# design 1

Fig. 1: design 1, wire density map
The bar under the picture is 20 um long. The die is cut into 13 by 13 equal tiles; white is low, dark blue is high, scaled to the fullest tile. Values are wire area over tile area, all layers added.
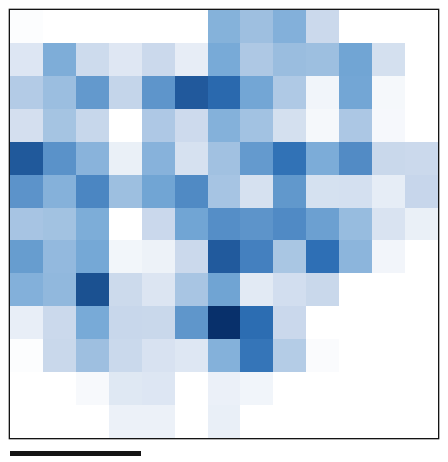
**src/rtl/pad_ctrl_pkg.sv**
```systemverilog
// Shared types and constants for the pad direction controller.
package pad_ctrl_pkg;

    typedef enum logic [1:0] {
        ST_IDLE = 2'd0,
        ST_TX   = 2'd1,
        ST_TURN = 2'd2,
        ST_RX   = 2'd3
    } pad_state_e;

    localparam int unsigned TURN_CYC_MIN = 1;
    localparam int unsigned TURN_CYC_MAX = 15;
    localparam int unsigned TURN_CNT_W   = $clog2(TURN_CYC_MAX + 1);

endpackage

```
**src/rtl/pad_sync.sv**
```systemverilog
// Two-flop synchronizer for the received pad word plus its valid flag.
module pad_sync #(
    parameter int W = 9
) (
    input  logic         clk,
    input  logic         rst_n,
    input  logic [W-1:0] d_i,
    output logic [W-1:0] q_o
);

    logic [W-1:0] meta_q;
    logic [W-1:0] sync_q;

    always_ff @(posedge clk) begin
        if (!rst_n) begin
            meta_q <= '0;
            sync_q <= '0;
        end else begin
            meta_q <= d_i;
            sync_q <= meta_q;
        end
    end

    assign q_o = sync_q;

endmodule

```
**src/rtl/pad_dir_ctrl.sv**
```systemverilog
// Bidirectional pad bank controller with a dead-time turnaround between drive and receive.
// Define PAD_SYNC_EN to route pad_y through a 2-flop synchronizer (rx latency 3 instead of 1).
module pad_dir_ctrl
    import pad_ctrl_pkg::*;
#(
    parameter int WIDTH    = 8,
    parameter int TURN_CYC = 2
) (
    input  logic             clk,
    input  logic             rst_n,
    input  logic             tx_valid,
    input  logic [WIDTH-1:0] tx_data,
    output logic             tx_ready,
    input  logic             rx_en,
    output logic             rx_valid,
    output logic [WIDTH-1:0] rx_data,
    output logic [WIDTH-1:0] pad_a,
    output logic             pad_oe,
    output logic             pad_ie,
    input  logic [WIDTH-1:0] pad_y,
    output logic             busy
);

    // Out-of-range TURN_CYC is clamped so the dead time is never zero.
    localparam int TURN_EFF = (TURN_CYC < int'(TURN_CYC_MIN)) ? int'(TURN_CYC_MIN) :
                              (TURN_CYC > int'(TURN_CYC_MAX)) ? int'(TURN_CYC_MAX) : TURN_CYC;
    localparam logic [TURN_CNT_W-1:0] TURN_LOAD = TURN_CNT_W'(TURN_EFF - 1);

    pad_state_e            state_q, state_d;
    pad_state_e            target_q, target_d;
    logic [TURN_CNT_W-1:0] cnt_q, cnt_d;
    logic                  pad_oe_q, pad_ie_q, tx_ready_q, busy_q, rx_valid_q;
    logic [WIDTH-1:0]      pad_a_q, rx_data_q;
    logic                  samp_v;
    logic [WIDTH-1:0]      samp_d;

    always_comb begin
        state_d  = state_q;
        target_d = target_q;
        cnt_d    = cnt_q;
        unique case (state_q)
            ST_IDLE: begin
                if (tx_valid) begin
                    state_d = ST_TX;
                end else if (rx_en) begin
                    state_d = ST_RX;
                end
            end
            ST_TX: begin
                if (!tx_valid) begin
                    state_d  = ST_TURN;
                    target_d = rx_en ? ST_RX : ST_IDLE;
                    cnt_d    = TURN_LOAD;
                end
            end
            ST_RX: begin
                if (tx_valid) begin
                    state_d  = ST_TURN;
                    target_d = ST_TX;
                    cnt_d    = TURN_LOAD;
                end else if (!rx_en) begin
                    state_d  = ST_TURN;
                    target_d = ST_IDLE;
                    cnt_d    = TURN_LOAD;
                end
            end
            ST_TURN: begin
                if (cnt_q == '0) begin
                    state_d = target_q;
                end else begin
                    cnt_d = cnt_q - TURN_CNT_W'(1);
                end
            end
            default: state_d = ST_IDLE;
        endcase
    end

    // Pad enables are decoded from the next state so they flip on the same edge as the state.
    always_ff @(posedge clk) begin
        if (!rst_n) begin
            state_q    <= ST_IDLE;
            target_q   <= ST_IDLE;
            cnt_q      <= '0;
            pad_oe_q   <= 1'b0;
            pad_ie_q   <= 1'b0;
            tx_ready_q <= 1'b0;
            busy_q     <= 1'b0;
            pad_a_q    <= '0;
        end else begin
            state_q    <= state_d;
            target_q   <= target_d;
            cnt_q      <= cnt_d;
            pad_oe_q   <= (state_d == ST_TX);
            pad_ie_q   <= (state_d == ST_RX);
            tx_ready_q <= (state_d == ST_TX);
            busy_q     <= (state_d != ST_IDLE);
            if (tx_ready_q && tx_valid) begin
                pad_a_q <= tx_data;
            end
        end
    end

`ifdef PAD_SYNC_EN
    logic [WIDTH:0] sync_out;

    pad_sync #(
        .W (WIDTH + 1)
    ) u_pad_sync (
        .clk   (clk),
        .rst_n (rst_n),
        .d_i   ({pad_ie_q, pad_y}),
        .q_o   (sync_out)
    );

    assign samp_v = sync_out[WIDTH];
    assign samp_d = sync_out[WIDTH-1:0];
`else
    assign samp_v = pad_ie_q;
    assign samp_d = pad_y;
`endif

    always_ff @(posedge clk) begin
        if (!rst_n) begin
            rx_valid_q <= 1'b0;
            rx_data_q  <= '0;
        end else begin
            rx_valid_q <= samp_v;
            if (samp_v) begin
                rx_data_q <= samp_d;
            end
        end
    end

    assign tx_ready = tx_ready_q;
    assign pad_oe   = pad_oe_q;
    assign pad_ie   = pad_ie_q;
    assign busy     = busy_q;
    assign pad_a    = pad_a_q;
    assign rx_valid = rx_valid_q;
    assign rx_data  = rx_data_q;

endmodule

```
**config.mk**
```make
export PLATFORM = sky130hd
export DESIGN_NAME = pad_dir_ctrl
export DESIGN_NICKNAME = d
export VERILOG_FILES = /design/src/rtl/pad_ctrl_pkg.sv /design/src/rtl/pad_sync.sv /design/src/rtl/pad_dir_ctrl.sv
export SDC_FILE = /design/constraint.sdc
export NUM_CORES = 1
export LEC_CHECK = 0
export CAP_MARGIN = 20
export CORE_MARGIN = 2
export CORE_UTILIZATION = 30
export CTS_CLUSTER_SIZE = 24
export DETAILED_ROUTE_END_ITERATION = 7
export PLACE_DENSITY = 0.55
export REMOVE_ABC_BUFFERS = 1
export SYNTH_ARGS = -nofsm -noshare
export SYNTH_HDL_FRONTEND = slang
export SYNTH_SLANG_ARGS = --single-unit
```
**constraint.sdc**
```tcl
create_clock -name clk -period 3.15 [get_ports clk]
set_input_delay 0.4725 -clock clk [delete_from_list [all_inputs] [get_ports clk]]
set_output_delay 0.4725 -clock clk [all_outputs]
set_load 0.02 [all_outputs]
```
==> flow_summary.toml <==
# yosys + openroad results
[synth]
yosys-stat-area_um2 = 1137
ys_seq_share_pct = 49.28
synth_top_cell_by_area = "dfxtp_1"
ys_types = 27
ys_cells = 129
synthMuxAreaShare_pct = 8.911
fa_ha_area_share_pct = 2.200
yosys_warnings = 0

[floorplan]
taps = 48
core_um2 = 3661
die_x_um = 65.57

[placement]
port-buffer-count = 40

[critical_path]
crit_family = "buffers and inverters"
crit_cells = 1
cp-start-kind = "flip-flop"
crit_type = "reg -> out"
r2r_start = "cnt_q[0]"

[flow_run]
max-cap-violations = 0

[clock_network]
cts_hold_buf = 0
clock-sinks = 28

[pwr]
vdd_drop_max_mv = 0.4052

[sta]
hold_slack_ps = 458.8
setup_viol = 0
rsz0062_at_grt = "false"

[min_path]
hp-start = "pad_a[7]"
hold_end = "pad_a[7]"

[outcome]
status = "completed"

[global_route]
grt_max_degree = 24
grt_overflow = 0

[layout]
nNonClkInverters = 5
mi_logic_area_um2 = 524.3
clock_buffers = 3

[routing]
wl_met3_um = 137
Notes on Fig. 1 above:
fullest tile: 0.33
mean over tiles: 0.089
nearly empty tiles: 26%
tiles over half the peak: 20%
emptiest ninth of the die: bottom right
WL final: 2.435 mm
Total GRT Usage: 11.89%
routed length per instance: 11.33 um
vias after detailed routing: 999

worst register-to-register path: stages (launching register included):
cell and delay (ps):
dfxtp_1 370, inv_1 80, ha_1 220, and3_1 180
or4_1 500, a21boi_1 160
logic make-up (layout without fill, tap and decap cells):
| group | count (synthesis) | count (layout) |
|---|---|---|
| AND-OR/OR-AND | 23 | 23 |
| adder cells (fa/ha/maj) | 2 | 2 |
| buffers and inverters | 12 | 50 |
| flip-flops | 28 | 28 |
| multiplexers | 10 | 10 |
| AND/OR/NAND/NOR | 54 | 54 |
cells in the mapped netlist (all sizes together):
library cell / n
or3: 1
a221o: 1
and2: 1
a31oi: 1
nand2: 13
nor2b: 5
ha: 2
mux2: 1
nand4b: 1
a21boi: 2
o22ai: 1
nand3: 9
dfxtp: 28
nand2b: 3
nand4: 2
buf: 3
o21ai: 6
or4: 2
clkbuf: 4
nor2: 14
nor3: 1
mux2i: 9
a21oi: 12
inv: 5
and3: 2
where the power goes:
part           total [W]  internal [W]  switching, W
Combinational   0.000181     0.0000957     0.0000851
Clock           0.000280      0.000170      0.000110
Sequential      0.000413      0.000383     0.0000296
Total           0.000873      0.000649      0.000224

# design 2

Fig. 2: design 2, clock nets
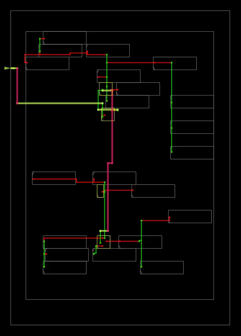
Fig. 3: design 2, routed metal, one color a layer
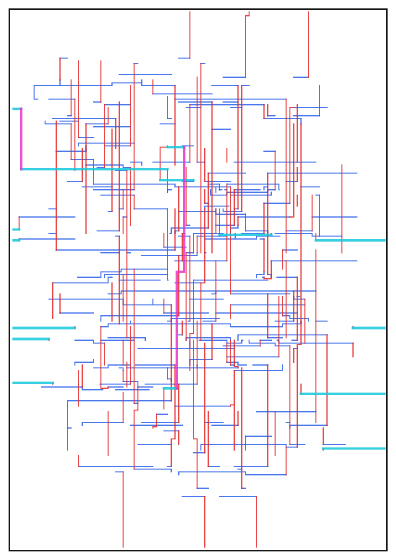
### config.mk
export PLATFORM = sky130hd
export DESIGN_NAME = fsm_bit_serializer
export DESIGN_NICKNAME = d
export VERILOG_FILES = /design/src/rtl/fsm_bit_serializer.sv
export SDC_FILE = /design/constraint.sdc
export NUM_CORES = 1
export LEC_CHECK = 0
export CELL_PAD_IN_SITES_DETAIL_PLACEMENT = 1
export CELL_PAD_IN_SITES_GLOBAL_PLACEMENT = 1
export CORE_ASPECT_RATIO = 1.5
export CORE_MARGIN = 3
export CORE_UTILIZATION = 40
export CTS_CLUSTER_DIAMETER = 80
export DETAILED_ROUTE_END_ITERATION = 12
export PLACE_DENSITY_LB_ADDON = 0.1
export RECOVER_POWER = 100
export SLEW_MARGIN = 30
export SYNTH_ARGS = -nofsm -noshare
export SYNTH_HDL_FRONTEND = slang
export SYNTH_SLANG_ARGS = --single-unit
### constraint.sdc
create_clock -name clk -period 1.9 [get_ports clk]
set_input_delay 0.19 -clock clk [delete_from_list [all_inputs] [get_ports clk]]
set_output_delay 0.19 -clock clk [all_outputs]
set_load 0.005 [all_outputs]
### src/rtl/fsm_bit_serializer.sv
// fsm_bit_serializer
//   Turns parallel words into the serial bit stream that feeds the input A of
//   the downstream single-bit Mealy machine. Each bit is held for BIT_CYCLES
//   clocks. A one-entry hold register lets words stream back to back with no
//   gap. While idle the stream is driven to 0, which parks the downstream
//   machine in its reset state.
//
//   state | meaning
//   ------+--------------------------------------------------------------
//   IDLE  | nothing to send; a_out=0, a_valid=0; next word loads directly
//   SHIFT | shifting out the word in shift_q; hold_q may hold the next one
//
// Ports
//   clk        rising-edge clock, shared with the downstream machine
//   rst_n      asynchronous active-low reset
//   din        parallel word to serialize
//   din_valid  din is valid
//   din_ready  a word can be accepted (hold register empty)
//   a_out      serial bit for the downstream A input
//   a_valid    a_out carries a data bit
//   a_last     high for every cycle of the final bit of a word
//   busy       high while shifting
module fsm_bit_serializer #(
  parameter int WIDTH      = 8,
  parameter int BIT_CYCLES = 1,
  parameter bit MSB_FIRST  = 1'b1
) (
  input  logic             clk,
  input  logic             rst_n,
  input  logic [WIDTH-1:0] din,
  input  logic             din_valid,
  output logic             din_ready,
  output logic             a_out,
  output logic             a_valid,
  output logic             a_last,
  output logic             busy
);

  localparam int BW = (WIDTH > 1)      ? $clog2(WIDTH)      : 1;
  localparam int DW = (BIT_CYCLES > 1) ? $clog2(BIT_CYCLES) : 1;
  localparam logic [BW-1:0] BIT_LAST = BW'(WIDTH - 1);
  localparam logic [DW-1:0] DIV_LAST = DW'(BIT_CYCLES - 1);

  typedef enum logic {IDLE, SHIFT} state_e;

  state_e           state_q, state_d;
  logic [WIDTH-1:0] shift_q, shift_d;
  logic [WIDTH-1:0] hold_q, hold_d;
  logic             hold_full_q, hold_full_d;
  logic [BW-1:0]    bit_cnt_q, bit_cnt_d;
  logic [DW-1:0]    div_cnt_q, div_cnt_d;

  logic             xfer;
  logic             div_term;
  logic             word_done;
  logic [WIDTH-1:0] shift_adv;

  always_ff @(posedge clk or negedge rst_n) begin
    if (!rst_n) begin
      state_q     <= IDLE;
      shift_q     <= '0;
      hold_q      <= '0;
      hold_full_q <= 1'b0;
      bit_cnt_q   <= '0;
      div_cnt_q   <= '0;
    end else begin
      state_q     <= state_d;
      shift_q     <= shift_d;
      hold_q      <= hold_d;
      hold_full_q <= hold_full_d;
      bit_cnt_q   <= bit_cnt_d;
      div_cnt_q   <= div_cnt_d;
    end
  end

  always_comb begin
    state_d     = state_q;
    shift_d     = shift_q;
    hold_d      = hold_q;
    hold_full_d = hold_full_q;
    bit_cnt_d   = bit_cnt_q;
    div_cnt_d   = div_cnt_q;

    // din_ready is exactly !hold_full_q, so the hold can never be overwritten.
    xfer      = din_valid && !hold_full_q;
    div_term  = (div_cnt_q == DIV_LAST);
    word_done = div_term && (bit_cnt_q == BIT_LAST);

    if (MSB_FIRST) shift_adv = {shift_q[WIDTH-2:0], 1'b0};
    else           shift_adv = {1'b0, shift_q[WIDTH-1:1]};

    case (state_q)
      IDLE: begin
        if (xfer) begin
          shift_d   = din;
          bit_cnt_d = '0;
          div_cnt_d = '0;
          state_d   = SHIFT;
        end
      end
      SHIFT: begin
        if (word_done) begin
          bit_cnt_d = '0;
          div_cnt_d = '0;
          // Held word first; otherwise a word arriving on this very edge
          // bypasses the hold so the stream stays contiguous.
          if (hold_full_q) begin
            shift_d     = hold_q;
            hold_full_d = 1'b0;
          end else if (xfer) begin
            shift_d = din;
          end else begin
            shift_d = '0;
            state_d = IDLE;
          end
        end else begin
          if (div_term) begin
            shift_d   = shift_adv;
            bit_cnt_d = bit_cnt_q + 1'b1;
            div_cnt_d = '0;
          end else begin
            div_cnt_d = div_cnt_q + 1'b1;
          end
          if (xfer) begin
            hold_d      = din;
            hold_full_d = 1'b1;
          end
        end
      end
      default: state_d = IDLE;
    endcase
  end

  // Outputs decode registered state only, so reset clears them immediately.
  assign busy      = (state_q == SHIFT);
  assign a_valid   = busy;
  assign a_out     = busy && (MSB_FIRST ? shift_q[WIDTH-1] : shift_q[0]);
  assign a_last    = busy && (bit_cnt_q == BIT_LAST);
  assign din_ready = !hold_full_q;

endmodule
==> flow_summary.toml <==
# yosys + openroad results
[pwr]
p_clk_share_pct = 12.3
swShare_pct = 33.24
vdd_drop_max_mv = 0.7331
power_density_nw_per_um2 = 1427

[min_path]
hp-class = "reg -> reg"
hp-start = "hold_q[5]"

[flow_run]
max-cap-violations = 0

[layout]
flop_area_um2 = 525.5
antennaDiodeCount = 0
nets = 109
final_common_cell = "dfrtp_1"
final_area_um2 = 1195

[floorplan]
fp_util_pct = 43.40
chipArea_um2 = 3127
die_x_um = 46.67

[global_route]
grt_overflow = 0
grt_pass1_vias = 735

[critical_path]
crit_required_ps = 2100
cp_max_fo = 7
cp_data_arrival_time_ps = 1950

[clock_network]
numCtsBuffers = 3
cts.htree.levels = 1

[outcome]
status = "completed"

[placement]
dpl_cell_area_um2 = 1159

[sta]
fin_setup_tns_ps = 0

[synth]
area_leaders = "dfrtp_1, a221o_1, a32o_1, mux2_1, ha_1"
## Picture notes: Fig. 2
Insertion Delay late pin: 310 ps
Worst Skew: 5.703 ps

## Picture notes: Fig. 3
[cyan] met3 | wire length: 81.9 um
[red] met2 | wire length: 986 um
[blue] met1 | wire length: 885 um
[magenta] met4 | wire length: 38.3 um
vias after detailed routing: 685
WL final: 1.991 mm
Total GRT Usage: 15.25%
routed length per instance: 17.02 um

## layer usage
metal | global-route usage (%) | routed length (um)
met2 | 23.79 | 986
met4 | 6.228 | 38
met5 | 0 | 0
met1 | 20.78 | 885
met3 | 1.892 | 81
## critical path: stages, from the launching register on
cell and delay [ps]:
dfrtp_1 400, ha_1 220, ha_1 240, and3_1 280
a32o_1 230, a221o_1 260
## kinds of logic after synthesis
logic type	after synthesis	synth area share [%]
flops	21	52.96
mux	10	11.22
compound gates	20	18.54
fa+ha+maj	3	3.784
buf+inv	8	5.800
simple gates	11	7.692
## final cells by class
cell class,count,area share [%]
Sequential cell,21,43.98
Tap cell,23,2.408
Inverter,2,0.6283
Clock buffer,4,2.199
Timing Repair Buffer,23,17.17
Multi-Input combinational cell,44,33.61
## metrics by stage
step	setup slack, ps	std cells	util (%)	hold WS [ps]
after global routing	45.09	117	52.27	516.1
after floorplan	241.4	73	-	-105.6
after global placement	219.5	110	50.68	478.5
after CTS	7.566	116	53.15	222.2
after detailed placement	160.0	110	50.68	484.7
final	148.0	117	52.27	503.4
## registers in the layout, summed over array words and instances (netlist names)
signal and count:
bit_cnt_q 3, hold_q 8, hold_full_q 1, shift_q 8, a_valid 1

# design 3

Fig. 4: design 3, layout detail
Region (35, 35) to (75, 75) um. Cells in gray, sequential cells in the stronger gray; small squares are vias.
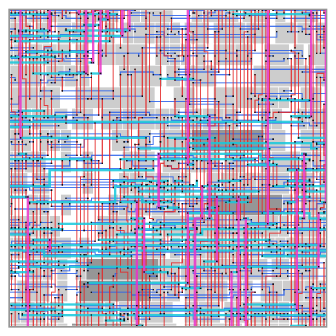
Fig. 5: design 3, clock nets
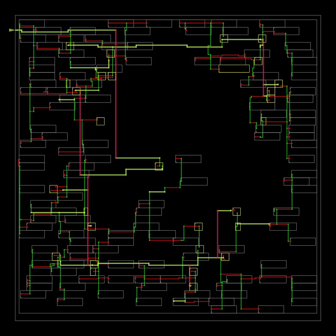
## src/rtl/lsu_pkg.sv

```systemverilog
// +------------------------------------------------------------------------+
// | lsu_pkg : shared funct3 codes, FSM states and latency for the LSU port  |
// | Revision: 1.0                                                          |
// +------------------------------------------------------------------------+
`default_nettype none

package lsu_pkg;

  localparam int MEM_LATENCY = 2;

  localparam logic [2:0] F3_B  = 3'b000;
  localparam logic [2:0] F3_H  = 3'b001;
  localparam logic [2:0] F3_W  = 3'b010;
  localparam logic [2:0] F3_BU = 3'b100;
  localparam logic [2:0] F3_HU = 3'b101;

  typedef enum logic [2:0] {
    ST_IDLE    = 3'd0,
    ST_RD_WAIT = 3'd1,
    ST_RMW_WR  = 3'd2,
    ST_WR      = 3'd3,
    ST_RESP    = 3'd4
  } state_e;

  // Stores only know B/H/W; the unsigned codes are load-only.
  function automatic logic funct3_legal(input logic is_write, input logic [2:0] f3);
    logic ok;
    ok = (f3 == F3_B) || (f3 == F3_H) || (f3 == F3_W);
    if (!is_write) begin
      ok = ok || (f3 == F3_BU) || (f3 == F3_HU);
    end
    return ok;
  endfunction

endpackage

`default_nettype wire

```

## src/rtl/lsu_mem_port_lane_align.sv

```systemverilog
// +------------------------------------------------------------------------+
// | lsu_lane_align : load lane extract/extend and sub-word store merge      |
// | Revision: 1.0                                                          |
// +------------------------------------------------------------------------+
`default_nettype none

module lsu_lane_align
  import lsu_pkg::*;
(
  input  logic [2:0]  funct3,
  input  logic [1:0]  offset,
  input  logic [31:0] word,
  input  logic [15:0] wdata,
  output logic [31:0] load_data,
  output logic [31:0] merged
);

  logic [7:0]  byte_sel;
  logic [15:0] half_sel;

  always_comb begin
    byte_sel = 8'h00;
    case (offset)
      2'd0:    byte_sel = word[7:0];
      2'd1:    byte_sel = word[15:8];
      2'd2:    byte_sel = word[23:16];
      default: byte_sel = word[31:24];
    endcase
    half_sel = offset[1] ? word[31:16] : word[15:0];

    load_data = 32'h0;
    case (funct3)
      F3_B:    load_data = {{24{byte_sel[7]}}, byte_sel};
      F3_BU:   load_data = {24'h0, byte_sel};
      F3_H:    load_data = {{16{half_sel[15]}}, half_sel};
      F3_HU:   load_data = {16'h0, half_sel};
      F3_W:    load_data = word;
      default: load_data = 32'h0;
    endcase
  end

  always_comb begin
    merged = word;
    case (funct3)
      F3_B: begin
        case (offset)
          2'd0:    merged[7:0]   = wdata[7:0];
          2'd1:    merged[15:8]  = wdata[7:0];
          2'd2:    merged[23:16] = wdata[7:0];
          default: merged[31:24] = wdata[7:0];
        endcase
      end
      F3_H: begin
        if (offset[1]) merged[31:16] = wdata;
        else           merged[15:0]  = wdata;
      end
      default: merged = word;
    endcase
  end

endmodule

`default_nettype wire

```

## src/rtl/lsu_mem_port.sv

```systemverilog
// +------------------------------------------------------------------------+
// | lsu_mem_port : RV32 byte-addressed load/store to word memory with RMW   |
// | Revision: 1.0   Option: MISALIGN_TRAP_EN traps misaligned H/W accesses |
// +------------------------------------------------------------------------+
`default_nettype none

module lsu_mem_port
  import lsu_pkg::*;
#(
  parameter int MEM_LATENCY = lsu_pkg::MEM_LATENCY
) (
  input  logic        clk,
  input  logic        rst_n,
  input  logic        req_valid,
  output logic        req_ready,
  input  logic        req_write,
  input  logic [2:0]  req_funct3,
  input  logic [31:0] req_addr,
  input  logic [31:0] req_wdata,
  output logic        resp_valid,
  output logic [31:0] resp_rdata,
  output logic        resp_error,
  output logic        mem_write_enable,
  output logic [31:0] mem_addr,
  output logic [31:0] mem_data_in,
  input  logic [31:0] mem_data_out
);

  localparam int CNT_W = $clog2(MEM_LATENCY + 1);

  state_e             state_q, state_d;
  logic [CNT_W-1:0]   cnt_q, cnt_d;
  logic               write_q, write_d;
  logic [2:0]         funct3_q, funct3_d;
  logic [1:0]         off_q, off_d;
  logic [15:0]        wdata_q, wdata_d;
  logic               req_ready_q, req_ready_d;
  logic               resp_valid_q, resp_valid_d;
  logic               resp_error_q, resp_error_d;
  logic [31:0]        resp_rdata_q, resp_rdata_d;
  logic               mem_we_q, mem_we_d;
  logic [31:0]        mem_addr_q, mem_addr_d;
  logic [31:0]        mem_data_in_q, mem_data_in_d;

  logic               accept;
  logic               is_half, is_word;
  logic               req_misaligned;
  logic               req_err;
  logic [1:0]         req_off;
  logic [31:0]        load_data;
  logic [31:0]        merged;

  assign accept  = req_valid && req_ready_q;
  assign is_half = (req_funct3[1:0] == 2'b01);
  assign is_word = (req_funct3[1:0] == 2'b10);

  // Low address bits are dropped to the natural alignment; in the trap build
  // an aligned access already has them at zero, so one formula serves both.
  always_comb begin
    if (is_word)      req_off = 2'b00;
    else if (is_half) req_off = {req_addr[1], 1'b0};
    else              req_off = req_addr[1:0];
  end

`ifdef MISALIGN_TRAP_EN
  assign req_misaligned = (is_half && req_addr[0]) || (is_word && (req_addr[1:0] != 2'b00));
`else
  assign req_misaligned = 1'b0;
`endif

  assign req_err = !funct3_legal(req_write, req_funct3) || req_misaligned;

  lsu_lane_align u_align (
    .funct3    (funct3_q),
    .offset    (off_q),
    .word      (mem_data_out),
    .wdata     (wdata_q),
    .load_data (load_data),
    .merged    (merged)
  );

  always_comb begin
    state_d       = state_q;
    cnt_d         = cnt_q;
    write_d       = write_q;
    funct3_d      = funct3_q;
    off_d         = off_q;
    wdata_d       = wdata_q;
    resp_valid_d  = 1'b0;
    resp_error_d  = resp_error_q;
    resp_rdata_d  = resp_rdata_q;
    mem_we_d      = 1'b0;
    mem_addr_d    = mem_addr_q;
    mem_data_in_d = mem_data_in_q;

    case (state_q)
      ST_IDLE: begin
        if (accept) begin
          write_d      = req_write;
          funct3_d     = req_funct3;
          off_d        = req_off;
          wdata_d      = req_wdata[15:0];
          mem_addr_d   = {2'b00, req_addr[31:2]};
          resp_rdata_d = 32'h0;
          resp_error_d = 1'b0;
          if (req_err) begin
            state_d      = ST_RESP;
            resp_valid_d = 1'b1;
            resp_error_d = 1'b1;
          end else if (req_write && (req_funct3 == F3_W)) begin
            state_d       = ST_WR;
            mem_we_d      = 1'b1;
            mem_data_in_d = req_wdata;
          end else begin
            state_d = ST_RD_WAIT;
            cnt_d   = CNT_W'(MEM_LATENCY);
          end
        end
      end
      ST_RD_WAIT: begin
        if (cnt_q == '0) begin
          if (write_q) begin
            state_d       = ST_RMW_WR;
            mem_we_d      = 1'b1;
            mem_data_in_d = merged;
          end else begin
            state_d      = ST_RESP;
            resp_valid_d = 1'b1;
            resp_rdata_d = load_data;
          end
        end else begin
          cnt_d = cnt_q - CNT_W'(1);
        end
      end
      ST_RMW_WR, ST_WR: begin
        state_d      = ST_RESP;
        resp_valid_d = 1'b1;
      end
      ST_RESP: state_d = ST_IDLE;
      default: state_d = ST_IDLE;
    endcase

    req_ready_d = (state_d == ST_IDLE);
  end

  always_ff @(posedge clk or negedge rst_n) begin
    if (!rst_n) begin
      state_q       <= ST_IDLE;
      cnt_q         <= '0;
      write_q       <= 1'b0;
      funct3_q      <= 3'b000;
      off_q         <= 2'b00;
      wdata_q       <= 16'h0;
      req_ready_q   <= 1'b0;
      resp_valid_q  <= 1'b0;
      resp_error_q  <= 1'b0;
      resp_rdata_q  <= 32'h0;
      mem_we_q      <= 1'b0;
      mem_addr_q    <= 32'h0;
      mem_data_in_q <= 32'h0;
    end else begin
      state_q       <= state_d;
      cnt_q         <= cnt_d;
      write_q       <= write_d;
      funct3_q      <= funct3_d;
      off_q         <= off_d;
      wdata_q       <= wdata_d;
      req_ready_q   <= req_ready_d;
      resp_valid_q  <= resp_valid_d;
      resp_error_q  <= resp_error_d;
      resp_rdata_q  <= resp_rdata_d;
      mem_we_q      <= mem_we_d;
      mem_addr_q    <= mem_addr_d;
      mem_data_in_q <= mem_data_in_d;
    end
  end

  assign req_ready        = req_ready_q;
  assign resp_valid       = resp_valid_q;
  assign resp_error       = resp_error_q;
  assign resp_rdata       = resp_rdata_q;
  assign mem_write_enable = mem_we_q;
  assign mem_addr         = mem_addr_q;
  assign mem_data_in      = mem_data_in_q;

endmodule

`default_nettype wire
```

## config.mk

```make
export PLATFORM = sky130hd
export DESIGN_NAME = lsu_mem_port
export DESIGN_NICKNAME = d
export VERILOG_FILES = /design/src/rtl/lsu_pkg.sv /design/src/rtl/lsu_mem_port_lane_align.sv /design/src/rtl/lsu_mem_port.sv
export SDC_FILE = /design/constraint.sdc
export NUM_CORES = 1
export LEC_CHECK = 0
export ABC_AREA = 1
export CORE_UTILIZATION = 60
export CTS_BUF_LIST = sky130_fd_sc_hd__clkbuf_4
export CTS_CLUSTER_SIZE = 10
export DETAILED_ROUTE_END_ITERATION = 8
export DONT_BUFFER_PORTS = 1
export PLACE_DENSITY = 0.76
export SETUP_SLACK_MARGIN = 0.3
export SLEW_MARGIN = 15
export SYNTH_ARGS = -nofsm -noshare
export SYNTH_HDL_FRONTEND = slang
export SYNTH_SLANG_ARGS = --single-unit
```

## constraint.sdc

```tcl
create_clock -name clk -period 1.6 [get_ports clk]
set_clock_uncertainty 0.05 [all_clocks]
set_input_delay 0.32 -clock clk [delete_from_list [all_inputs] [get_ports clk]]
set_output_delay 0.32 -clock clk [all_outputs]
set_load 0.01 [all_outputs]
```

==> flow_summary.toml <==
# yosys + openroad results
[placement]
placed_cells = 1212

[outcome]
violations = "negative hold slack, negative setup slack"
status = "complete, but fails checks"

[critical_path]
cp-end-kind = "flip-flop"
cp_num_buf_inv = 2

[floorplan]
core.rowCount = 39

[layout]
nNonClkInverters = 87
buffers = 181
flop_area_um2 = 3133
antennaDiodeCount = 0
clock_buffers = 20

[sta]
fin_ws_ps = -156.6
hold_slack_ps = -612.6
timing.final.hold_violations = 125
setup_viol = 41

[global_route]
grtUsageTotal_pct = 37.60

[synth]
ys_cells = 1060

[pwr]
switching_power_w = 0.008789
## Picture notes: Fig. 4
[red] met2
[cyan] met3
[blue] met1
[magenta] met4
netlist names of flops here include: wdata_q (2)
sequential cells in the window: 4
most frequent: nand2_1 (42), buf_4 (34)
cells with their middle in the window: 206

## Picture notes: Fig. 5
Flop Count: 125
P_clk: 0.00195 W
TritonCTS buffer count: 17
TritonCTS sink count: 125
Insertion Delay late pin: 560 ps

[metal layers]
| layer | track usage [%] | routed length, um |
|---|---|---|
| met5 | 0 | 0 |
| met4 | 15.73 | 1076 |
| met3 | 12.57 | 3117 |
| met2 | 58.63 | 11940 |
| met1 | 48.01 | 9355 |
[path summary, 6_finish.rpt]
check                           slack (ps)              from  cells past startpoint          endpoint
worst min-delay path                  -610             rst_n                      0  mem_write_enable
worst max-delay path                  -160       funct3_q[0]                      7     resp_rdata[5]
worst max register to register        -160       funct3_q[0]                      7     resp_rdata[5]
max in group asynchronous             1950             rst_n                      0       mem_addr[3]
worst min register to register         480          cnt_q[0]                      2          cnt_q[0]
min in group clk                        20  mem_data_out[30]                      4   mem_data_in[30]
[repair_timing]
| item | 4_1_cts | 5_1_grt |
|---|---|---|
| pin swaps | 11 | 31 |
| setup buffers | 4 | 16 |
| gates resized | 40 | 114 |
| gates cloned | 4 | 10 |
| setup endpoints to repair | 216 | 222 |
| hold endpoints to repair | 210 | 125 |
[cell families after synthesis]
group	synth area share [%]
AND-OR/OR-AND	7.380
adder cells (fa/ha/maj)	0.1774
buffers and inverters	8.533
flip-flops	44.35
other	0.05317
AND/OR/NAND/NOR	39.51

# design 4

Fig. 6: design 4, clock nets
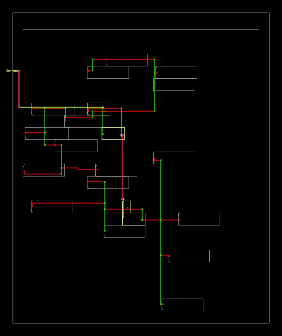
Fig. 7: design 4, wire density map
The bar under the picture is 20 um long. The die is cut into 11 by 14 equal tiles; white is low, dark blue is high, scaled to the fullest tile. Values are wire area over tile area, all layers added.
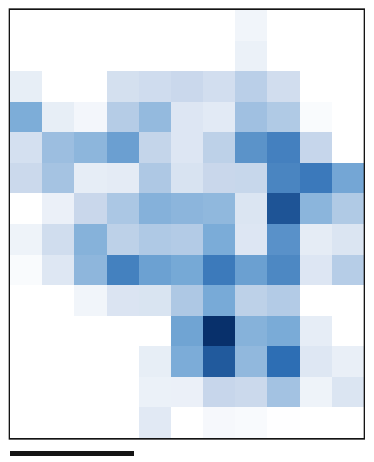
===== config.mk =====
export PLATFORM = sky130hd
export DESIGN_NAME = run_step_ctrl
export DESIGN_NICKNAME = d
export VERILOG_FILES = /design/src/rtl/run_step_pkg.sv /design/src/rtl/run_step_ctrl_btn_press_l.sv /design/src/rtl/run_step_ctrl.sv
export SDC_FILE = /design/constraint.sdc
export NUM_CORES = 1
export LEC_CHECK = 0
export CORE_AREA = 2 2 55 67
export DETAILED_ROUTE_END_ITERATION = 10
export DIE_AREA = 0 0 57 69
export PLACE_DENSITY_LB_ADDON = 0.12
export SLEW_MARGIN = 20
export SYNTH_ARGS = -nofsm -noshare
export SYNTH_HDL_FRONTEND = slang
export SYNTH_SLANG_ARGS = --single-unit

===== constraint.sdc =====
create_clock -name CLK -period 1.6 [get_ports CLK]
set_input_delay 0.16 -clock CLK [delete_from_list [all_inputs] [get_ports CLK]]
set_output_delay 0.16 -clock CLK [all_outputs]
set_load 0.005 [all_outputs]

===== src/rtl/run_step_pkg.sv =====
// Shared types for the run/halt/single-step controller.
// Provides the FSM state encoding and the idle level of the active-low buttons.
package run_step_pkg;

  typedef enum logic [1:0] {
    RUN    = 2'd0,
    HALTED = 2'd1,
    STEP   = 2'd2
  } state_t;

  localparam logic BTN_IDLE = 1'b1;

  // Counter width for a debouncer: wide enough to hold DEB_CYCLES-1,
  // never narrower than one bit.
  function automatic int deb_cnt_w(input int deb);
    return (deb > 1) ? $clog2(deb) : 1;
  endfunction

endpackage


===== src/rtl/run_step_ctrl_btn_press_l.sv =====
// btn_press_l: synchroniser + debounce + one-shot press pulse for an active-low button.
// Ports: clk_i, rst_i (async high), btn_l_i (async button), press_o (1-cycle pulse).
module btn_press_l
  import run_step_pkg::*;
#(
  parameter int DEB_CYCLES = 4
) (
  input  logic clk_i,
  input  logic rst_i,
  input  logic btn_l_i,
  output logic press_o
);

  localparam int CNTW = deb_cnt_w(DEB_CYCLES);
  localparam logic [CNTW-1:0] CMAX = CNTW'(DEB_CYCLES - 1);

  logic            sync1_q;
  logic            sync2_q;
  logic [CNTW-1:0] cnt_q;
  logic [CNTW-1:0] cnt_d;
  logic            fired_q;
  logic            fired_d;

  always_ff @(posedge clk_i or posedge rst_i) begin
    if (rst_i) begin
      sync1_q <= BTN_IDLE;
      sync2_q <= BTN_IDLE;
    end else begin
      sync1_q <= btn_l_i;
      sync2_q <= sync1_q;
    end
  end

  // cnt_q holds how many earlier cycles the synchronised level has
  // been low (saturating); the current low cycle completes the window.
  assign press_o = ~sync2_q & (cnt_q == CMAX) & ~fired_q;

  always_comb begin
    cnt_d   = cnt_q;
    fired_d = fired_q;
    if (sync2_q) begin
      cnt_d   = '0;
      fired_d = 1'b0;
    end else begin
      if (cnt_q != CMAX) begin
        cnt_d = cnt_q + 1'b1;
      end
      // A held button must go high again before re-arming.
      if (press_o) begin
        fired_d = 1'b1;
      end
    end
  end

  always_ff @(posedge clk_i or posedge rst_i) begin
    if (rst_i) begin
      cnt_q   <= '0;
      fired_q <= 1'b0;
    end else begin
      cnt_q   <= cnt_d;
      fired_q <= fired_d;
    end
  end

endmodule


===== src/rtl/run_step_ctrl.sv =====
// run_step_ctrl: processor run/halt/single-step controller driving HOLD.
// Ports: CLK, RST (async high), HALT_REQ, STEP_L, RUN_L, STEP_COUNT, PC,
//   BP_ADDR, BP_VALID in; HOLD, STATE, STEP_LEFT, BP_HIT out.
// Build option: RUN_STEP_BREAKPOINT_EN enables the PC breakpoint.
module run_step_ctrl
  import run_step_pkg::*;
#(
  parameter int CW           = 4,
  parameter int AW           = 32,
  parameter int DEB_CYCLES   = 4,
  parameter int RESET_HALTED = 0
) (
  input  logic          CLK,
  input  logic          RST,
  input  logic          HALT_REQ,
  input  logic          STEP_L,
  input  logic          RUN_L,
  input  logic [CW-1:0] STEP_COUNT,
  input  logic [AW-1:0] PC,
  input  logic [AW-1:0] BP_ADDR,
  input  logic          BP_VALID,
  output logic          HOLD,
  output logic [1:0]    STATE,
  output logic [CW-1:0] STEP_LEFT,
  output logic          BP_HIT
);

  localparam state_t RST_STATE = (RESET_HALTED != 0) ? HALTED : RUN;

  state_t        state_q;
  state_t        state_d;
  logic [CW-1:0] step_q;
  logic [CW-1:0] step_d;
  logic          mask_q;
  logic          mask_d;
  logic          bphit_q;
  logic          bphit_d;

  logic step_pulse;
  logic run_pulse;
  logic bp_match;
  logic stop_req;

  btn_press_l #(
    .DEB_CYCLES(DEB_CYCLES)
  ) u_step_btn (
    .clk_i  (CLK),
    .rst_i  (RST),
    .btn_l_i(STEP_L),
    .press_o(step_pulse)
  );

  btn_press_l #(
    .DEB_CYCLES(DEB_CYCLES)
  ) u_run_btn (
    .clk_i  (CLK),
    .rst_i  (RST),
    .btn_l_i(RUN_L),
    .press_o(run_pulse)
  );

`ifdef RUN_STEP_BREAKPOINT_EN
  assign bp_match = BP_VALID & (PC == BP_ADDR);
`else
  logic unused_bp;
  assign bp_match  = 1'b0;
  assign unused_bp = ^{PC, BP_ADDR, BP_VALID};
`endif

  // The mask lets the instruction that caused the halt retire once
  // on resume instead of re-halting immediately.
  assign stop_req = (HALT_REQ | bp_match) & ~mask_q;

  assign HOLD = (state_q == HALTED)
              | ((state_q == RUN) & stop_req);

  assign STATE     = state_q;
  assign STEP_LEFT = step_q;
  assign BP_HIT    = bphit_q;

  always_comb begin
    state_d = state_q;
    step_d  = step_q;
    mask_d  = 1'b0;
    bphit_d = bphit_q;
    case (state_q)
      RUN: begin
        if (stop_req) begin
          state_d = HALTED;
          bphit_d = bp_match;
        end
      end
      HALTED: begin
        if (run_pulse) begin
          state_d = RUN;
          mask_d  = 1'b1;
          bphit_d = 1'b0;
        end else if (step_pulse) begin
          state_d = STEP;
          step_d  = (STEP_COUNT == '0) ? CW'(1) : STEP_COUNT;
          bphit_d = 1'b0;
        end
      end
      STEP: begin
        if (step_q <= CW'(1)) begin
          state_d = HALTED;
          step_d  = '0;
        end else begin
          step_d = step_q - 1'b1;
        end
      end
      default: begin
        state_d = HALTED;
        step_d  = '0;
      end
    endcase
  end

  always_ff @(posedge CLK or posedge RST) begin
    if (RST) begin
      state_q <= RST_STATE;
      step_q  <= '0;
      mask_q  <= 1'b0;
      bphit_q <= 1'b0;
    end else begin
      state_q <= state_d;
      step_q  <= step_d;
      mask_q  <= mask_d;
      bphit_q <= bphit_d;
    end
  end

endmodule

==> flow_summary.toml <==
# yosys + openroad results
[outcome]
status = "complete, but fails checks"
violations = "negative setup slack"

[synth]
synthMuxAreaShare_pct = 2.332
ys_seq_share_pct = 50.15
synthCells = 81
top_area_share_pct = 37.90
yosys-top-cells-count = "dfrtp_1, nor2_1, inv_1"
fa_ha_area_share_pct = 10.20

[clock_network]
cts_setup_buffers = 1
clock_latency_ps = 250
clockBufferDepth = 2
cts_hold_buf = 0
path_clk_slew_ps = 70
clock-sinks = 17
cts_tree = "yes"

[placement]
port-buffer-count = 15
dpl_cell_area_um2 = 1157
dp_hpwl_mm = 1.349

[sta]
max_freq_mhz = 615.7
setup_viol = 2
fin_ws_ps = -24.12

[layout]
layout-drive-gt1-share_pct = 32.74
antennaDiodeCount = 0
final_util_pct = 38.63
fill_cells = 354

[critical_path]
crit_required_ps = 1740
cp_max_fo = 4
slowest_stage = "dfrtp_1"
rr_endpoint = "STEP_LEFT[0]"
path_cells = "ha_4, or3b_4, a211o_4, a22o_1"
crit_family = "AND-OR/OR-AND gates"

[routing]
viasPerCell = 4.560
post-route-drc-count = 0
drt_iter0_drc = 13
drtAntennaViolNets = 0
via_count = 684

[pwr]
p_seq_share_pct = 29.9
power_frac_comb_pct = 55.1

[floorplan]
core.rowCount = 23

[flow_run]
warning_count = 96
max-cap-violations = 0
Notes on Fig. 6 above:
P_clk: 0.000324 W
Worst Skew: 1.992 ps
TritonCTS buffer count: 3
Flop Count: 17

Notes on Fig. 7 above:
tiles over half the peak: 12%
emptiest ninth of the die: bottom left
fullest tile: 0.36
mean over tiles: 0.074
nearly empty tiles: 34%
WL final: 1.796 mm
Total GRT Usage: 10.18%
routed length per instance: 11.97 um

==> cell type report <==
type	count	area (um2)	area share (%)
tap	37	46.29	3.653
timing repair buffer	30	261.5	20.63
clock buffer	3	41.29	3.258
clock inverter	1	5.005	0.3949
inverter	8	30.03	2.369
sequential	17	430.4	33.96
multi-input combinational	54	452.9	35.74
==> cells in the final DEF (no fill, tap or decap), drive strengths merged <==
master / instances
a211o: 1
a22o: 4
a2bb2oi: 1
a31o: 1
and4bb: 1
buf: 15
clkbuf: 3
clkdlybuf4s50: 14
clkinv: 1
conb: 1
dfrtp: 13
dfstp: 4
dlygate4sd2: 1
ha: 7
inv: 8
mux2i: 2
nand2: 5
nand2b: 1
nand3: 1
nor2: 11
nor2b: 1
nor3: 2
nor3b: 1
o211a: 1
o21ai: 6
o22ai: 1
o311ai: 1
o31ai: 1
or3b: 1
xnor2: 1
xor2: 2
==> per-layer routing <==
layer  wire length, um  global-route usage (%)  share of wire [%]  vias up
li1                  -                       -                  -      339
met2               872                   17.11                 49       18
met3               102                   2.439                5.7        6
met4                58                   5.168                3.2        0
met5                 0                       0                  0        -
met1               763                   11.76                 42      321

# design 5

Fig. 8: design 5, M3 wires
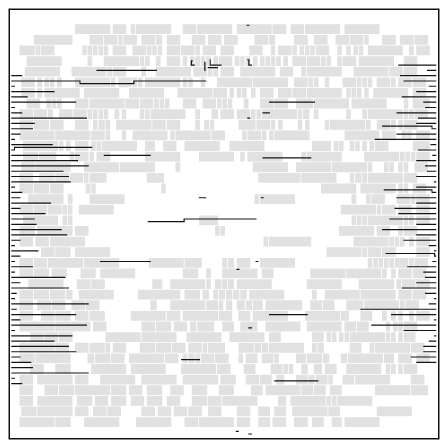
File: src/rtl/ci_master_pkg.sv
// rtl/ci_master_pkg.sv - shared FSM encoding, error word and default widths for ci_sample_master
// Optional feature macro: CI_TIMEOUT_EN (adds the ST_ERR state).
// Contents:
//   CI_DATA_W_DEF   default sample / operand / result width
//   CI_TIMEOUT_DEF  default cycles waited for ci_done
//   CI_OP_CNT_W     width of the completed-operation counter
//   CI_ERR_WORD     word reported on m_data after a slave timeout (sliced to DATA_W)
//   ci_state_e      master FSM states
//   ctr_width()     counter width able to hold 0..limit
package ci_master_pkg;

   localparam int CI_DATA_W_DEF  = 32;
   localparam int CI_TIMEOUT_DEF = 64;
   localparam int CI_OP_CNT_W    = 16;
   localparam int CI_ERR_WORD_W  = 64;

   localparam logic [CI_ERR_WORD_W-1:0] CI_ERR_WORD = '1;

`ifdef CI_TIMEOUT_EN
   typedef enum logic [2:0] {
      ST_IDLE  = 3'd0,
      ST_ISSUE = 3'd1,
      ST_WAIT  = 3'd2,
      ST_HOLD  = 3'd3,
      ST_ERR   = 3'd4
   } ci_state_e;
`else
   typedef enum logic [1:0] {
      ST_IDLE  = 2'd0,
      ST_ISSUE = 2'd1,
      ST_WAIT  = 2'd2,
      ST_HOLD  = 2'd3
   } ci_state_e;
`endif

   function automatic int ctr_width(input int limit);
      return ($clog2(limit + 1) < 1) ? 1 : $clog2(limit + 1);
   endfunction

endpackage

File: src/rtl/ci_sample_master_if.sv
// rtl/ci_sample_master_if.sv - custom-instruction bus between ci_sample_master and its slave
// Signals:
//   ci_clk_en  master->slave  clock enable for the slave datapath
//   ci_start   master->slave  one-cycle start pulse
//   ci_dataa   master->slave  operand A (sample)
//   ci_datab   master->slave  operand B (cfg_b latched at accept)
//   ci_result  slave->master  result word
//   ci_done    slave->master  completion strobe
interface ci_sample_master_if
   import ci_master_pkg::*;
#(
   parameter int DATA_W = CI_DATA_W_DEF
);

   logic              ci_clk_en;
   logic              ci_start;
   logic [DATA_W-1:0] ci_dataa;
   logic [DATA_W-1:0] ci_datab;
   logic [DATA_W-1:0] ci_result;
   logic              ci_done;

   modport master (
      output ci_clk_en,
      output ci_start,
      output ci_dataa,
      output ci_datab,
      input  ci_result,
      input  ci_done
   );

   modport slave (
      input  ci_clk_en,
      input  ci_start,
      input  ci_dataa,
      input  ci_datab,
      output ci_result,
      output ci_done
   );

endinterface

File: src/rtl/ci_sample_master_timeout_ctr.sv
// rtl/ci_sample_master_timeout_ctr.sv - WAIT-cycle watchdog used by ci_sample_master under CI_TIMEOUT_EN
// Ports:
//   clk, reset_n  clock, asynchronous active-low reset
//   load          clear the count (asserted in the ISSUE cycle)
//   enable        count one WAIT cycle
//   expire        high during the LIMIT-th consecutive enabled cycle
module ci_timeout_ctr
   import ci_master_pkg::*;
#(
   parameter int LIMIT = CI_TIMEOUT_DEF
) (
   input  logic clk,
   input  logic reset_n,
   input  logic load,
   input  logic enable,
   output logic expire
);

   localparam int CW = ctr_width(LIMIT);

   logic [CW-1:0] cnt_q;

   always_ff @(posedge clk or negedge reset_n) begin
      if (!reset_n) begin
         cnt_q <= '0;
      end else if (load) begin
         cnt_q <= '0;
      end else if (enable && !expire) begin
         cnt_q <= cnt_q + CW'(1);
      end
   end

   // The count holds the number of WAIT cycles already completed, so it
   // equals LIMIT-1 during the LIMIT-th one; the FSM leaves WAIT on that edge.
   assign expire = enable && (cnt_q == CW'(LIMIT - 1));

endmodule

File: src/rtl/ci_sample_master.sv
// rtl/ci_sample_master.sv - feeds audio samples one at a time through a custom-instruction slave
// Optional feature macro: CI_TIMEOUT_EN (watchdog on WAIT, ERR state reporting CI_ERR_WORD).
// Ports:
//   clk, reset_n              clock, asynchronous active-low reset
//   s_data/s_valid/s_ready    sample input stream
//   cfg_b                     operand B, latched with each accepted sample
//   ci                        custom-instruction bus (master modport)
//   m_data/m_valid/m_ready    result output stream
//   busy                      high whenever the FSM is not IDLE
//   op_count                  completed operations, wraps at 16 bits
module ci_sample_master
   import ci_master_pkg::*;
#(
   parameter int DATA_W      = CI_DATA_W_DEF,
   parameter int TIMEOUT_CYC = CI_TIMEOUT_DEF
) (
   input  logic                   clk,
   input  logic                   reset_n,
   input  logic [DATA_W-1:0]      s_data,
   input  logic                   s_valid,
   output logic                   s_ready,
   input  logic [DATA_W-1:0]      cfg_b,
   ci_sample_master_if.master     ci,
   output logic [DATA_W-1:0]      m_data,
   output logic                   m_valid,
   input  logic                   m_ready,
   output logic                   busy,
   output logic [CI_OP_CNT_W-1:0] op_count
);

   if (TIMEOUT_CYC < 1) begin : g_bad_timeout
      $error("ci_sample_master: TIMEOUT_CYC must be at least 1");
   end

   if (DATA_W < 1 || DATA_W > CI_ERR_WORD_W) begin : g_bad_width
      $error("ci_sample_master: DATA_W out of range");
   end

   ci_state_e state;

`ifdef CI_TIMEOUT_EN
   logic to_load;
   logic to_enable;
   logic to_expire;

   assign to_load   = (state == ST_ISSUE);
   assign to_enable = (state == ST_WAIT);

   ci_timeout_ctr #(
      .LIMIT (TIMEOUT_CYC)
   ) u_timeout_ctr (
      .clk     (clk),
      .reset_n (reset_n),
      .load    (to_load),
      .enable  (to_enable),
      .expire  (to_expire)
   );
`endif

   // All outputs are registered and set on the edge that enters their
   // state, so each output already reflects the state it belongs to.
   always_ff @(posedge clk or negedge reset_n) begin
      if (!reset_n) begin
         state        <= ST_IDLE;
         s_ready      <= 1'b0;
         ci.ci_clk_en <= 1'b0;
         ci.ci_start  <= 1'b0;
         ci.ci_dataa  <= '0;
         ci.ci_datab  <= '0;
         m_data       <= '0;
         m_valid      <= 1'b0;
         busy         <= 1'b0;
         op_count     <= '0;
      end else begin
         ci.ci_start <= 1'b0;

         case (state)
            ST_IDLE: begin
               s_ready <= 1'b1;
               if (s_valid && s_ready) begin
                  ci.ci_dataa  <= s_data;
                  ci.ci_datab  <= cfg_b;
                  ci.ci_start  <= 1'b1;
                  ci.ci_clk_en <= 1'b1;
                  s_ready      <= 1'b0;
                  busy         <= 1'b1;
                  state        <= ST_ISSUE;
               end
            end

            // A zero-wait slave answers in the ISSUE cycle itself, so ISSUE
            // and WAIT share the capture path.
            ST_ISSUE, ST_WAIT: begin
               if (ci.ci_done) begin
                  m_data       <= ci.ci_result;
                  m_valid      <= 1'b1;
                  ci.ci_clk_en <= 1'b0;
                  state        <= ST_HOLD;
               end
`ifdef CI_TIMEOUT_EN
               else if (to_expire) begin
                  m_data       <= CI_ERR_WORD[DATA_W-1:0];
                  m_valid      <= 1'b1;
                  ci.ci_clk_en <= 1'b0;
                  state        <= ST_ERR;
               end
`endif
               else begin
                  state <= ST_WAIT;
               end
            end

            ST_HOLD: begin
               if (m_ready) begin
                  m_valid  <= 1'b0;
                  busy     <= 1'b0;
                  s_ready  <= 1'b1;
                  op_count <= op_count + CI_OP_CNT_W'(1);
                  state    <= ST_IDLE;
               end
            end

`ifdef CI_TIMEOUT_EN
            // Same handshake as HOLD, but a timed-out operation is not counted.
            ST_ERR: begin
               if (m_ready) begin
                  m_valid <= 1'b0;
                  busy    <= 1'b0;
                  s_ready <= 1'b1;
                  state   <= ST_IDLE;
               end
            end
`endif

            default: begin
               state <= ST_IDLE;
            end
         endcase
      end
   end

endmodule

File: src/flat_wrapper.sv
// flat-port wrapper written by rule: the top's interface ports become plain ports
module ci_sample_master_flat import ci_master_pkg::*;
#(
   parameter int DATA_W      = CI_DATA_W_DEF,
   parameter int TIMEOUT_CYC = CI_TIMEOUT_DEF
)
  (clk, reset_n, s_data, s_valid, s_ready, cfg_b, m_data, m_valid, m_ready, busy, op_count, ci_ci_clk_en, ci_ci_start, ci_ci_dataa, ci_ci_datab, ci_ci_result, ci_ci_done);
  ci_sample_master_if #(.DATA_W(DATA_W)) ci_i ();
  input  logic clk;
  input  logic reset_n;
  input  logic [DATA_W-1:0] s_data;
  input  logic s_valid;
  output logic s_ready;
  input  logic [DATA_W-1:0] cfg_b;
  output logic [DATA_W-1:0] m_data;
  output logic m_valid;
  input  logic m_ready;
  output logic busy;
  output logic [CI_OP_CNT_W-1:0] op_count;
  output wire logic [$bits(ci_i.ci_clk_en)-1:0] ci_ci_clk_en;
  output wire logic [$bits(ci_i.ci_start)-1:0] ci_ci_start;
  output wire logic [$bits(ci_i.ci_dataa)-1:0] ci_ci_dataa;
  output wire logic [$bits(ci_i.ci_datab)-1:0] ci_ci_datab;
  input wire logic [$bits(ci_i.ci_result)-1:0] ci_ci_result;
  input wire logic [$bits(ci_i.ci_done)-1:0] ci_ci_done;
  assign ci_ci_clk_en = ci_i.ci_clk_en;
  assign ci_ci_start = ci_i.ci_start;
  assign ci_ci_dataa = ci_i.ci_dataa;
  assign ci_ci_datab = ci_i.ci_datab;
  assign ci_i.ci_result = ci_ci_result;
  assign ci_i.ci_done = ci_ci_done;
  ci_sample_master #(.DATA_W(DATA_W), .TIMEOUT_CYC(TIMEOUT_CYC)) u_core (.clk(clk), .reset_n(reset_n), .s_data(s_data), .s_valid(s_valid), .s_ready(s_ready), .cfg_b(cfg_b), .ci(ci_i), .m_data(m_data), .m_valid(m_valid), .m_ready(m_ready), .busy(busy), .op_count(op_count));
endmodule
File: config.mk
export PLATFORM = sky130hd
export DESIGN_NAME = ci_sample_master_flat
export DESIGN_NICKNAME = d
export VERILOG_FILES = /design/src/rtl/ci_master_pkg.sv /design/src/rtl/ci_sample_master_if.sv /design/src/rtl/ci_sample_master_timeout_ctr.sv /design/src/rtl/ci_sample_master.sv /design/src/flat_wrapper.sv
export SDC_FILE = /design/constraint.sdc
export NUM_CORES = 1
export LEC_CHECK = 0
export CORE_MARGIN = 2
export CORE_UTILIZATION = 41
export DETAILED_ROUTE_END_ITERATION = 7
export GPL_TIMING_DRIVEN = 0
export PLACE_DENSITY = 0.91
export SLEW_MARGIN = 20
export SYNTH_ARGS = -nofsm -noshare
export SYNTH_HDL_FRONTEND = slang
export SYNTH_SLANG_ARGS = --single-unit
File: constraint.sdc
create_clock -name clk -period 2.1 [get_ports clk]
set_input_delay 0.63 -clock clk [delete_from_list [all_inputs] [get_ports clk]]
set_output_delay 0.63 -clock clk [all_outputs]
set_load 0.01 [all_outputs]
==> flow_summary.toml <==
# yosys + openroad results
[clock_network]
clockBufferDepth = 2
cts.htree.levels = 4

[synth]
top_area_share_pct = 65.08
ys_seq_share_pct = 65.08
ys_sh_aoi_pct = 1.395
ys_types = 23
synth.logic.top_family = "simple AND/OR/NAND/NOR gates"
synthCells = 429

[critical_path]
rrSetupSlack_ps = 220
cp_num_buf_inv = 1
cp_data_arrival_time_ps = 1420
cp-startpoint = "u_core.ci.ci_datab[10]"
r2r_start = "u_core.state[0]"
crit_required_ps = 1470
slowest_delay_ps = 570
cp-start-kind = "flip-flop"
crit_type = "reg -> out"
cp-end-kind = "output pin"

[layout]
final_area_um2 = 7565
layout_top_cells = "nand2_1, clkdlybuf4s50_1, dfrtp_1, mux2_2, clkbuf_16"
final_util_pct = 69.48
synthToLayoutAreaGrowth_pct = 65.33
stdcell_count = 823
top_regs = "u_core.ci.ci_dataa: 32 flops, u_core.ci.ci_datab: 32 flops, u_core.m_data: 32 flops"
antennaDiodeCount = 0

[sta]
relSlewSlack_pct = 64.05
slew_viol_final = 0
rsz0062_at_grt = "false"
hold_slack_ps = 80.67
tightestPinTransition_ps = 539.2
clock_skew_ps = 9.815

[min_path]
hp-class = "in -> async"

[outcome]
status = "completed"

[routing]
post-route-drc-count = 0

[pwr]
p_seq_share_pct = 34.6
pwr.group.clock_w = 0.00279
internal-power_w = 0.007644
vdd_drop_max_mv = 0.8838

[placement]
placed_cells = 787

[flow_run]
warning_count = 27
max-cap-violations = 0

[floorplan]
die_x_um = 109.6

[global_route]
antenna_found_initial = 0
grt_pass1_vias = 4103
## Picture notes: Fig. 8
main direction: horizontal
nets with wire on the layer: 127
share of all routed wire: 7.9%
wire length on this layer: 994 um
longest straight run: 19.8 um
M3 GR Usage: 7.825%
WL final: 12.53 mm
vias after detailed routing: 3853

## final cells by class
type / instances / area [um2] / share of cell area, %
inverter: 5 / 18.77 / 0.2481
tap: 140 / 175.2 / 2.316
buffer: 17 / 71.32 / 0.9428
clock inverter: 9 / 125.1 / 1.654
clock buffer: 23 / 446.7 / 5.905
multi-input combinational: 288 / 1508 / 19.93
timing repair buffer: 222 / 2241 / 29.62
sequential: 119 / 2979 / 39.38
## synth_stat cells
cell type and number:
nor4_1 1, nand3_1 6, buf_1 2, xnor2_1 9, nand2_1 201, o21ai_0 9
and3_1 2, xor2_1 6, nand4_1 1, a21oi_1 2, a22o_1 1, mux2_2 35
nor3_1 1, inv_1 5, clkbuf_1 9, nand4bb_1 1, dfrtp_1 119, ha_1 3
or3b_1 1, and4_1 2, nor2b_1 1, buf_2 6, nor2_1 6
## worst reg2reg max path: cells and delay by family (launching register included)
kind | cells | cell delay (ps)
flops | 1 | 360
simple gates | 3 | 320
fa+ha+maj | 1 | 220
buf+inv | 3 | 920
## routing by layer
layer  track usage [%]  routed length (um)  up-vias
li1                  -                   -     1851
met4             7.414                 211        0
met1             22.75                4685     1834
met2             38.80                6642      151
met5                 0                   0        -
met3             7.825                 994       17

# design 6

## config.mk

```make
export PLATFORM = sky130hd
export DESIGN_NAME = sys_cmd_ctrl_flat
export DESIGN_NICKNAME = d
export VERILOG_FILES = /design/src/rtl/sys_ctrl_pkg.sv /design/src/rtl/sys_cmd_ctrl_if.sv /design/src/rtl/sys_cmd_ctrl.sv /design/src/flat_wrapper.sv
export SDC_FILE = /design/constraint.sdc
export NUM_CORES = 1
export LEC_CHECK = 0
export CORE_MARGIN = 4
export CORE_UTILIZATION = 52
export CTS_CLUSTER_SIZE = 25
export DETAILED_ROUTE_END_ITERATION = 10
export PLACE_DENSITY = 0.85
export SYNTH_ARGS = -nofsm -noshare
export SYNTH_HDL_FRONTEND = slang
export SYNTH_SLANG_ARGS = --single-unit
```

## constraint.sdc

```tcl
create_clock -name CLK -period 5.3 [get_ports CLK]
set_clock_uncertainty 0.15 [all_clocks]
set_input_delay 0.795 -clock CLK [delete_from_list [all_inputs] [get_ports CLK]]
set_output_delay 0.795 -clock CLK [all_outputs]
set_load 0.1 [all_outputs]
```

## src/rtl/sys_ctrl_pkg.sv

```systemverilog
// rtl/sys_ctrl_pkg.sv - host command codes, operand addresses and FSM encoding
package sys_ctrl_pkg;

  localparam logic [7:0] RF_WR_CMD    = 8'hAA;
  localparam logic [7:0] RF_RD_CMD    = 8'hBB;
  localparam logic [7:0] ALU_W_OP_CMD = 8'hCC;
  localparam logic [7:0] ALU_N_OP_CMD = 8'hDD;

  localparam int OPA_ADDR = 0;
  localparam int OPB_ADDR = 1;

  localparam logic [3:0] ST_IDLE     = 4'd0;
  localparam logic [3:0] ST_WR_ADDR  = 4'd1;
  localparam logic [3:0] ST_WR_DATA  = 4'd2;
  localparam logic [3:0] ST_RD_ADDR  = 4'd3;
  localparam logic [3:0] ST_RD_WAIT  = 4'd4;
  localparam logic [3:0] ST_OPA      = 4'd5;
  localparam logic [3:0] ST_OPB      = 4'd6;
  localparam logic [3:0] ST_FUN      = 4'd7;
  localparam logic [3:0] ST_ALU_WAIT = 4'd8;
  localparam logic [3:0] ST_TX_LSB   = 4'd9;
  localparam logic [3:0] ST_TX_GAP   = 4'd10;
  localparam logic [3:0] ST_TX_MSB   = 4'd11;
  localparam logic [3:0] ST_TX_END   = 4'd12;

endpackage

```

## src/rtl/sys_cmd_ctrl_if.sv

```systemverilog
// rtl/sys_cmd_ctrl_if.sv - RX/RF/ALU/TX signal bundle of the command controller
interface sys_cmd_ctrl_if #(
  parameter int DATA_WIDTH    = 8,
  parameter int ADDR_WIDTH    = 4,
  parameter int ALU_FUN_WIDTH = 4
);
  logic [DATA_WIDTH-1:0]    RX_P_DATA;
  logic                     RX_D_VLD;
  logic [ADDR_WIDTH-1:0]    RF_ADDR;
  logic                     RF_WR_EN;
  logic [DATA_WIDTH-1:0]    RF_WR_DATA;
  logic                     RF_RD_EN;
  logic [DATA_WIDTH-1:0]    RF_RD_DATA;
  logic                     RF_RD_DATA_VLD;
  logic [ALU_FUN_WIDTH-1:0] ALU_FUN;
  logic                     ALU_EN;
  logic [2*DATA_WIDTH-1:0]  ALU_OUT;
  logic                     ALU_OUT_VLD;
  logic [DATA_WIDTH-1:0]    TX_P_DATA;
  logic                     TX_D_VLD;
  logic                     TX_BUSY;

  modport master (
    input  RX_P_DATA, RX_D_VLD, RF_RD_DATA, RF_RD_DATA_VLD, ALU_OUT, ALU_OUT_VLD, TX_BUSY,
    output RF_ADDR, RF_WR_EN, RF_WR_DATA, RF_RD_EN, ALU_FUN, ALU_EN, TX_P_DATA, TX_D_VLD
  );

  modport slave (
    output RX_P_DATA, RX_D_VLD, RF_RD_DATA, RF_RD_DATA_VLD, ALU_OUT, ALU_OUT_VLD, TX_BUSY,
    input  RF_ADDR, RF_WR_EN, RF_WR_DATA, RF_RD_EN, ALU_FUN, ALU_EN, TX_P_DATA, TX_D_VLD
  );
endinterface

```

## src/rtl/sys_cmd_ctrl.sv

```systemverilog
// rtl/sys_cmd_ctrl.sv - UART host command decoder and response sequencer
module sys_cmd_ctrl
  import sys_ctrl_pkg::*;
#(
  parameter int DATA_WIDTH    = 8,
  parameter int ADDR_WIDTH    = 4,
  parameter int ALU_FUN_WIDTH = 4
) (
  input  logic          CLK,
  input  logic          RST,
  sys_cmd_ctrl_if.master bus
);

  logic [3:0]               state_q, state_d;
  logic [ADDR_WIDTH-1:0]    addr_q, addr_d;
  logic [DATA_WIDTH-1:0]    lsb_q, lsb_d, msb_q, msb_d;
  logic                     two_q, two_d;
  logic                     wr_en_q, wr_en_d, rd_en_q, rd_en_d, alu_en_q, alu_en_d, tx_vld_q, tx_vld_d;
  logic [DATA_WIDTH-1:0]    wr_data_q, wr_data_d, tx_data_q, tx_data_d;
  logic [ALU_FUN_WIDTH-1:0] fun_q, fun_d;

  always_comb begin
    state_d   = state_q;
    addr_d    = addr_q;
    lsb_d     = lsb_q;
    msb_d     = msb_q;
    two_d     = two_q;
    wr_en_d   = 1'b0;
    rd_en_d   = 1'b0;
    alu_en_d  = 1'b0;
    tx_vld_d  = 1'b0;
    wr_data_d = wr_data_q;
    fun_d     = fun_q;
    tx_data_d = tx_data_q;
    case (state_q)
      ST_IDLE: if (bus.RX_D_VLD) begin
        case (bus.RX_P_DATA)
          RF_WR_CMD:    state_d = ST_WR_ADDR;
          RF_RD_CMD:    state_d = ST_RD_ADDR;
          ALU_W_OP_CMD: state_d = ST_OPA;
          ALU_N_OP_CMD: state_d = ST_FUN;
          default:      state_d = ST_IDLE;
        endcase
      end
      ST_WR_ADDR: if (bus.RX_D_VLD) begin
        addr_d  = bus.RX_P_DATA[ADDR_WIDTH-1:0];
        state_d = ST_WR_DATA;
      end
      ST_WR_DATA: if (bus.RX_D_VLD) begin
        wr_en_d   = 1'b1;
        wr_data_d = bus.RX_P_DATA;
        state_d   = ST_IDLE;
      end
      ST_RD_ADDR: if (bus.RX_D_VLD) begin
        addr_d  = bus.RX_P_DATA[ADDR_WIDTH-1:0];
        rd_en_d = 1'b1;
        state_d = ST_RD_WAIT;
      end
      // With the transmitter idle the first byte leaves straight from the wait
      // state, giving one cycle from result-valid to TX_D_VLD.
      ST_RD_WAIT: if (bus.RF_RD_DATA_VLD) begin
        lsb_d   = bus.RF_RD_DATA;
        two_d   = 1'b0;
        state_d = ST_TX_LSB;
        if (!bus.TX_BUSY) begin
          tx_vld_d  = 1'b1;
          tx_data_d = bus.RF_RD_DATA;
          state_d   = ST_TX_END;
        end
      end
      ST_OPA: if (bus.RX_D_VLD) begin
        addr_d    = ADDR_WIDTH'(OPA_ADDR);
        wr_en_d   = 1'b1;
        wr_data_d = bus.RX_P_DATA;
        state_d   = ST_OPB;
      end
      ST_OPB: if (bus.RX_D_VLD) begin
        addr_d    = ADDR_WIDTH'(OPB_ADDR);
        wr_en_d   = 1'b1;
        wr_data_d = bus.RX_P_DATA;
        state_d   = ST_FUN;
      end
      ST_FUN: if (bus.RX_D_VLD) begin
        alu_en_d = 1'b1;
        fun_d    = bus.RX_P_DATA[ALU_FUN_WIDTH-1:0];
        state_d  = ST_ALU_WAIT;
      end
      ST_ALU_WAIT: if (bus.ALU_OUT_VLD) begin
        lsb_d   = bus.ALU_OUT[DATA_WIDTH-1:0];
        msb_d   = bus.ALU_OUT[2*DATA_WIDTH-1:DATA_WIDTH];
        two_d   = 1'b1;
        state_d = ST_TX_LSB;
        if (!bus.TX_BUSY) begin
          tx_vld_d  = 1'b1;
          tx_data_d = bus.ALU_OUT[DATA_WIDTH-1:0];
          state_d   = ST_TX_GAP;
        end
      end
      ST_TX_LSB: if (!bus.TX_BUSY) begin
        tx_vld_d  = 1'b1;
        tx_data_d = lsb_q;
        state_d   = two_q ? ST_TX_GAP : ST_TX_END;
      end
      ST_TX_GAP: state_d = ST_TX_MSB;
      ST_TX_MSB: if (!bus.TX_BUSY) begin
        tx_vld_d  = 1'b1;
        tx_data_d = msb_q;
        state_d   = ST_TX_END;
      end
      ST_TX_END: state_d = ST_IDLE;
      default:   state_d = ST_IDLE;
    endcase
  end

  always_ff @(posedge CLK) begin
    if (RST) begin
      state_q   <= ST_IDLE;
      addr_q    <= '0;
      lsb_q     <= '0;
      msb_q     <= '0;
      two_q     <= 1'b0;
      wr_en_q   <= 1'b0;
      rd_en_q   <= 1'b0;
      alu_en_q  <= 1'b0;
      tx_vld_q  <= 1'b0;
      wr_data_q <= '0;
      fun_q     <= '0;
      tx_data_q <= '0;
    end else begin
      state_q   <= state_d;
      addr_q    <= addr_d;
      lsb_q     <= lsb_d;
      msb_q     <= msb_d;
      two_q     <= two_d;
      wr_en_q   <= wr_en_d;
      rd_en_q   <= rd_en_d;
      alu_en_q  <= alu_en_d;
      tx_vld_q  <= tx_vld_d;
      wr_data_q <= wr_data_d;
      fun_q     <= fun_d;
      tx_data_q <= tx_data_d;
    end
  end

  assign bus.RF_ADDR    = addr_q;
  assign bus.RF_WR_EN   = wr_en_q;
  assign bus.RF_WR_DATA = wr_data_q;
  assign bus.RF_RD_EN   = rd_en_q;
  assign bus.ALU_FUN    = fun_q;
  assign bus.ALU_EN     = alu_en_q;
  assign bus.TX_P_DATA  = tx_data_q;
  assign bus.TX_D_VLD   = tx_vld_q;

endmodule

```

## src/flat_wrapper.sv

```systemverilog
// flat-port wrapper written by rule: the top's interface ports become plain ports
module sys_cmd_ctrl_flat import sys_ctrl_pkg::*;
#(
  parameter int DATA_WIDTH    = 8,
  parameter int ADDR_WIDTH    = 4,
  parameter int ALU_FUN_WIDTH = 4
)
  (CLK, RST, bus_RX_P_DATA, bus_RX_D_VLD, bus_RF_RD_DATA, bus_RF_RD_DATA_VLD, bus_ALU_OUT, bus_ALU_OUT_VLD, bus_TX_BUSY, bus_RF_ADDR, bus_RF_WR_EN, bus_RF_WR_DATA, bus_RF_RD_EN, bus_ALU_FUN, bus_ALU_EN, bus_TX_P_DATA, bus_TX_D_VLD);
  sys_cmd_ctrl_if #(.DATA_WIDTH(DATA_WIDTH), .ADDR_WIDTH(ADDR_WIDTH), .ALU_FUN_WIDTH(ALU_FUN_WIDTH)) bus_i ();
  input  logic CLK;
  input  logic RST;
  input wire logic [$bits(bus_i.RX_P_DATA)-1:0] bus_RX_P_DATA;
  input wire logic [$bits(bus_i.RX_D_VLD)-1:0] bus_RX_D_VLD;
  input wire logic [$bits(bus_i.RF_RD_DATA)-1:0] bus_RF_RD_DATA;
  input wire logic [$bits(bus_i.RF_RD_DATA_VLD)-1:0] bus_RF_RD_DATA_VLD;
  input wire logic [$bits(bus_i.ALU_OUT)-1:0] bus_ALU_OUT;
  input wire logic [$bits(bus_i.ALU_OUT_VLD)-1:0] bus_ALU_OUT_VLD;
  input wire logic [$bits(bus_i.TX_BUSY)-1:0] bus_TX_BUSY;
  output wire logic [$bits(bus_i.RF_ADDR)-1:0] bus_RF_ADDR;
  output wire logic [$bits(bus_i.RF_WR_EN)-1:0] bus_RF_WR_EN;
  output wire logic [$bits(bus_i.RF_WR_DATA)-1:0] bus_RF_WR_DATA;
  output wire logic [$bits(bus_i.RF_RD_EN)-1:0] bus_RF_RD_EN;
  output wire logic [$bits(bus_i.ALU_FUN)-1:0] bus_ALU_FUN;
  output wire logic [$bits(bus_i.ALU_EN)-1:0] bus_ALU_EN;
  output wire logic [$bits(bus_i.TX_P_DATA)-1:0] bus_TX_P_DATA;
  output wire logic [$bits(bus_i.TX_D_VLD)-1:0] bus_TX_D_VLD;
  assign bus_i.RX_P_DATA = bus_RX_P_DATA;
  assign bus_i.RX_D_VLD = bus_RX_D_VLD;
  assign bus_i.RF_RD_DATA = bus_RF_RD_DATA;
  assign bus_i.RF_RD_DATA_VLD = bus_RF_RD_DATA_VLD;
  assign bus_i.ALU_OUT = bus_ALU_OUT;
  assign bus_i.ALU_OUT_VLD = bus_ALU_OUT_VLD;
  assign bus_i.TX_BUSY = bus_TX_BUSY;
  assign bus_RF_ADDR = bus_i.RF_ADDR;
  assign bus_RF_WR_EN = bus_i.RF_WR_EN;
  assign bus_RF_WR_DATA = bus_i.RF_WR_DATA;
  assign bus_RF_RD_EN = bus_i.RF_RD_EN;
  assign bus_ALU_FUN = bus_i.ALU_FUN;
  assign bus_ALU_EN = bus_i.ALU_EN;
  assign bus_TX_P_DATA = bus_i.TX_P_DATA;
  assign bus_TX_D_VLD = bus_i.TX_D_VLD;
  sys_cmd_ctrl #(.DATA_WIDTH(DATA_WIDTH), .ADDR_WIDTH(ADDR_WIDTH), .ALU_FUN_WIDTH(ALU_FUN_WIDTH)) u_core (.CLK(CLK), .RST(RST), .bus(bus_i));
endmodule
```

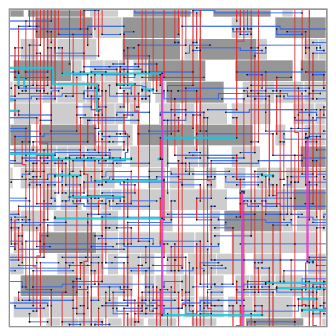
Fig. 9. Layout detail (design 6).
Region (18, 18) to (58, 58) um. Cells in gray, sequential cells in the stronger gray; small squares are vias.
[blue] met1
[red] met2
[magenta] met4
[cyan] met3
sequential cells in the window: 16
cells with their middle in the window: 144
netlist names of flops here include: u_core.lsb_q (5), u_core.bus.RF_WR_DATA (3), u_core.bus.ALU_FUN (2)
most frequent: nor2_1 (25), dfxtp_1 (16), nand2_1 (12)

==> flow_summary.toml <==
# yosys + openroad results
[min_path]
hp-start = "u_core.msb_q[4]"

[layout]
mi_logic_area_um2 = 1354
area_dominant_class = "multi-input combinational cells"
clock_buffers = 5
seq_share_pct = 30.68
comb_cells = 211

[routing]
highest_layer = "met4"
drt_iter0_drc = 132
wire_per_inst_um = 15.93
drtAntennaViolNets = 0

[critical_path]
cp-end-kind = "output pin"
rr_endpoint = "u_core.bus.RF_WR_DATA[1]"
worst_r2r_path_depth = 5
crit_type = "reg -> out"
slowest_delay_ps = 1150

[sta]
setup_viol = 0

[floorplan]
ios = 66

[synth]
fa_ha_area_share_pct = 2.039
ys_cells = 284

[placement]
dpl_cell_area_um2 = 3084
dpl_worst_slack_ps = 2613
dp_hpwl_mm = 4.521

[outcome]
status = "completed"

[pwr]
p_seq_share_pct = 52.1
power_frac_comb_pct = 9.3

[flow_run]
max-cap-violations = 0

[global_route]
grt_overflow = 0
cell usage in the layout (no fill, tap or decap), types with 2 or more instances in the layout:
| master | instances |
|---|---|
| clkdlybuf4s50_1 | 65 |
| dfxtp_1 | 49 |
| nor2_1 | 45 |
| mux2i_1 | 31 |
| nand2_1 | 29 |
| a21oi_1 | 24 |
| o21ai_0 | 11 |
| a211oi_1 | 9 |
| a22o_1 | 8 |
| inv_1 | 7 |
| nand2b_1 | 5 |
| clkbuf_8 | 5 |
| a31oi_1 | 4 |
| nor3_1 | 4 |
| ha_1 | 4 |
| and2_1 | 3 |
| nor2b_1 | 2 |
| nand4_1 | 2 |
| a21o_1 | 2 |
| and3_1 | 2 |
| nor4bb_1 | 2 |
| o2bb2ai_1 | 2 |
| or2_2 | 2 |
| a22oi_1 | 2 |
power by group through the flow:
stage / Sequential (W) / Clock (W) / Combinational (W)
6_report: 0.000370 / 0.000274 / 0.0000660
5_1_grt: 0.000370 / 0.000296 / 0.0000709
3_3_place_gp: 0.000378 / 0 / 0.0000640
2_1_floorplan: 0.000380 / 0 / 0.0000245
4_1_cts: 0.000370 / 0.000276 / 0.0000657
3_5_place_dp: 0.000378 / 0 / 0.0000651

# design 7

Fig. 10: design 7, layout detail
Region (41, 41) to (81, 81) um. Cells in gray, sequential cells in the stronger gray; small squares are vias.
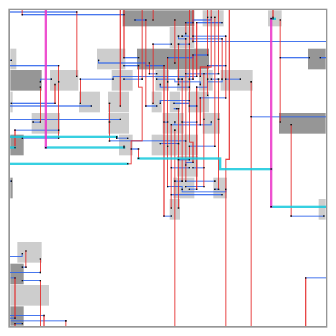
File: config.mk
export PLATFORM = sky130hd
export DESIGN_NAME = pipe_stage_elastic
export DESIGN_NICKNAME = d
export VERILOG_FILES = /design/src/rtl/pipe_stage_elastic.sv
export SDC_FILE = /design/constraint.sdc
export NUM_CORES = 1
export LEC_CHECK = 0
export CELL_PAD_IN_SITES_DETAIL_PLACEMENT = 1
export CELL_PAD_IN_SITES_GLOBAL_PLACEMENT = 2
export CORE_MARGIN = 2
export CORE_UTILIZATION = 36
export CTS_BUF_LIST = sky130_fd_sc_hd__clkbuf_2
export DETAILED_ROUTE_END_ITERATION = 10
export PLACE_DENSITY = 0.91
export SETUP_SLACK_MARGIN = 0.3
export SLEW_MARGIN = 20
export SYNTH_ARGS = -nofsm -noshare
export SYNTH_HDL_FRONTEND = slang
export SYNTH_SLANG_ARGS = --single-unit
File: constraint.sdc
create_clock -name clk -period 4.1 [get_ports clk]
set_clock_uncertainty 0.2 [all_clocks]
set_input_delay 1.025 -clock clk [delete_from_list [all_inputs] [get_ports clk]]
set_output_delay 1.025 -clock clk [all_outputs]
set_load 0.05 [all_outputs]
File: src/rtl/pipe_stage_elastic.sv
// Elastic two-entry pipeline stage (main + skid register).
// Decouples upstream and downstream handshakes: in_ready depends only on
// registered state, so no combinational path runs from out_ready to in_ready.
// Output payload always comes from the main register. A saturating counter
// records cycles in which held data was blocked by the downstream stage.
module pipe_stage_elastic #(
    parameter int DATA_W              = 40,
    parameter int CTRL_W              = 9,
    parameter bit ZERO_CTRL_ON_BUBBLE = 1'b1,
    parameter int CNT_W               = 16
) (
    input  logic              clk,
    input  logic              rst_n,
    input  logic              flush,
    input  logic              in_valid,
    output logic              in_ready,
    input  logic [DATA_W-1:0] in_data,
    input  logic [CTRL_W-1:0] in_ctrl,
    output logic              out_valid,
    input  logic              out_ready,
    output logic [DATA_W-1:0] out_data,
    output logic [CTRL_W-1:0] out_ctrl,
    output logic [1:0]        occupancy,
    output logic [CNT_W-1:0]  stall_cnt
);

    // Number of held entries; the encoding is the entry count.
    typedef enum logic [1:0] {
        EMPTY = 2'd0,
        ONE   = 2'd1,
        TWO   = 2'd2
    } state_t;

    state_t             state_q;
    state_t             state_d;

    logic [DATA_W-1:0]  main_data_q;
    logic [CTRL_W-1:0]  main_ctrl_q;
    logic [DATA_W-1:0]  skid_data_q;
    logic [CTRL_W-1:0]  skid_ctrl_q;
    logic [CNT_W-1:0]   stall_cnt_q;

    logic               in_fire;
    logic               out_fire;
    logic               load_main_in;
    logic               load_main_skid;
    logic               load_skid;
    logic               stalled;

    // Handshake flags come from registered state only.
    assign out_valid = (state_q != EMPTY);
    assign in_ready  = (state_q != TWO);
    assign in_fire   = in_valid & in_ready;
    assign out_fire  = out_valid & out_ready;
    assign stalled   = out_valid & ~out_ready;

    // Next-state and register-load decode; flush overrides every transition.
    // NOTE: every output of a combinational block gets a default first so no latch is inferred.
    always_comb begin
        state_d        = state_q;
        load_main_in   = 1'b0;
        load_main_skid = 1'b0;
        load_skid      = 1'b0;
        if (flush) begin
            state_d = EMPTY;
        end else begin
            unique case (state_q)
                EMPTY: begin
                    if (in_fire) begin
                        load_main_in = 1'b1;
                        state_d      = ONE;
                    end
                end
                ONE: begin
                    if (in_fire && out_fire) begin
                        load_main_in = 1'b1;
                    end else if (in_fire) begin
                        load_skid = 1'b1;
                        state_d   = TWO;
                    end else if (out_fire) begin
                        state_d = EMPTY;
                    end
                end
                TWO: begin
                    if (out_fire) begin
                        load_main_skid = 1'b1;
                        state_d        = ONE;
                    end
                end
                default: begin
                    state_d = EMPTY;
                end
            endcase
        end
    end

    // State register.
    // NOTE: sequential state uses non-blocking assignments so all flops update together at the edge.
    always_ff @(posedge clk or negedge rst_n) begin
        if (!rst_n) begin
            state_q <= EMPTY;
        end else begin
            state_q <= state_d;
        end
    end

    // Main register: filled from the input or promoted from the skid entry.
    // NOTE: the payload registers are reset so outputs read zero straight out of reset.
    always_ff @(posedge clk or negedge rst_n) begin
        if (!rst_n) begin
            main_data_q <= '0;
            main_ctrl_q <= '0;
        end else if (load_main_in) begin
            main_data_q <= in_data;
            main_ctrl_q <= in_ctrl;
        end else if (load_main_skid) begin
            main_data_q <= skid_data_q;
            main_ctrl_q <= skid_ctrl_q;
        end
    end

    // Skid register: catches the entry accepted while main is blocked.
    always_ff @(posedge clk or negedge rst_n) begin
        if (!rst_n) begin
            skid_data_q <= '0;
            skid_ctrl_q <= '0;
        end else if (load_skid) begin
            skid_data_q <= in_data;
            skid_ctrl_q <= in_ctrl;
        end
    end

    // Saturating stall counter; survives flush, cleared only by reset.
    always_ff @(posedge clk or negedge rst_n) begin
        if (!rst_n) begin
            stall_cnt_q <= '0;
        end else if (stalled && (stall_cnt_q != {CNT_W{1'b1}})) begin
            stall_cnt_q <= stall_cnt_q + CNT_W'(1);
        end
    end

    // Output decode: control is optionally masked during bubbles.
    always_comb begin
        out_data = main_data_q;
        out_ctrl = main_ctrl_q;
        if (ZERO_CTRL_ON_BUBBLE && (state_q == EMPTY)) begin
            out_ctrl = '0;
        end
    end

    // Occupancy mirrors the entry count held by the state.
    always_comb begin
        occupancy = 2'd0;
        unique case (state_q)
            ONE:     occupancy = 2'd1;
            TWO:     occupancy = 2'd2;
            default: occupancy = 2'd0;
        endcase
    end

    assign stall_cnt = stall_cnt_q;

endmodule

==> flow_summary.toml <==
# yosys + openroad results
[layout]
nets = 599
synthToLayoutAreaGrowth_pct = 32.99
layout-drive-gt1-share_pct = 15.62
stdcell_count = 737

[synth]
ys.flop_type = "dfrtp_1"
ys_types = 36
ys_seq_share_pct = 57.37
top_area_share_pct = 57.37
ys_cells = 418
synthCells = 418
syn_avg_cell_area_um2 = 12.10
synth.logic.top_family = "multiplexers"

[placement]
dp_hpwl_mm = 8.380
port-buffer-count = 122
dpl_worst_slack_ps = 817.8
dpl_cell_area_um2 = 6467
placed_cells = 705
gp_congestion = 0.7591

[global_route]
grt_first_pass_wirelength_mm = 19.60
grt_pass1_vias = 4014
grt_max_degree = 62
grt_overflow = 0

[floorplan]
die_x_um = 122.6
ios = 123
chipArea_um2 = 15020
die_h_um = 122.6

[sta]
hold_slack_ps = 232.2
max_freq_mhz = 277.5
period_minus_slack_ps = 3604

[pwr]
power_leakage_nw = 2.799
vdd_drop_max_mv = 0.3020

[critical_path]
rr_endpoint = "out_data[2]"
cp_data_arrival_time_ps = 2380
path_cells = "inv_1, nor2_1, clkdlybuf4s50_1"
cp-end-kind = "output pin"

[routing]
drt_iter0_drc = 155
wire_per_inst_um = 16.53
drt_wl_total_mm = 12.18

[outcome]
status = "completed"

[clock_network]
cts_tree = "yes"
cts_hold_buf = 0
clock_latency_ps = 660
path_clk_slew_ps = 160
numCtsBuffers = 17
Notes on Fig. 10 above:
[red] met2
[magenta] met4
[cyan] met3
[blue] met1
most frequent: buf_4 (4), a21oi_1 (3), dfrtp_1 (3)
cells with their middle in the window: 29
sequential cells in the window: 3
netlist names of flops here include: state_q (2), skid_ctrl_q (1)

==> area by class of cell <==
class | instances | area (um2) | share of cell area [%]
inverters | 3 | 11.26 | 0.1673
clock buffers | 17 | 85.08 | 1.264
well taps | 180 | 225.2 | 3.347
repair buffers | 129 | 1284 | 19.08
clock inverters | 15 | 168.9 | 2.510
multi-input cells | 277 | 2052 | 30.49
flip-flops and latches | 116 | 2903 | 43.14
==> power breakdown <==
part	total (W)	switching (W)	internal, W
Sequential	0.00154	0.000154	0.00139
Combinational	0.00104	0.000612	0.000424
Clock	0.000799	0.000416	0.000383
==> layer usage <==
metal	GRT usage [%]	share of wire, %
met5	0	0
met4	6.681	1.5
met3	5.855	6.1
met2	29.03	51
met1	19.62	41
==> critical path: cells and delay by family (launching register included) <==
kind / cells / cell delay, ps
flops: 1 / 530
simple gates: 1 / 160
buf+inv: 2 / 1020
==> timing repair <==
item                                    4_1_cts  5_1_grt
cloned                                        0        0
resized                                       1        1
buffers inserted                              0        0
endpoints found under the setup margin       10        8

# design 8

## config.mk

```make
export PLATFORM = sky130hd
export DESIGN_NAME = eit_drive_sequencer
export DESIGN_NICKNAME = d
export VERILOG_FILES = /design/src/rtl/eit_drive_sequencer.sv
export SDC_FILE = /design/constraint.sdc
export NUM_CORES = 1
export LEC_CHECK = 0
export ABC_CLOCK_PERIOD_IN_PS = 2900
export CORE_MARGIN = 2
export CORE_UTILIZATION = 40
export CTS_CLUSTER_DIAMETER = 30
export DETAILED_ROUTE_END_ITERATION = 10
export GPL_TIMING_DRIVEN = 1
export PLACE_DENSITY = 0.66
export RECOVER_POWER = 100
export SYNTH_ARGS = -nofsm -noshare
export SYNTH_HDL_FRONTEND = slang
export SYNTH_SLANG_ARGS = --single-unit
```

## constraint.sdc

```tcl
create_clock -name clk -period 2.9 [get_ports clk]
set_input_delay 0.58 -clock clk [delete_from_list [all_inputs] [get_ports clk]]
set_output_delay 0.58 -clock clk [all_outputs]
set_load 0.005 [all_outputs]
```

## src/rtl/eit_drive_sequencer.sv

```systemverilog
// EIT current-injection frame sequencer: steps source/sink pairs over N_ELEC electrodes,
// settles, then handshakes with acquisition. Optional handshake timeout: MEAS_TIMEOUT_EN.
module eit_drive_sequencer #(
  parameter int N_ELEC         = 16,
  parameter int DAC_W          = 16,
  parameter int SETTLE_W       = 8,
  parameter int TIMEOUT_CYCLES = 1023,
  localparam int EW            = $clog2(N_ELEC)
) (
  input  logic                clk,
  input  logic                rst,
  input  logic                start_frame,
  input  logic                abort,
  input  logic [1:0]          mode,
  input  logic [EW-1:0]       skip,
  input  logic [SETTLE_W-1:0] settle_cycles,
  input  logic [DAC_W-1:0]    dac_amp,
  input  logic                meas_ack,
  output logic [EW-1:0]       src_sel,
  output logic [EW-1:0]       sink_sel,
  output logic [DAC_W-1:0]    dac_val,
  output logic                drive_en,
  output logic                meas_req,
  output logic [EW-1:0]       step_idx,
  output logic                step_done,
  output logic                frame_done,
  output logic                busy,
  output logic                cfg_err,
  output logic                meas_err,
  output logic [1:0]          dbg_state
);

  // Handshake: meas_req rises when settling ends and stays high until the edge
  // on which meas_ack is sampled high; meas_ack is ignored outside MEASURE.
  typedef enum logic [1:0] {IDLE = 2'd0, SETTLE = 2'd1, MEASURE = 2'd2} state_e;

  state_e state_q, state_d;
  logic [1:0]          mode_q, mode_d;
  logic [EW-1:0]       skip_q, skip_d;
  logic [SETTLE_W-1:0] settle_q, settle_d, cnt_q, cnt_d;
  logic [EW-1:0]       src_q, src_d, sink_q, sink_d, step_q, step_d;
  logic [DAC_W-1:0]    dac_q, dac_d;
  logic drive_q, drive_d, req_q, req_d, busy_q, busy_d;
  logic step_done_q, step_done_d, frame_done_q, frame_done_d, cfg_err_q, cfg_err_d;
  logic step_end;
  logic [EW-1:0] step_next;

  assign step_next = step_q + EW'(1);

  function automatic logic [EW-1:0] sink_of(input logic [1:0] m, input logic [EW-1:0] k,
                                            input logic [EW-1:0] s);
    case (m)
      2'd1:    sink_of = s + EW'(N_ELEC / 2);
      2'd2:    sink_of = s + EW'(1) + k;
      default: sink_of = s + EW'(1);
    endcase
  endfunction

`ifdef MEAS_TIMEOUT_EN
  localparam int TO_W = (TIMEOUT_CYCLES > 1) ? $clog2(TIMEOUT_CYCLES) : 1;
  logic [TO_W-1:0] to_q, to_d;
  logic meas_err_q, meas_err_d;
  assign meas_err = meas_err_q;
`else
  logic unused_timeout;
  assign unused_timeout = (TIMEOUT_CYCLES != 0);
  assign meas_err = 1'b0;
`endif

  always_comb begin
    state_d      = state_q;
    mode_d       = mode_q;
    skip_d       = skip_q;
    settle_d     = settle_q;
    cnt_d        = cnt_q;
    src_d        = src_q;
    sink_d       = sink_q;
    step_d       = step_q;
    dac_d        = dac_q;
    drive_d      = drive_q;
    req_d        = req_q;
    busy_d       = busy_q;
    step_done_d  = 1'b0;
    frame_done_d = 1'b0;
    cfg_err_d    = 1'b0;
    step_end     = 1'b0;
`ifdef MEAS_TIMEOUT_EN
    to_d         = to_q;
    meas_err_d   = meas_err_q;
`endif
    if (abort) begin
      state_d = IDLE;
      src_d   = '0;
      sink_d  = '0;
      step_d  = '0;
      dac_d   = '0;
      drive_d = 1'b0;
      req_d   = 1'b0;
      busy_d  = 1'b0;
    end else begin
      case (state_q)
        IDLE: begin
          if (start_frame) begin
            // Skip of N_ELEC-1 would make sink equal source on every step.
            if (mode == 2'd2 && skip == EW'(N_ELEC - 1)) begin
              cfg_err_d = 1'b1;
            end else begin
              mode_d   = mode;
              skip_d   = skip;
              settle_d = settle_cycles;
              step_d   = '0;
              src_d    = '0;
              sink_d   = sink_of(mode, skip, '0);
              dac_d    = dac_amp;
              drive_d  = 1'b1;
              busy_d   = 1'b1;
              cnt_d    = settle_cycles;
              state_d  = SETTLE;
`ifdef MEAS_TIMEOUT_EN
              meas_err_d = 1'b0;
`endif
            end
          end
        end
        SETTLE: begin
          if (cnt_q == '0) begin
            req_d   = 1'b1;
            state_d = MEASURE;
`ifdef MEAS_TIMEOUT_EN
            to_d    = '0;
`endif
          end else begin
            cnt_d = cnt_q - SETTLE_W'(1);
          end
        end
        MEASURE: begin
          step_end = meas_ack;
`ifdef MEAS_TIMEOUT_EN
          if (!meas_ack) begin
            if (to_q == TO_W'(TIMEOUT_CYCLES - 1)) begin
              step_end   = 1'b1;
              meas_err_d = 1'b1;
            end else begin
              to_d = to_q + TO_W'(1);
            end
          end
`endif
          if (step_end) begin
            req_d       = 1'b0;
            step_done_d = 1'b1;
            if (step_q == EW'(N_ELEC - 1)) begin
              frame_done_d = 1'b1;
              drive_d      = 1'b0;
              dac_d        = '0;
              busy_d       = 1'b0;
              src_d        = '0;
              sink_d       = '0;
              step_d       = '0;
              state_d      = IDLE;
            end else begin
              step_d  = step_next;
              src_d   = step_next;
              sink_d  = sink_of(mode_q, skip_q, step_next);
              cnt_d   = settle_q;
              state_d = SETTLE;
            end
          end
        end
        default: state_d = IDLE;
      endcase
    end
  end

  always_ff @(posedge clk or posedge rst) begin
    if (rst) begin
      state_q      <= IDLE;
      mode_q       <= '0;
      skip_q       <= '0;
      settle_q     <= '0;
      cnt_q        <= '0;
      src_q        <= '0;
      sink_q       <= '0;
      step_q       <= '0;
      dac_q        <= '0;
      drive_q      <= 1'b0;
      req_q        <= 1'b0;
      busy_q       <= 1'b0;
      step_done_q  <= 1'b0;
      frame_done_q <= 1'b0;
      cfg_err_q    <= 1'b0;
`ifdef MEAS_TIMEOUT_EN
      to_q         <= '0;
      meas_err_q   <= 1'b0;
`endif
    end else begin
      state_q      <= state_d;
      mode_q       <= mode_d;
      skip_q       <= skip_d;
      settle_q     <= settle_d;
      cnt_q        <= cnt_d;
      src_q        <= src_d;
      sink_q       <= sink_d;
      step_q       <= step_d;
      dac_q        <= dac_d;
      drive_q      <= drive_d;
      req_q        <= req_d;
      busy_q       <= busy_d;
      step_done_q  <= step_done_d;
      frame_done_q <= frame_done_d;
      cfg_err_q    <= cfg_err_d;
`ifdef MEAS_TIMEOUT_EN
      to_q         <= to_d;
      meas_err_q   <= meas_err_d;
`endif
    end
  end

  assign src_sel    = src_q;
  assign sink_sel   = sink_q;
  assign dac_val    = dac_q;
  assign drive_en   = drive_q;
  assign meas_req   = req_q;
  assign step_idx   = step_q;
  assign step_done  = step_done_q;
  assign frame_done = frame_done_q;
  assign busy       = busy_q;
  assign cfg_err    = cfg_err_q;
  assign dbg_state  = state_q;

endmodule

```

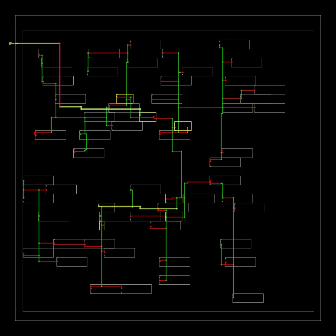
Fig. 11. Clock nets (design 8).
P_clk: 0.000410 W
TritonCTS sink count: 53
Worst Skew: 4.700 ps
Flop Count: 53

==> flow_summary.toml <==
# yosys + openroad results
[critical_path]
slowest_stage = "clkbuf_1"
slowest_delay_ps = 660
crit_required_ps = 3090
crit_type = "in -> reg"
r2r_start = "step_idx[1]"

[clock_network]
cts-root-buf = "clkbuf_8"
clockBufferDepth = 2

[sta]
fin_setup_tns_ps = 0
max_freq_mhz = 380.6
relSlewSlack_pct = 35.57
rsz0062_at_grt = "false"
tightestPinTransition_ps = 965.4

[placement]
placed_cells = 463
dp_hpwl_mm = 5.249

[synth]
ys_cells = 304
synth_top_cell_by_area = "dfrtp_1"
ys.flop_type = "dfrtp_1"
async_reset_ff_share_pct = 100.0
yosys-top-cells-count = "dfrtp_1, nand2_1, nor2_1"

[routing]
wl_met3_um = 205
post-route-drc-count = 0

[floorplan]
chipArea_um2 = 8416

[pwr]
vdd_drop_max_mv = 0.4411

[layout]
layout_top_cells = "dfrtp_1, dlygate4sd3_1, clkdlybuf4s50_1, nand2_1, nor2_1"
synthToLayoutAreaGrowth_pct = 27.22
stdcell_count = 470
final_common_cell = "dfrtp_1"
area_dominant_class = "multi-input combinational cells"

[flow_run]
warning_count = 33

[min_path]
hold_end = "dac_val[5]"
hp-start = "dac_val[5]"
hold_depth = 1

[global_route]
use_met3_pct = 2.876

[outcome]
status = "completed"
[cells by family after synthesis]
family / count (synthesis) / share of synthesized area [%]
buffers and inverters: 40 / 6.501
adder cells (fa/ha/maj): 18 / 7.558
multiplexers: 13 / 4.673
XOR/XNOR: 13 / 3.698
AND-OR/OR-AND: 80 / 19.79
other: 1 / 0.1218
AND/OR/NAND/NOR: 86 / 14.59
flip-flops: 53 / 43.07
[state kept, by name, summed over array words and instances (netlist names)]
register and count:
cfg_err 1, sink_sel 4, step_done 1, dbg_state 2, busy 1, frame_done 1, step_idx 4, dac_val 16
skip_q 4, cnt_q 8, mode_q 2, settle_q 8, meas_req 1
[power breakdown]
part | internal (W) | leakage [nW] | switching [W]
combinational | 0.000751 | 1.08 | 0.000797
sequential | 0.000995 | 0.683 | 0.000169
clock | 0.000190 | 0.0443 | 0.000220
total | 0.00194 | 1.80 | 0.00119
[stage by stage]
| step | instance area, um2 | util, % |
|---|---|---|
| after floorplan | 3079 | - |
| after global placement | 3886 | 52.73 |
| after detailed placement | 3886 | 52.73 |
| after CTS | 3973 | 53.90 |
| after global routing | 3918 | 53.16 |
| final | 3918 | 53.16 |

# design 9

[src/rtl/mdu_pkg.sv]
// mdu_pkg: op encodings, FSM states and width-parametrised constants for the multiply/divide unit
package mdu_pkg;
    typedef enum logic [2:0] {
        MULT  = 3'd0,
        MULTU = 3'd1,
        DIV   = 3'd2,
        DIVU  = 3'd3,
        MTHI  = 3'd4,
        MTLO  = 3'd5
    } op_e;

    typedef enum logic [1:0] {IDLE, RUN, FIX} state_e;

    localparam int MAX_W = 128;

    function automatic logic [MAX_W-1:0] min_val(input int w);
        return MAX_W'(1) << (w - 1);
    endfunction
endpackage

[src/rtl/mdu_div_step.sv]
// mdu_div_step: one restoring-division step (shift in a dividend bit, trial-subtract the divisor)
module mdu_div_step #(
    parameter int WIDTH = 32
) (
    input  logic [WIDTH:0]   rem_in,
    input  logic             bit_in,
    input  logic [WIDTH-1:0] divisor,
    output logic [WIDTH:0]   rem_out,
    output logic             q_bit
);
    logic [WIDTH+1:0] diff;

    always_comb begin
        diff    = {rem_in, bit_in} - {2'b00, divisor};
        q_bit   = ~diff[WIDTH+1];
        rem_out = q_bit ? diff[WIDTH:0] : {rem_in[WIDTH-1:0], bit_in};
    end
endmodule

[src/rtl/mdu_iter.sv]
// mdu_iter: iterative MULT/DIV unit owning HI/LO; defining MDU_FAST_MUL_EN swaps in a single-cycle multiplier
module mdu_iter
    import mdu_pkg::*;
#(
    parameter int WIDTH = 32
) (
    input  logic             clk,
    input  logic             rst,
    input  logic             start,
    input  logic [2:0]       op,
    input  logic [WIDTH-1:0] a,
    input  logic [WIDTH-1:0] b,
    input  logic             flush,
    output logic             busy,
    output logic             done,
    output logic [WIDTH-1:0] hi,
    output logic [WIDTH-1:0] lo
);
    localparam int CW = $clog2(WIDTH) + 1;
    localparam logic [MAX_W-1:0] MIN_FULL = min_val(WIDTH);
    localparam logic [WIDTH-1:0] MIN_V = MIN_FULL[WIDTH-1:0];

    state_e state, state_n;
    logic [CW-1:0] cnt;
    logic [2*WIDTH-1:0] acc, acc_init;
    logic [WIDTH:0] rem, rem_n, add;
    logic [WIDTH-1:0] quo, dsr, mag_a, mag_b;
    logic is_div, neg_q, neg_r, div0, ovf, q_bit;
    logic is_mul, is_signed, arith, a_neg, b_neg, fast_mul, go;

    always_comb begin
        is_mul    = op == MULT || op == MULTU;
        is_signed = op == MULT || op == DIV;
        arith     = op <= DIVU;
        a_neg     = is_signed & a[WIDTH-1];
        b_neg     = is_signed & b[WIDTH-1];
        mag_a     = a_neg ? -a : a;
        mag_b     = b_neg ? -b : b;
        go        = state == IDLE && start && !flush;
        add       = {1'b0, acc[2*WIDTH-1:WIDTH]} + (acc[0] ? {1'b0, dsr} : {(WIDTH+1){1'b0}});
    end

`ifdef MDU_FAST_MUL_EN
    assign fast_mul = is_mul;
    assign acc_init = {{WIDTH{1'b0}}, mag_a} * {{WIDTH{1'b0}}, mag_b};
`else
    assign fast_mul = 1'b0;
    assign acc_init = {{WIDTH{1'b0}}, mag_b};
`endif

    mdu_div_step #(.WIDTH(WIDTH)) u_step (
        .rem_in  (rem),
        .bit_in  (quo[WIDTH-1]),
        .divisor (dsr),
        .rem_out (rem_n),
        .q_bit   (q_bit)
    );

    always_ff @(posedge clk) begin
        if (!rst) state <= IDLE;
        else      state <= state_n;
    end

    always_comb begin
        state_n = flush ? IDLE :
                  state == IDLE ? (start && arith ? (fast_mul ? FIX : RUN) : IDLE) :
                  state == RUN  ? (cnt == CW'(1) ? FIX : RUN) : IDLE;
    end

    always_ff @(posedge clk) begin
        if (!rst) begin
            busy   <= 1'b0;
            done   <= 1'b0;
            hi     <= '0;
            lo     <= '0;
            cnt    <= '0;
            acc    <= '0;
            rem    <= '0;
            quo    <= '0;
            dsr    <= '0;
            is_div <= 1'b0;
            neg_q  <= 1'b0;
            neg_r  <= 1'b0;
            div0   <= 1'b0;
            ovf    <= 1'b0;
        end else begin
            busy <= state_n != IDLE;
            done <= 1'b0;
            if (go) begin
                if (op == MTHI) hi <= a;
                if (op == MTLO) lo <= a;
                if (arith) begin
                    cnt    <= CW'(WIDTH);
                    is_div <= !is_mul;
                    neg_q  <= a_neg ^ b_neg;
                    neg_r  <= a_neg;
                    div0   <= b == '0;
                    ovf    <= op == DIV && a == MIN_V && b == '1;
                    dsr    <= is_mul ? mag_a : mag_b;
                    acc    <= acc_init;
                    rem    <= '0;
                    quo    <= mag_a;
                end
            end else if (state == RUN && !flush) begin
                cnt <= cnt - 1'b1;
                if (is_div) begin
                    rem <= rem_n;
                    quo <= {quo[WIDTH-2:0], q_bit};
                end else begin
                    acc <= {add, acc[WIDTH-1:1]};
                end
            end else if (state == FIX && !flush) begin
                done <= 1'b1;
                if (is_div) begin
                    lo <= div0 ? '1 : ovf ? MIN_V : neg_q ? -quo : quo;
                    hi <= ovf ? '0 : neg_r ? -rem[WIDTH-1:0] : rem[WIDTH-1:0];
                end else begin
                    {hi, lo} <= neg_q ? -acc : acc;
                end
            end
        end
    end
endmodule

[config.mk]
export PLATFORM = sky130hd
export DESIGN_NAME = mdu_iter
export DESIGN_NICKNAME = d
export VERILOG_FILES = /design/src/rtl/mdu_pkg.sv /design/src/rtl/mdu_div_step.sv /design/src/rtl/mdu_iter.sv
export SDC_FILE = /design/constraint.sdc
export NUM_CORES = 1
export LEC_CHECK = 0
export ABC_CLOCK_PERIOD_IN_PS = 3400
export CORE_MARGIN = 5
export CORE_UTILIZATION = 50
export DETAILED_ROUTE_END_ITERATION = 8
export PLACE_DENSITY = 0.72
export SLEW_MARGIN = 20
export SYNTH_ARGS = -nofsm -noshare
export SYNTH_HDL_FRONTEND = slang
export SYNTH_HIERARCHICAL = 1
export SYNTH_SLANG_ARGS = --single-unit
[constraint.sdc]
create_clock -name clk -period 3.4 [get_ports clk]
set_clock_uncertainty 0.1 [all_clocks]
set_input_delay 0.51 -clock clk [delete_from_list [all_inputs] [get_ports clk]]
set_output_delay 0.51 -clock clk [all_outputs]
set_load 0.01 [all_outputs]
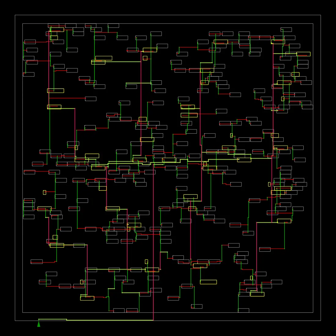
Fig. 12. Clock nets (design 9).
TritonCTS sink count: 240
Flop Count: 240

==> flow_summary.toml <==
# yosys + openroad results
[outcome]
status = "completed"

[layout]
synthToLayoutAreaGrowth_pct = 27.98
layout_top_cells = "buf_4, dfxtp_1, nand2_1, a21oi_1, o21ai_0"
area_dominant_class = "multi-input combinational cells"
buffer_area_share_pct = 15.64
buffers = 431
antennaDiodeCount = 1
fill_cells = 3310
final_util_pct = 64.43
clock_buffers = 41

[routing]
via_count = 21320
viasPerCell = 6.440
wire_per_inst_um = 24.20

[synth]
top_area_share_pct = 25.46
synthCells = 2487
ys_types = 81
synthMuxAreaShare_pct = 3.964
area_leaders = "dfxtp_1, xor2_1, a21oi_1, xnor2_1, o21ai_0"
async_reset_ff_share_pct = 0
synthMostInstantiatedCell = "dfxtp_1"
ys_seq_elements = 240
floorplan.nets = 2632

[placement]
dpl_cell_area_um2 = 22570
dpl_worst_slack_ps = -93.68

[critical_path]
r2r_start = "acc[39]"
cp_max_fo = 8
crit_type = "reg -> reg"

[sta]
relSlewSlack_pct = 36.53
slew_viol_final = 0
tightestPinTransition_ps = 952.0

[pwr]
switching_power_w = 0.005119

[global_route]
grt_max_degree = 78

[floorplan]
die_h_um = 204.3
die_x_um = 204.3

[min_path]
hp-start = "rst"

[clock_network]
clockBufferDepth = 3
-- routing by layer --
metal / GRT usage, % / share of wire, %
met2: 53.54 / 42
met3: 6.982 / 11
met4: 17.11 / 6.0
met5: 0 / 0.016
met1: 50.32 / 41
-- critical path: cells and delay by family, from the launching register on --
family	cells	cell delay [ps]
compound gates	2	330
buf+inv	1	170
flops	1	320
simple gates	5	2370
-- stage by stage --
stage | hold slack, ps | power (W) | std cells | setup TNS [ps]
after floorplan | 342.4 | 0.006752 | 2487 | 0
after global placement | 341.8 | 0.008580 | 3245 | -169.5
after detailed placement | 356.6 | 0.008669 | 3245 | -377.1
after CTS | 299.1 | 0.01227 | 3300 | 0
after global routing | 330.5 | 0.01432 | 3310 | -258.1
final | 294.6 | 0.01383 | 3311 | 0
-- power groups by stage --
stage	sequential [W]	clock, W	combinational [W]
after floorplan	0.00310	0	0.00365
after global placement	0.00311	0	0.00547
after detailed placement	0.00311	0	0.00556
after CTS	0.00305	0.00359	0.00562
after global routing	0.00307	0.00371	0.00754
final	0.00307	0.00358	0.00718
-- flip-flops by register name (all words and copies together), names as in the netlist, 2 cells and up --
name and cells:
state 2, cnt 6, rem 33, acc 64, hi 32, dsr 32, quo 32, lo 32

# design 10

**config.mk**
```make
export PLATFORM = sky130hd
export DESIGN_NAME = minifloat_frame_accum_flat
export DESIGN_NICKNAME = d
export VERILOG_FILES = /design/src/rtl/minifloat_frame_accum_if.sv /design/src/rtl/minifloat_frame_accum.sv /design/src/flat_wrapper.sv
export SDC_FILE = /design/constraint.sdc
export NUM_CORES = 1
export LEC_CHECK = 0
export ABC_AREA = 1
export CAP_MARGIN = 25
export CORE_UTILIZATION = 45
export DETAILED_ROUTE_END_ITERATION = 16
export GPL_TIMING_DRIVEN = 0
export PLACE_DENSITY = 0.71
export SLEW_MARGIN = 10
export SYNTH_ARGS = -nofsm -noshare
export SYNTH_HDL_FRONTEND = slang
export SYNTH_SLANG_ARGS = --single-unit
export TNS_END_PERCENT = 30
```
**constraint.sdc**
```tcl
create_clock -name clk -period 5.12 [get_ports clk]
set_clock_uncertainty 0.1 [all_clocks]
set_input_delay 1.024 -clock clk [delete_from_list [all_inputs] [get_ports clk]]
set_output_delay 1.024 -clock clk [all_outputs]
set_load 0.05 [all_outputs]
```
**src/rtl/minifloat_frame_accum_if.sv**
```systemverilog
// Sample/result handshake bundle for minifloat_frame_accum.
//   in_valid/in_ready/in_exp/in_mant/in_last : minifloat sample stream into the block
//   out_valid/out_ready/out_sum/out_count/out_ovf : one frame result out of the block
// master drives samples and consumes results; slave is the accumulator.
interface minifloat_frame_accum_if #(
  parameter int unsigned SUM_W = 16
);
  logic             in_valid;
  logic             in_ready;
  logic [2:0]       in_exp;
  logic [3:0]       in_mant;
  logic             in_last;
  logic             out_valid;
  logic             out_ready;
  logic [SUM_W-1:0] out_sum;
  logic [7:0]       out_count;
  logic             out_ovf;

  modport master (
    output in_valid, in_exp, in_mant, in_last, out_ready,
    input  in_ready, out_valid, out_sum, out_count, out_ovf
  );

  modport slave (
    input  in_valid, in_exp, in_mant, in_last, out_ready,
    output in_ready, out_valid, out_sum, out_count, out_ovf
  );
endinterface

```
**src/rtl/minifloat_frame_accum.sv**
```systemverilog
// Frame accumulator for 7-bit minifloat samples {exp[2:0], mant[3:0]}.
// Each accepted sample is decoded to its exact integer value and added into a
// saturating SUM_W-bit sum; a frame closes on in_last or after FRAME_LEN samples
// and its result is offered once on the out_* handshake.
// Ports:
//   clk   : rising-edge clock
//   rst_n : asynchronous active-low reset
//   bus   : slave side of minifloat_frame_accum_if (sample input, frame result output)
module minifloat_frame_accum #(
  parameter int unsigned FRAME_LEN = 16,
  parameter int unsigned SUM_W     = 16
) (
  input  logic                  clk,
  input  logic                  rst_n,
  minifloat_frame_accum_if.slave bus
);

  localparam int unsigned DEC_W = 11;
  localparam int unsigned CNT_W = 8;
  localparam int unsigned ADD_W = SUM_W + 1;
  localparam logic [CNT_W-1:0] LAST_IDX = CNT_W'(FRAME_LEN - 1);

  typedef enum logic {
    ST_ACCUM = 1'b0,
    ST_DONE  = 1'b1
  } state_e;

  state_e           state_q, state_d;
  logic [DEC_W-1:0] dec_val_q, dec_val_d;
  logic             dec_v_q, dec_v_d;
  logic             dec_close_q, dec_close_d;
  logic [CNT_W-1:0] acc_cnt_q, acc_cnt_d;
  logic [CNT_W-1:0] cnt_q, cnt_d;
  logic [CNT_W-1:0] out_count_q, out_count_d;
  logic [SUM_W-1:0] sum_q, sum_d;
  logic [SUM_W-1:0] out_sum_q, out_sum_d;
  logic             ovf_q, ovf_d;
  logic             out_valid_q, out_valid_d;
  logic             close_pending_q, close_pending_d;
  logic             in_ready_q, in_ready_d;

  logic             accept_c;
  logic             close_c;
  logic [DEC_W-1:0] dec_c;
  logic [ADD_W-1:0] add_c;
  logic             clamp_c;
  logic [SUM_W-1:0] sat_c;

  // Minifloat to integer: denormal range is the bare mantissa, otherwise hidden one shifted.
  always_comb begin
    if (bus.in_exp == 3'd0) begin
      dec_c = DEC_W'(bus.in_mant);
    end else begin
      dec_c = DEC_W'({1'b1, bus.in_mant}) << (bus.in_exp - 3'd1);
    end
  end

  // Saturating add of the stage-1 value into the running sum; carry out means clamp.
  always_comb begin
    add_c   = ADD_W'(sum_q) + ADD_W'(dec_val_q);
    clamp_c = add_c[SUM_W];
    sat_c   = clamp_c ? '1 : add_c[SUM_W-1:0];
  end

  assign accept_c = bus.in_valid && in_ready_q;
  assign close_c  = bus.in_last || (acc_cnt_q == LAST_IDX);

  // Next-state logic for both pipeline stages and the result FSM.
  always_comb begin
    state_d         = state_q;
    dec_val_d       = dec_val_q;
    dec_v_d         = 1'b0;
    dec_close_d     = dec_close_q;
    acc_cnt_d       = acc_cnt_q;
    cnt_d           = cnt_q;
    out_count_d     = out_count_q;
    sum_d           = sum_q;
    out_sum_d       = out_sum_q;
    ovf_d           = ovf_q;
    out_valid_d     = out_valid_q;
    close_pending_d = close_pending_q;

    if (accept_c) begin
      dec_val_d   = dec_c;
      dec_v_d     = 1'b1;
      dec_close_d = close_c;
      acc_cnt_d   = close_c ? '0 : acc_cnt_q + CNT_W'(1);
      if (close_c) begin
        close_pending_d = 1'b1;
      end
    end

    if (state_q == ST_ACCUM) begin
      if (dec_v_q) begin
        sum_d = sat_c;
        ovf_d = ovf_q | clamp_c;
        cnt_d = cnt_q + CNT_W'(1);
        if (dec_close_q) begin
          state_d     = ST_DONE;
          out_valid_d = 1'b1;
          out_count_d = cnt_q + CNT_W'(1);
          out_sum_d   = sat_c;
        end
      end
    end else begin
      // Result held until taken; clearing here opens the next frame.
      if (bus.out_ready) begin
        state_d         = ST_ACCUM;
        out_valid_d     = 1'b0;
        sum_d           = '0;
        cnt_d           = '0;
        ovf_d           = 1'b0;
        close_pending_d = 1'b0;
      end
    end

    // Registered form of (state == ACCUM) && !close_pending.
    in_ready_d = (state_d == ST_ACCUM) && !close_pending_d;
  end

  // State registers.
  always_ff @(posedge clk or negedge rst_n) begin
    if (!rst_n) begin
      state_q         <= ST_ACCUM;
      dec_val_q       <= '0;
      dec_v_q         <= 1'b0;
      dec_close_q     <= 1'b0;
      acc_cnt_q       <= '0;
      cnt_q           <= '0;
      out_count_q     <= '0;
      sum_q           <= '0;
      out_sum_q       <= '0;
      ovf_q           <= 1'b0;
      out_valid_q     <= 1'b0;
      close_pending_q <= 1'b0;
      in_ready_q      <= 1'b1;
    end else begin
      state_q         <= state_d;
      dec_val_q       <= dec_val_d;
      dec_v_q         <= dec_v_d;
      dec_close_q     <= dec_close_d;
      acc_cnt_q       <= acc_cnt_d;
      cnt_q           <= cnt_d;
      out_count_q     <= out_count_d;
      sum_q           <= sum_d;
      out_sum_q       <= out_sum_d;
      ovf_q           <= ovf_d;
      out_valid_q     <= out_valid_d;
      close_pending_q <= close_pending_d;
      in_ready_q      <= in_ready_d;
    end
  end

  assign bus.in_ready  = in_ready_q;
  assign bus.out_valid = out_valid_q;
  assign bus.out_sum   = out_sum_q;
  assign bus.out_count = out_count_q;
  assign bus.out_ovf   = ovf_q;

endmodule

```
**src/flat_wrapper.sv**
```systemverilog
// flat-port wrapper written by rule: the top's interface ports become plain ports
module minifloat_frame_accum_flat 
#(
  parameter int unsigned FRAME_LEN = 16,
  parameter int unsigned SUM_W     = 16
)
  (clk, rst_n, bus_in_valid, bus_in_exp, bus_in_mant, bus_in_last, bus_out_ready, bus_in_ready, bus_out_valid, bus_out_sum, bus_out_count, bus_out_ovf);
  minifloat_frame_accum_if #(.SUM_W(SUM_W)) bus_i ();
  input  logic clk;
  input  logic rst_n;
  input wire logic [$bits(bus_i.in_valid)-1:0] bus_in_valid;
  input wire logic [$bits(bus_i.in_exp)-1:0] bus_in_exp;
  input wire logic [$bits(bus_i.in_mant)-1:0] bus_in_mant;
  input wire logic [$bits(bus_i.in_last)-1:0] bus_in_last;
  input wire logic [$bits(bus_i.out_ready)-1:0] bus_out_ready;
  output wire logic [$bits(bus_i.in_ready)-1:0] bus_in_ready;
  output wire logic [$bits(bus_i.out_valid)-1:0] bus_out_valid;
  output wire logic [$bits(bus_i.out_sum)-1:0] bus_out_sum;
  output wire logic [$bits(bus_i.out_count)-1:0] bus_out_count;
  output wire logic [$bits(bus_i.out_ovf)-1:0] bus_out_ovf;
  assign bus_i.in_valid = bus_in_valid;
  assign bus_i.in_exp = bus_in_exp;
  assign bus_i.in_mant = bus_in_mant;
  assign bus_i.in_last = bus_in_last;
  assign bus_i.out_ready = bus_out_ready;
  assign bus_in_ready = bus_i.in_ready;
  assign bus_out_valid = bus_i.out_valid;
  assign bus_out_sum = bus_i.out_sum;
  assign bus_out_count = bus_i.out_count;
  assign bus_out_ovf = bus_i.out_ovf;
  minifloat_frame_accum #(.FRAME_LEN(FRAME_LEN), .SUM_W(SUM_W)) u_core (.clk(clk), .rst_n(rst_n), .bus(bus_i));
endmodule
```
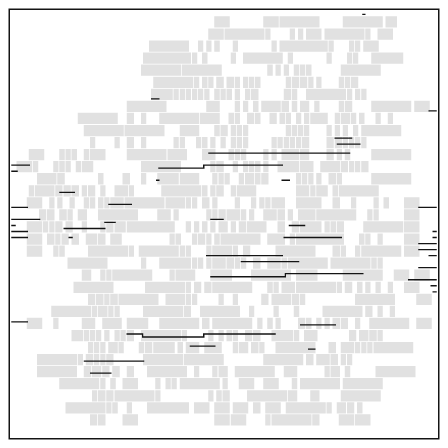
Fig. 13. M3 wires (design 10).
share of all routed wire: 3.4%
wire length on this layer: 298 um
main direction: horizontal
vias after detailed routing: 3477
M3 GR Usage: 3.991%
WL final: 8.777 mm

[power groups by stage]
stage | logic [W] | clock network [W] | registers, W
floorplan | 0.000738 | 0 | 0.00128
global placement | 0.00141 | 0 | 0.000995
detailed placement | 0.00144 | 0 | 0.00100
CTS | 0.00145 | 0.000610 | 0.000992
global route | 0.00161 | 0.000636 | 0.00102
finish | 0.00144 | 0.000600 | 0.000992
[state kept, by name (all words and copies together), names as in the netlist, 8 cells and up]
| name | count |
|---|---|
| u_core.cnt_q | 8 |
| u_core.bus.out_sum | 16 |
| u_core.bus.out_count | 8 |
| u_core.dec_val_q | 11 |
| u_core.sum_q | 16 |
| u_core.acc_cnt_q | 8 |
[stage by stage]
stage / cell area (um2) / instances / worst slack (ps)
2_1_floorplan: 4023 / 525 / 2839
5_1_grt: 4811 / 687 / 2271
6_report: 4811 / 687 / 2322
3_3_place_gp: 4528 / 670 / 421.1
4_1_cts: 4811 / 687 / 2307
3_5_place_dp: 4546 / 671 / 2389
[final cells by class]
cell class	instances	area share, %
buffer	10	1.092
clock buffer	10	2.653
clock inverter	6	2.861
inverter	68	5.306
multi-input combinational	373	38.70
sequential	74	38.52
tap	108	2.809
timing repair buffer	38	8.062
==> flow_summary.toml <==
# yosys + openroad results
[outcome]
status = "completed"

[pwr]
p_clk_share_pct = 19.8
switching_power_w = 0.001349
power_leakage_nw = 2.524

[critical_path]
crit_required_ps = 4000
cp_num_buf_inv = 1
crit_family = "buffers and inverters"
r2r_start = "u_core.sum_q[0]"
slowest_stage = "clkdlybuf4s50_1"
rrSetupSlack_ps = 2850
path_cells = "clkdlybuf4s50_1"

[synth]
synthMuxAreaShare_pct = 0
fa_ha_area_share_pct = 5.163
netlist_area_um2 = 4023
floorplan.nets = 553
synthMostInstantiatedCell = "nand2_1"
synthXorXnorAreaFrac_pct = 2.395
async_reset_ff_share_pct = 100.0
synth.logic.top_family = "simple AND/OR/NAND/NOR gates"
ys.flop_type = "dfrtp_1"
area_leaders = "dfrtp_1, nand2_1, inv_1, o21ai_0, ha_1"
yosys-stat-area_um2 = 4023

[sta]
relSlewSlack_pct = 64.50
slew_viol_final = 0
tightestPinTransition_ps = 532.5
max_freq_mhz = 357.4
rsz0062_at_grt = "false"
fin_setup_tns_ps = 0

[routing]
drt_iter0_drc = 164
post-route-drc-count = 0
drt-met1-wl_mm = 4.155

[flow_run]
warning_count = 27

[global_route]
grt_overflow = 0
grt_pass1_vias = 3322
top_usage_layer = "met2"
grt_max_degree = 43

[placement]
dp_hpwl_mm = 6.545
port-buffer-count = 37
gp_congestion = 0.8735

[clock_network]
cts.htree.levels = 3
post_cts_resized = 0
cts_hold_buf = 0

[layout]
layout-drive-gt1-share_pct = 7.427

[min_path]
hold_end = "u_core.bus.out_sum[14]"

[floorplan]
die_h_um = 96.55

# design 11

$ cat src/rtl/ov7670_capture.sv
// OV7670 camera capture: assembles RGB565 byte pairs from the sensor bus into
// RGB444 pixels and writes them into a frame buffer, one address per pixel.
// Everything runs in the camera PCLK domain.
//
// Bus behaviour: the sensor gives no back-pressure. A byte is valid on d on
// every cycle with href=1 while a frame is active. The frame-buffer write is a
// one-cycle strobe (we) with addr/dout valid in the same cycle. addr/dout
// hold their last values while we=0.
module ov7670_capture #(
  parameter int C_IMG_COLS    = 640,
  parameter int C_IMG_ROWS    = 480,
  parameter int C_IMG_PXLS    = C_IMG_COLS * C_IMG_ROWS,
  parameter int C_NB_IMG_PXLS = 19
) (
  input  logic                     clk,
  input  logic                     rst_n,
  input  logic                     cap_en,
  input  logic                     vsync,
  input  logic                     href,
  input  logic [7:0]               d,
  output logic                     we,
  output logic [C_NB_IMG_PXLS-1:0] addr,
  output logic [11:0]              dout,
  output logic                     frame_done,
  output logic                     overflow,
  output logic [1:0]               o_state
);

  typedef enum logic [1:0] {
    S_IDLE      = 2'd0,
    S_WAIT_SYNC = 2'd1,
    S_ACTIVE    = 2'd2
  } state_t;

  // Pixel count limit and increment at the counter's own width.
  localparam logic [C_NB_IMG_PXLS-1:0] L_MAX = C_NB_IMG_PXLS'(C_IMG_PXLS);
  localparam logic [C_NB_IMG_PXLS-1:0] L_ONE = C_NB_IMG_PXLS'(1);

  state_t                     r_state;
  logic                       r_phase;
  logic [6:0]                 r_hi;      // {R[4:1], G[5:3]} of the pending pixel
  logic [C_NB_IMG_PXLS-1:0]   r_cnt;
  logic                       r_we;
  logic [C_NB_IMG_PXLS-1:0]   r_addr;
  logic [11:0]                r_dout;
  logic                       r_frame_done;
  logic                       r_ovf;

  // RGB444 pixel from the latched high byte and the current low byte:
  // R[4:1] = hi[7:4], G[5:2] = {hi[2:0], lo[7]}, B[4:1] = lo[4:1].
  logic [11:0]                w_pixel;
  logic                       w_room;

  assign w_pixel = {r_hi[6:3], r_hi[2:0], d[7], d[4:1]};
  assign w_room  = (r_cnt < L_MAX);

  // Frame state machine, byte pairing and frame-buffer write generation.
  always_ff @(posedge clk) begin
    if (!rst_n) begin
      r_state      <= S_IDLE;
      r_phase      <= 1'b0;
      r_hi         <= '0;
      r_cnt        <= '0;
      r_we         <= 1'b0;
      r_addr       <= '0;
      r_dout       <= '0;
      r_frame_done <= 1'b0;
      r_ovf        <= 1'b0;
    end else begin
      r_we         <= 1'b0;
      r_frame_done <= 1'b0;
      case (r_state)
        S_IDLE: begin
          r_phase <= 1'b0;
          if (vsync && cap_en) begin
            r_state <= S_WAIT_SYNC;
          end
        end

        S_WAIT_SYNC: begin
          r_phase <= 1'b0;
          // End of vertical blanking: a new frame starts from a clean slate.
          if (!vsync) begin
            r_state <= S_ACTIVE;
            r_cnt   <= '0;
            r_ovf   <= 1'b0;
          end
        end

        S_ACTIVE: begin
          if (vsync) begin
            // Frame over; cap_en is only consulted here, so dropping it
            // mid-frame lets the current frame finish.
            r_frame_done <= 1'b1;
            r_phase      <= 1'b0;
            r_state      <= cap_en ? S_WAIT_SYNC : S_IDLE;
          end else if (href) begin
            if (!r_phase) begin
              r_hi    <= {d[7:4], d[2:0]};
              r_phase <= 1'b1;
            end else begin
              r_phase <= 1'b0;
              if (w_room) begin
                r_we   <= 1'b1;
                r_addr <= r_cnt;
                r_dout <= w_pixel;
                r_cnt  <= r_cnt + L_ONE;
              end else begin
                // Frame longer than the buffer: drop the pixel, flag it.
                r_ovf <= 1'b1;
              end
            end
          end else begin
            // href low discards any half-received pixel.
            r_phase <= 1'b0;
          end
        end

        default: begin
          r_state <= S_IDLE;
          r_phase <= 1'b0;
        end
      endcase
    end
  end

  assign we         = r_we;
  assign addr       = r_addr;
  assign dout       = r_dout;
  assign frame_done = r_frame_done;
  assign overflow   = r_ovf;
  assign o_state    = r_state;

endmodule

$ cat config.mk
export PLATFORM = sky130hd
export DESIGN_NAME = ov7670_capture
export DESIGN_NICKNAME = d
export VERILOG_FILES = /design/src/rtl/ov7670_capture.sv
export SDC_FILE = /design/constraint.sdc
export NUM_CORES = 1
export LEC_CHECK = 0
export CAP_MARGIN = 20
export CELL_PAD_IN_SITES_DETAIL_PLACEMENT = 1
export CELL_PAD_IN_SITES_GLOBAL_PLACEMENT = 1
export CORE_UTILIZATION = 38
export DETAILED_ROUTE_END_ITERATION = 7
export HOLD_SLACK_MARGIN = 0.05
export PLACE_DENSITY_LB_ADDON = 0.1
export SLEW_MARGIN = 20
export SYNTH_ARGS = -nofsm -noshare
export SYNTH_HDL_FRONTEND = slang
export SYNTH_SLANG_ARGS = --single-unit
$ cat constraint.sdc
create_clock -name clk -period 1.9 [get_ports clk]
set_input_delay 0.19 -clock clk [delete_from_list [all_inputs] [get_ports clk]]
set_output_delay 0.19 -clock clk [all_outputs]
set_load 0.005 [all_outputs]
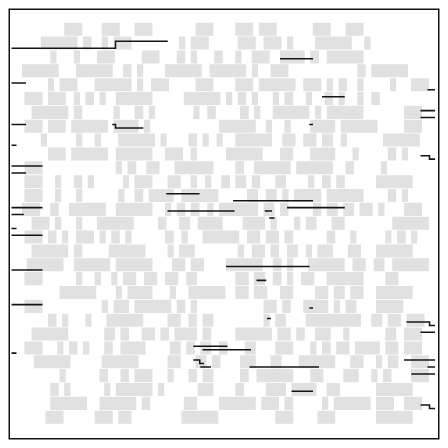
Fig. 14. M3 wires (design 11).
longest straight run: 20.2 um
share of all routed wire: 3.1%
nets with wire on the layer: 33
main direction: horizontal

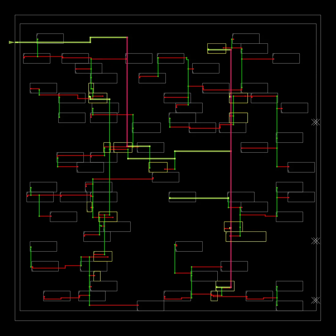
Fig. 15. Clock nets (design 11).
Insertion Delay late pin: 340 ps
P_clk: 0.00114 W
Worst Skew: 5.508 ps
TritonCTS sink count: 63

metal layers:
layer	GRT usage, %	up-vias	wire [um]
met3	3.561	11	224
met2	35.77	54	3421
met1	27.75	1195	3415
met5	0	-	0
met4	9.875	0	128
li1	-	1193	-
synthesized netlist by cell type (6+ instances only):
library cell	instances
mux2i_1	7
nor2_1	18
nand2_1	71
and3_1	6
a21oi_1	43
nand3_1	11
dfxtp_1	63
o211ai_1	7
clkbuf_1	15
o21ai_0	7
inv_1	6
power by group:
group          internal [W]   total, W  switching [W]
logic             0.0000433  0.0000941      0.0000508
clock network      0.000636    0.00114       0.000505
registers           0.00132    0.00132     0.00000203
logic make-up (layout without fill, tap and decap cells):
group	Yosys count	count (layout)	share of synthesized area, %
muxes	7	7	2.741
DFF	63	63	49.34
AOI/OAI and AO/OA	81	81	19.19
buffers and inverters	27	91	4.356
adders and majority gates	1	1	0.4894
and+or+nand+nor	131	131	23.89
worst max-delay path, delay by kind of cell (launching register included):
kind / cells / cell delay (ps)
compound gates: 3 / 390
fa+ha+maj: 1 / 230
buf+inv: 1 / 190
flops: 1 / 380
simple gates: 2 / 430
==> flow_summary.toml <==
# yosys + openroad results
[outcome]
status = "complete, but fails checks"
violations = "design-rule violations"

[routing]
via_count = 2453
drt_wl_total_mm = 7.190
drtAntennaViolNets = 0
wire_per_inst_um = 15.94
post-route-drc-count = 6

[layout]
final_util_pct = 53.34
mi_logic_area_um2 = 1204
synthToLayoutAreaGrowth_pct = 34.02
layout_top_cells = "nand2_1, dfxtp_1, clkdlybuf4s50_1, a21oi_1, buf_4"
clock_buffers = 12
final_area_um2 = 3426

[global_route]
grt_overflow = 0
grt_first_pass_wirelength_mm = 11.99
grtUsageTotal_pct = 21.69

[flow_run]
max-cap-violations = 0

[synth]
floorplan.nets = 324
ys_types = 40
ys.flop_type = "dfxtp_1"
yosys_warnings = 0
area_leaders = "dfxtp_1, nand2_1, a21oi_1, mux2i_1, nor2_1"
yosys-stat-area_um2 = 2556
synthCells = 310
syn_avg_cell_area_um2 = 8.246

[critical_path]
rrSetupSlack_ps = 150
cp-startpoint = "r_cnt[0]"

[floorplan]
die_x_um = 84.02
fp_util_pct = 39.80
core.rowCount = 29
die_h_um = 84.02

[clock_network]
numCtsBuffers = 9
cts_hold_buf = 0
path_clk_slew_ps = 70

[sta]
fin_ws_ps = 148.0
tightestPinTransition_ps = 369.8
max_freq_mhz = 570.8
timing.final.hold_violations = 0
setup_viol = 0

[placement]
dpl_worst_slack_ps = 95.92
port-buffer-count = 48

[min_path]
hp-class = "in -> reg"
hold_end = "dout[2]"

# design 12

**config.mk**
```make
export PLATFORM = sky130hd
export DESIGN_NAME = keypad_emulator
export DESIGN_NICKNAME = d
export VERILOG_FILES = /design/src/rtl/keypad_emulator.sv
export SDC_FILE = /design/constraint.sdc
export NUM_CORES = 1
export LEC_CHECK = 0
export CAP_MARGIN = 0
export CORE_ASPECT_RATIO = 1.25
export CORE_MARGIN = 2
export CORE_UTILIZATION = 50
export CTS_CLUSTER_SIZE = 24
export DETAILED_ROUTE_END_ITERATION = 8
export HOLD_SLACK_MARGIN = 0.08
export PLACE_DENSITY = 0.74
export SYNTH_ARGS = -nofsm -noshare
export SYNTH_HDL_FRONTEND = slang
export SYNTH_SLANG_ARGS = --single-unit
```
**constraint.sdc**
```tcl
create_clock -name clk -period 2.79 [get_ports clk]
set_input_delay 0.279 -clock clk [delete_from_list [all_inputs] [get_ports clk]]
set_output_delay 0.279 -clock clk [all_outputs]
set_load 0.1 [all_outputs]
```
**src/rtl/keypad_emulator.sv**
```systemverilog
// keypad_emulator: responder side of a 4x4 column-drive/row-sense key matrix that plays
// each accepted key request as press bounce, hold, release bounce and gap. Macro: KEYEMU_BOUNCE_EN.
module keypad_emulator #(
  parameter int HOLD_CYCLES   = 1000,
  parameter int BOUNCE_LEN    = 16,
  parameter int BOUNCE_PERIOD = 4,
  parameter int GAP_CYCLES    = 32
) (
  input  logic        clk,
  input  logic        reset,
  input  logic        req_valid,
  output logic        req_ready,
  input  logic [7:0]  req_key,
  input  logic [15:0] req_hold,
  input  logic [3:0]  col,
  output logic [3:0]  row,
  output logic        busy,
  output logic        done,
  output logic        err
);

  localparam int          PW       = (BOUNCE_PERIOD > 1) ? $clog2(BOUNCE_PERIOD) : 1;
  localparam logic [PW-1:0] PH_LAST = PW'(BOUNCE_PERIOD - 1);
  localparam logic [15:0] BL_LAST  = 16'(BOUNCE_LEN - 1);
  localparam logic [15:0] GAP_LAST = 16'(GAP_CYCLES - 1);
  localparam logic [15:0] HOLD_DEF = 16'(HOLD_CYCLES);

  typedef enum logic [2:0] {IDLE, PRESS_B, HELD, REL_B, GAP} state_t;

  state_t        r_state, w_state_nxt;
  logic [15:0]   r_cnt, w_cnt_nxt;
  logic [PW-1:0] r_phase, w_phase_nxt;
  logic          r_contact, w_contact_nxt;
  logic [7:0]    r_key_q, w_key_nxt;
  logic [15:0]   r_hold_q, w_hold_nxt;
  logic          r_done, w_done_nxt;
  logic          r_err, w_err_nxt;
  logic          w_key_ok;

  function automatic logic is_onehot4(input logic [3:0] v);
    return (v != 4'b0) && ((v & (v - 4'd1)) == 4'b0);
  endfunction

  assign w_key_ok = is_onehot4(req_key[7:4]) && is_onehot4(req_key[3:0]);

  // r_phase tracks cnt % BOUNCE_PERIOD without a divider; it restarts with cnt on every state entry.
  always_comb begin
    // NOTE: every output of this block gets a default first so no path can infer a latch.
    w_state_nxt   = r_state;
    w_cnt_nxt     = r_cnt + 16'd1;
    w_phase_nxt   = (r_phase == PH_LAST) ? '0 : r_phase + PW'(1);
    w_contact_nxt = r_contact;
    w_key_nxt     = r_key_q;
    w_hold_nxt    = r_hold_q;
    w_done_nxt    = 1'b0;
    w_err_nxt     = 1'b0;

    case (r_state)
      IDLE: begin
        w_cnt_nxt   = '0;
        w_phase_nxt = '0;
        if (req_valid) begin
          if (w_key_ok) begin
            w_key_nxt     = req_key;
            w_hold_nxt    = (req_hold == 16'd0) ? HOLD_DEF : req_hold;
            w_contact_nxt = 1'b1;
`ifdef KEYEMU_BOUNCE_EN
            w_state_nxt   = PRESS_B;
`else
            w_state_nxt   = HELD;
`endif
          end else begin
            w_err_nxt = 1'b1;
          end
        end
      end

      PRESS_B: begin
        if (r_phase == PH_LAST) w_contact_nxt = ~r_contact;
        if (r_cnt == BL_LAST) begin
          w_state_nxt   = HELD;
          w_contact_nxt = 1'b1;
          w_cnt_nxt     = '0;
          w_phase_nxt   = '0;
        end
      end

      HELD: begin
        if (r_cnt == r_hold_q - 16'd1) begin
          w_contact_nxt = 1'b0;
          w_cnt_nxt     = '0;
          w_phase_nxt   = '0;
`ifdef KEYEMU_BOUNCE_EN
          w_state_nxt   = REL_B;
`else
          w_state_nxt   = GAP;
`endif
        end
      end

      REL_B: begin
        if (r_phase == PH_LAST) w_contact_nxt = ~r_contact;
        if (r_cnt == BL_LAST) begin
          w_state_nxt   = GAP;
          w_contact_nxt = 1'b0;
          w_cnt_nxt     = '0;
          w_phase_nxt   = '0;
        end
      end

      GAP: begin
        if (r_cnt == GAP_LAST) begin
          w_state_nxt = IDLE;
          w_done_nxt  = 1'b1;
          w_cnt_nxt   = '0;
        end
      end

      default: w_state_nxt = IDLE;
    endcase
  end

  always_ff @(posedge clk or negedge reset) begin
    if (!reset) begin
      r_state   <= IDLE;
      r_cnt     <= '0;
      r_phase   <= '0;
      r_contact <= 1'b0;
      r_key_q   <= '0;
      r_hold_q  <= '0;
      r_done    <= 1'b0;
      r_err     <= 1'b0;
    end else begin
      // NOTE: non-blocking assignments so every register samples pre-edge values.
      r_state   <= w_state_nxt;
      r_cnt     <= w_cnt_nxt;
      r_phase   <= w_phase_nxt;
      r_contact <= w_contact_nxt;
      r_key_q   <= w_key_nxt;
      r_hold_q  <= w_hold_nxt;
      r_done    <= w_done_nxt;
      r_err     <= w_err_nxt;
    end
  end

  // Row is a pure function of contact, key and col, so clearing contact in reset blanks it without a clock.
  assign row       = (r_contact && ((col & r_key_q[7:4]) != 4'b0)) ? r_key_q[3:0] : 4'b0;
  assign req_ready = (r_state == IDLE);
  assign busy      = (r_state != IDLE);
  assign done      = r_done;
  assign err       = r_err;

endmodule

```
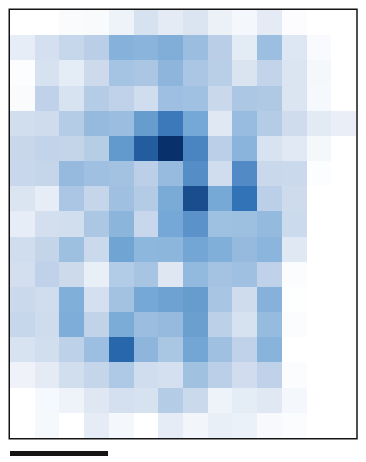
Fig. 16. Wire density map (design 12).
The bar under the picture is 20 um long. The die is cut into 14 by 17 equal tiles; white is low, dark blue is high, scaled to the fullest tile. Values are wire area over tile area, all layers added.
tiles over half the peak: 9.2%
fullest tile: 0.64
mean over tiles: 0.16
emptiest ninth of the die: bottom right
nearly empty tiles: 17%
routed length per instance: 15.79 um
vias after detailed routing: 2262
WL final: 6.032 mm
Total GRT Usage: 20.88%

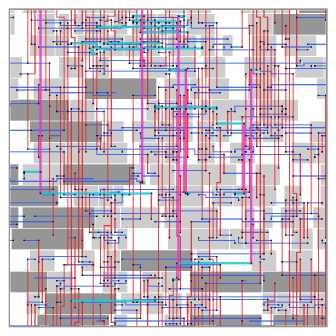
Fig. 17. Layout detail (design 12).
Region (15, 23) to (55, 63) um. Cells in gray, sequential cells in the stronger gray; small squares are vias.
[cyan] met3
[blue] met1
[magenta] met4
[red] met2
netlist names of flops here include: r_cnt (7), r_hold_q (3), r_state (2)
cells with their middle in the window: 124
most frequent: dfrtp_1 (16), nand2_1 (9), xnor2_1 (9)
sequential cells in the window: 16

kinds of logic after synthesis:
logic type	count (synthesis)	synth area share, %
muxes	20	8.091
AOI/OAI and AO/OA	39	9.864
DFF	45	40.91
xor gates and xnor gates	33	10.50
adders and majority gates	2	0.9089
and+or+nand+nor	116	24.96
buffers and inverters	29	4.773
worst reg2reg max path, cell delays in order (launching register included):
cell and delay, ps:
dfrtp_1 430, inv_1 80, ha_1 230, or4b_4 500, a2111o_1 390, a221oi_2 280, nand4_1 140, nor4_2 250
o21ai_0 160
path summary, 6_finish.rpt:
kind | depth (start not counted) | slack (ps) | endpoint
worst max-delay path | 8 | 210 | r_state[1]
worst min-delay path | 1 | 140 | r_key_q[0]
worst max register to register | 8 | 210 | r_state[1]
worst min register to register | 1 | 510 | r_key_q[0]
max in group asynchronous | 1 | 2040 | r_hold_q[4]
min in group clk | 1 | 510 | r_key_q[0]
flip-flops by register name, summed over array words and instances (netlist names):
register   cells
done           1
err            1
r_cnt         16
r_contact      1
r_hold_q      16
r_key_q        8
r_state        2
where the power goes:
part           switching, W  internal (W)
clock network      0.000222      0.000173
registers                 0      0.000652
logic             0.0000303     0.0000422
total              0.000252      0.000867
==> flow_summary.toml <==
# yosys + openroad results
[outcome]
status = "completed"

[layout]
mi_logic_area_um2 = 1501
clock_buffers = 5
layout-drive-gt1-share_pct = 16.98
nets = 350
area_dominant_class = "multi-input combinational cells"

[synth]
synthMostInstantiatedCell = "dfrtp_1"
yosys-stat-area_um2 = 2753
ys_seq_elements = 45
yosys-top-cells-count = "dfrtp_1, nor3_1, mux2_2"
edf_count = 0
top_area_share_pct = 40.91
area_leaders = "dfrtp_1, mux2_2, xnor2_1, xor2_1, nor3_1"

[floorplan]
die_x_um = 70.37
core_um2 = 5368

[routing]
highest_layer = "met4"

[sta]
fin_setup_tns_ps = 0
max_freq_mhz = 388.2
timing.final.hold_violations = 0
setup_viol = 0
relSlewSlack_pct = 34.33

[critical_path]
slowest_stage = "or4b_4"
cp-startpoint = "r_hold_q[0]"

[clock_network]
numCtsBuffers = 5
cts_tree = "yes"

[global_route]
grt_first_pass_wirelength_mm = 10.16
top_usage_layer = "met2"
antenna_found_initial = 0

[placement]
dp_hpwl_mm = 4.616
port-buffer-count = 38

# design 13

==> config.mk <==
export PLATFORM = sky130hd
export DESIGN_NAME = encode_6466b
export DESIGN_NICKNAME = d
export VERILOG_FILES = /design/src/rtl/encode_6466b.sv
export SDC_FILE = /design/constraint.sdc
export NUM_CORES = 1
export LEC_CHECK = 0
export ABC_AREA = 1
export CAP_MARGIN = 20
export CORE_ASPECT_RATIO = 0.9
export CORE_MARGIN = 3
export CORE_UTILIZATION = 40
export CTS_CLUSTER_SIZE = 25
export DETAILED_ROUTE_END_ITERATION = 6
export DONT_BUFFER_PORTS = 1
export PLACE_DENSITY = 0.56
export REMOVE_ABC_BUFFERS = 1
export SKIP_CTS_REPAIR_TIMING = 1
export SLEW_MARGIN = 20
export SYNTH_ARGS = -nofsm -noshare
export SYNTH_HDL_FRONTEND = slang
export SYNTH_SLANG_ARGS = --single-unit
==> constraint.sdc <==
create_clock -name i_txc -period 2.45 [get_ports i_txc]
set_clock_uncertainty 0.1 [all_clocks]
set_input_delay 0.49 -clock i_txc [delete_from_list [all_inputs] [get_ports i_txc]]
set_output_delay 0.49 -clock i_txc [all_outputs]
set_load 0.05 [all_outputs]
==> src/rtl/encode_6466b.sv <==
// 64b/66b transmit PCS encoder: pairs 32-bit XGMII half-words into one
// 64-bit word, encodes it as a 66-bit block and emits it as 32-bit halves.
//
// Ports:
//   i_txc             transmit clock, rising edge
//   i_reset_n         asynchronous active-low reset
//   i_txd/i_txctl     XGMII data half-word and per-lane control flags
//   i_tx_data_valid   gearbox pacing; nothing advances while low
//   o_txd             encoded payload half (bits 31:0 first, then 63:32)
//   o_tx_header       sync header, valid with o_tx_header_valid
//   o_tx_header_valid high on the cycle carrying payload bits 31:0
//   o_tx_data_valid   i_tx_data_valid delayed one cycle
//
// Build option: define ENCODER_TX_SM_EN to compile in the Clause 49
// transmit state machine (TX_INIT/TX_C/TX_D/TX_T/TX_E sequencing).

module encode_6466b (
    input  logic        i_txc,
    input  logic        i_reset_n,
    input  logic [31:0] i_txd,
    input  logic [3:0]  i_txctl,
    input  logic        i_tx_data_valid,
    output logic [31:0] o_txd,
    output logic [1:0]  o_tx_header,
    output logic        o_tx_header_valid,
    output logic        o_tx_data_valid
);

    localparam int DATA_WIDTH  = 32;
    localparam int DATA_NBYTES = DATA_WIDTH / 8;

    localparam logic [1:0] SYNC_DATA = 2'b10;
    localparam logic [1:0] SYNC_CTL  = 2'b01;

    localparam logic [7:0] RS_IDLE  = 8'h07;
    localparam logic [7:0] RS_START = 8'hFB;
    localparam logic [7:0] RS_TERM  = 8'hFD;
    localparam logic [7:0] RS_SEQ   = 8'h9C;

    localparam logic [6:0] CC_IDLE  = 7'h00;
    localparam logic [6:0] CC_ERROR = 7'h1E;

    localparam logic [7:0] BT_IDLE  = 8'h1E;
    localparam logic [7:0] BT_S0    = 8'h78;
    localparam logic [7:0] BT_S4    = 8'h33;
    localparam logic [7:0] BT_O0    = 8'h4B;
    localparam logic [7:0] BT_O4    = 8'h2D;
    localparam logic [7:0] BT_O0S4  = 8'h66;
    localparam logic [7:0] BT_O0O4  = 8'h55;
    // Terminate types T7..T0, byte k holds the type for T in lane k
    localparam logic [63:0] BT_T_TAB = 64'hFFE1_D2CC_B4AA_9987;

    localparam logic [3:0] O_SEQ = 4'h0;

    // Error block: type 0x1E with every lane coded as error
    localparam logic [63:0] E_BLOCK = {{8{CC_ERROR}}, BT_IDLE};

    typedef enum logic [2:0] {
        CLS_C,
        CLS_S,
        CLS_D,
        CLS_T,
        CLS_E
    } cls_t;

    typedef struct packed {
        cls_t        cls;
        logic [1:0]  hdr;
        logic [63:0] payload;
    } enc_t;

    // Encode one 64-bit word; class E leaves the payload for the
    // output mux to replace with the error block.
    function automatic enc_t encode(
        input logic [63:0] w,
        input logic [7:0]  c
    );
        enc_t             r;
        logic [7:0][7:0]  ln;
        logic [7:0][6:0]  code;
        logic [7:0]       st;
        logic [7:0]       tm;
        logic [7:0]       sq;
        logic [7:0]       cc;
        logic [7:0]       below;
        logic [7:0]       above;
        logic [7:0]       thit;
        logic             lo_c;
        logic             hi_c;
        logic             lo_o;
        logic             hi_o;
        logic             hi_s;
        logic             s0;
        logic [7:0]       bt;

        ln = w;
        for (int i = 0; i < 8; i++) begin
            st[i] = c[i] && (ln[i] == RS_START);
            tm[i] = c[i] && (ln[i] == RS_TERM);
            sq[i] = c[i] && (ln[i] == RS_SEQ);
            cc[i] = c[i] && !st[i] && !tm[i] && !sq[i];
            code[i] = (ln[i] == RS_IDLE) ? CC_IDLE : CC_ERROR;
        end

        // below[k]: lanes 0..k-1 are data; above[k]: lanes k+1..7
        // are plain control characters
        below[0] = 1'b1;
        for (int k = 1; k < 8; k++)
            below[k] = below[k-1] && !c[k-1];
        above[7] = 1'b1;
        for (int k = 6; k >= 0; k--)
            above[k] = above[k+1] && cc[k+1];
        thit = tm & below & above;

        lo_c = &cc[3:0];
        hi_c = &cc[7:4];
        lo_o = sq[0] && !(|c[3:1]);
        hi_o = sq[4] && !(|c[7:5]);
        hi_s = st[4] && !(|c[7:5]);
        s0   = st[0] && !(|c[7:1]);

        r.cls     = CLS_E;
        r.hdr     = SYNC_CTL;
        r.payload = '0;
        bt        = BT_IDLE;

        if (c == 8'h00) begin
            r.cls     = CLS_D;
            r.hdr     = SYNC_DATA;
            r.payload = w;
        end else if ((lo_c || lo_o) && (hi_c || hi_o || hi_s)) begin
            if (lo_c) begin
                for (int i = 0; i < 4; i++)
                    r.payload[8+7*i +: 7] = code[i];
            end else begin
                r.payload[31:8]  = w[31:8];
                r.payload[35:32] = O_SEQ;
            end
            if (hi_c) begin
                for (int i = 4; i < 8; i++)
                    r.payload[8+7*i +: 7] = code[i];
            end else begin
                r.payload[39:36] = hi_o ? O_SEQ : 4'h0;
                r.payload[63:40] = w[63:40];
            end
            if (lo_c)
                bt = hi_c ? BT_IDLE : (hi_o ? BT_O4 : BT_S4);
            else
                bt = hi_c ? BT_O0 : (hi_o ? BT_O0O4 : BT_O0S4);
            r.payload[7:0] = bt;
            r.cls = hi_s ? CLS_S : CLS_C;
        end else if (s0) begin
            r.cls     = CLS_S;
            r.payload = {w[63:8], BT_S0};
        end else if (|thit) begin
            r.cls = CLS_T;
            for (int k = 0; k < 8; k++) begin
                if (thit[k]) begin
                    r.payload[7:0] = BT_T_TAB[8*k +: 8];
                    // data shifts up past the type byte
                    for (int j = 0; j < 7; j++)
                        if (j < k)
                            r.payload[8+8*j +: 8] = ln[j];
                    for (int j = 1; j < 8; j++)
                        if (j > k)
                            r.payload[8+7*j +: 7] = code[j];
                end
            end
        end

        return r;
    endfunction

    logic                   phase;
    logic [DATA_WIDTH-1:0]  held_lower;
    logic [DATA_NBYTES-1:0] held_ctl;
    logic [DATA_WIDTH-1:0]  held_upper;

    enc_t        enc;
    logic [1:0]  blk_hdr;
    logic [63:0] blk_payload;

    always_comb begin
        enc = encode({i_txd, held_lower}, {i_txctl, held_ctl});
    end

`ifdef ENCODER_TX_SM_EN

    // Local fault ordered set: 0x4B, lanes 1-3 = 00 00 01, idle upper
    localparam logic [63:0] LF_BLOCK = 64'h0000_0000_0100_004B;

    typedef enum logic [2:0] {
        TX_INIT,
        TX_C,
        TX_D,
        TX_T,
        TX_E
    } state_t;

    state_t state;
    state_t state_next;

    always_comb begin
        state_next = state;
        unique case (state)
            TX_INIT: begin
                if (enc.cls == CLS_C)
                    state_next = TX_C;
                else if (enc.cls == CLS_S)
                    state_next = TX_D;
            end
            TX_C, TX_T: begin
                if (enc.cls == CLS_C)
                    state_next = TX_C;
                else if (enc.cls == CLS_S)
                    state_next = TX_D;
                else
                    state_next = TX_E;
            end
            TX_D: begin
                if (enc.cls == CLS_D)
                    state_next = TX_D;
                else if (enc.cls == CLS_T)
                    state_next = TX_T;
                else
                    state_next = TX_E;
            end
            TX_E: begin
                if (enc.cls == CLS_D)
                    state_next = TX_D;
                else if (enc.cls == CLS_T)
                    state_next = TX_T;
                else if (enc.cls == CLS_C)
                    state_next = TX_C;
                else if (enc.cls == CLS_S)
                    state_next = TX_D;
            end
            default: state_next = TX_INIT;
        endcase
    end

    always_ff @(posedge i_txc or negedge i_reset_n) begin
        if (!i_reset_n)
            state <= TX_INIT;
        else if (i_tx_data_valid && phase)
            state <= state_next;
    end

    // INIT reports local fault for the word it sees; otherwise the
    // state being entered decides whether the word is replaced by E.
    always_comb begin
        blk_hdr     = enc.hdr;
        blk_payload = enc.payload;
        if (state == TX_INIT) begin
            blk_hdr     = SYNC_CTL;
            blk_payload = LF_BLOCK;
        end else if (state_next == TX_E) begin
            blk_hdr     = SYNC_CTL;
            blk_payload = E_BLOCK;
        end
    end

`else

    always_comb begin
        blk_hdr     = enc.hdr;
        blk_payload = enc.payload;
        if (enc.cls == CLS_E) begin
            blk_hdr     = SYNC_CTL;
            blk_payload = E_BLOCK;
        end
    end

`endif

    always_ff @(posedge i_txc or negedge i_reset_n) begin
        if (!i_reset_n) begin
            phase             <= 1'b0;
            held_lower        <= '0;
            held_ctl          <= '0;
            held_upper        <= '0;
            o_txd             <= '0;
            o_tx_header       <= 2'b00;
            o_tx_header_valid <= 1'b0;
            o_tx_data_valid   <= 1'b0;
        end else begin
            o_tx_data_valid <= i_tx_data_valid;
            if (i_tx_data_valid) begin
                phase <= ~phase;
                if (!phase) begin
                    held_lower        <= i_txd;
                    held_ctl          <= i_txctl;
                    o_txd             <= held_upper;
                    o_tx_header_valid <= 1'b0;
                end else begin
                    o_txd             <= blk_payload[31:0];
                    o_tx_header       <= blk_hdr;
                    o_tx_header_valid <= 1'b1;
                    held_upper        <= blk_payload[63:32];
                end
            end else begin
                o_tx_header_valid <= 1'b0;
            end
        end
    end

endmodule
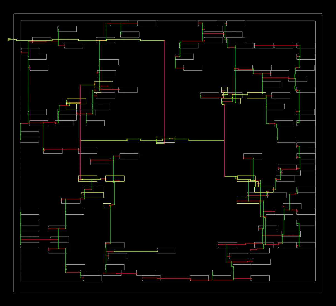
Fig. 18. Clock nets (design 13).
TritonCTS buffer count: 9
Clock Buffer Count: 11

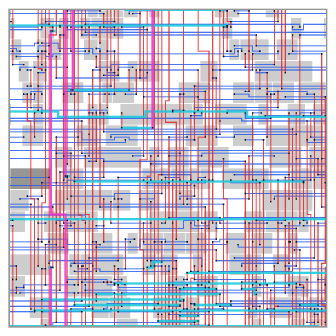
Fig. 19. Layout detail (design 13).
Region (56, 48) to (96, 88) um. Cells in gray, sequential cells in the stronger gray; small squares are vias.
[cyan] met3
[red] met2
[magenta] met4
[blue] met1
sequential cells in the window: 1
cells with their middle in the window: 110
most frequent: buf_4 (28), nand2_1 (17), nor2_1 (11)
netlist names of flops here include: o_txd (1)

==> flow_summary.toml <==
# yosys + openroad results
[outcome]
status = "complete, but fails checks"
violations = "negative hold slack"

[clock_network]
clockBufferDepth = 2
clock_latency_ps = 360

[pwr]
vdd_drop_max_mv = 0.3162

[sta]
fin_setup_tns_ps = 0
timing.final.hold_violations = 105
hold_slack_ps = -286.7
tightestPinTransition_ps = 688.3

[critical_path]
slowest_delay_ps = 420
cp-end-kind = "flip-flop"
path_cells = "inv_2, nor2_1, nand3_1, nand3_2, nor2_4, nand3_4, nor2_4, buf_6, nand2_2, nand2_1, inv_1, o21ai_2, nand2_1, o21ai_2, buf_4, nand3_1"

[layout]
antennaDiodeCount = 0
fill_cells = 1903
final_area_um2 = 9747
buffer_area_share_pct = 15.64
buffers = 183
final_util_pct = 52.62
nets = 1366
flop_area_um2 = 2633

[floorplan]
ios = 75
die_x_um = 151.3
fp_util_pct = 41.01

[placement]
dpl_cell_area_um2 = 9060

[flow_run]
warning_count = 29

[synth]
ys_seq_share_pct = 34.59
edf_count = 0
yosys-top-cells-count = "nand2_1, nor2_1, inv_1"
synthXorXnorAreaFrac_pct = 0
syn_avg_cell_area_um2 = 6.383
yosys_warnings = 0
fa_ha_area_share_pct = 0

[global_route]
grtUsageTotal_pct = 30.52

[routing]
drt_iter0_drc = 922
post-route-drc-count = 0
drt_wl_total_mm = 31.55
viasPerCell = 5.443
[routing by layer]
| metal | global-route usage [%] | vias to the layer above | share of wire [%] |
|---|---|---|---|
| li1 | - | 4165 | - |
| met5 | 0 | - | 0 |
| met3 | 4.834 | 34 | 7.9 |
| met4 | 5.237 | 0 | 1.4 |
| met1 | 45.70 | 4036 | 46 |
| met2 | 46.93 | 349 | 44 |
[worst paths after layout]
kind / from / end / slack, ps / cells after the start
max reg2reg: held_lower[24] / o_txd[2] / 40 / 16
max in group asynchronous: i_reset_n / held_ctl[3] / 2360 / 0
min in group i_txc: i_tx_data_valid / o_tx_data_valid / 60 / 0
min: i_reset_n / o_txd[6] / -290 / 0
min reg2reg: held_upper[31] / held_upper[31] / 380 / 2
max: held_lower[24] / o_txd[2] / 40 / 16
[sequential cells by signal, summed over array words and instances, names as in the netlist]
name / count
held_ctl: 4
held_lower: 32
held_upper: 32
o_tx_data_valid: 1
o_tx_header: 2
o_tx_header_valid: 1
o_txd: 32
phase: 1
[power by group]
part           total (W)  internal, W  switching (W)  leakage (nW)
registers        0.00254      0.00196       0.000575          1.24
logic            0.00138     0.000579       0.000803          3.35
clock network    0.00165     0.000935       0.000710         0.158
total            0.00556      0.00348        0.00209          4.75

# design 14

Fig. 20: design 14, clock wires, drivers and flops
The bar under the picture is 20 um long.
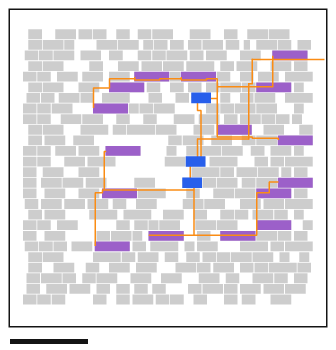
Fig. 21: design 14, clock nets
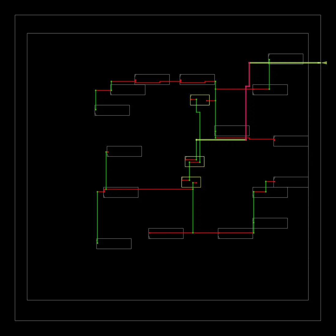
===== src/rtl/gates_pkg.sv =====
// ============================================================================
// gates_pkg : shared widths and word type for the combinational gate library
// Rev 1.0
// ============================================================================
`default_nettype none

package gates_pkg;
  localparam int WORD_W = 16;
  localparam int SEL8_W = 3;

  typedef logic [WORD_W-1:0] word_t;
endpackage : gates_pkg

`default_nettype wire


===== src/rtl/mux.sv =====
// ============================================================================
// mux : 1-bit two-way selector (sel_i=0 -> a_i, sel_i=1 -> b_i)
// Rev 1.0
// ============================================================================
`default_nettype none

module mux (
  input  logic a_i,
  input  logic b_i,
  input  logic sel_i,
  output logic out_o
);

  assign out_o = sel_i ? b_i : a_i;

endmodule : mux

`default_nettype wire


===== src/rtl/mux16.sv =====
// ============================================================================
// mux16 : 16-bit two-way selector built from sixteen independent 1-bit muxes
// Rev 1.0
// ============================================================================
`default_nettype none

module mux16
  import gates_pkg::*;
(
  input  word_t a_i,
  input  word_t b_i,
  input  logic  sel_i,
  output word_t out_o
);

  for (genvar i = 0; i < WORD_W; i++) begin : g_bit
    mux u_mux (
      .a_i   (a_i[i]),
      .b_i   (b_i[i]),
      .sel_i (sel_i),
      .out_o (out_o[i])
    );
  end

endmodule : mux16

`default_nettype wire


===== src/rtl/mux4way16.sv =====
// ============================================================================
// mux4way16 : 16-bit four-way selector (00->a, 01->b, 10->c, 11->d)
// Rev 1.0
// ============================================================================
`default_nettype none

module mux4way16
  import gates_pkg::*;
(
  input  word_t       a_i,
  input  word_t       b_i,
  input  word_t       c_i,
  input  word_t       d_i,
  input  logic  [1:0] sel_i,
  output word_t       out_o
);

  word_t w_ab;
  word_t w_cd;

  // sel_i[0] picks within each pair, sel_i[1] picks the pair
  mux16 u_mux_ab (
    .a_i   (a_i),
    .b_i   (b_i),
    .sel_i (sel_i[0]),
    .out_o (w_ab)
  );

  mux16 u_mux_cd (
    .a_i   (c_i),
    .b_i   (d_i),
    .sel_i (sel_i[0]),
    .out_o (w_cd)
  );

  mux16 u_mux_out (
    .a_i   (w_ab),
    .b_i   (w_cd),
    .sel_i (sel_i[1]),
    .out_o (out_o)
  );

endmodule : mux4way16

`default_nettype wire


===== src/rtl/mux8way16.sv =====
// ============================================================================
// mux8way16 : 16-bit eight-way selector with combinational and registered out
// Rev 1.0
// ============================================================================
`default_nettype none

module mux8way16
  import gates_pkg::*;
#(
  parameter int WIDTH = WORD_W
) (
  input  logic              clk,
  input  logic              rst_n,
  input  logic [WIDTH-1:0]  a,
  input  logic [WIDTH-1:0]  b,
  input  logic [WIDTH-1:0]  c,
  input  logic [WIDTH-1:0]  d,
  input  logic [WIDTH-1:0]  e,
  input  logic [WIDTH-1:0]  f,
  input  logic [WIDTH-1:0]  g,
  input  logic [WIDTH-1:0]  h,
  input  logic [SEL8_W-1:0] sel,
  output logic [WIDTH-1:0]  out,
  output logic [WIDTH-1:0]  out_q
);

  word_t w_lo;
  word_t w_hi;
  word_t out_d;

  mux4way16 u_mux_lo (
    .a_i   (a),
    .b_i   (b),
    .c_i   (c),
    .d_i   (d),
    .sel_i (sel[1:0]),
    .out_o (w_lo)
  );

  mux4way16 u_mux_hi (
    .a_i   (e),
    .b_i   (f),
    .c_i   (g),
    .d_i   (h),
    .sel_i (sel[1:0]),
    .out_o (w_hi)
  );

  mux16 u_mux_grp (
    .a_i   (w_lo),
    .b_i   (w_hi),
    .sel_i (sel[2]),
    .out_o (out_d)
  );

  assign out = out_d;

  // Reset only touches the registered copy; the combinational path stays live
  always_ff @(posedge clk or negedge rst_n) begin
    if (!rst_n) begin
      out_q <= '0;
    end else begin
      out_q <= out_d;
    end
  end

endmodule : mux8way16

`default_nettype wire


===== config.mk =====
export PLATFORM = sky130hd
export DESIGN_NAME = mux8way16
export DESIGN_NICKNAME = d
export VERILOG_FILES = /design/src/rtl/gates_pkg.sv /design/src/rtl/mux.sv /design/src/rtl/mux16.sv /design/src/rtl/mux4way16.sv /design/src/rtl/mux8way16.sv
export SDC_FILE = /design/constraint.sdc
export NUM_CORES = 1
export LEC_CHECK = 0
export CORE_MARGIN = 3
export CORE_UTILIZATION = 37
export DETAILED_ROUTE_END_ITERATION = 8
export PLACE_DENSITY = 0.95
export SYNTH_ARGS = -nofsm -noshare
export SYNTH_HDL_FRONTEND = slang
export SYNTH_HIERARCHICAL = 1
export SYNTH_SLANG_ARGS = --single-unit

===== constraint.sdc =====
create_clock -name clk -period 3 [get_ports clk]
set_clock_uncertainty 0.1 [all_clocks]
set_input_delay 0.3 -clock clk [delete_from_list [all_inputs] [get_ports clk]]
set_output_delay 0.3 -clock clk [all_outputs]
set_load 0.1 [all_outputs]

==> flow_summary.toml <==
# yosys + openroad results
[outcome]
status = "completed"

[global_route]
met2_usage_pct = 39.57
grt_first_pass_wirelength_mm = 9.666
use_met1_pct = 17.74
grt_overflow = 0

[critical_path]
crit_top_cell = "mux2_4"
crit_required_ps = 2600
crit_family = "multiplexers"
path_cells = "buf_4, buf_12, mux2_4, mux2_4, mux2_4, buf_12"
cp_num_buf_inv = 3
cp-end-kind = "output pin"

[sta]
setup_viol = 0
max_freq_mhz = 424.1
slew_viol_final = 0

[floorplan]
fp_util_pct = 39.51

[pwr]
switching_power_w = 0.0006631
comb_cell_power_w = 0.00108
swShare_pct = 44.26
p_seq_share_pct = 16.7
power_frac_comb_pct = 72.1
power_leakage_nw = 1.905

[synth]
area_leaders = "mux2_4, dfrtp_1"
ys_types = 2
ys_cells = 128
floorplan.nets = 261

[routing]
post-route-drc-count = 0
wl_met3_um = 657
drtAntennaViolNets = 0
wire_per_inst_um = 17.45

[clock_network]
cts.htree.levels = 1
cts-root-buf = "clkbuf_8"
post_cts_resized = 0

[flow_run]
warning_count = 26

[layout]
layout-drive-gt1-share_pct = 51.17
final_util_pct = 76.52

[min_path]
hp-class = "in -> async"
Notes on Fig. 20 above:
[blue] cells driving clock nets | count: 3
[orange] clock wires | length: 297 um
[purple] flip-flops | count: 16
routed clock nets: 4
Clk pwr share: 11.1%
P_clk: 0.000167 W

Notes on Fig. 21 above:
Flop Count: 16
TritonCTS sink count: 16
Clock Buffer Count: 3
TritonCTS buffer count: 3

==> placed cells by master (no fill, tap or decap) <==
cell type,n
clkdlybuf4s50_1,130
buf_12,19
mux2_4,112
dfrtp_1,16
clkbuf_8,3
buf_4,18
buf_2,1
==> worst paths after layout <==
check                      startpoint        to  slack (ps)
setup / recovery               sel[0]    out[0]         640
hold / removal                  rst_n  out_q[8]         410
max in group asynchronous       rst_n  out_q[9]        1890
min in group clk               sel[1]  out_q[4]         680
==> layout make-up <==
| type | instances | area (um2) | area share [%] |
|---|---|---|---|
| repair buffers | 168 | 1822 | 45.18 |
| multi-input cells | 112 | 1682 | 41.70 |
| flip-flops and latches | 16 | 400.4 | 9.929 |
| well taps | 70 | 87.58 | 2.172 |
| clock buffers | 3 | 41.29 | 1.024 |
==> metrics by stage <==
step	area (um2)	cells	setup slack, ps	total power (W)	hold WS (ps)
global route	4033	369	593.2	0.001551	491.9
CTS	4033	369	637.2	0.001515	440.2
floorplan	2082	128	1361	0.0009119	-95.59
detailed placement	3991	366	632.1	0.001343	712.6
finish	4033	369	642.2	0.001498	410.1
global placement	3991	366	671.2	0.001325	707.7
==> logic make-up after synthesis <==
logic type  synth area share (%)
muxes                      80.77
DFF                        19.23

# design 15

==> src/rtl/dmem_pkg.sv <==
// Shared types and defaults for the MEM-stage data-memory controller.
package dmem_pkg;

  localparam int unsigned DATA_W = 32;
  localparam int unsigned CNT_W  = 8;

  localparam int unsigned       TIMEOUT_DEF  = 64;
  localparam logic [DATA_W-1:0] ERR_DATA_DEF = 32'hDEADBEEF;

  typedef enum logic [1:0] {
    IDLE = 2'd0,
    WAIT = 2'd1,
    DONE = 2'd2
  } dmem_state_e;

endpackage

==> src/rtl/dmem_ctrl_if.sv <==
// Request/acknowledge port between the MEM-stage controller and data memory.
interface dmem_ctrl_if;
  import dmem_pkg::*;

  logic              mem_req_o;
  logic              mem_we_o;
  logic [DATA_W-1:0] mem_addr_o;
  logic [DATA_W-1:0] mem_wdata_o;
  logic              mem_ack_i;
  logic [DATA_W-1:0] mem_rdata_i;

  modport master (
    output mem_req_o, mem_we_o, mem_addr_o, mem_wdata_o,
    input  mem_ack_i, mem_rdata_i
  );

  modport slave (
    input  mem_req_o, mem_we_o, mem_addr_o, mem_wdata_o,
    output mem_ack_i, mem_rdata_i
  );

endinterface

==> src/rtl/dmem_timeout_ctr.sv <==
// Counts WAIT cycles; expired flags the last cycle allowed without an ack.
module dmem_timeout_ctr
  import dmem_pkg::*;
#(
  parameter int unsigned TIMEOUT = TIMEOUT_DEF
) (
  input  logic clk_i,
  input  logic rst_i,
  input  logic clr,
  input  logic en,
  output logic expired
);

  logic [CNT_W-1:0] cnt_q;

  always_ff @(posedge clk_i or posedge rst_i) begin
    if (rst_i) begin
      cnt_q <= '0;
    end else if (clr) begin
      cnt_q <= '0;
    end else if (en) begin
      cnt_q <= cnt_q + CNT_W'(1);
    end
  end

  assign expired = (cnt_q == CNT_W'(TIMEOUT - 1));

endmodule

==> src/rtl/dmem_ctrl.sv <==
// MEM-stage data-memory controller: turns EX/MEM load/store controls into a
// req/ack transaction and stalls the front of the pipeline until it completes.
module dmem_ctrl
  import dmem_pkg::*;
#(
  parameter int unsigned       TIMEOUT  = TIMEOUT_DEF,
  parameter logic [DATA_W-1:0] ERR_DATA = ERR_DATA_DEF
) (
  input  logic              clk_i,
  input  logic              rst_i,
  input  logic              MemRead_i,
  input  logic              MemWrite_i,
  input  logic [DATA_W-1:0] addr_i,
  input  logic [DATA_W-1:0] wdata_i,
  dmem_ctrl_if.master       mem,
  output logic              stall_o,
  output logic [DATA_W-1:0] rdata_o,
  output logic              err_o
);

  dmem_state_e       state_q, state_d;
  logic              req_q, req_d;
  logic              we_q, we_d;
  logic [DATA_W-1:0] addr_q, addr_d;
  logic [DATA_W-1:0] wdata_q, wdata_d;
  logic [DATA_W-1:0] rdata_q, rdata_d;
  logic              err_q, err_d;
  logic              expired;

  dmem_timeout_ctr #(.TIMEOUT(TIMEOUT)) u_timeout_ctr (
    .clk_i   (clk_i),
    .rst_i   (rst_i),
    .clr     (state_q != WAIT),
    .en      (state_q == WAIT),
    .expired (expired)
  );

  always_ff @(posedge clk_i or posedge rst_i) begin
    if (rst_i) begin
      state_q <= IDLE;
      req_q   <= 1'b0;
      we_q    <= 1'b0;
      addr_q  <= '0;
      wdata_q <= '0;
      rdata_q <= '0;
      err_q   <= 1'b0;
    end else begin
      state_q <= state_d;
      req_q   <= req_d;
      we_q    <= we_d;
      addr_q  <= addr_d;
      wdata_q <= wdata_d;
      rdata_q <= rdata_d;
      err_q   <= err_d;
    end
  end

  // Next state and next register values; a write wins when both controls are set.
  always_comb begin
    state_d = state_q;
    req_d   = req_q;
    we_d    = we_q;
    addr_d  = addr_q;
    wdata_d = wdata_q;
    rdata_d = rdata_q;
    err_d   = 1'b0;
    stall_o = 1'b0;

    unique case (state_q)
      IDLE: begin
        if (MemRead_i || MemWrite_i) begin
          stall_o = 1'b1;
          req_d   = 1'b1;
          we_d    = MemWrite_i;
          addr_d  = addr_i & ~DATA_W'(3);
          wdata_d = wdata_i;
          state_d = WAIT;
        end
      end
      WAIT: begin
        stall_o = 1'b1;
        if (mem.mem_ack_i) begin
          req_d   = 1'b0;
          state_d = DONE;
          if (!we_q) rdata_d = mem.mem_rdata_i;
        end else if (expired) begin
          req_d   = 1'b0;
          err_d   = 1'b1;
          state_d = DONE;
          if (!we_q) rdata_d = ERR_DATA;
        end
      end
      DONE: begin
        state_d = IDLE;
      end
      default: begin
        state_d = IDLE;
      end
    endcase
  end

  assign mem.mem_req_o   = req_q;
  assign mem.mem_we_o    = we_q;
  assign mem.mem_addr_o  = addr_q;
  assign mem.mem_wdata_o = wdata_q;
  assign rdata_o         = rdata_q;
  assign err_o           = err_q;

endmodule

==> src/flat_wrapper.sv <==
// flat-port wrapper written by rule: the top's interface ports become plain ports
module dmem_ctrl_flat import dmem_pkg::*;
#(
  parameter int unsigned       TIMEOUT  = TIMEOUT_DEF,
  parameter logic [DATA_W-1:0] ERR_DATA = ERR_DATA_DEF
)
  (clk_i, rst_i, MemRead_i, MemWrite_i, addr_i, wdata_i, stall_o, rdata_o, err_o, mem_mem_req_o, mem_mem_we_o, mem_mem_addr_o, mem_mem_wdata_o, mem_mem_ack_i, mem_mem_rdata_i);
  dmem_ctrl_if mem_i ();
  input  logic clk_i;
  input  logic rst_i;
  input  logic MemRead_i;
  input  logic MemWrite_i;
  input  logic [DATA_W-1:0] addr_i;
  input  logic [DATA_W-1:0] wdata_i;
  output logic stall_o;
  output logic [DATA_W-1:0] rdata_o;
  output logic err_o;
  output wire logic [$bits(mem_i.mem_req_o)-1:0] mem_mem_req_o;
  output wire logic [$bits(mem_i.mem_we_o)-1:0] mem_mem_we_o;
  output wire logic [$bits(mem_i.mem_addr_o)-1:0] mem_mem_addr_o;
  output wire logic [$bits(mem_i.mem_wdata_o)-1:0] mem_mem_wdata_o;
  input wire logic [$bits(mem_i.mem_ack_i)-1:0] mem_mem_ack_i;
  input wire logic [$bits(mem_i.mem_rdata_i)-1:0] mem_mem_rdata_i;
  assign mem_mem_req_o = mem_i.mem_req_o;
  assign mem_mem_we_o = mem_i.mem_we_o;
  assign mem_mem_addr_o = mem_i.mem_addr_o;
  assign mem_mem_wdata_o = mem_i.mem_wdata_o;
  assign mem_i.mem_ack_i = mem_mem_ack_i;
  assign mem_i.mem_rdata_i = mem_mem_rdata_i;
  dmem_ctrl #(.TIMEOUT(TIMEOUT), .ERR_DATA(ERR_DATA)) u_core (.clk_i(clk_i), .rst_i(rst_i), .MemRead_i(MemRead_i), .MemWrite_i(MemWrite_i), .addr_i(addr_i), .wdata_i(wdata_i), .mem(mem_i), .stall_o(stall_o), .rdata_o(rdata_o), .err_o(err_o));
endmodule
==> config.mk <==
export PLATFORM = sky130hd
export DESIGN_NAME = dmem_ctrl_flat
export DESIGN_NICKNAME = d
export VERILOG_FILES = /design/src/rtl/dmem_pkg.sv /design/src/rtl/dmem_ctrl_if.sv /design/src/rtl/dmem_timeout_ctr.sv /design/src/rtl/dmem_ctrl.sv /design/src/flat_wrapper.sv
export SDC_FILE = /design/constraint.sdc
export NUM_CORES = 1
export LEC_CHECK = 0
export ABC_CLOCK_PERIOD_IN_PS = 4400
export CORE_MARGIN = 4
export CORE_UTILIZATION = 41
export CTS_BUF_LIST = sky130_fd_sc_hd__clkbuf_16
export CTS_CLUSTER_DIAMETER = 80
export DETAILED_ROUTE_END_ITERATION = 16
export GPL_TIMING_DRIVEN = 0
export MAX_ROUTING_LAYER = met4
export PLACE_DENSITY = 0.8
export REMOVE_ABC_BUFFERS = 1
export SLEW_MARGIN = 10
export SYNTH_ARGS = -nofsm -noshare
export SYNTH_HDL_FRONTEND = slang
export SYNTH_HIERARCHICAL = 1
export SYNTH_SLANG_ARGS = --single-unit
export TNS_END_PERCENT = 30
==> constraint.sdc <==
create_clock -name clk_i -period 4.4 [get_ports clk_i]
set_input_delay 1.32 -clock clk_i [delete_from_list [all_inputs] [get_ports clk_i]]
set_output_delay 1.32 -clock clk_i [all_outputs]
set_load 0.01 [all_outputs]
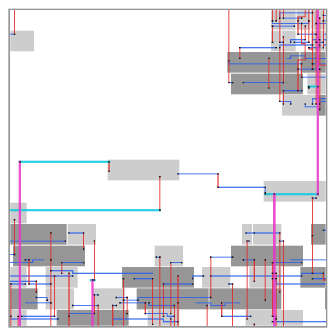
Fig. 22. Layout detail (design 15).
Region (36, 36) to (76, 76) um. Cells in gray, sequential cells in the stronger gray; small squares are vias.
[magenta] met4
[red] met2
[cyan] met3
[blue] met1
sequential cells in the window: 9
netlist names of flops here include: u_core/mem.mem_addr_o (4), u_core/rdata_o (2), u_core/u_timeout_ctr/cnt_q (2)
cells with their middle in the window: 32
most frequent: dfrtp_1 (9), clkdlybuf4s50_1 (7), mux2_2 (5)

==> flow_summary.toml <==
# yosys + openroad results
[min_path]
hp-class = "reg -> reg"
hold_end = "u_core/rdata_o[11]"

[critical_path]
cp_data_arrival_time_ps = 2590
rr_endpoint = "u_core/rdata_o[28]"
cp_max_fo = 3
cp-start-kind = "input pin"

[synth]
async_reset_ff_share_pct = 100.0
synthXorXnorAreaFrac_pct = 0.8048
edf_count = 0
yosys-stat-area_um2 = 4353
ys_seq_elements = 107
synth.logic.top_family = "multiplexers"
ys_types = 31
syn_avg_cell_area_um2 = 14.23
ys_seq_share_pct = 61.51

[layout]
nNonClkInverters = 11
buffer_area_share_pct = 30.41
layout-drive-gt1-share_pct = 21.19
final_util_pct = 65.05
area_dominant_class = "sequential cells"
final_common_cell = "clkdlybuf4s50_1"
clockNetworkAreaShare_pct = 3.894
nets = 602
buffers = 200
synthToLayoutAreaGrowth_pct = 54.27
comb_cells = 171
fill_cells = 788

[flow_run]
max-cap-violations = 0
warning_count = 27

[pwr]
power_density_nw_per_um2 = 644.3

[clock_network]
path_clk_slew_ps = 70
cts_setup_buffers = 0
cts.htree.levels = 3

[routing]
viasPerCell = 4.803

[outcome]
status = "completed"

[sta]
period_minus_slack_ps = 3910
setup_viol = 0
timing.final.hold_violations = 0
fin_setup_tns_ps = 0
tightestPinTransition_ps = 608.3

[global_route]
grt_overflow = 0
[routing by layer]
metal / track usage [%] / part of all wire, %
met1: 20.44 / 41
met2: 29.09 / 50
met3: 3.766 / 6.1
met4: 7.137 / 2.8
met5: - / 0
[Yosys cell counts (4+ instances only)]
library cell  count  area [um2]
inv_1            11       41.29
dfrtp_1         107        2678
o21ai_0           5       25.02
nand2_1          10       37.54
nor2_1            9       33.78
mux2_2           85       957.2
nand2b_1         22       137.6
buf_4             8       60.06
or2b_1            4       30.03
buf_2             4       20.02
mux2i_1           9       90.09
[metrics by stage]
stage	setup WS [ps]	total power [W]	hold slack, ps
2_1_floorplan	489.6	0.002465	523.3
3_3_place_gp	-985.1	0.003577	470.4
3_5_place_dp	335.5	0.003660	492.5
4_1_cts	486.3	0.004397	507.6
5_1_grt	414.0	0.004578	518.5
6_report	489.8	0.004326	498.7
[critical path, cell delays in order]
cell             delay (ps)
clkdlybuf4s50_1         520
nor3_1                   70
nor2_1                  110
clkdlybuf4s50_1         570
[power breakdown]
group          total, W  switching, W  leakage, nW  internal, W
registers       0.00167      0.000240         1.24      0.00143
clock network  0.000708      0.000332        0.127     0.000376
logic           0.00194      0.000720         1.34      0.00122
total           0.00433       0.00129         2.71      0.00303

# design 16

Fig. 23: design 16, clock nets
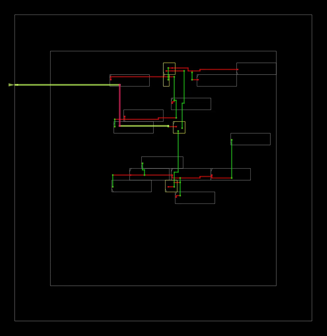
Fig. 24: design 16, layout detail
Region (14, 16) to (54, 56) um. Cells in gray, sequential cells in the stronger gray; small squares are vias.
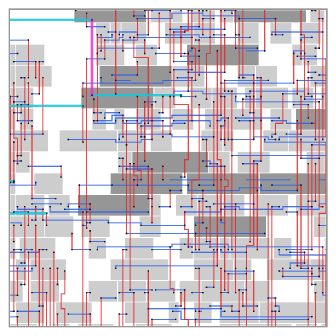
==> src/rtl/cc_flag_unit.sv <==
// Condition-flag producer: computes or accepts N/Z/C/V, holds them in a
// pending/commit pair, and keeps a one-entry shadow copy for exceptions.
module cc_flag_unit #(
   parameter int WIDTH = 32
) (
   input  logic             clk,
   input  logic             rst_n,
   input  logic             stall,
   input  logic             kill,
   input  logic             set_flags,
   input  logic [1:0]       alu_op,
   input  logic [WIDTH-1:0] alu_res,
   input  logic             a_msb,
   input  logic             b_msb,
   input  logic             carry_in,
   input  logic             flag_wr,
   input  logic [3:0]       flag_wdata,
   input  logic             save,
   input  logic             restore,
   output logic [3:0]       flag,
   output logic             flag_pending,
   output logic [3:0]       shadow_flag
);

   localparam logic [1:0] OP_LOGIC = 2'b00;
   localparam logic [1:0] OP_ADD   = 2'b01;
   localparam logic [1:0] OP_SUB   = 2'b10;

   logic [3:0] pend_p0;
   logic       vld_p0;
   logic [3:0] flag_p1;
   logic [3:0] shadow_q;

   logic [1:0] prev_cv;
   logic [3:0] calc_p0;
   logic       advance;
   logic [3:0] flag_next;

   // Logic ops keep the prior C and V; only add/sub produce a fresh overflow.
   function automatic logic [3:0] calc_flags(
      input logic [1:0]              op,
      input logic signed [WIDTH-1:0] res,
      input logic                    a,
      input logic                    b,
      input logic                    cin,
      input logic [1:0]              prev
   );
      logic n, z, c, v;
      n = (res < 0);
      z = (res == 0);
      c = cin;
      v = prev[0];
      case (op)
         OP_LOGIC: c = prev[1];
         OP_ADD:   v = (a == b) && (n != a);
         OP_SUB:   v = (a != b) && (n != a);
         default:  v = prev[0];
      endcase
      return {n, z, c, v};
   endfunction

   assign prev_cv   = vld_p0 ? pend_p0[1:0] : flag_p1[1:0];
   assign calc_p0   = calc_flags(alu_op, alu_res, a_msb, b_msb, carry_in, prev_cv);
   assign advance   = !stall && !kill && !restore;
   assign flag_next = (advance && vld_p0) ? pend_p0 : flag_p1;

   // Stage p0: pending entry; stage p1: committed flags.
   always_ff @(posedge clk or negedge rst_n) begin
      if (!rst_n) begin
         pend_p0  <= 4'b0000;
         vld_p0   <= 1'b0;
         flag_p1  <= 4'b0000;
         shadow_q <= 4'b0000;
      end else begin
         if (restore) begin
            flag_p1 <= shadow_q;
            vld_p0  <= 1'b0;
         end else if (kill) begin
            vld_p0  <= 1'b0;
         end else if (!stall) begin
            flag_p1 <= flag_next;
            if (set_flags) begin
               pend_p0 <= calc_p0;
               vld_p0  <= 1'b1;
            end else if (flag_wr) begin
               pend_p0 <= flag_wdata;
               vld_p0  <= 1'b1;
            end else begin
               vld_p0  <= 1'b0;
            end
         end
         if (save && !restore) shadow_q <= flag_next;
      end
   end

   assign flag         = flag_p1;
   assign flag_pending = vld_p0;
   assign shadow_flag  = shadow_q;

endmodule

==> config.mk <==
export PLATFORM = sky130hd
export DESIGN_NAME = cc_flag_unit
export DESIGN_NICKNAME = d
export VERILOG_FILES = /design/src/rtl/cc_flag_unit.sv
export SDC_FILE = /design/constraint.sdc
export NUM_CORES = 1
export LEC_CHECK = 0
export CORE_AREA = 8 8 61 63
export CTS_CLUSTER_SIZE = 25
export DETAILED_ROUTE_END_ITERATION = 8
export DIE_AREA = 0 0 69 71
export PLACE_DENSITY_LB_ADDON = 0.05
export REMOVE_ABC_BUFFERS = 1
export SYNTH_ARGS = -nofsm -noshare
export SYNTH_HDL_FRONTEND = slang
export SYNTH_SLANG_ARGS = --single-unit
==> constraint.sdc <==
create_clock -name clk -period 1.07 [get_ports clk]
set_input_delay 0.214 -clock clk [delete_from_list [all_inputs] [get_ports clk]]
set_output_delay 0.214 -clock clk [all_outputs]
set_load 0.05 [all_outputs]
==> flow_summary.toml <==
# yosys + openroad results
[sta]
fin_ws_ps = -136.0
fin_setup_tns_ps = -843.0
max_freq_mhz = 829.2
setup_viol = 14
hold_slack_ps = 235.5
period_minus_slack_ps = 1206

[floorplan]
core_um2 = 2853
die_x_um = 69

[synth]
ys_seq_share_pct = 39.69
syn_avg_cell_area_um2 = 9.874
ys_cells = 83
synthCells = 83
yosys-top-cells-count = "dfrtp_1, mux2i_1, nor2_1"

[critical_path]
slowest_stage = "dfrtp_1"
cp-start-kind = "flip-flop"

[outcome]
violations = "negative setup slack"
status = "complete, but fails checks"

[global_route]
top_usage_layer = "met2"
use_met3_pct = 3.916
grt_overflow = 0
met2_usage_pct = 23.05

[clock_network]
cts_setup_buffers = 10

[routing]
viasPerCell = 4.915
drtAntennaViolNets = 0
first_pass_iters = 2

[layout]
final_common_cell = "clkdlybuf4s50_1"
layout_top_cells = "clkdlybuf4s50_1, buf_4, dfrtp_1, dlymetal6s2s_1, buf_12"

[placement]
placed_cells = 183
Notes on Fig. 23 above:
Insertion Delay late pin: 270 ps
P_clk: 0.000304 W
TritonCTS sink count: 13
TritonCTS buffer count: 3
Worst Skew: 7.316 ps

Notes on Fig. 24 above:
[blue] met1
[magenta] met4
[red] met2
[cyan] met3
most frequent: buf_4 (14), dfrtp_1 (10), clkdlybuf4s50_1 (8)
netlist names of flops here include: pend_p0 (4), flag (3), shadow_flag (3)
cells with their middle in the window: 106
sequential cells in the window: 11

-- kinds of logic after synthesis --
kind of cell,synth area share (%)
AOI/OAI and AO/OA,16.95
xor gates and xnor gates,1.069
adders and majority gates,3.053
buffers and inverters,3.358
DFF,39.69
muxes,11.60
and+or+nand+nor,24.28
-- report_power, final --
part | leakage (nW) | switching (W) | internal, W
registers | 0.170 | 0.0000975 | 0.000582
clock network | 0.0150 | 0.000159 | 0.000144
logic | 0.709 | 0.000453 | 0.000613
-- layout make-up --
cell class | count | area, um2
inverters | 3 | 11.26
repair buffers | 81 | 858.3
fillers | 253 | 1007
multi-input cells | 65 | 581.8
clock buffers | 4 | 26.28
flip-flops and latches | 13 | 326.6
well taps | 33 | 41.29
-- final timing paths --
check                                 end  slack [ps]  depth (start not counted)
min reg2reg                    pend_p0[0]         550                          1
max in group asynchronous         flag[0]         650                          2
max                          flag_pending        -140                          2
min in group clk             flag_pending         270                          2
min                        shadow_flag[0]         240                          2
max reg2reg                shadow_flag[0]        -110                          5
-- registers in the layout, indices dropped and copies added, names as in the netlist --
register	count
flag	4
pend_p0	4
shadow_flag	4
flag_pending	1

# design 17

[config.mk]
export PLATFORM = sky130hd
export DESIGN_NAME = ingress_rr_mux
export DESIGN_NICKNAME = d
export VERILOG_FILES = /design/src/rtl/ingress_rr_mux.sv
export SDC_FILE = /design/constraint.sdc
export NUM_CORES = 1
export LEC_CHECK = 0
export ABC_AREA = 1
export CAP_MARGIN = 10
export CORE_AREA = 2 2 470 472
export CTS_CLUSTER_DIAMETER = 200
export DETAILED_ROUTE_END_ITERATION = 16
export DIE_AREA = 0 0 472 474
export PLACE_DENSITY_LB_ADDON = 0.1
export REMOVE_ABC_BUFFERS = 1
export SYNTH_ARGS = -nofsm -noshare
export SYNTH_HDL_FRONTEND = slang
export SYNTH_SLANG_ARGS = --single-unit
[constraint.sdc]
create_clock -name clk -period 3.4 [get_ports clk]
set_input_delay 0.34 -clock clk [delete_from_list [all_inputs] [get_ports clk]]
set_output_delay 0.34 -clock clk [all_outputs]
set_load 0.005 [all_outputs]
[src/rtl/ingress_rr_mux.sv]
// Ingress arbiter for the shared-SRAM switch: round-robin grant among ports, one packet
// at a time, serialised onto a registered stream with SRAM word addresses and header fields.
module ingress_rr_mux #(
    parameter int num_of_ports      = 16,
    parameter int sg_data_width     = 64,
    parameter int sg_address_width  = 12,
    parameter int sg_des_width      = 4,
    parameter int sg_priority_width = 3
) (
    input  logic                                    clk,
    input  logic                                    rst,
    input  logic [num_of_ports-1:0]                 wr_sop,
    input  logic [num_of_ports-1:0]                 wr_eop,
    input  logic [num_of_ports-1:0]                 wr_vld,
    input  logic [num_of_ports*sg_data_width-1:0]   wr_data,
    output logic [num_of_ports-1:0]                 wr_ready,
    output logic                                    transfering,
    output logic [num_of_ports-1:0]                 eop,
    output logic                                    busy,
    output logic [sg_data_width-1:0]                data_out,
    output logic                                    out_valid,
    output logic [sg_address_width-1:0]             address_out,
    output logic [sg_des_width-1:0]                 des_port,
    output logic [sg_priority_width-1:0]            wr_priority
);

    localparam int PW = (num_of_ports > 1) ? $clog2(num_of_ports) : 1;

    typedef enum logic {IDLE, XFER} state_t;

    state_t                         state_reg, state_next;
    logic [PW-1:0]                  gnt_reg, gnt_next;
    logic [PW-1:0]                  rr_ptr_reg, rr_ptr_next;
    logic [sg_address_width-1:0]    base_reg, base_next;
    logic [sg_address_width-1:0]    pay_cnt_reg, pay_cnt_next;
    logic                           hdr_pend_reg, hdr_pend_next;

    logic                           transfering_reg, transfering_next;
    logic [num_of_ports-1:0]        eop_reg, eop_next;
    logic [sg_data_width-1:0]       data_out_reg, data_out_next;
    logic                           out_valid_reg, out_valid_next;
    logic [sg_address_width-1:0]    address_out_reg, address_out_next;
    logic [sg_des_width-1:0]        des_port_reg, des_port_next;
    logic [sg_priority_width-1:0]   wr_priority_reg, wr_priority_next;

    logic [sg_data_width-1:0]       port_data [num_of_ports];
    logic [sg_data_width-1:0]       sel_data;
    logic [num_of_ports-1:0]        request;
    logic                           arb_found;
    logic [PW-1:0]                  arb_idx;
    logic [PW-1:0]                  cand;
    logic                           accept;
    logic                           last_word;

    generate
        for (genvar gi = 0; gi < num_of_ports; gi++) begin : g_port
            assign port_data[gi] = wr_data[gi*sg_data_width +: sg_data_width];
            assign wr_ready[gi]  = (state_reg == XFER) && (gnt_reg == PW'(gi));
        end
    endgenerate

    assign sel_data  = port_data[gnt_reg];
    assign accept    = (state_reg == XFER) && wr_vld[gnt_reg];
    assign last_word = accept && wr_eop[gnt_reg];

    // Search starts one past the last grant; offset num_of_ports wraps back to rr_ptr itself.
    always_comb begin
        request   = wr_vld & wr_sop;
        arb_found = 1'b0;
        arb_idx   = rr_ptr_reg;
        cand      = rr_ptr_reg;
        for (int i = 1; i <= num_of_ports; i++) begin
            cand = rr_ptr_reg + PW'(i);
            if (!arb_found && request[cand]) begin
                arb_found = 1'b1;
                arb_idx   = cand;
            end
        end
    end

    always_comb begin
        state_next       = state_reg;
        gnt_next         = gnt_reg;
        rr_ptr_next      = rr_ptr_reg;
        base_next        = base_reg;
        pay_cnt_next     = pay_cnt_reg;
        hdr_pend_next    = hdr_pend_reg;
        transfering_next = 1'b0;
        eop_next         = '0;
        data_out_next    = '0;
        out_valid_next   = 1'b0;
        address_out_next = address_out_reg;
        des_port_next    = des_port_reg;
        wr_priority_next = wr_priority_reg;

        case (state_reg)
            IDLE: begin
                if (arb_found) begin
                    gnt_next      = arb_idx;
                    rr_ptr_next   = arb_idx;
                    state_next    = XFER;
                    hdr_pend_next = 1'b1;
                    pay_cnt_next  = '0;
                end
            end
            XFER: begin
                // Once the header is out, the stream stays active across source gaps.
                transfering_next = !hdr_pend_reg;
                if (accept) begin
                    transfering_next = 1'b1;
                    out_valid_next   = 1'b1;
                    data_out_next    = sel_data;
                    if (hdr_pend_reg) begin
                        hdr_pend_next    = 1'b0;
                        des_port_next    = sel_data[sg_des_width-1:0];
                        wr_priority_next = sel_data[sg_des_width +: sg_priority_width];
                        address_out_next = base_reg;
                    end else begin
                        address_out_next = base_reg + pay_cnt_reg;
                        pay_cnt_next     = pay_cnt_reg + 1'b1;
                    end
                    if (last_word) begin
                        eop_next[gnt_reg] = 1'b1;
                        state_next        = IDLE;
                        base_next         = base_reg + pay_cnt_next;
                    end
                end
            end
            default: state_next = IDLE;
        endcase
    end

    always_ff @(posedge clk) begin
        if (rst) begin
            state_reg       <= IDLE;
            gnt_reg         <= '0;
            rr_ptr_reg      <= PW'(num_of_ports - 1);
            base_reg        <= '0;
            pay_cnt_reg     <= '0;
            hdr_pend_reg    <= 1'b0;
            transfering_reg <= 1'b0;
            eop_reg         <= '0;
            data_out_reg    <= '0;
            out_valid_reg   <= 1'b0;
            address_out_reg <= '0;
            des_port_reg    <= '0;
            wr_priority_reg <= '0;
        end else begin
            state_reg       <= state_next;
            gnt_reg         <= gnt_next;
            rr_ptr_reg      <= rr_ptr_next;
            base_reg        <= base_next;
            pay_cnt_reg     <= pay_cnt_next;
            hdr_pend_reg    <= hdr_pend_next;
            transfering_reg <= transfering_next;
            eop_reg         <= eop_next;
            data_out_reg    <= data_out_next;
            out_valid_reg   <= out_valid_next;
            address_out_reg <= address_out_next;
            des_port_reg    <= des_port_next;
            wr_priority_reg <= wr_priority_next;
        end
    end

    assign busy        = (state_reg == XFER);
    assign transfering = transfering_reg;
    assign eop         = eop_reg;
    assign data_out    = data_out_reg;
    assign out_valid   = out_valid_reg;
    assign address_out = address_out_reg;
    assign des_port    = des_port_reg;
    assign wr_priority = wr_priority_reg;

endmodule

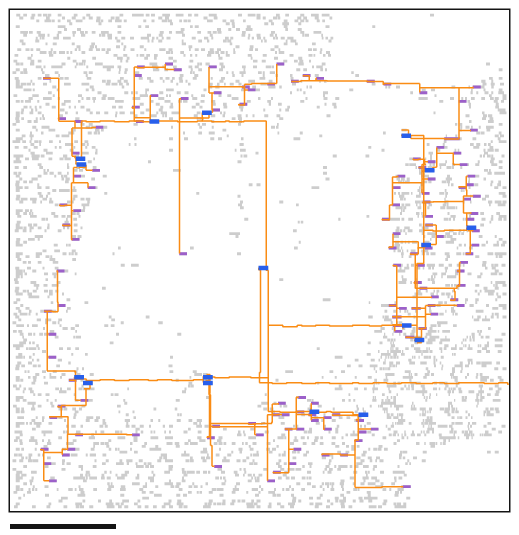
Fig. 25. Clock wires, drivers and flops (design 17).
The bar under the picture is 100 um long.
[purple] flip-flops | count: 135
[blue] cells driving clock nets | count: 17
[orange] clock wires | length: 4720 um
routed clock nets: 18
Clk pwr share: 11.8%
Worst Skew: 30.43 ps
Insertion Delay late pin: 560 ps
P_clk: 0.00211 W

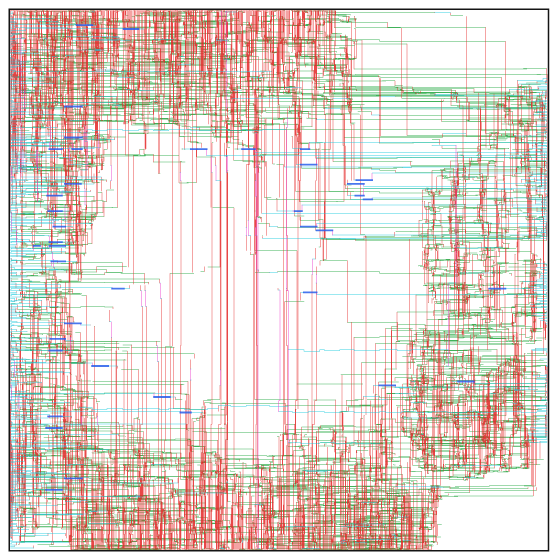
Fig. 26. Routed metal, one color a layer (design 17).
[green] met1 | wire length: 71.7 mm
[blue] met5 | wire length: 480 um
[magenta] met4 | wire length: 2000 um
[cyan] met3 | wire length: 15000 um
[red] met2 | wire length: 91.9 mm
vias after detailed routing: 23.48k
Total GRT Usage: 15.44%
WL final: 181.1 mm
routed length per instance: 28.66 um

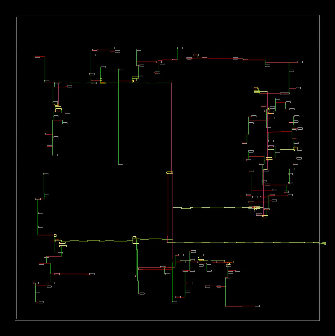
Fig. 27. Clock nets (design 17).
TritonCTS sink count: 135
TritonCTS buffer count: 17

==> stage by stage <==
stage | power [W] | area [um2] | utilization, % | setup slack (ps) | instances
finish | 0.01795 | 31630 | 14.47 | 142.9 | 6317
global route | 0.01943 | 31590 | 14.45 | -25.47 | 6300
CTS | 0.01795 | 31180 | 14.26 | 7.502 | 6281
detailed placement | 0.01563 | 30610 | 14.00 | 23.07 | 6249
global placement | 0.01577 | 30610 | 14.00 | -35.22 | 6249
floorplan | 0.008299 | 13610 | - | -30290 | 2028
==> layout by cell type, fill, tap and decap left out, types with 5 or more instances in the layout <==
cell type        count
clkinv_4             5
xnor2_1             11
a211oi_1             5
nor2_4               7
nor2_1              39
dfxtp_1            130
o22ai_1              9
a21oi_2              5
nand4_1              8
nand3_1            603
diode_2             22
clkbuf_16           18
inv_1               83
a31oi_1            264
a21oi_1             64
o41a_1              57
a22oi_1            260
nor4_1               8
ha_1                26
nand3_2             18
nand2_2             11
clkdlybuf4s50_1   1191
nor3_1              36
buf_12              19
inv_6                5
buf_4              148
xor2_1              14
o21ai_0             52
o211ai_1             6
inv_2               10
nand2_1            245
==> flow_summary.toml <==
# yosys + openroad results
[outcome]
status = "completed"

[floorplan]
die_x_um = 472
core.rowCount = 172
fp_util_pct = 6.646

[routing]
drt_iter0_drc = 1277
wl_met3_mm = 14.96

[layout]
comb_share_pct = 34.13
largest_register_ffs = 64
synthToLayoutAreaGrowth_pct = 117.7
clock_buffers = 21
area_dominant_class = "non-clock buffers"
mi_logic_area_um2 = 10790
fill_cells = 25260

[critical_path]
cp_data_arrival_time_ps = 3740
cp-startpoint = "rr_ptr_reg[1]"
rrSetupSlack_ps = 140
crit_type = "reg -> reg"

[sta]
max_freq_mhz = 307.0
period_used_pct = 95.80

[clock_network]
cts.htree.levels = 4
clockBufferDepth = 2
cts-root-buf = "clkbuf_16"

[synth]
fa_ha_area_share_pct = 2.859
top_area_share_pct = 21.18
syn_avg_cell_area_um2 = 6.421
synthCells = 2263
ys.flop_type = "dfxtp_1"
ys_cells = 2263

[pwr]
maxPowerGroup = "combinational logic"

[global_route]
grt_first_pass_wirelength_mm = 232.0

# design 18

Fig. 28: design 18, M3 wires
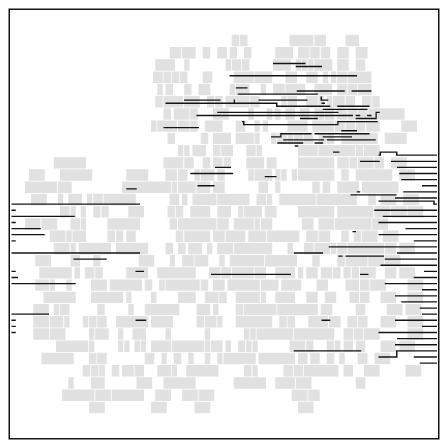
Fig. 29: design 18, clock wires, drivers and flops
The bar under the picture is 20 um long.
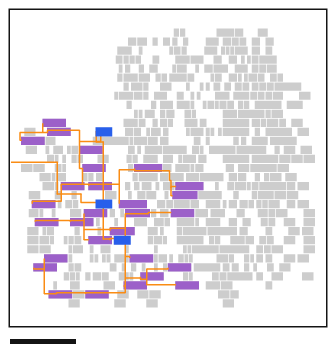
==> config.mk <==
export PLATFORM = sky130hd
export DESIGN_NAME = mux_rr_scheduler
export DESIGN_NICKNAME = d
export VERILOG_FILES = /design/src/rtl/mux_sched_pkg.sv /design/src/rtl/rr_pick.sv /design/src/rtl/mux_rr_scheduler.sv
export SDC_FILE = /design/constraint.sdc
export NUM_CORES = 1
export LEC_CHECK = 0
export CAP_MARGIN = 20
export CORE_MARGIN = 3
export CORE_UTILIZATION = 34
export DETAILED_ROUTE_END_ITERATION = 8
export GPL_ROUTABILITY_DRIVEN = 1
export GPL_TIMING_DRIVEN = 0
export PLACE_DENSITY = 0.63
export SETUP_SLACK_MARGIN = 0.5
export SLEW_MARGIN = 30
export SYNTH_ARGS = -nofsm -noshare
export SYNTH_HDL_FRONTEND = slang
export SYNTH_SLANG_ARGS = --single-unit
==> constraint.sdc <==
create_clock -name clk -period 4.8 [get_ports clk]
set_clock_uncertainty 0.2 [all_clocks]
set_input_delay 0.48 -clock clk [delete_from_list [all_inputs] [get_ports clk]]
set_output_delay 0.48 -clock clk [all_outputs]
set_load 0.01 [all_outputs]
==> src/rtl/mux_sched_pkg.sv <==
// Shared types and default sizing for the PE output-mux scheduler and its arbiters.
package mux_sched_pkg;

  localparam int unsigned DEF_NUM_PES = 16;
  localparam int unsigned DEF_NUM_SEL = $clog2(DEF_NUM_PES);
  localparam int unsigned DEF_CNT_W   = 16;

  typedef enum logic [1:0] {
    IDLE  = 2'd0,
    FILL  = 2'd1,
    VALID = 2'd2
  } state_t;

endpackage

==> src/rtl/rr_pick.sv <==
// Combinational round-robin pick: first set candidate at or after ptr, modulo N.
module rr_pick #(
  parameter int unsigned N = 16,
  parameter int unsigned W = $clog2(N)
) (
  input  logic [N-1:0] cand,
  input  logic [W-1:0] ptr,
  output logic [W-1:0] winner,
  output logic         any
);

  logic [2*N-1:0] dbl;
  logic [N-1:0]   rot;
  logic [W-1:0]   offs;
  logic [W:0]     sum;

  // Rotate so ptr lands on bit 0, then priority-encode the lowest set bit.
  always_comb begin
    dbl  = {cand, cand} >> ptr;
    rot  = dbl[N-1:0];
    offs = '0;
    any  = 1'b0;
    for (int i = N - 1; i >= 0; i--) begin
      if (rot[i]) begin
        offs = W'(i);
        any  = 1'b1;
      end
    end
    sum = {1'b0, ptr} + {1'b0, offs};
    if (sum >= (W+1)'(N)) begin
      sum = sum - (W+1)'(N);
    end
    winner = sum[W-1:0];
  end

endmodule

==> src/rtl/mux_rr_scheduler.sv <==
// Round-robin owner of the registered N:1 PE output mux; tracks the mux register
// latency and exposes a valid/ready handshake aligned with the mux output.
module mux_rr_scheduler
  import mux_sched_pkg::*;
#(
  parameter int unsigned NUM_PES = DEF_NUM_PES,
  parameter int unsigned NUM_SEL = $clog2(NUM_PES),
  parameter int unsigned CNT_W   = DEF_CNT_W
) (
  input  logic               clk,
  input  logic               rst,
  input  logic [NUM_PES-1:0] req,
  input  logic               out_ready,
  output logic [NUM_SEL-1:0] sel,
  output logic               out_valid,
  output logic [NUM_SEL-1:0] out_pe,
  output logic [NUM_PES-1:0] grant,
  output logic               busy,
  output logic [CNT_W-1:0]   xfer_count
);

  state_t               state_q, state_d;
  logic [NUM_SEL-1:0]   sel_q, sel_d;
  logic [NUM_SEL-1:0]   rr_ptr_q;
  logic                 out_valid_q;
  logic                 busy_q;
  logic [CNT_W-1:0]     cnt_q;

  logic                 in_valid;
  logic                 done;
  logic [NUM_PES-1:0]   served_oh;
  logic [NUM_PES-1:0]   cand;
  logic [NUM_SEL-1:0]   ptr_inc;
  logic [NUM_SEL-1:0]   pick_ptr;
  logic [NUM_SEL-1:0]   winner;
  logic                 any;

  assign in_valid  = (state_q == VALID);
  assign done      = in_valid && out_ready && !rst;
  assign served_oh = NUM_PES'(1) << sel_q;
  assign ptr_inc   = (sel_q == NUM_SEL'(NUM_PES - 1)) ? '0 : sel_q + NUM_SEL'(1);

  // On completion the served PE still holds req, so mask it and search from out_pe+1.
  assign cand     = in_valid ? (req & ~served_oh) : req;
  assign pick_ptr = in_valid ? ptr_inc : rr_ptr_q;

  rr_pick #(
    .N (NUM_PES),
    .W (NUM_SEL)
  ) u_rr_pick (
    .cand   (cand),
    .ptr    (pick_ptr),
    .winner (winner),
    .any    (any)
  );

  always_comb begin
    state_d = state_q;
    sel_d   = sel_q;
    unique case (state_q)
      IDLE: begin
        if (any) begin
          sel_d   = winner;
          state_d = FILL;
        end
      end
      FILL: state_d = VALID;
      VALID: begin
        if (out_ready) begin
          if (any) begin
            sel_d   = winner;
            state_d = FILL;
          end else begin
            state_d = IDLE;
          end
        end
      end
      default: state_d = IDLE;
    endcase
  end

  always_ff @(posedge clk) begin
    if (rst) begin
      state_q     <= IDLE;
      sel_q       <= '0;
      rr_ptr_q    <= '0;
      out_valid_q <= 1'b0;
      busy_q      <= 1'b0;
      cnt_q       <= '0;
    end else begin
      state_q     <= state_d;
      sel_q       <= sel_d;
      out_valid_q <= (state_d == VALID);
      busy_q      <= (state_d != IDLE);
      if (done) begin
        cnt_q    <= cnt_q + CNT_W'(1);
        rr_ptr_q <= ptr_inc;
      end
    end
  end

  // The grant must coincide with the accepting out_ready, so it is decoded, not flopped.
  assign grant      = done ? served_oh : '0;
  assign sel        = sel_q;
  assign out_pe     = sel_q;
  assign out_valid  = out_valid_q;
  assign busy       = busy_q;
  assign xfer_count = cnt_q;

endmodule

==> flow_summary.toml <==
# yosys + openroad results
[global_route]
grt_pass1_vias = 2887
top_usage_layer = "met2"
use_met3_pct = 3.552

[layout]
layout_top_cells = "clkdlybuf4s50_1, nor2_1, nand2_1, buf_4, dfxtp_1"
largest_register_ffs = 16
layout-drive-gt1-share_pct = 27.21
stdcell_count = 551

[routing]
wire_per_inst_um = 16.59
highest_layer = "met4"
first_pass_iters = 4
wl_met2_mm = 4.148
drt_iter0_drc = 170

[outcome]
status = "completed"

[sta]
setup_viol = 0
period_minus_slack_ps = 4331
fin_setup_tns_ps = 0

[placement]
gp_congestion = 0.9240
placed_cells = 525
dp_hpwl_mm = 6.533

[floorplan]
core.rowCount = 31
die_h_um = 95.20

[critical_path]
worst_r2r_path_depth = 20
cp-end-kind = "flip-flop"
cp-startpoint = "state_q[1]"
crit_type = "reg -> reg"
endpoint = "out_pe[3]"

[synth]
async_reset_ff_share_pct = 0
ys_sh_aoi_pct = 22.53
ys_cells = 366
yosys_warnings = 0
yosys-stat-area_um2 = 2705

[flow_run]
warning_count = 31

[clock_network]
path_clk_slew_ps = 100
About Fig. 28:
longest straight run: 34.5 um
main direction: horizontal
share of all routed wire: 9.2%

About Fig. 29:
[blue] cells driving clock nets | count: 3
[orange] clock wires | length: 344 um
[purple] flip-flops | count: 28
routed clock nets: 4
P_clk: 0.000186 W
Insertion Delay late pin: 280 ps
Clk pwr share: 19.3%

[Yosys cell counts, types with 2 or more instances]
cell / count
and3_1: 13
buf_2: 5
o22ai_1: 18
nor4_1: 7
clkbuf_1: 5
nand3b_1: 6
buf_4: 4
a22oi_1: 3
a22oi_2: 2
or4_1: 3
nand4_1: 6
a211oi_2: 2
a211oi_1: 2
a21oi_1: 21
or4_4: 3
nor2_1: 44
o21ai_0: 26
or2_1: 2
o21ai_1: 5
a21o_2: 2
xor2_1: 9
and2_1: 8
nand3_2: 2
ha_1: 10
or3_1: 5
or3_4: 2
dfxtp_1: 28
or2_2: 6
nand2_1: 35
buf_1: 2
inv_1: 9
mux2i_1: 18
a21boi_1: 2
nor3_1: 4
xnor2_1: 2
a31oi_1: 4
nand3_1: 14
buf_6: 3
[final cells by class]
type                            instances  share of cell area (%)
Multi-Input combinational cell        309                   56.61
Tap cell                               99                   3.029
Inverter                                9                  0.8262
Sequential cell                        28                   14.08
Buffer                                 20                   3.947
Clock inverter                          1                  0.7344
Timing Repair Buffer                   82                   19.77
Clock buffer                            3                   1.010
[what timing repair did]
action                     CTS  global route
setup endpoints to repair    4             3
resized                     69            32
pin swaps                    2            12
buffers inserted             5            16
cloned                       0             1

# design 19

Fig. 30: design 19, M3 wires
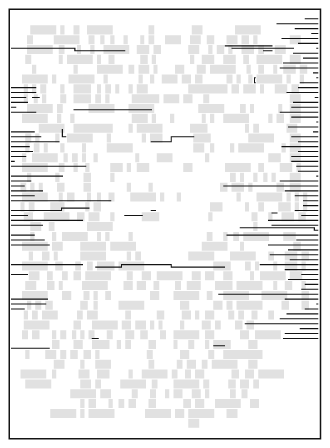
Fig. 31: design 19, wire density map
The bar under the picture is 20 um long. The die is cut into 17 by 24 equal tiles; white is low, dark blue is high, scaled to the fullest tile. Values are wire area over tile area, all layers added.
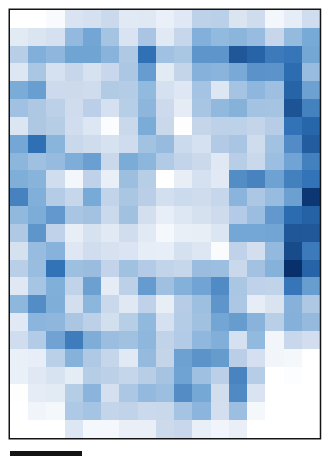
Fig. 32: design 19, clock nets
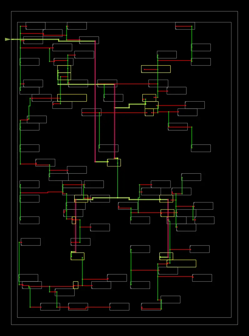
<file path="config.mk">
export PLATFORM = sky130hd
export DESIGN_NAME = mul8_share_arb_flat
export DESIGN_NICKNAME = d
export VERILOG_FILES = /design/src/rtl/mul8_share_pkg.sv /design/src/rtl/mul8_share_arb_if.sv /design/src/rtl/mul8_share_arb_rr.sv /design/src/rtl/mul8_share_arb.sv /design/src/flat_wrapper.sv
export SDC_FILE = /design/constraint.sdc
export NUM_CORES = 1
export LEC_CHECK = 0
export CAP_MARGIN = 40
export CELL_PAD_IN_SITES_DETAIL_PLACEMENT = 1
export CELL_PAD_IN_SITES_GLOBAL_PLACEMENT = 2
export CORE_ASPECT_RATIO = 1.4
export CORE_MARGIN = 2
export CORE_UTILIZATION = 38
export CTS_BUF_LIST = sky130_fd_sc_hd__clkbuf_8
export DETAILED_ROUTE_END_ITERATION = 10
export DONT_BUFFER_PORTS = 1
export GPL_TIMING_DRIVEN = 0
export HOLD_SLACK_MARGIN = 0.05
export PLACE_DENSITY = 0.9
export SKIP_CTS_REPAIR_TIMING = 1
export SLEW_MARGIN = 20
export SYNTH_ARGS = -nofsm -noshare
export SYNTH_HDL_FRONTEND = slang
export SYNTH_HIERARCHICAL = 1
export SYNTH_SLANG_ARGS = --single-unit
</file>
<file path="constraint.sdc">
create_clock -name clk -period 4.88 [get_ports clk]
set_input_delay 0.732 -clock clk [delete_from_list [all_inputs] [get_ports clk]]
set_output_delay 0.732 -clock clk [all_outputs]
set_load 0.05 [all_outputs]
</file>
<file path="src/rtl/mul8_share_pkg.sv">
// Shared widths and the round-robin pick helper for the mul8 sharing arbiter.
package mul8_share_pkg;
   localparam int MUL8_W  = 8;
   localparam int MUL8_PW = 16;

   typedef struct packed {
      logic       found;
      logic [2:0] idx;
   } pick_t;

   // First set bit of valid scanning ptr, ptr+1, ... modulo nreq (nreq <= 8).
   function automatic pick_t rr_pick(input logic [7:0] valid, input logic [2:0] ptr, input int nreq);
      pick_t p;
      int    j;
      p = '0;
      for (int k = 0; k < 8; k++) begin
         j = (int'(ptr) + k) % nreq;
         if (k < nreq && !p.found && valid[j[2:0]]) begin
            p.found = 1'b1;
            p.idx   = j[2:0];
         end
      end
      return p;
   endfunction
endpackage

</file>
<file path="src/rtl/mul8_share_arb_if.sv">
// Request/response bundle between NREQ requesters, the shared multiplier and its consumer.
interface mul8_share_arb_if
   import mul8_share_pkg::*;
#(
   parameter int NREQ = 4,
   parameter int IDW  = 2
);
   logic [NREQ-1:0]        req_valid;
   logic [NREQ-1:0]        req_ready;
   logic [NREQ*MUL8_W-1:0] req_a;
   logic [NREQ*MUL8_W-1:0] req_b;
   logic                   rsp_valid;
   logic                   rsp_ready;
   logic [IDW-1:0]         rsp_id;
   logic [MUL8_PW-1:0]     rsp_o;

   modport master (output req_valid, req_a, req_b, rsp_ready,
                   input  req_ready, rsp_valid, rsp_id, rsp_o);
   modport slave  (input  req_valid, req_a, req_b, rsp_ready,
                   output req_ready, rsp_valid, rsp_id, rsp_o);
endinterface

</file>
<file path="src/rtl/mul8_share_arb_rr.sv">
// Round-robin picker: one-hot grant to the first valid requester at/after rr_ptr.
// Combinational grant; pointer moves to the slot after the winner only when a grant is issued.
module mul8_rr_arb
   import mul8_share_pkg::*;
#(
   parameter int NREQ = 4,
   parameter int IDW  = 2
) (
   input  logic            clk,
   input  logic            rst,
   input  logic            en,
   input  logic [NREQ-1:0] valid,
   output logic [NREQ-1:0] grant,
   output logic            gnt,
   output logic [IDW-1:0]  gnt_idx
);
   logic [IDW-1:0] rr_ptr;
   pick_t          pick;

   always_comb begin
      pick    = rr_pick(8'(valid), 3'(rr_ptr), NREQ);
      gnt     = en & pick.found;
      gnt_idx = IDW'(pick.idx);
      grant   = gnt ? (NREQ'(1) << pick.idx) : '0;
   end

   always_ff @(posedge clk) begin
      if (rst) begin
         rr_ptr <= '0;
      end else if (gnt) begin
         rr_ptr <= (int'(pick.idx) == NREQ - 1) ? '0 : gnt_idx + IDW'(1);
      end
   end
endmodule

</file>
<file path="src/rtl/mul8_share_arb.sv">
// Shares one external combinational 8x8 multiplier among NREQ requesters; 2-stage pipe, 1 op/cycle.
// rsp_ready low freezes stage 2; stage 1 then refills only if empty, otherwise req_ready drops to 0.
module mul8_share_arb
   import mul8_share_pkg::*;
#(
   parameter int NREQ = 4,
   parameter int IDW  = 2,
   parameter int CNTW = 32
) (
   input  logic               clk,
   input  logic               rst,
   mul8_share_arb_if.slave    bus,
   output logic [MUL8_W-1:0]  mul_a,
   output logic [MUL8_W-1:0]  mul_b,
   input  logic [MUL8_PW-1:0] mul_o,
   output logic               busy,
   output logic [CNTW-1:0]    op_count
);
   logic               s1_v, s2_v, s1_adv, s2_adv, gnt;
   logic [NREQ-1:0]    grant;
   logic [IDW-1:0]     gnt_idx, s1_id, rsp_id_q;
   logic [MUL8_W-1:0]  s1_a, s1_b, a_sel, b_sel;
   logic [MUL8_PW-1:0] rsp_o_q;

   assign s2_adv = !s2_v | bus.rsp_ready;
   assign s1_adv = !s1_v | s2_adv;

   // Gating with rst keeps a requester from seeing a handshake that reset would discard.
   mul8_rr_arb #(.NREQ(NREQ), .IDW(IDW)) u_arb (
      .clk     (clk),
      .rst     (rst),
      .en      (s1_adv & !rst),
      .valid   (bus.req_valid),
      .grant   (grant),
      .gnt     (gnt),
      .gnt_idx (gnt_idx)
   );

   always_comb begin
      a_sel = '0;
      b_sel = '0;
      for (int i = 0; i < NREQ; i++) begin
         if (grant[i]) begin
            a_sel = bus.req_a[i*MUL8_W +: MUL8_W];
            b_sel = bus.req_b[i*MUL8_W +: MUL8_W];
         end
      end
   end

   always_ff @(posedge clk) begin
      if (rst) begin
         s1_v     <= 1'b0;
         s2_v     <= 1'b0;
         s1_a     <= '0;
         s1_b     <= '0;
         s1_id    <= '0;
         rsp_id_q <= '0;
         rsp_o_q  <= '0;
         op_count <= '0;
      end else begin
         if (s1_adv) begin
            s1_v <= gnt;
            if (gnt) begin
               s1_a  <= a_sel;
               s1_b  <= b_sel;
               s1_id <= gnt_idx;
            end
         end
         if (s2_adv) begin
            s2_v <= s1_v;
            if (s1_v) begin
               rsp_o_q  <= mul_o;
               rsp_id_q <= s1_id;
            end
         end
         if (gnt) op_count <= op_count + CNTW'(1);
      end
   end

   assign bus.req_ready = grant;
   assign bus.rsp_valid = s2_v & !rst;
   assign bus.rsp_id    = rsp_id_q;
   assign bus.rsp_o     = rsp_o_q;
   assign mul_a         = s1_a;
   assign mul_b         = s1_b;
   assign busy          = s1_v | s2_v;
endmodule
</file>
<file path="src/flat_wrapper.sv">
// flat-port wrapper written by rule: the top's interface ports become plain ports
module mul8_share_arb_flat import mul8_share_pkg::*;
#(
   parameter int NREQ = 4,
   parameter int IDW  = 2,
   parameter int CNTW = 32
)
  (clk, rst, mul_a, mul_b, mul_o, busy, op_count, bus_req_valid, bus_req_a, bus_req_b, bus_rsp_ready, bus_req_ready, bus_rsp_valid, bus_rsp_id, bus_rsp_o);
  mul8_share_arb_if #(.NREQ(NREQ), .IDW(IDW)) bus_i ();
  input  logic clk;
  input  logic rst;
  output logic [MUL8_W-1:0] mul_a;
  output logic [MUL8_W-1:0] mul_b;
  input  logic [MUL8_PW-1:0] mul_o;
  output logic busy;
  output logic [CNTW-1:0] op_count;
  input wire logic [$bits(bus_i.req_valid)-1:0] bus_req_valid;
  input wire logic [$bits(bus_i.req_a)-1:0] bus_req_a;
  input wire logic [$bits(bus_i.req_b)-1:0] bus_req_b;
  input wire logic [$bits(bus_i.rsp_ready)-1:0] bus_rsp_ready;
  output wire logic [$bits(bus_i.req_ready)-1:0] bus_req_ready;
  output wire logic [$bits(bus_i.rsp_valid)-1:0] bus_rsp_valid;
  output wire logic [$bits(bus_i.rsp_id)-1:0] bus_rsp_id;
  output wire logic [$bits(bus_i.rsp_o)-1:0] bus_rsp_o;
  assign bus_i.req_valid = bus_req_valid;
  assign bus_i.req_a = bus_req_a;
  assign bus_i.req_b = bus_req_b;
  assign bus_i.rsp_ready = bus_rsp_ready;
  assign bus_req_ready = bus_i.req_ready;
  assign bus_rsp_valid = bus_i.rsp_valid;
  assign bus_rsp_id = bus_i.rsp_id;
  assign bus_rsp_o = bus_i.rsp_o;
  mul8_share_arb #(.NREQ(NREQ), .IDW(IDW), .CNTW(CNTW)) u_core (.clk(clk), .rst(rst), .bus(bus_i), .mul_a(mul_a), .mul_b(mul_b), .mul_o(mul_o), .busy(busy), .op_count(op_count));
endmodule
</file>
==> flow_summary.toml <==
# yosys + openroad results
[floorplan]
chipArea_um2 = 10140
taps = 107

[placement]
dp_hpwl_mm = 8.702
gp_congestion = 0.8060

[layout]
fill_cells = 1123
flop_area_um2 = 1441
buffer_area_share_pct = 3.527

[synth]
async_reset_ff_share_pct = 0
ys_sh_aoi_pct = 19.91
ys_cells = 438
synthXorXnorAreaFrac_pct = 2.467

[global_route]
antenna_found_initial = 0

[outcome]
status = "completed"

[clock_network]
clockBufferDepth = 2
clock-sinks = 72

[routing]
first_pass_iters = 4

[critical_path]
crit_family = "buffers and inverters"

[flow_run]
warning_count = 29

[sta]
max_freq_mhz = 273.5
Notes on Fig. 30 above:
main direction: horizontal
wire length on this layer: 970 um
WL final: 11.11 mm
vias after detailed routing: 3377
M3 GR Usage: 6.913%

Notes on Fig. 31 above:
mean over tiles: 0.18
nearly empty tiles: 5.9%
densest ninth of the die: right middle
emptiest ninth of the die: bottom right
tiles over half the peak: 18%
fullest tile: 0.54

Notes on Fig. 32 above:
P_clk: 0.000576 W
Flop Count: 72

[power by group through the flow]
stage | Sequential (W) | Combinational (W) | Clock [W]
floorplan | 0.000715 | 0.000136 | 0
global placement | 0.000722 | 0.000171 | 0
detailed placement | 0.000723 | 0.000177 | 0
CTS | 0.000709 | 0.000178 | 0.000597
global route | 0.000713 | 0.000196 | 0.000619
finish | 0.000709 | 0.000175 | 0.000576
[registers in the layout (all words and copies together) (netlist names)]
name                 cells
u_core/s1_v              1
u_core/op_count         32
u_core/s2_v              1
u_core/mul_b             8
u_core/mul_a             8
u_core/s1_id             2
u_core/bus.rsp_id        2
u_core/u_arb/rr_ptr      2
u_core/bus.rsp_o        16
[metal layers]
layer  global-route usage (%)  part of all wire (%)
met2                    41.65                    54
met1                    22.82                    36
met4                    6.052                   1.0
met3                    6.913                   8.7
met5                        0                     0
[per-stage QoR]
step | util, % | hold WS, ps | cells
detailed placement | 40.90 | 470.3 | 546
global placement | 40.81 | 450.4 | 545
CTS | 43.61 | 416.6 | 562
floorplan | - | 431.3 | 438
finish | 43.61 | 443.9 | 562
global route | 43.61 | 423.1 | 562

# design 20

--- src/rtl/muldiv_unit.sv ---
// HI/LO multiply/divide unit: one-cycle multiply and radix-2 restoring divide.
// Divide-by-zero takes the multiply path and returns hi=a, lo=all-ones.
package selector;
  typedef enum logic [2:0] {
    MULDIV_NCARE,
    MULDIV_MULT,
    MULDIV_MULTU,
    MULDIV_DIV,
    MULDIV_DIVU
  } muldiv_funct_t;
endpackage

module muldiv_unit
  import selector::*;
#(
  parameter int WIDTH = 32
) (
  input  logic             clk,
  input  logic             reset_n,
  input  logic             start,
  input  muldiv_funct_t    funct,
  input  logic [WIDTH-1:0] a,
  input  logic [WIDTH-1:0] b,
  input  logic             flush,
  input  logic             wr_hi,
  input  logic             wr_lo,
  input  logic [WIDTH-1:0] wdata,
  output logic             busy,
  output logic             done,
  output logic [WIDTH-1:0] hi,
  output logic [WIDTH-1:0] lo
);

  localparam int CW = $clog2(WIDTH);

  typedef enum logic [2:0] {
    S_IDLE, S_MUL, S_DIV, S_SIGN, S_DONE
  } state_t;

  state_t           r_state, w_next;
  logic [WIDTH-1:0] r_hi, r_lo;
  logic [WIDTH-1:0] r_a, r_b;
  logic [WIDTH-1:0] r_rem, r_quo, r_dvs;
  logic [CW-1:0]    r_cnt;
  logic             r_signed, r_dz;
  logic             r_negq, r_negr;

  logic             w_busy, w_is_mul, w_is_div;
  logic             w_sgn, w_bz, w_go;
  logic [WIDTH-1:0] w_amag, w_bmag;
  logic [2*WIDTH-1:0] w_ea, w_eb, w_prod;
  logic [WIDTH:0]   w_rsh;
  logic [WIDTH+1:0] w_diff;
  logic             w_ge, w_unused;
  logic [WIDTH-1:0] w_rem_nx, w_quo_nx;
  logic [WIDTH-1:0] w_q_fin, w_r_fin;

  assign w_busy = (r_state == S_MUL) || (r_state == S_DIV) ||
                  (r_state == S_SIGN);
  assign busy   = w_busy;
  assign done   = (r_state == S_DONE);
  assign hi     = r_hi;
  assign lo     = r_lo;

  always_comb begin
    w_is_mul = 1'b0;
    w_is_div = 1'b0;
    w_sgn    = 1'b0;
    unique case (1'b1)
      funct == MULDIV_MULT:  begin w_is_mul = 1'b1; w_sgn = 1'b1; end
      funct == MULDIV_MULTU: w_is_mul = 1'b1;
      funct == MULDIV_DIV:   begin w_is_div = 1'b1; w_sgn = 1'b1; end
      funct == MULDIV_DIVU:  w_is_div = 1'b1;
      default: ;
    endcase
  end

  assign w_bz   = (b == '0);
  assign w_go   = start && !w_busy && !flush && (w_is_mul || w_is_div);
  assign w_amag = (w_sgn && a[WIDTH-1]) ? -a : a;
  assign w_bmag = (w_sgn && b[WIDTH-1]) ? -b : b;

  // Sign-extend to 2W so one modular multiply covers MULT and MULTU.
  assign w_ea   = {{WIDTH{r_signed & r_a[WIDTH-1]}}, r_a};
  assign w_eb   = {{WIDTH{r_signed & r_b[WIDTH-1]}}, r_b};
  assign w_prod = w_ea * w_eb;

  assign w_rsh    = {r_rem, r_quo[WIDTH-1]};
  assign w_diff   = {1'b0, w_rsh} - {2'b00, r_dvs};
  assign w_ge     = ~w_diff[WIDTH+1];
  assign w_unused = w_diff[WIDTH];
  assign w_rem_nx = w_ge ? w_diff[WIDTH-1:0] : w_rsh[WIDTH-1:0];
  assign w_quo_nx = {r_quo[WIDTH-2:0], w_ge};
  assign w_q_fin  = r_negq ? -r_quo : r_quo;
  assign w_r_fin  = r_negr ? -r_rem : r_rem;

  always_comb begin
    w_next = r_state;
    unique case (r_state)
      S_IDLE, S_DONE: begin
        w_next = S_IDLE;
        if (w_go)
          w_next = (w_is_div && !w_bz) ? S_DIV : S_MUL;
      end
      S_MUL:  w_next = S_DONE;
      S_DIV:  if (r_cnt == CW'(WIDTH-1)) w_next = S_SIGN;
      S_SIGN: w_next = S_DONE;
      default: w_next = S_IDLE;
    endcase
    if (flush) w_next = S_IDLE;
  end

  always_ff @(posedge clk or negedge reset_n) begin
    if (!reset_n) r_state <= S_IDLE;
    else          r_state <= w_next;
  end

  always_ff @(posedge clk or negedge reset_n) begin
    if (!reset_n) begin
      r_a      <= '0;
      r_b      <= '0;
      r_rem    <= '0;
      r_quo    <= '0;
      r_dvs    <= '0;
      r_cnt    <= '0;
      r_signed <= 1'b0;
      r_dz     <= 1'b0;
      r_negq   <= 1'b0;
      r_negr   <= 1'b0;
    end else if (w_go) begin
      r_a      <= a;
      r_b      <= b;
      r_signed <= w_sgn;
      r_dz     <= w_is_div && w_bz;
      r_quo    <= w_amag;
      r_dvs    <= w_bmag;
      r_rem    <= '0;
      r_cnt    <= '0;
      r_negq   <= w_sgn && (a[WIDTH-1] ^ b[WIDTH-1]);
      r_negr   <= w_sgn && a[WIDTH-1];
    end else if (r_state == S_DIV) begin
      r_rem <= w_rem_nx;
      r_quo <= w_quo_nx;
      r_cnt <= r_cnt + CW'(1);
    end
  end

  // Result edges can only occur while busy, so they always beat MTHI/MTLO.
  always_ff @(posedge clk or negedge reset_n) begin
    if (!reset_n) begin
      r_hi <= '0;
      r_lo <= '0;
    end else if (!flush) begin
      if (r_state == S_MUL) begin
        if (r_dz) begin
          r_hi <= r_a;
          r_lo <= {WIDTH{1'b1}};
        end else begin
          r_hi <= w_prod[2*WIDTH-1:WIDTH];
          r_lo <= w_prod[WIDTH-1:0];
        end
      end else if (r_state == S_SIGN) begin
        r_hi <= w_r_fin;
        r_lo <= w_q_fin;
      end else if (!w_busy) begin
        if (wr_hi) r_hi <= wdata;
        if (wr_lo) r_lo <= wdata;
      end
    end
  end

endmodule

--- config.mk ---
export PLATFORM = sky130hd
export DESIGN_NAME = muldiv_unit
export DESIGN_NICKNAME = d
export VERILOG_FILES = /design/src/rtl/muldiv_unit.sv
export SDC_FILE = /design/constraint.sdc
export NUM_CORES = 2
export LEC_CHECK = 0
export CORE_ASPECT_RATIO = 0.9
export CORE_MARGIN = 2
export CORE_UTILIZATION = 50
export CTS_CLUSTER_SIZE = 8
export DETAILED_ROUTE_END_ITERATION = 10
export PLACE_DENSITY_LB_ADDON = 0.15
export RECOVER_POWER = 25
export REMOVE_ABC_BUFFERS = 1
export SKIP_CTS_REPAIR_TIMING = 1
export SYNTH_ARGS = -nofsm -noshare
export SYNTH_HDL_FRONTEND = slang
export SYNTH_SLANG_ARGS = --single-unit
export TNS_END_PERCENT = 100
--- constraint.sdc ---
create_clock -name clk -period 7.75 [get_ports clk]
set_clock_uncertainty 0.15 [all_clocks]
set_input_delay 1.55 -clock clk [delete_from_list [all_inputs] [get_ports clk]]
set_output_delay 1.55 -clock clk [all_outputs]
set_load 0.01 [all_outputs]
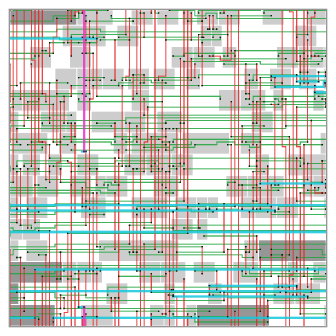
Fig. 33. Layout detail (design 20).
Region (153, 136) to (193, 176) um. Cells in gray, sequential cells in the stronger gray; small squares are vias.
[magenta] met4
[red] met2
[green] met1
[cyan] met3
sequential cells in the window: 5
cells with their middle in the window: 108
most frequent: buf_4 (33), nand2_1 (10)
netlist names of flops here include: lo (2)

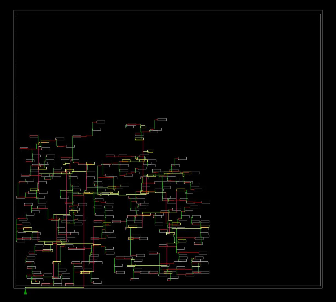
Fig. 34. Clock nets (design 20).
TritonCTS buffer count: 36
Flop Count: 235

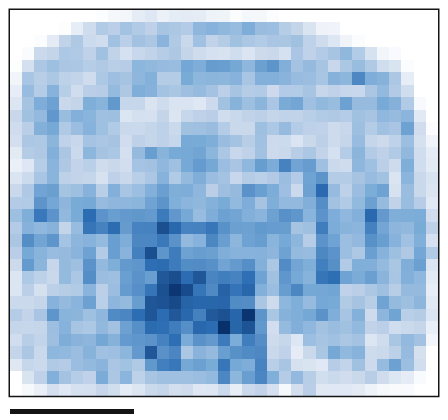
Fig. 35. Wire density map (design 20).
The bar under the picture is 100 um long. The die is cut into 35 by 31 equal tiles; white is low, dark blue is high, scaled to the fullest tile. Values are wire area over tile area, all layers added.
fullest tile: 0.72
densest ninth of the die: bottom middle
tiles over half the peak: 22%
WL final: 174.1 mm
Total GRT Usage: 32.33%

==> flow_summary.toml <==
# yosys + openroad results
[outcome]
status = "complete, but fails checks"
violations = "max-capacitance violations, max-slew violations, negative setup slack"

[critical_path]
crit_required_ps = 8080
rrSetupSlack_ps = -140

[sta]
period_used_pct = 101.8
fin_setup_tns_ps = -914.1
fin_ws_ps = -139.2
slew_viol_final = 95
setup_viol = 13

[placement]
port-buffer-count = 170

[global_route]
grt_pass1_vias = 44330
use_met1_pct = 46.42
antenna_found_initial = 17

[flow_run]
max-cap-violations = 1

[floorplan]
ios = 171
chipArea_um2 = 107700

[synth]
ys.flop_type = "dfrtp_1"
async_reset_ff_share_pct = 100.0

[layout]
comb_share_pct = 67.41
worst min-delay path by stage:
stage	end	cells after the start
CTS	hi[7]	1
floorplan	r_dvs[11]	2
global route	r_dvs[18]	2
finish	r_dvs[18]	2
global placement	r_negq	2
detailed placement	hi[7]	1
worst register-to-register path, delay by kind of cell, from the launching register on:
| family | cells | cell delay, ps |
|---|---|---|
| xor+xnor | 1 | 130 |
| buf+inv | 8 | 1020 |
| flops | 1 | 500 |
| simple gates | 4 | 890 |
| fa+ha+maj | 9 | 4180 |
| compound gates | 6 | 930 |
per-stage QoR:
stage | worst slack (ps) | util (%)
after floorplan | -876.9 | -
after CTS | -641.9 | 58.06
after global routing | -406.7 | 59.82
after detailed placement | -620.8 | 57.09
final | -139.2 | 59.82
after global placement | -711.7 | 57.09

# design 21

===== src/rtl/mem_port_arbiter.sv =====
// Arbitrates the single-ported program/data RAM between loader, data stage and fetch.
// One access at a time; read latency is absorbed in WAIT and the result is returned with a one-cycle ack.
module mem_port_arbiter #(
  parameter int ADDR_W     = 15,
  parameter int DATA_W     = 32,
  parameter int RD_LATENCY = 1,
  parameter int STARVE_MAX = 4
) (
  input  logic              clk,
  input  logic              reset_n,
  input  logic              ld_req,
  input  logic [ADDR_W-1:0] ld_addr,
  input  logic [DATA_W-1:0] ld_wdata,
  output logic              ld_ack,
  input  logic              dm_req,
  input  logic              dm_we,
  input  logic [ADDR_W-1:0] dm_addr,
  input  logic [DATA_W-1:0] dm_wdata,
  output logic [DATA_W-1:0] dm_rdata,
  output logic              dm_ack,
  input  logic              im_req,
  input  logic [ADDR_W-1:0] im_addr,
  output logic [DATA_W-1:0] im_rdata,
  output logic              im_ack,
  output logic              mem_en,
  output logic              mem_we,
  output logic [ADDR_W-1:0] mem_addr,
  output logic [DATA_W-1:0] mem_wdata,
  input  logic [DATA_W-1:0] mem_rdata,
  output logic              busy,
  output logic [1:0]        owner
);

  localparam int              SW         = $clog2(STARVE_MAX + 2);
  localparam logic [SW-1:0]   STARVE_LIM = SW'(STARVE_MAX);
  localparam logic [2:0]      LAT        = 3'(RD_LATENCY);

  localparam logic [1:0] OWN_NONE = 2'd0;
  localparam logic [1:0] OWN_LD   = 2'd1;
  localparam logic [1:0] OWN_DM   = 2'd2;
  localparam logic [1:0] OWN_IM   = 2'd3;

  typedef enum logic [1:0] {IDLE, ISSUE, WAIT, DONE} state_t;

  state_t        state;
  logic [2:0]    wait_cnt;
  logic [SW-1:0] starve_cnt;
  logic [1:0]    grant;

  // Fixed priority ld > dm > im, unless fetch has lost too many arbitrations in a row.
  always_comb begin
    grant = OWN_NONE;
    if (im_req && (starve_cnt >= STARVE_LIM)) grant = OWN_IM;
    else if (ld_req)                          grant = OWN_LD;
    else if (dm_req)                          grant = OWN_DM;
    else if (im_req)                          grant = OWN_IM;
  end

  assign busy = (state != IDLE);

  always_ff @(posedge clk) begin
    if (!reset_n) begin
      state      <= IDLE;
      owner      <= OWN_NONE;
      mem_en     <= 1'b0;
      mem_we     <= 1'b0;
      mem_addr   <= '0;
      mem_wdata  <= '0;
      dm_rdata   <= '0;
      im_rdata   <= '0;
      ld_ack     <= 1'b0;
      dm_ack     <= 1'b0;
      im_ack     <= 1'b0;
      wait_cnt   <= '0;
      starve_cnt <= '0;
    end else begin
      ld_ack <= 1'b0;
      dm_ack <= 1'b0;
      im_ack <= 1'b0;
      unique case (state)
        IDLE: begin
          if (!im_req || grant == OWN_IM) starve_cnt <= '0;
          else if (starve_cnt < STARVE_LIM) starve_cnt <= starve_cnt + 1'b1;
          case (grant)
            OWN_LD: begin
              mem_we    <= 1'b1;
              mem_addr  <= ld_addr;
              mem_wdata <= ld_wdata;
            end
            OWN_DM: begin
              mem_we    <= dm_we;
              mem_addr  <= dm_addr;
              mem_wdata <= dm_wdata;
            end
            OWN_IM: begin
              mem_we   <= 1'b0;
              mem_addr <= im_addr;
            end
            default: ;
          endcase
          if (grant != OWN_NONE) begin
            owner  <= grant;
            mem_en <= 1'b1;
            state  <= ISSUE;
          end
        end
        // The latched write enable decides whether a read latency has to be waited out.
        ISSUE: begin
          mem_en <= 1'b0;
          mem_we <= 1'b0;
          if (mem_we) begin
            ld_ack <= (owner == OWN_LD);
            dm_ack <= (owner == OWN_DM);
            state  <= DONE;
          end else begin
            wait_cnt <= LAT;
            state    <= WAIT;
          end
        end
        WAIT: begin
          wait_cnt <= wait_cnt - 1'b1;
          if (wait_cnt == 3'd1) begin
            if (owner == OWN_DM) begin
              dm_rdata <= mem_rdata;
              dm_ack   <= 1'b1;
            end
            if (owner == OWN_IM) begin
              im_rdata <= mem_rdata;
              im_ack   <= 1'b1;
            end
            state <= DONE;
          end
        end
        DONE: begin
          owner <= OWN_NONE;
          state <= IDLE;
        end
        default: state <= IDLE;
      endcase
    end
  end

endmodule

===== config.mk =====
export PLATFORM = sky130hd
export DESIGN_NAME = mem_port_arbiter
export DESIGN_NICKNAME = d
export VERILOG_FILES = /design/src/rtl/mem_port_arbiter.sv
export SDC_FILE = /design/constraint.sdc
export NUM_CORES = 1
export LEC_CHECK = 0
export CORE_ASPECT_RATIO = 1.1
export CORE_MARGIN = 1
export CORE_UTILIZATION = 37
export DETAILED_ROUTE_END_ITERATION = 8
export GPL_ROUTABILITY_DRIVEN = 0
export PLACE_DENSITY_LB_ADDON = 0.25
export SYNTH_ARGS = -nofsm -noshare
export SYNTH_HDL_FRONTEND = slang
export SYNTH_SLANG_ARGS = --single-unit

===== constraint.sdc =====
create_clock -name clk -period 2.5 [get_ports clk]
set_input_delay 0.5 -clock clk [delete_from_list [all_inputs] [get_ports clk]]
set_output_delay 0.5 -clock clk [all_outputs]
set_load 0.03 [all_outputs]

==> flow_summary.toml <==
# yosys + openroad results
[synth]
ys_seq_elements = 126
synthCells = 627
edf_count = 0
area_leaders = "dfxtp_1, nand2_1, a21boi_0, mux2i_1, o211a_1"

[floorplan]
die_x_um = 118.5
chipArea_um2 = 15420

[sta]
period_minus_slack_ps = 2249
rsz0062_at_grt = "false"
max_freq_mhz = 444.6
slew_viol_final = 0
tightestPinTransition_ps = 660.4

[global_route]
antenna_found_initial = 0
grtUsageTotal_pct = 21.68
grt_pass1_vias = 5344

[clock_network]
post_cts_resized = 1
cts.htree.levels = 4
clock_latency_ps = 410

[critical_path]
cp_num_buf_inv = 3
crit_cells = 4
crit_required_ps = 2000

[min_path]
hp-start = "dm_rdata[4]"

[flow_run]
max-cap-violations = 0
warning_count = 34

[layout]
stdcell_count = 1086
nets = 1041

[outcome]
status = "completed"

[routing]
viasPerCell = 4.934
drtAntennaViolNets = 0
==> per-stage QoR <==
step                      total power, W  worst slack [ps]  hold WS (ps)  setup TNS, ps  utilization [%]
after floorplan                 0.003912             122.1         441.0              0                -
after global placement          0.004945             46.83         439.0              0            57.99
after detailed placement        0.005033            -39.53         444.9         -308.7            57.99
after CTS                       0.007554             201.8         452.2              0            62.16
after global routing            0.007849             139.7         464.8              0            62.16
final                           0.007477             251.0         449.9              0            62.16
==> layer usage <==
layer	share of wire (%)	vias to the layer above
li1	-	2642
met4	1.5	0
met1	39	2469
met2	50	228
met5	0	-
met3	9.2	19
==> cell families after synthesis <==
logic type | synth area share (%)
flops | 45.66
simple gates | 17.71
fa+ha+maj | 2.718
mux | 6.161
compound gates | 23.28
buf+inv | 4.462
==> power by group <==
group          internal [W]  switching, W
Sequential          0.00229      0.000182
Clock               0.00163      0.000860
Combinational       0.00113       0.00137
==> cell type report <==
class | count | area [um2]
Inverter | 9 | 33.78
Timing Repair Buffer | 284 | 2841
Clock inverter | 11 | 140.1
Clock buffer | 20 | 466.7
Sequential cell | 126 | 2522
Fill cell | 1237 | 5488
Multi-Input combinational cell | 444 | 2771
Tap cell | 192 | 240.2
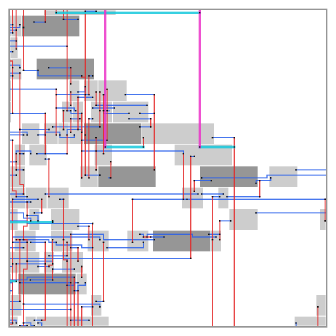
Fig. 36. Layout detail (design 21).
Region (39, 45) to (79, 85) um. Cells in gray, sequential cells in the stronger gray; small squares are vias.
[red] met2
[magenta] met4
[blue] met1
[cyan] met3
most frequent: nand2_1 (10), dfxtp_1 (7)
cells with their middle in the window: 47
netlist names of flops here include: mem_addr (3), starve_cnt (3)
sequential cells in the window: 7

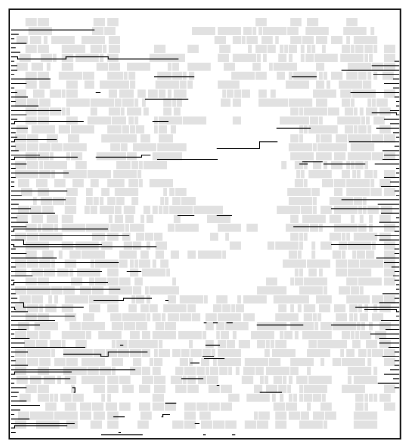
Fig. 37. M3 wires (design 21).
share of all routed wire: 9.2%
longest straight run: 43.2 um
main direction: horizontal


# design 22

Fig. 38: design 22, M3 wires
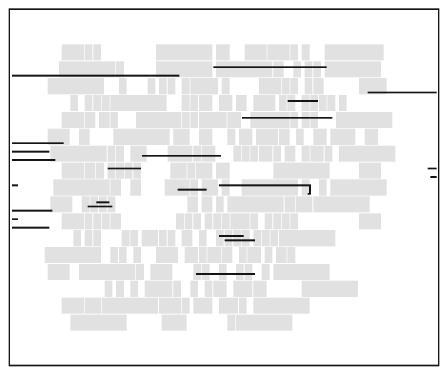
Fig. 39: design 22, wire density map
The bar under the picture is 20 um long. The die is cut into 14 by 11 equal tiles; white is low, dark blue is high, scaled to the fullest tile. Values are wire area over tile area, all layers added.
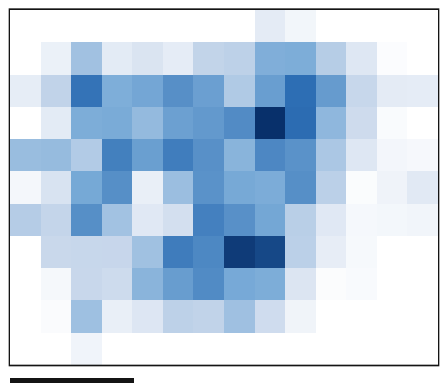
Fig. 40: design 22, clock wires, drivers and flops
The bar under the picture is 20 um long.
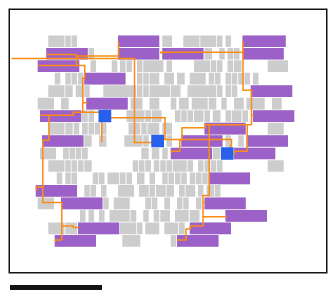
==> src/rtl/uart_pkg.sv <==
// ============================================================================
// uart_pkg : shared state encoding and constants for the UART blocks
// Rev 1.0  : initial release
// ============================================================================
`timescale 1ns/1ps
`default_nettype none

package uart_pkg;

  localparam int unsigned UART_DATA_BITS              = 8;
  localparam int unsigned UART_DEFAULT_CLOCKS_PER_BIT = 868;

  typedef enum logic [2:0] {
    ST_IDLE    = 3'd0,
    ST_REQUEST = 3'd1,
    ST_START   = 3'd2,
    ST_DATA    = 3'd3,
    ST_STOP    = 3'd4
  } uart_state_e;

  // Counter width for 0..cpb-1; never narrower than one bit.
  function automatic int unsigned baud_cnt_width(input int unsigned cpb);
    return (cpb > 1) ? $clog2(cpb) : 1;
  endfunction

endpackage

`default_nettype wire

==> src/rtl/baud_counter.sv <==
// ============================================================================
// baud_counter : free-running bit-period counter with one-cycle terminal tick
// Rev 1.0      : initial release
// ============================================================================
`timescale 1ns/1ps
`default_nettype none

module baud_counter
  import uart_pkg::*;
#(
  parameter int unsigned CLOCKS_PER_BIT = UART_DEFAULT_CLOCKS_PER_BIT
) (
  input  logic clock,
  input  logic reset,
  input  logic clear,
  input  logic enable,
  output logic tick
);

  localparam int unsigned      CW       = baud_cnt_width(CLOCKS_PER_BIT);
  localparam logic [CW-1:0]    TERMINAL = CW'(CLOCKS_PER_BIT - 1);

  logic [CW-1:0] count_q;
  logic [CW-1:0] count_d;

  always_comb begin
    count_d = count_q;
    if (clear) begin
      count_d = '0;
    end else if (enable) begin
      count_d = (count_q == TERMINAL) ? '0 : count_q + 1'b1;
    end
  end

  always_ff @(posedge clock or negedge reset) begin
    if (!reset) begin
      count_q <= '0;
    end else begin
      count_q <= count_d;
    end
  end

  assign tick = enable && (count_q == TERMINAL);

endmodule

`default_nettype wire

==> src/rtl/uart_tx_drain.sv <==
// ============================================================================
// uart_tx_drain : pulls one byte at a time from the async FIFO read side and
//                 sends it as an 8N1/8N2 UART frame on tx
// Rev 1.0       : initial release
// ============================================================================
`timescale 1ns/1ps
`default_nettype none

module uart_tx_drain
  import uart_pkg::*;
#(
  parameter int unsigned CLOCKS_PER_BIT = UART_DEFAULT_CLOCKS_PER_BIT,
  parameter int unsigned STOP_BITS      = 1
) (
  input  logic       clock,
  input  logic       reset,
  output logic       fifo_ready,
  input  logic       fifo_valid,
  input  logic [7:0] fifo_data,
  input  logic       fifo_empty,
  output logic       tx,
  output logic       busy
);

  localparam logic [2:0] LAST_BIT  = 3'(UART_DATA_BITS - 1);
  localparam logic       STOP_LAST = (STOP_BITS == 2) ? 1'b1 : 1'b0;

  uart_state_e                 state_q, state_d;
  logic [UART_DATA_BITS-1:0]   shift_q, shift_d;
  logic [2:0]                  bit_idx_q, bit_idx_d;
  logic                        stop_cnt_q, stop_cnt_d;
  logic                        tx_q, tx_d;
  logic                        fifo_ready_q, fifo_ready_d;
  logic                        busy_q, busy_d;

  logic baud_clear;
  logic baud_enable;
  logic baud_tick;

  baud_counter #(
    .CLOCKS_PER_BIT (CLOCKS_PER_BIT)
  ) u_baud (
    .clock  (clock),
    .reset  (reset),
    .clear  (baud_clear),
    .enable (baud_enable),
    .tick   (baud_tick)
  );

  always_comb begin
    state_d     = state_q;
    shift_d     = shift_q;
    bit_idx_d   = bit_idx_q;
    stop_cnt_d  = stop_cnt_q;
    baud_clear  = 1'b0;
    baud_enable = 1'b0;

    case (state_q)
      ST_IDLE: begin
        // A still-high valid means the previous read has not released yet.
        if (!fifo_empty && !fifo_valid) begin
          state_d = ST_REQUEST;
        end
      end
      ST_REQUEST: begin
        if (fifo_valid) begin
          shift_d    = fifo_data;
          bit_idx_d  = '0;
          stop_cnt_d = 1'b0;
          baud_clear = 1'b1;
          state_d    = ST_START;
        end
      end
      ST_START: begin
        baud_enable = 1'b1;
        if (baud_tick) begin
          bit_idx_d = '0;
          state_d   = ST_DATA;
        end
      end
      ST_DATA: begin
        baud_enable = 1'b1;
        if (baud_tick) begin
          shift_d   = shift_q >> 1;
          bit_idx_d = bit_idx_q + 3'd1;
          if (bit_idx_q == LAST_BIT) begin
            stop_cnt_d = 1'b0;
            state_d    = ST_STOP;
          end
        end
      end
      ST_STOP: begin
        baud_enable = 1'b1;
        if (baud_tick) begin
          if (stop_cnt_q == STOP_LAST) begin
            state_d = ST_IDLE;
          end else begin
            stop_cnt_d = stop_cnt_q + 1'b1;
          end
        end
      end
      default: begin
        state_d = ST_IDLE;
      end
    endcase

    // Outputs decoded from the next state so they leave flops glitch-free.
    tx_d = 1'b1;
    case (state_d)
      ST_START: tx_d = 1'b0;
      ST_DATA:  tx_d = shift_d[0];
      default:  tx_d = 1'b1;
    endcase
    fifo_ready_d = (state_d == ST_REQUEST);
    busy_d       = (state_d != ST_IDLE);
  end

  always_ff @(posedge clock or negedge reset) begin
    if (!reset) begin
      state_q      <= ST_IDLE;
      shift_q      <= '0;
      bit_idx_q    <= '0;
      stop_cnt_q   <= 1'b0;
      tx_q         <= 1'b1;
      fifo_ready_q <= 1'b0;
      busy_q       <= 1'b0;
    end else begin
      state_q      <= state_d;
      shift_q      <= shift_d;
      bit_idx_q    <= bit_idx_d;
      stop_cnt_q   <= stop_cnt_d;
      tx_q         <= tx_d;
      fifo_ready_q <= fifo_ready_d;
      busy_q       <= busy_d;
    end
  end

  assign tx         = tx_q;
  assign fifo_ready = fifo_ready_q;
  assign busy       = busy_q;

endmodule

`default_nettype wire

==> config.mk <==
export PLATFORM = sky130hd
export DESIGN_NAME = uart_tx_drain
export DESIGN_NICKNAME = d
export VERILOG_FILES = /design/src/rtl/uart_pkg.sv /design/src/rtl/baud_counter.sv /design/src/rtl/uart_tx_drain.sv
export SDC_FILE = /design/constraint.sdc
export NUM_CORES = 1
export LEC_CHECK = 0
export ABC_AREA = 1
export CORE_ASPECT_RATIO = 0.8
export CORE_MARGIN = 5
export CORE_UTILIZATION = 55
export CTS_CLUSTER_DIAMETER = 80
export DETAILED_ROUTE_END_ITERATION = 7
export GPL_ROUTABILITY_DRIVEN = 1
export PLACE_DENSITY = 0.77
export SYNTH_ARGS = -nofsm -noshare
export SYNTH_HDL_FRONTEND = slang
export SYNTH_HIERARCHICAL = 1
export SYNTH_SLANG_ARGS = --single-unit
==> constraint.sdc <==
create_clock -name clock -period 2.4 [get_ports clock]
set_input_delay 0.72 -clock clock [delete_from_list [all_inputs] [get_ports clock]]
set_output_delay 0.72 -clock clock [all_outputs]
set_load 0.05 [all_outputs]
==> flow_summary.toml <==
# yosys + openroad results
[outcome]
status = "completed"

[floorplan]
core_um2 = 2701
fp_util_pct = 56.55

[placement]
dp_hpwl_mm = 2.245
placed_cells = 250

[synth]
ys_seq_elements = 27
synth_top_cell_by_area = "dfrtp_1"
ys_types = 27

[layout]
final_common_cell = "nand2_1"
seq_share_pct = 38.53

[pwr]
vdd_drop_max_mv = 0.3199
power_density_nw_per_um2 = 386.3

[clock_network]
clockBufferDepth = 2
cts-root-buf = "clkbuf_4"
post_cts_resized = 0

[global_route]
grt_first_pass_wirelength_mm = 5.368
## Picture notes: Fig. 38
main direction: horizontal
longest straight run: 26.7 um
share of all routed wire: 5.7%
wire length on this layer: 171 um
nets with wire on the layer: 20

## Picture notes: Fig. 39
fullest tile: 0.47
nearly empty tiles: 27%
emptiest ninth of the die: bottom right
Total GRT Usage: 17.45%
vias after detailed routing: 1266

## Picture notes: Fig. 40
[purple] flip-flops | count: 27
[orange] clock wires | length: 302 um
[blue] cells driving clock nets | count: 3
routed clock nets: 4
flops lie: spread over the die
Worst Skew: 4.844 ps
Insertion Delay late pin: 320 ps
Clk pwr share: 28.5%

==> layer usage <==
layer,track usage (%),vias up
li1,-,654
met1,24.03,576
met2,27.31,34
met3,5.315,2
met4,3.333,0
met5,0,-
==> registers in the layout, indices dropped and copies added (netlist names) <==
signal	count
state_q	3
bit_idx_q	3
fifo_ready	1
u_baud/count_q	10
shift_q	8
busy	1
tx	1
==> logic make-up (layout without fill, tap and decap cells) <==
kind of cell / after synthesis / in the layout
simple gates: 134 / 134
flops: 27 / 27
buf+inv: 20 / 40
compound gates: 7 / 7
xor+xnor: 4 / 4
fa+ha+maj: 3 / 3
mux: 1 / 1
==> cell usage after synthesis (all sizes together) <==
| cell type | number |
|---|---|
| o21ai | 1 |
| buf | 2 |
| nor3 | 1 |
| nor4 | 1 |
| or2 | 1 |
| dfrtp | 26 |
| dfstp | 1 |
| a21oi | 6 |
| xor2 | 2 |
| nand4 | 6 |
| nor2 | 35 |
| nand3b | 1 |
| nand3 | 14 |
| ha | 3 |
| mux2i | 1 |
| xnor2 | 2 |
| nand2 | 75 |
| inv | 18 |

# design 23

**src/rtl/ticket_caller.sv**
```systemverilog
// Queue caller: counts issued tickets and hands them, in order, to counter buttons A..E.
// Arbitration: fixed priority (A highest) by default, round-robin when ROUND_ROBIN_EN is defined.
module ticket_caller (
    input  logic       clk,
    input  logic       rst,
    input  logic [5:0] issued_number,
    input  logic [4:0] free_btn,
    output logic       call_valid,
    output logic [5:0] call_number,
    output logic [2:0] call_counter,
    output logic [5:0] A_serviceNumber,
    output logic [5:0] B_serviceNumber,
    output logic [5:0] C_serviceNumber,
    output logic [5:0] D_serviceNumber,
    output logic [5:0] E_serviceNumber,
    output logic [5:0] waiting
);

    logic [5:0]      prev_issued;
    logic [4:0]      prev_btn;
    logic [4:0]      pend;
    logic [4:0]      pend_next;
    logic [5:0]      next_to_call;
    logic [5:0]      waiting_next;
    logic [4:0][5:0] svc;
    logic            new_ticket;
    logic [4:0]      btn_rise;
    logic            grant_any;
    logic [2:0]      grant_idx;
    logic [4:0]      grant_mask;

    assign A_serviceNumber = svc[0];
    assign B_serviceNumber = svc[1];
    assign C_serviceNumber = svc[2];
    assign D_serviceNumber = svc[3];
    assign E_serviceNumber = svc[4];

    assign new_ticket = (issued_number != prev_issued);
    assign btn_rise   = free_btn & ~prev_btn;

    always_comb begin
        grant_any  = 1'b0;
        grant_idx  = '0;
        grant_mask = '0;
`ifdef ROUND_ROBIN_EN
        begin
            // call_counter holds the last grant as 1..5 (0 after reset), which is
            // exactly the 0-based index where the search should begin.
            int unsigned start;
            int unsigned idx;
            start = (call_counter >= 3'd5) ? 0 : int'(call_counter);
            for (int unsigned k = 0; k < 5; k++) begin
                idx = start + k;
                if (idx >= 5) idx = idx - 5;
                if (!grant_any && pend[idx] && (waiting != '0)) begin
                    grant_any = 1'b1;
                    grant_idx = 3'(idx);
                end
            end
        end
`else
        for (int unsigned k = 0; k < 5; k++) begin
            if (!grant_any && pend[k] && (waiting != '0)) begin
                grant_any = 1'b1;
                grant_idx = 3'(k);
            end
        end
`endif
        if (grant_any) grant_mask[grant_idx] = 1'b1;
    end

    // A rise on an already-pending counter is dropped, including the granted one.
    assign pend_next = (pend & ~grant_mask) | (btn_rise & ~pend);

    always_comb begin
        waiting_next = waiting;
        if (new_ticket && !grant_any) begin
            if (waiting != 6'd63) waiting_next = waiting + 6'd1;
        end else if (grant_any && !new_ticket) begin
            waiting_next = waiting - 6'd1;
        end
    end

    always_ff @(posedge clk or posedge rst) begin
        if (rst) begin
            prev_issued  <= '0;
            prev_btn     <= '1;
            pend         <= '0;
            waiting      <= '0;
            next_to_call <= 6'd1;
            call_valid   <= 1'b0;
            call_number  <= '0;
            call_counter <= '0;
            svc          <= '0;
        end else begin
            prev_issued <= issued_number;
            prev_btn    <= free_btn;
            pend        <= pend_next;
            waiting     <= waiting_next;
            call_valid  <= grant_any;
            if (grant_any) begin
                call_number    <= next_to_call;
                call_counter   <= grant_idx + 3'd1;
                svc[grant_idx] <= next_to_call;
                next_to_call   <= (next_to_call == 6'd63) ? 6'd1 : next_to_call + 6'd1;
            end
        end
    end

endmodule

```
**config.mk**
```make
export PLATFORM = sky130hd
export DESIGN_NAME = ticket_caller
export DESIGN_NICKNAME = d
export VERILOG_FILES = /design/src/rtl/ticket_caller.sv
export SDC_FILE = /design/constraint.sdc
export NUM_CORES = 1
export LEC_CHECK = 0
export ABC_CLOCK_PERIOD_IN_PS = 3200
export CAP_MARGIN = 20
export CORE_ASPECT_RATIO = 0.75
export CORE_MARGIN = 2
export CORE_UTILIZATION = 45
export CTS_CLUSTER_DIAMETER = 30
export DETAILED_ROUTE_END_ITERATION = 6
export GPL_TIMING_DRIVEN = 1
export PLACE_DENSITY = 0.81
export SLEW_MARGIN = 40
export SYNTH_ARGS = -nofsm -noshare
export SYNTH_HDL_FRONTEND = slang
export SYNTH_SLANG_ARGS = --single-unit
```
**constraint.sdc**
```tcl
create_clock -name clk -period 3.2 [get_ports clk]
set_input_delay 0.32 -clock clk [delete_from_list [all_inputs] [get_ports clk]]
set_output_delay 0.32 -clock clk [all_outputs]
set_load 0.005 [all_outputs]
```
==> flow_summary.toml <==
# yosys + openroad results
[pwr]
maxPowerGroup = "sequential cells"
pwr.group.clock_w = 0.000662

[synth]
synth.logic.top_family = "multiplexers"
simple_gate_area_share_pct = 10.54
area_leaders = "dfrtp_1, mux2_2, dfstp_2, nand2_1, xnor2_1"
syn_avg_cell_area_um2 = 12.69
fa_ha_area_share_pct = 3.244
floorplan.nets = 251
ys_seq_elements = 68
synthMuxAreaShare_pct = 14.26
synth_top_cell_by_area = "dfrtp_1"

[sta]
timing.final.hold_violations = 0
fin_setup_tns_ps = 0
fin_ws_ps = 274.8

[layout]
nNonClkInverters = 4
seq_share_pct = 45.19
area_dominant_class = "sequential cells"

[critical_path]
path_cells = "or4_4, o2bb2ai_4, o21ai_0, ha_1, a211oi_1, o21bai_1, a21o_1, o211ai_1, o311ai_0"
cp_data_arrival_time_ps = 3110
crit_family = "AND-OR/OR-AND gates"
rrSetupSlack_ps = 270

[routing]
drt_wl_total_mm = 5.689
wire_per_inst_um = 15.01

[floorplan]
die_x_um = 97.20

[global_route]
antenna_found_initial = 0
grtUsageTotal_pct = 18.02
grt_first_pass_wirelength_mm = 9.956

[placement]
gp_congestion = 0.8195
placed_cells = 363
dpl_cell_area_um2 = 3598

[flow_run]
max-cap-violations = 0

[outcome]
status = "completed"

[clock_network]
cts_hold_buf = 0
numCtsBuffers = 9
-- layer usage --
layer	share of wire (%)	track usage (%)	routed length [um]	vias to the layer above
met5	0	0	0	-
met4	1.3	5.634	76	0
met3	5.9	6.946	334	6
met2	45	27.01	2544	54
met1	48	24.64	2734	949
li1	-	-	-	925
-- cells in the final DEF (no fill, tap or decap), drive strengths merged, types with 6 or more instances in the layout --
| cell type | Yosys | final |
|---|---|---|
| dfrtp | 62 | 62 |
| mux2 | 34 | 34 |
| nand2 | 31 | 31 |
| dfstp | 6 | 6 |
| ha | 6 | 6 |
| clkbuf | 9 | 11 |
| xnor2 | 10 | 10 |
| clkdlybuf4s50 | 0 | 58 |
| o21ai | 10 | 10 |
| nor2 | 10 | 10 |
-- how the worst max path moves through the flow --
| stage | startpoint | endpoint | slack [ps] | cells past startpoint |
|---|---|---|---|---|
| 4_1_cts | pend[0] | waiting[5] | 290 | 9 |
| 3_3_place_gp | issued_number[1] | waiting[5] | 170 | 10 |
| 2_1_floorplan | pend[0] | waiting[5] | 450 | 9 |
| 3_5_place_dp | issued_number[0] | waiting[5] | 70 | 10 |
| 6_report | pend[0] | waiting[5] | 270 | 9 |
| 5_1_grt | pend[0] | waiting[5] | 20 | 9 |
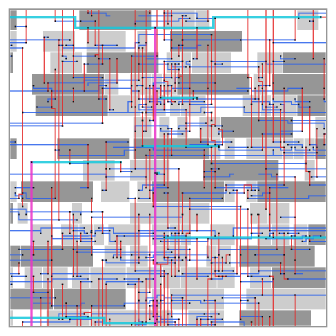
Fig. 41. Layout detail (design 23).
Region (29, 17) to (69, 57) um. Cells in gray, sequential cells in the stronger gray; small squares are vias.
[red] met2
[magenta] met4
[cyan] met3
[blue] met1
sequential cells in the window: 21
most frequent: dfrtp_1 (17), nand2_1 (14), nor2_1 (9)
cells with their middle in the window: 103
netlist names of flops here include: next_to_call (5), B_serviceNumber (3), pend (3)


# design 24

[src/rtl/pipe_ctrl_pkg.sv]
// Shared types and widths for the pipeline hazard controller.
package pipe_ctrl_pkg;

    localparam int PC_W      = 64;
    localparam int REG_W     = 5;
    localparam int CNT_W_DEF = 32;

    typedef enum logic {
        PC_RUN   = 1'b0,
        PC_RWAIT = 1'b1
    } pc_state_e;

endpackage

[src/rtl/pipe_ctrl_if.sv]
// Hazard-controller bundle: pipeline status in, stage controls and counters out.
interface pipe_ctrl_if
    import pipe_ctrl_pkg::*;
#(
    parameter int CNT_W = CNT_W_DEF
) ();

    logic              ex_redirect;
    logic [PC_W-1:0]   ex_redirect_pc;
    logic              ex_is_load;
    logic [REG_W-1:0]  ex_rd;
    logic [REG_W-1:0]  id_rs1;
    logic [REG_W-1:0]  id_rs2;
    logic              id_rs1_used;
    logic              id_rs2_used;
    logic              ifu_busy;
    logic              lsu_busy;

    logic              if_stall;
    logic              if_nop;
    logic              id_flush;
    logic              ex_stall;
    logic              pc_redirect;
    logic [PC_W-1:0]   pc_target;
    logic [CNT_W-1:0]  stall_cnt;
    logic [CNT_W-1:0]  flush_cnt;

    // Pipeline side.
    modport master (
        output ex_redirect, ex_redirect_pc, ex_is_load, ex_rd,
               id_rs1, id_rs2, id_rs1_used, id_rs2_used, ifu_busy, lsu_busy,
        input  if_stall, if_nop, id_flush, ex_stall, pc_redirect, pc_target,
               stall_cnt, flush_cnt
    );

    // Controller side.
    modport slave (
        input  ex_redirect, ex_redirect_pc, ex_is_load, ex_rd,
               id_rs1, id_rs2, id_rs1_used, id_rs2_used, ifu_busy, lsu_busy,
        output if_stall, if_nop, id_flush, ex_stall, pc_redirect, pc_target,
               stall_cnt, flush_cnt
    );

endinterface

[src/rtl/pipe_ctrl_hazard_det.sv]
// Load-use comparator: flags an ID source that reads the destination of a load in EX.
// Purely combinational; x0 never creates a hazard.
module hazard_det
    import pipe_ctrl_pkg::*;
(
    input  logic             ex_is_load_i,
    input  logic [REG_W-1:0] ex_rd_i,
    input  logic [REG_W-1:0] id_rs1_i,
    input  logic [REG_W-1:0] id_rs2_i,
    input  logic             id_rs1_used_i,
    input  logic             id_rs2_used_i,
    output logic             load_use_o
);

    logic rs1_hit;
    logic rs2_hit;

    assign rs1_hit    = id_rs1_used_i && (id_rs1_i == ex_rd_i);
    assign rs2_hit    = id_rs2_used_i && (id_rs2_i == ex_rd_i);
    assign load_use_o = ex_is_load_i && (ex_rd_i != '0) && (rs1_hit || rs2_hit);

endmodule

[src/rtl/pipe_ctrl.sv]
// Pipeline hazard controller: LSU stall > EX redirect > load-use, zero-cycle controls.
// A redirect raised while IF has a fetch in flight is parked in tgt_q until IF goes idle.
module pipe_ctrl
    import pipe_ctrl_pkg::*;
#(
    parameter int CNT_W = CNT_W_DEF
) (
    input logic         clock,
    input logic         reset,
    pipe_ctrl_if.slave  io
);

    pc_state_e        state_q, state_d;
    logic [PC_W-1:0]  tgt_q, tgt_d;
    logic [CNT_W-1:0] stall_cnt_q, stall_cnt_d;
    logic [CNT_W-1:0] flush_cnt_q, flush_cnt_d;

    logic             load_use;
    logic             if_stall;
    logic             if_nop;
    logic             id_flush;
    logic             ex_stall;
    logic             pc_redirect;
    logic [PC_W-1:0]  pc_target;

    hazard_det u_hazard_det (
        .ex_is_load_i  (io.ex_is_load),
        .ex_rd_i       (io.ex_rd),
        .id_rs1_i      (io.id_rs1),
        .id_rs2_i      (io.id_rs2),
        .id_rs1_used_i (io.id_rs1_used),
        .id_rs2_used_i (io.id_rs2_used),
        .load_use_o    (load_use)
    );

    always_comb begin
        state_d     = state_q;
        tgt_d       = tgt_q;
        if_stall    = 1'b0;
        if_nop      = 1'b0;
        id_flush    = 1'b0;
        ex_stall    = 1'b0;
        pc_redirect = 1'b0;
        pc_target   = '0;

        if (!reset) begin
            state_d = PC_RUN;
        end else if (io.lsu_busy) begin
            // EX is frozen and will re-present any redirect once the LSU frees up.
            if_stall = 1'b1;
            ex_stall = 1'b1;
        end else begin
            unique case (state_q)
                PC_RUN: begin
                    if (io.ex_redirect) begin
                        if_nop   = 1'b1;
                        id_flush = 1'b1;
                        if (io.ifu_busy) begin
                            tgt_d   = io.ex_redirect_pc;
                            state_d = PC_RWAIT;
                        end else begin
                            pc_redirect = 1'b1;
                            pc_target   = io.ex_redirect_pc;
                        end
                    end else if (load_use) begin
                        if_stall = 1'b1;
                        id_flush = 1'b1;
                    end
                end
                PC_RWAIT: begin
                    if_nop = 1'b1;
                    if (io.ex_redirect) begin
                        tgt_d    = io.ex_redirect_pc;
                        id_flush = 1'b1;
                    end
                    // Latest redirect wins, even when it lands in the release cycle.
                    if (!io.ifu_busy) begin
                        pc_redirect = 1'b1;
                        pc_target   = tgt_d;
                        state_d     = PC_RUN;
                    end
                end
                default: state_d = PC_RUN;
            endcase
        end

        stall_cnt_d = stall_cnt_q + CNT_W'(if_stall | ex_stall);
        flush_cnt_d = flush_cnt_q + CNT_W'(id_flush);
    end

    always_ff @(posedge clock) begin
        if (!reset) begin
            state_q     <= PC_RUN;
            tgt_q       <= '0;
            stall_cnt_q <= '0;
            flush_cnt_q <= '0;
        end else begin
            state_q     <= state_d;
            tgt_q       <= tgt_d;
            stall_cnt_q <= stall_cnt_d;
            flush_cnt_q <= flush_cnt_d;
        end
    end

    assign io.if_stall    = if_stall;
    assign io.if_nop      = if_nop;
    assign io.id_flush    = id_flush;
    assign io.ex_stall    = ex_stall;
    assign io.pc_redirect = pc_redirect;
    assign io.pc_target   = pc_target;
    assign io.stall_cnt   = stall_cnt_q;
    assign io.flush_cnt   = flush_cnt_q;

endmodule

[src/flat_wrapper.sv]
// flat-port wrapper written by rule: the top's interface ports become plain ports
module pipe_ctrl_flat import pipe_ctrl_pkg::*;
#(
    parameter int CNT_W = CNT_W_DEF
)
  (clock, reset, io_ex_redirect, io_ex_redirect_pc, io_ex_is_load, io_ex_rd, io_id_rs1, io_id_rs2, io_id_rs1_used, io_id_rs2_used, io_ifu_busy, io_lsu_busy, io_if_stall, io_if_nop, io_id_flush, io_ex_stall, io_pc_redirect, io_pc_target, io_stall_cnt, io_flush_cnt);
  pipe_ctrl_if #(.CNT_W(CNT_W)) io_i ();
  input logic clock;
  input logic reset;
  input wire logic [$bits(io_i.ex_redirect)-1:0] io_ex_redirect;
  input wire logic [$bits(io_i.ex_redirect_pc)-1:0] io_ex_redirect_pc;
  input wire logic [$bits(io_i.ex_is_load)-1:0] io_ex_is_load;
  input wire logic [$bits(io_i.ex_rd)-1:0] io_ex_rd;
  input wire logic [$bits(io_i.id_rs1)-1:0] io_id_rs1;
  input wire logic [$bits(io_i.id_rs2)-1:0] io_id_rs2;
  input wire logic [$bits(io_i.id_rs1_used)-1:0] io_id_rs1_used;
  input wire logic [$bits(io_i.id_rs2_used)-1:0] io_id_rs2_used;
  input wire logic [$bits(io_i.ifu_busy)-1:0] io_ifu_busy;
  input wire logic [$bits(io_i.lsu_busy)-1:0] io_lsu_busy;
  output wire logic [$bits(io_i.if_stall)-1:0] io_if_stall;
  output wire logic [$bits(io_i.if_nop)-1:0] io_if_nop;
  output wire logic [$bits(io_i.id_flush)-1:0] io_id_flush;
  output wire logic [$bits(io_i.ex_stall)-1:0] io_ex_stall;
  output wire logic [$bits(io_i.pc_redirect)-1:0] io_pc_redirect;
  output wire logic [$bits(io_i.pc_target)-1:0] io_pc_target;
  output wire logic [$bits(io_i.stall_cnt)-1:0] io_stall_cnt;
  output wire logic [$bits(io_i.flush_cnt)-1:0] io_flush_cnt;
  assign io_i.ex_redirect = io_ex_redirect;
  assign io_i.ex_redirect_pc = io_ex_redirect_pc;
  assign io_i.ex_is_load = io_ex_is_load;
  assign io_i.ex_rd = io_ex_rd;
  assign io_i.id_rs1 = io_id_rs1;
  assign io_i.id_rs2 = io_id_rs2;
  assign io_i.id_rs1_used = io_id_rs1_used;
  assign io_i.id_rs2_used = io_id_rs2_used;
  assign io_i.ifu_busy = io_ifu_busy;
  assign io_i.lsu_busy = io_lsu_busy;
  assign io_if_stall = io_i.if_stall;
  assign io_if_nop = io_i.if_nop;
  assign io_id_flush = io_i.id_flush;
  assign io_ex_stall = io_i.ex_stall;
  assign io_pc_redirect = io_i.pc_redirect;
  assign io_pc_target = io_i.pc_target;
  assign io_stall_cnt = io_i.stall_cnt;
  assign io_flush_cnt = io_i.flush_cnt;
  pipe_ctrl #(.CNT_W(CNT_W)) u_core (.clock(clock), .reset(reset), .io(io_i));
endmodule
[config.mk]
export PLATFORM = sky130hd
export DESIGN_NAME = pipe_ctrl_flat
export DESIGN_NICKNAME = d
export VERILOG_FILES = /design/src/rtl/pipe_ctrl_pkg.sv /design/src/rtl/pipe_ctrl_if.sv /design/src/rtl/pipe_ctrl_hazard_det.sv /design/src/rtl/pipe_ctrl.sv /design/src/flat_wrapper.sv
export SDC_FILE = /design/constraint.sdc
export NUM_CORES = 1
export LEC_CHECK = 0
export CORE_MARGIN = 2
export CORE_UTILIZATION = 39
export DETAILED_ROUTE_END_ITERATION = 12
export GPL_TIMING_DRIVEN = 0
export HOLD_SLACK_MARGIN = 0.06
export PLACE_DENSITY_LB_ADDON = 0.15
export SETUP_SLACK_MARGIN = 0.15
export SYNTH_ARGS = -nofsm -noshare
export SYNTH_HDL_FRONTEND = slang
export SYNTH_SLANG_ARGS = --single-unit
[constraint.sdc]
create_clock -name clock -period 3.4 [get_ports clock]
set_clock_uncertainty 0.1 [all_clocks]
set_input_delay 0.68 -clock clock [delete_from_list [all_inputs] [get_ports clock]]
set_output_delay 0.68 -clock clock [all_outputs]
set_load 0.005 [all_outputs]
==> flow_summary.toml <==
# yosys + openroad results
[min_path]
hold_end = "u_core.tgt_q[61]"
hold_depth = 2

[placement]
placed_cells = 1228
dpl_worst_slack_ps = -877.8
gp_congestion = 0.8409
dpl_cell_area_um2 = 8620

[synth]
simple_gate_area_share_pct = 27.39
netlist_area_um2 = 6153
synthXorXnorAreaFrac_pct = 4.839
synthMuxAreaShare_pct = 0.6507
ys_seq_elements = 129
edf_count = 0
ys.flop_type = "dfxtp_1"
yosys_warnings = 0
syn_avg_cell_area_um2 = 7.711

[floorplan]
core.rowCount = 45
taps = 211
die_h_um = 129.6

[pwr]
switching_power_w = 0.0008587
vdd_drop_max_mv = 0.2929
power_frac_comb_pct = 9.6
comb_cell_power_w = 0.000360

[layout]
nets = 1138
buffers = 288
mi_logic_area_um2 = 3500
synthToLayoutAreaGrowth_pct = 55.12
buffer_area_share_pct = 27.08
seq_share_pct = 27.05

[clock_network]
cts_tree = "yes"
numCtsBuffers = 17
cts_hold_buf = 0

[sta]
rsz0062_at_grt = "true"
max_freq_mhz = 311.6
setup_viol = 0
relSlewSlack_pct = 31.52

[critical_path]
path_cells = "clkdlybuf4s50_1, inv_2, nand2_2, clkbuf_8, clkbuf_4, nor2_1, clkdlybuf4s50_1"
rr_endpoint = "u_core.io.stall_cnt[26]"
worst_r2r_path_depth = 10
cp-end-kind = "output pin"
endpoint = "io_pc_target[25]"

[flow_run]
max-cap-violations = 0

[outcome]
status = "completed"

[routing]
drt_iter0_drc = 378
registers in the layout (all words and copies together), names as in the netlist:
name and count:
u_core.tgt_q 64, u_core.io.flush_cnt 32, u_core.io.stall_cnt 32, u_core.state_q 1
logic make-up after synthesis:
logic type | count (synthesis)
and+or+nand+nor | 363
AOI/OAI and AO/OA | 200
DFF | 129
buffers and inverters | 64
xor gates and xnor gates | 34
muxes | 4
adders and majority gates | 4
worst register-to-register path, delay by kind of cell (launching register included):
kind | cells | cell delay [ps]
DFF | 1 | 380
and+or+nand+nor | 5 | 1180
AOI/OAI and AO/OA | 2 | 430
buffers and inverters | 1 | 140
adders and majority gates | 2 | 440
placed cells by master (no fill, tap or decap), types with 17 or more instances in the layout:
cell / instances
a21oi_1: 92
a22oi_1: 64
clkbuf_1: 29
clkbuf_16: 17
clkdlybuf4s50_1: 200
dfxtp_1: 129
nand2_1: 152
nand3_1: 23
nor2_1: 87
o31ai_1: 20
or4_1: 19
xor2_1: 27
metal layers:
layer | wire [um] | GRT usage [%]
met1 | 8741 | 29.52
met2 | 9683 | 38.74
met3 | 1597 | 6.111
met4 | 303 | 7.274
met5 | 0 | 0
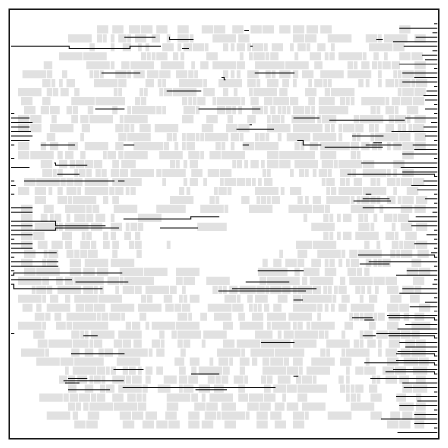
Fig. 42. M3 wires (design 24).
wire length on this layer: 1600 um
longest straight run: 46.0 um
vias after detailed routing: 6706
WL final: 20.33 mm
M3 GR Usage: 6.111%

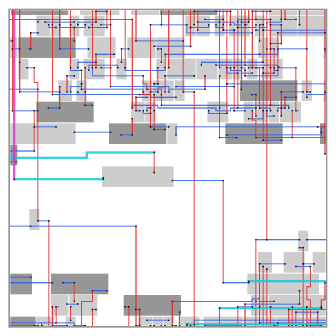
Fig. 43. Layout detail (design 24).
Region (45, 45) to (85, 85) um. Cells in gray, sequential cells in the stronger gray; small squares are vias.
[cyan] met3
[magenta] met4
[blue] met1
[red] met2
most frequent: nand2_1 (12), dfxtp_1 (7)
sequential cells in the window: 7
cells with their middle in the window: 60
netlist names of flops here include: u_core.tgt_q (6), u_core.io.stall_cnt (1)



==> screenshots <==
M3 wires.
image #1
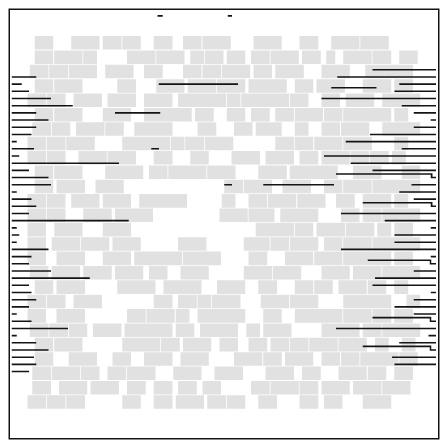
image #2
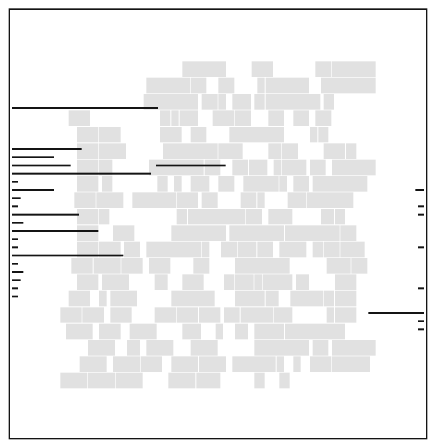
image #3
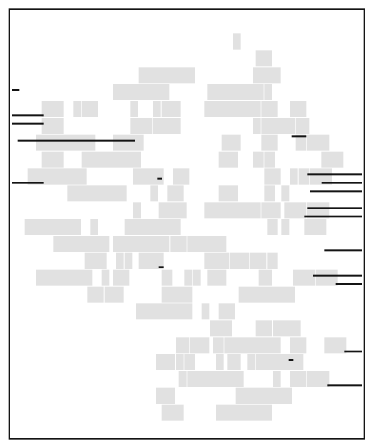
image #4
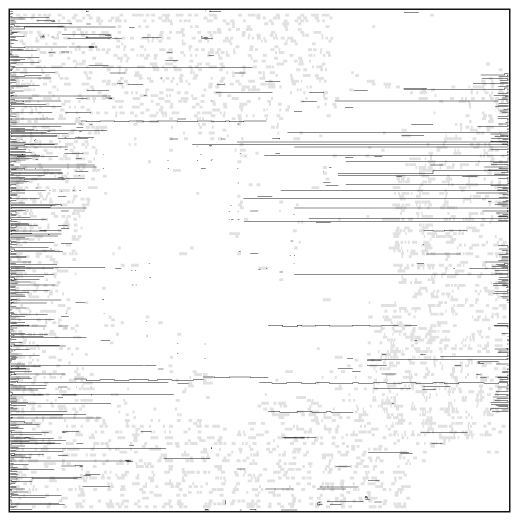
image #5
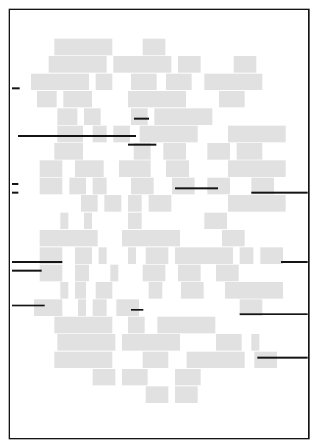
image #6
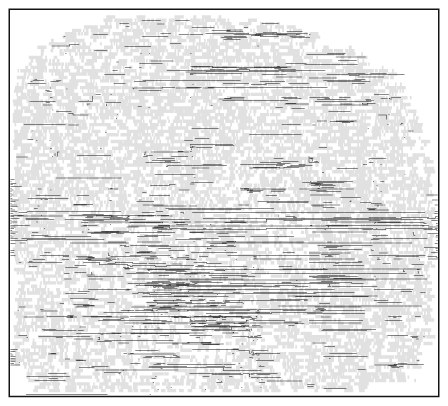
Image #6 comes from design 20.
Image #1 comes from design 14.
Image #2 comes from design 16.
Image #4 comes from design 17.
Image #5 comes from design 2.
Image #3 comes from design 4.

Key to image #4:
share of all routed wire: 8.3%
nets with wire on the layer: 665
main direction: horizontal
wire length on this layer: 15000 um
longest straight run: 298 um


==> layout pictures side by side <==
Clock nets.
shot_01.png
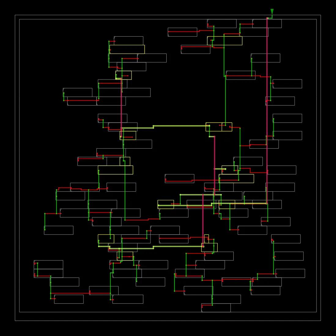
shot_02.png
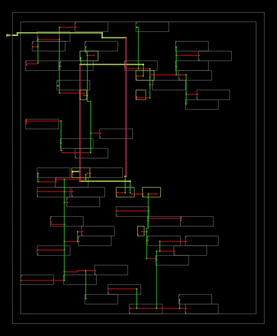
shot_03.png
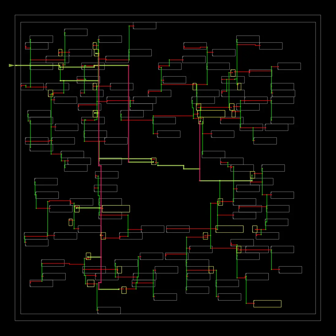
shot_04.png
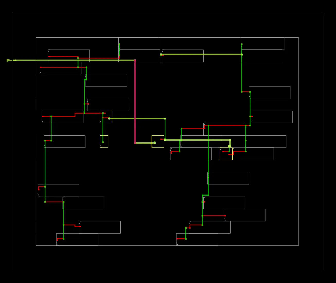
shot_05.png
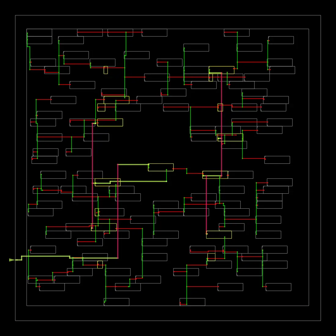
shot_06.png
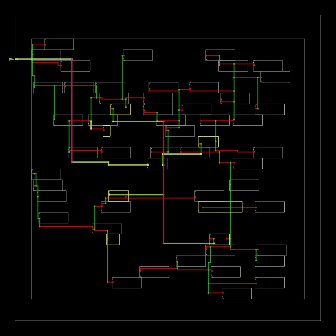
| picture | from |
|---|---|
| shot_04.png | design 22 |
| shot_02.png | design 12 |
| shot_01.png | design 10 |
| shot_03.png | design 7 |
| shot_06.png | design 6 |
| shot_05.png | design 15 |
- most clock buffers: shot_03.png
- fewest sequential cells: shot_04.png

Power figures rest on the tool's default switching activity, not on a simulated workload.
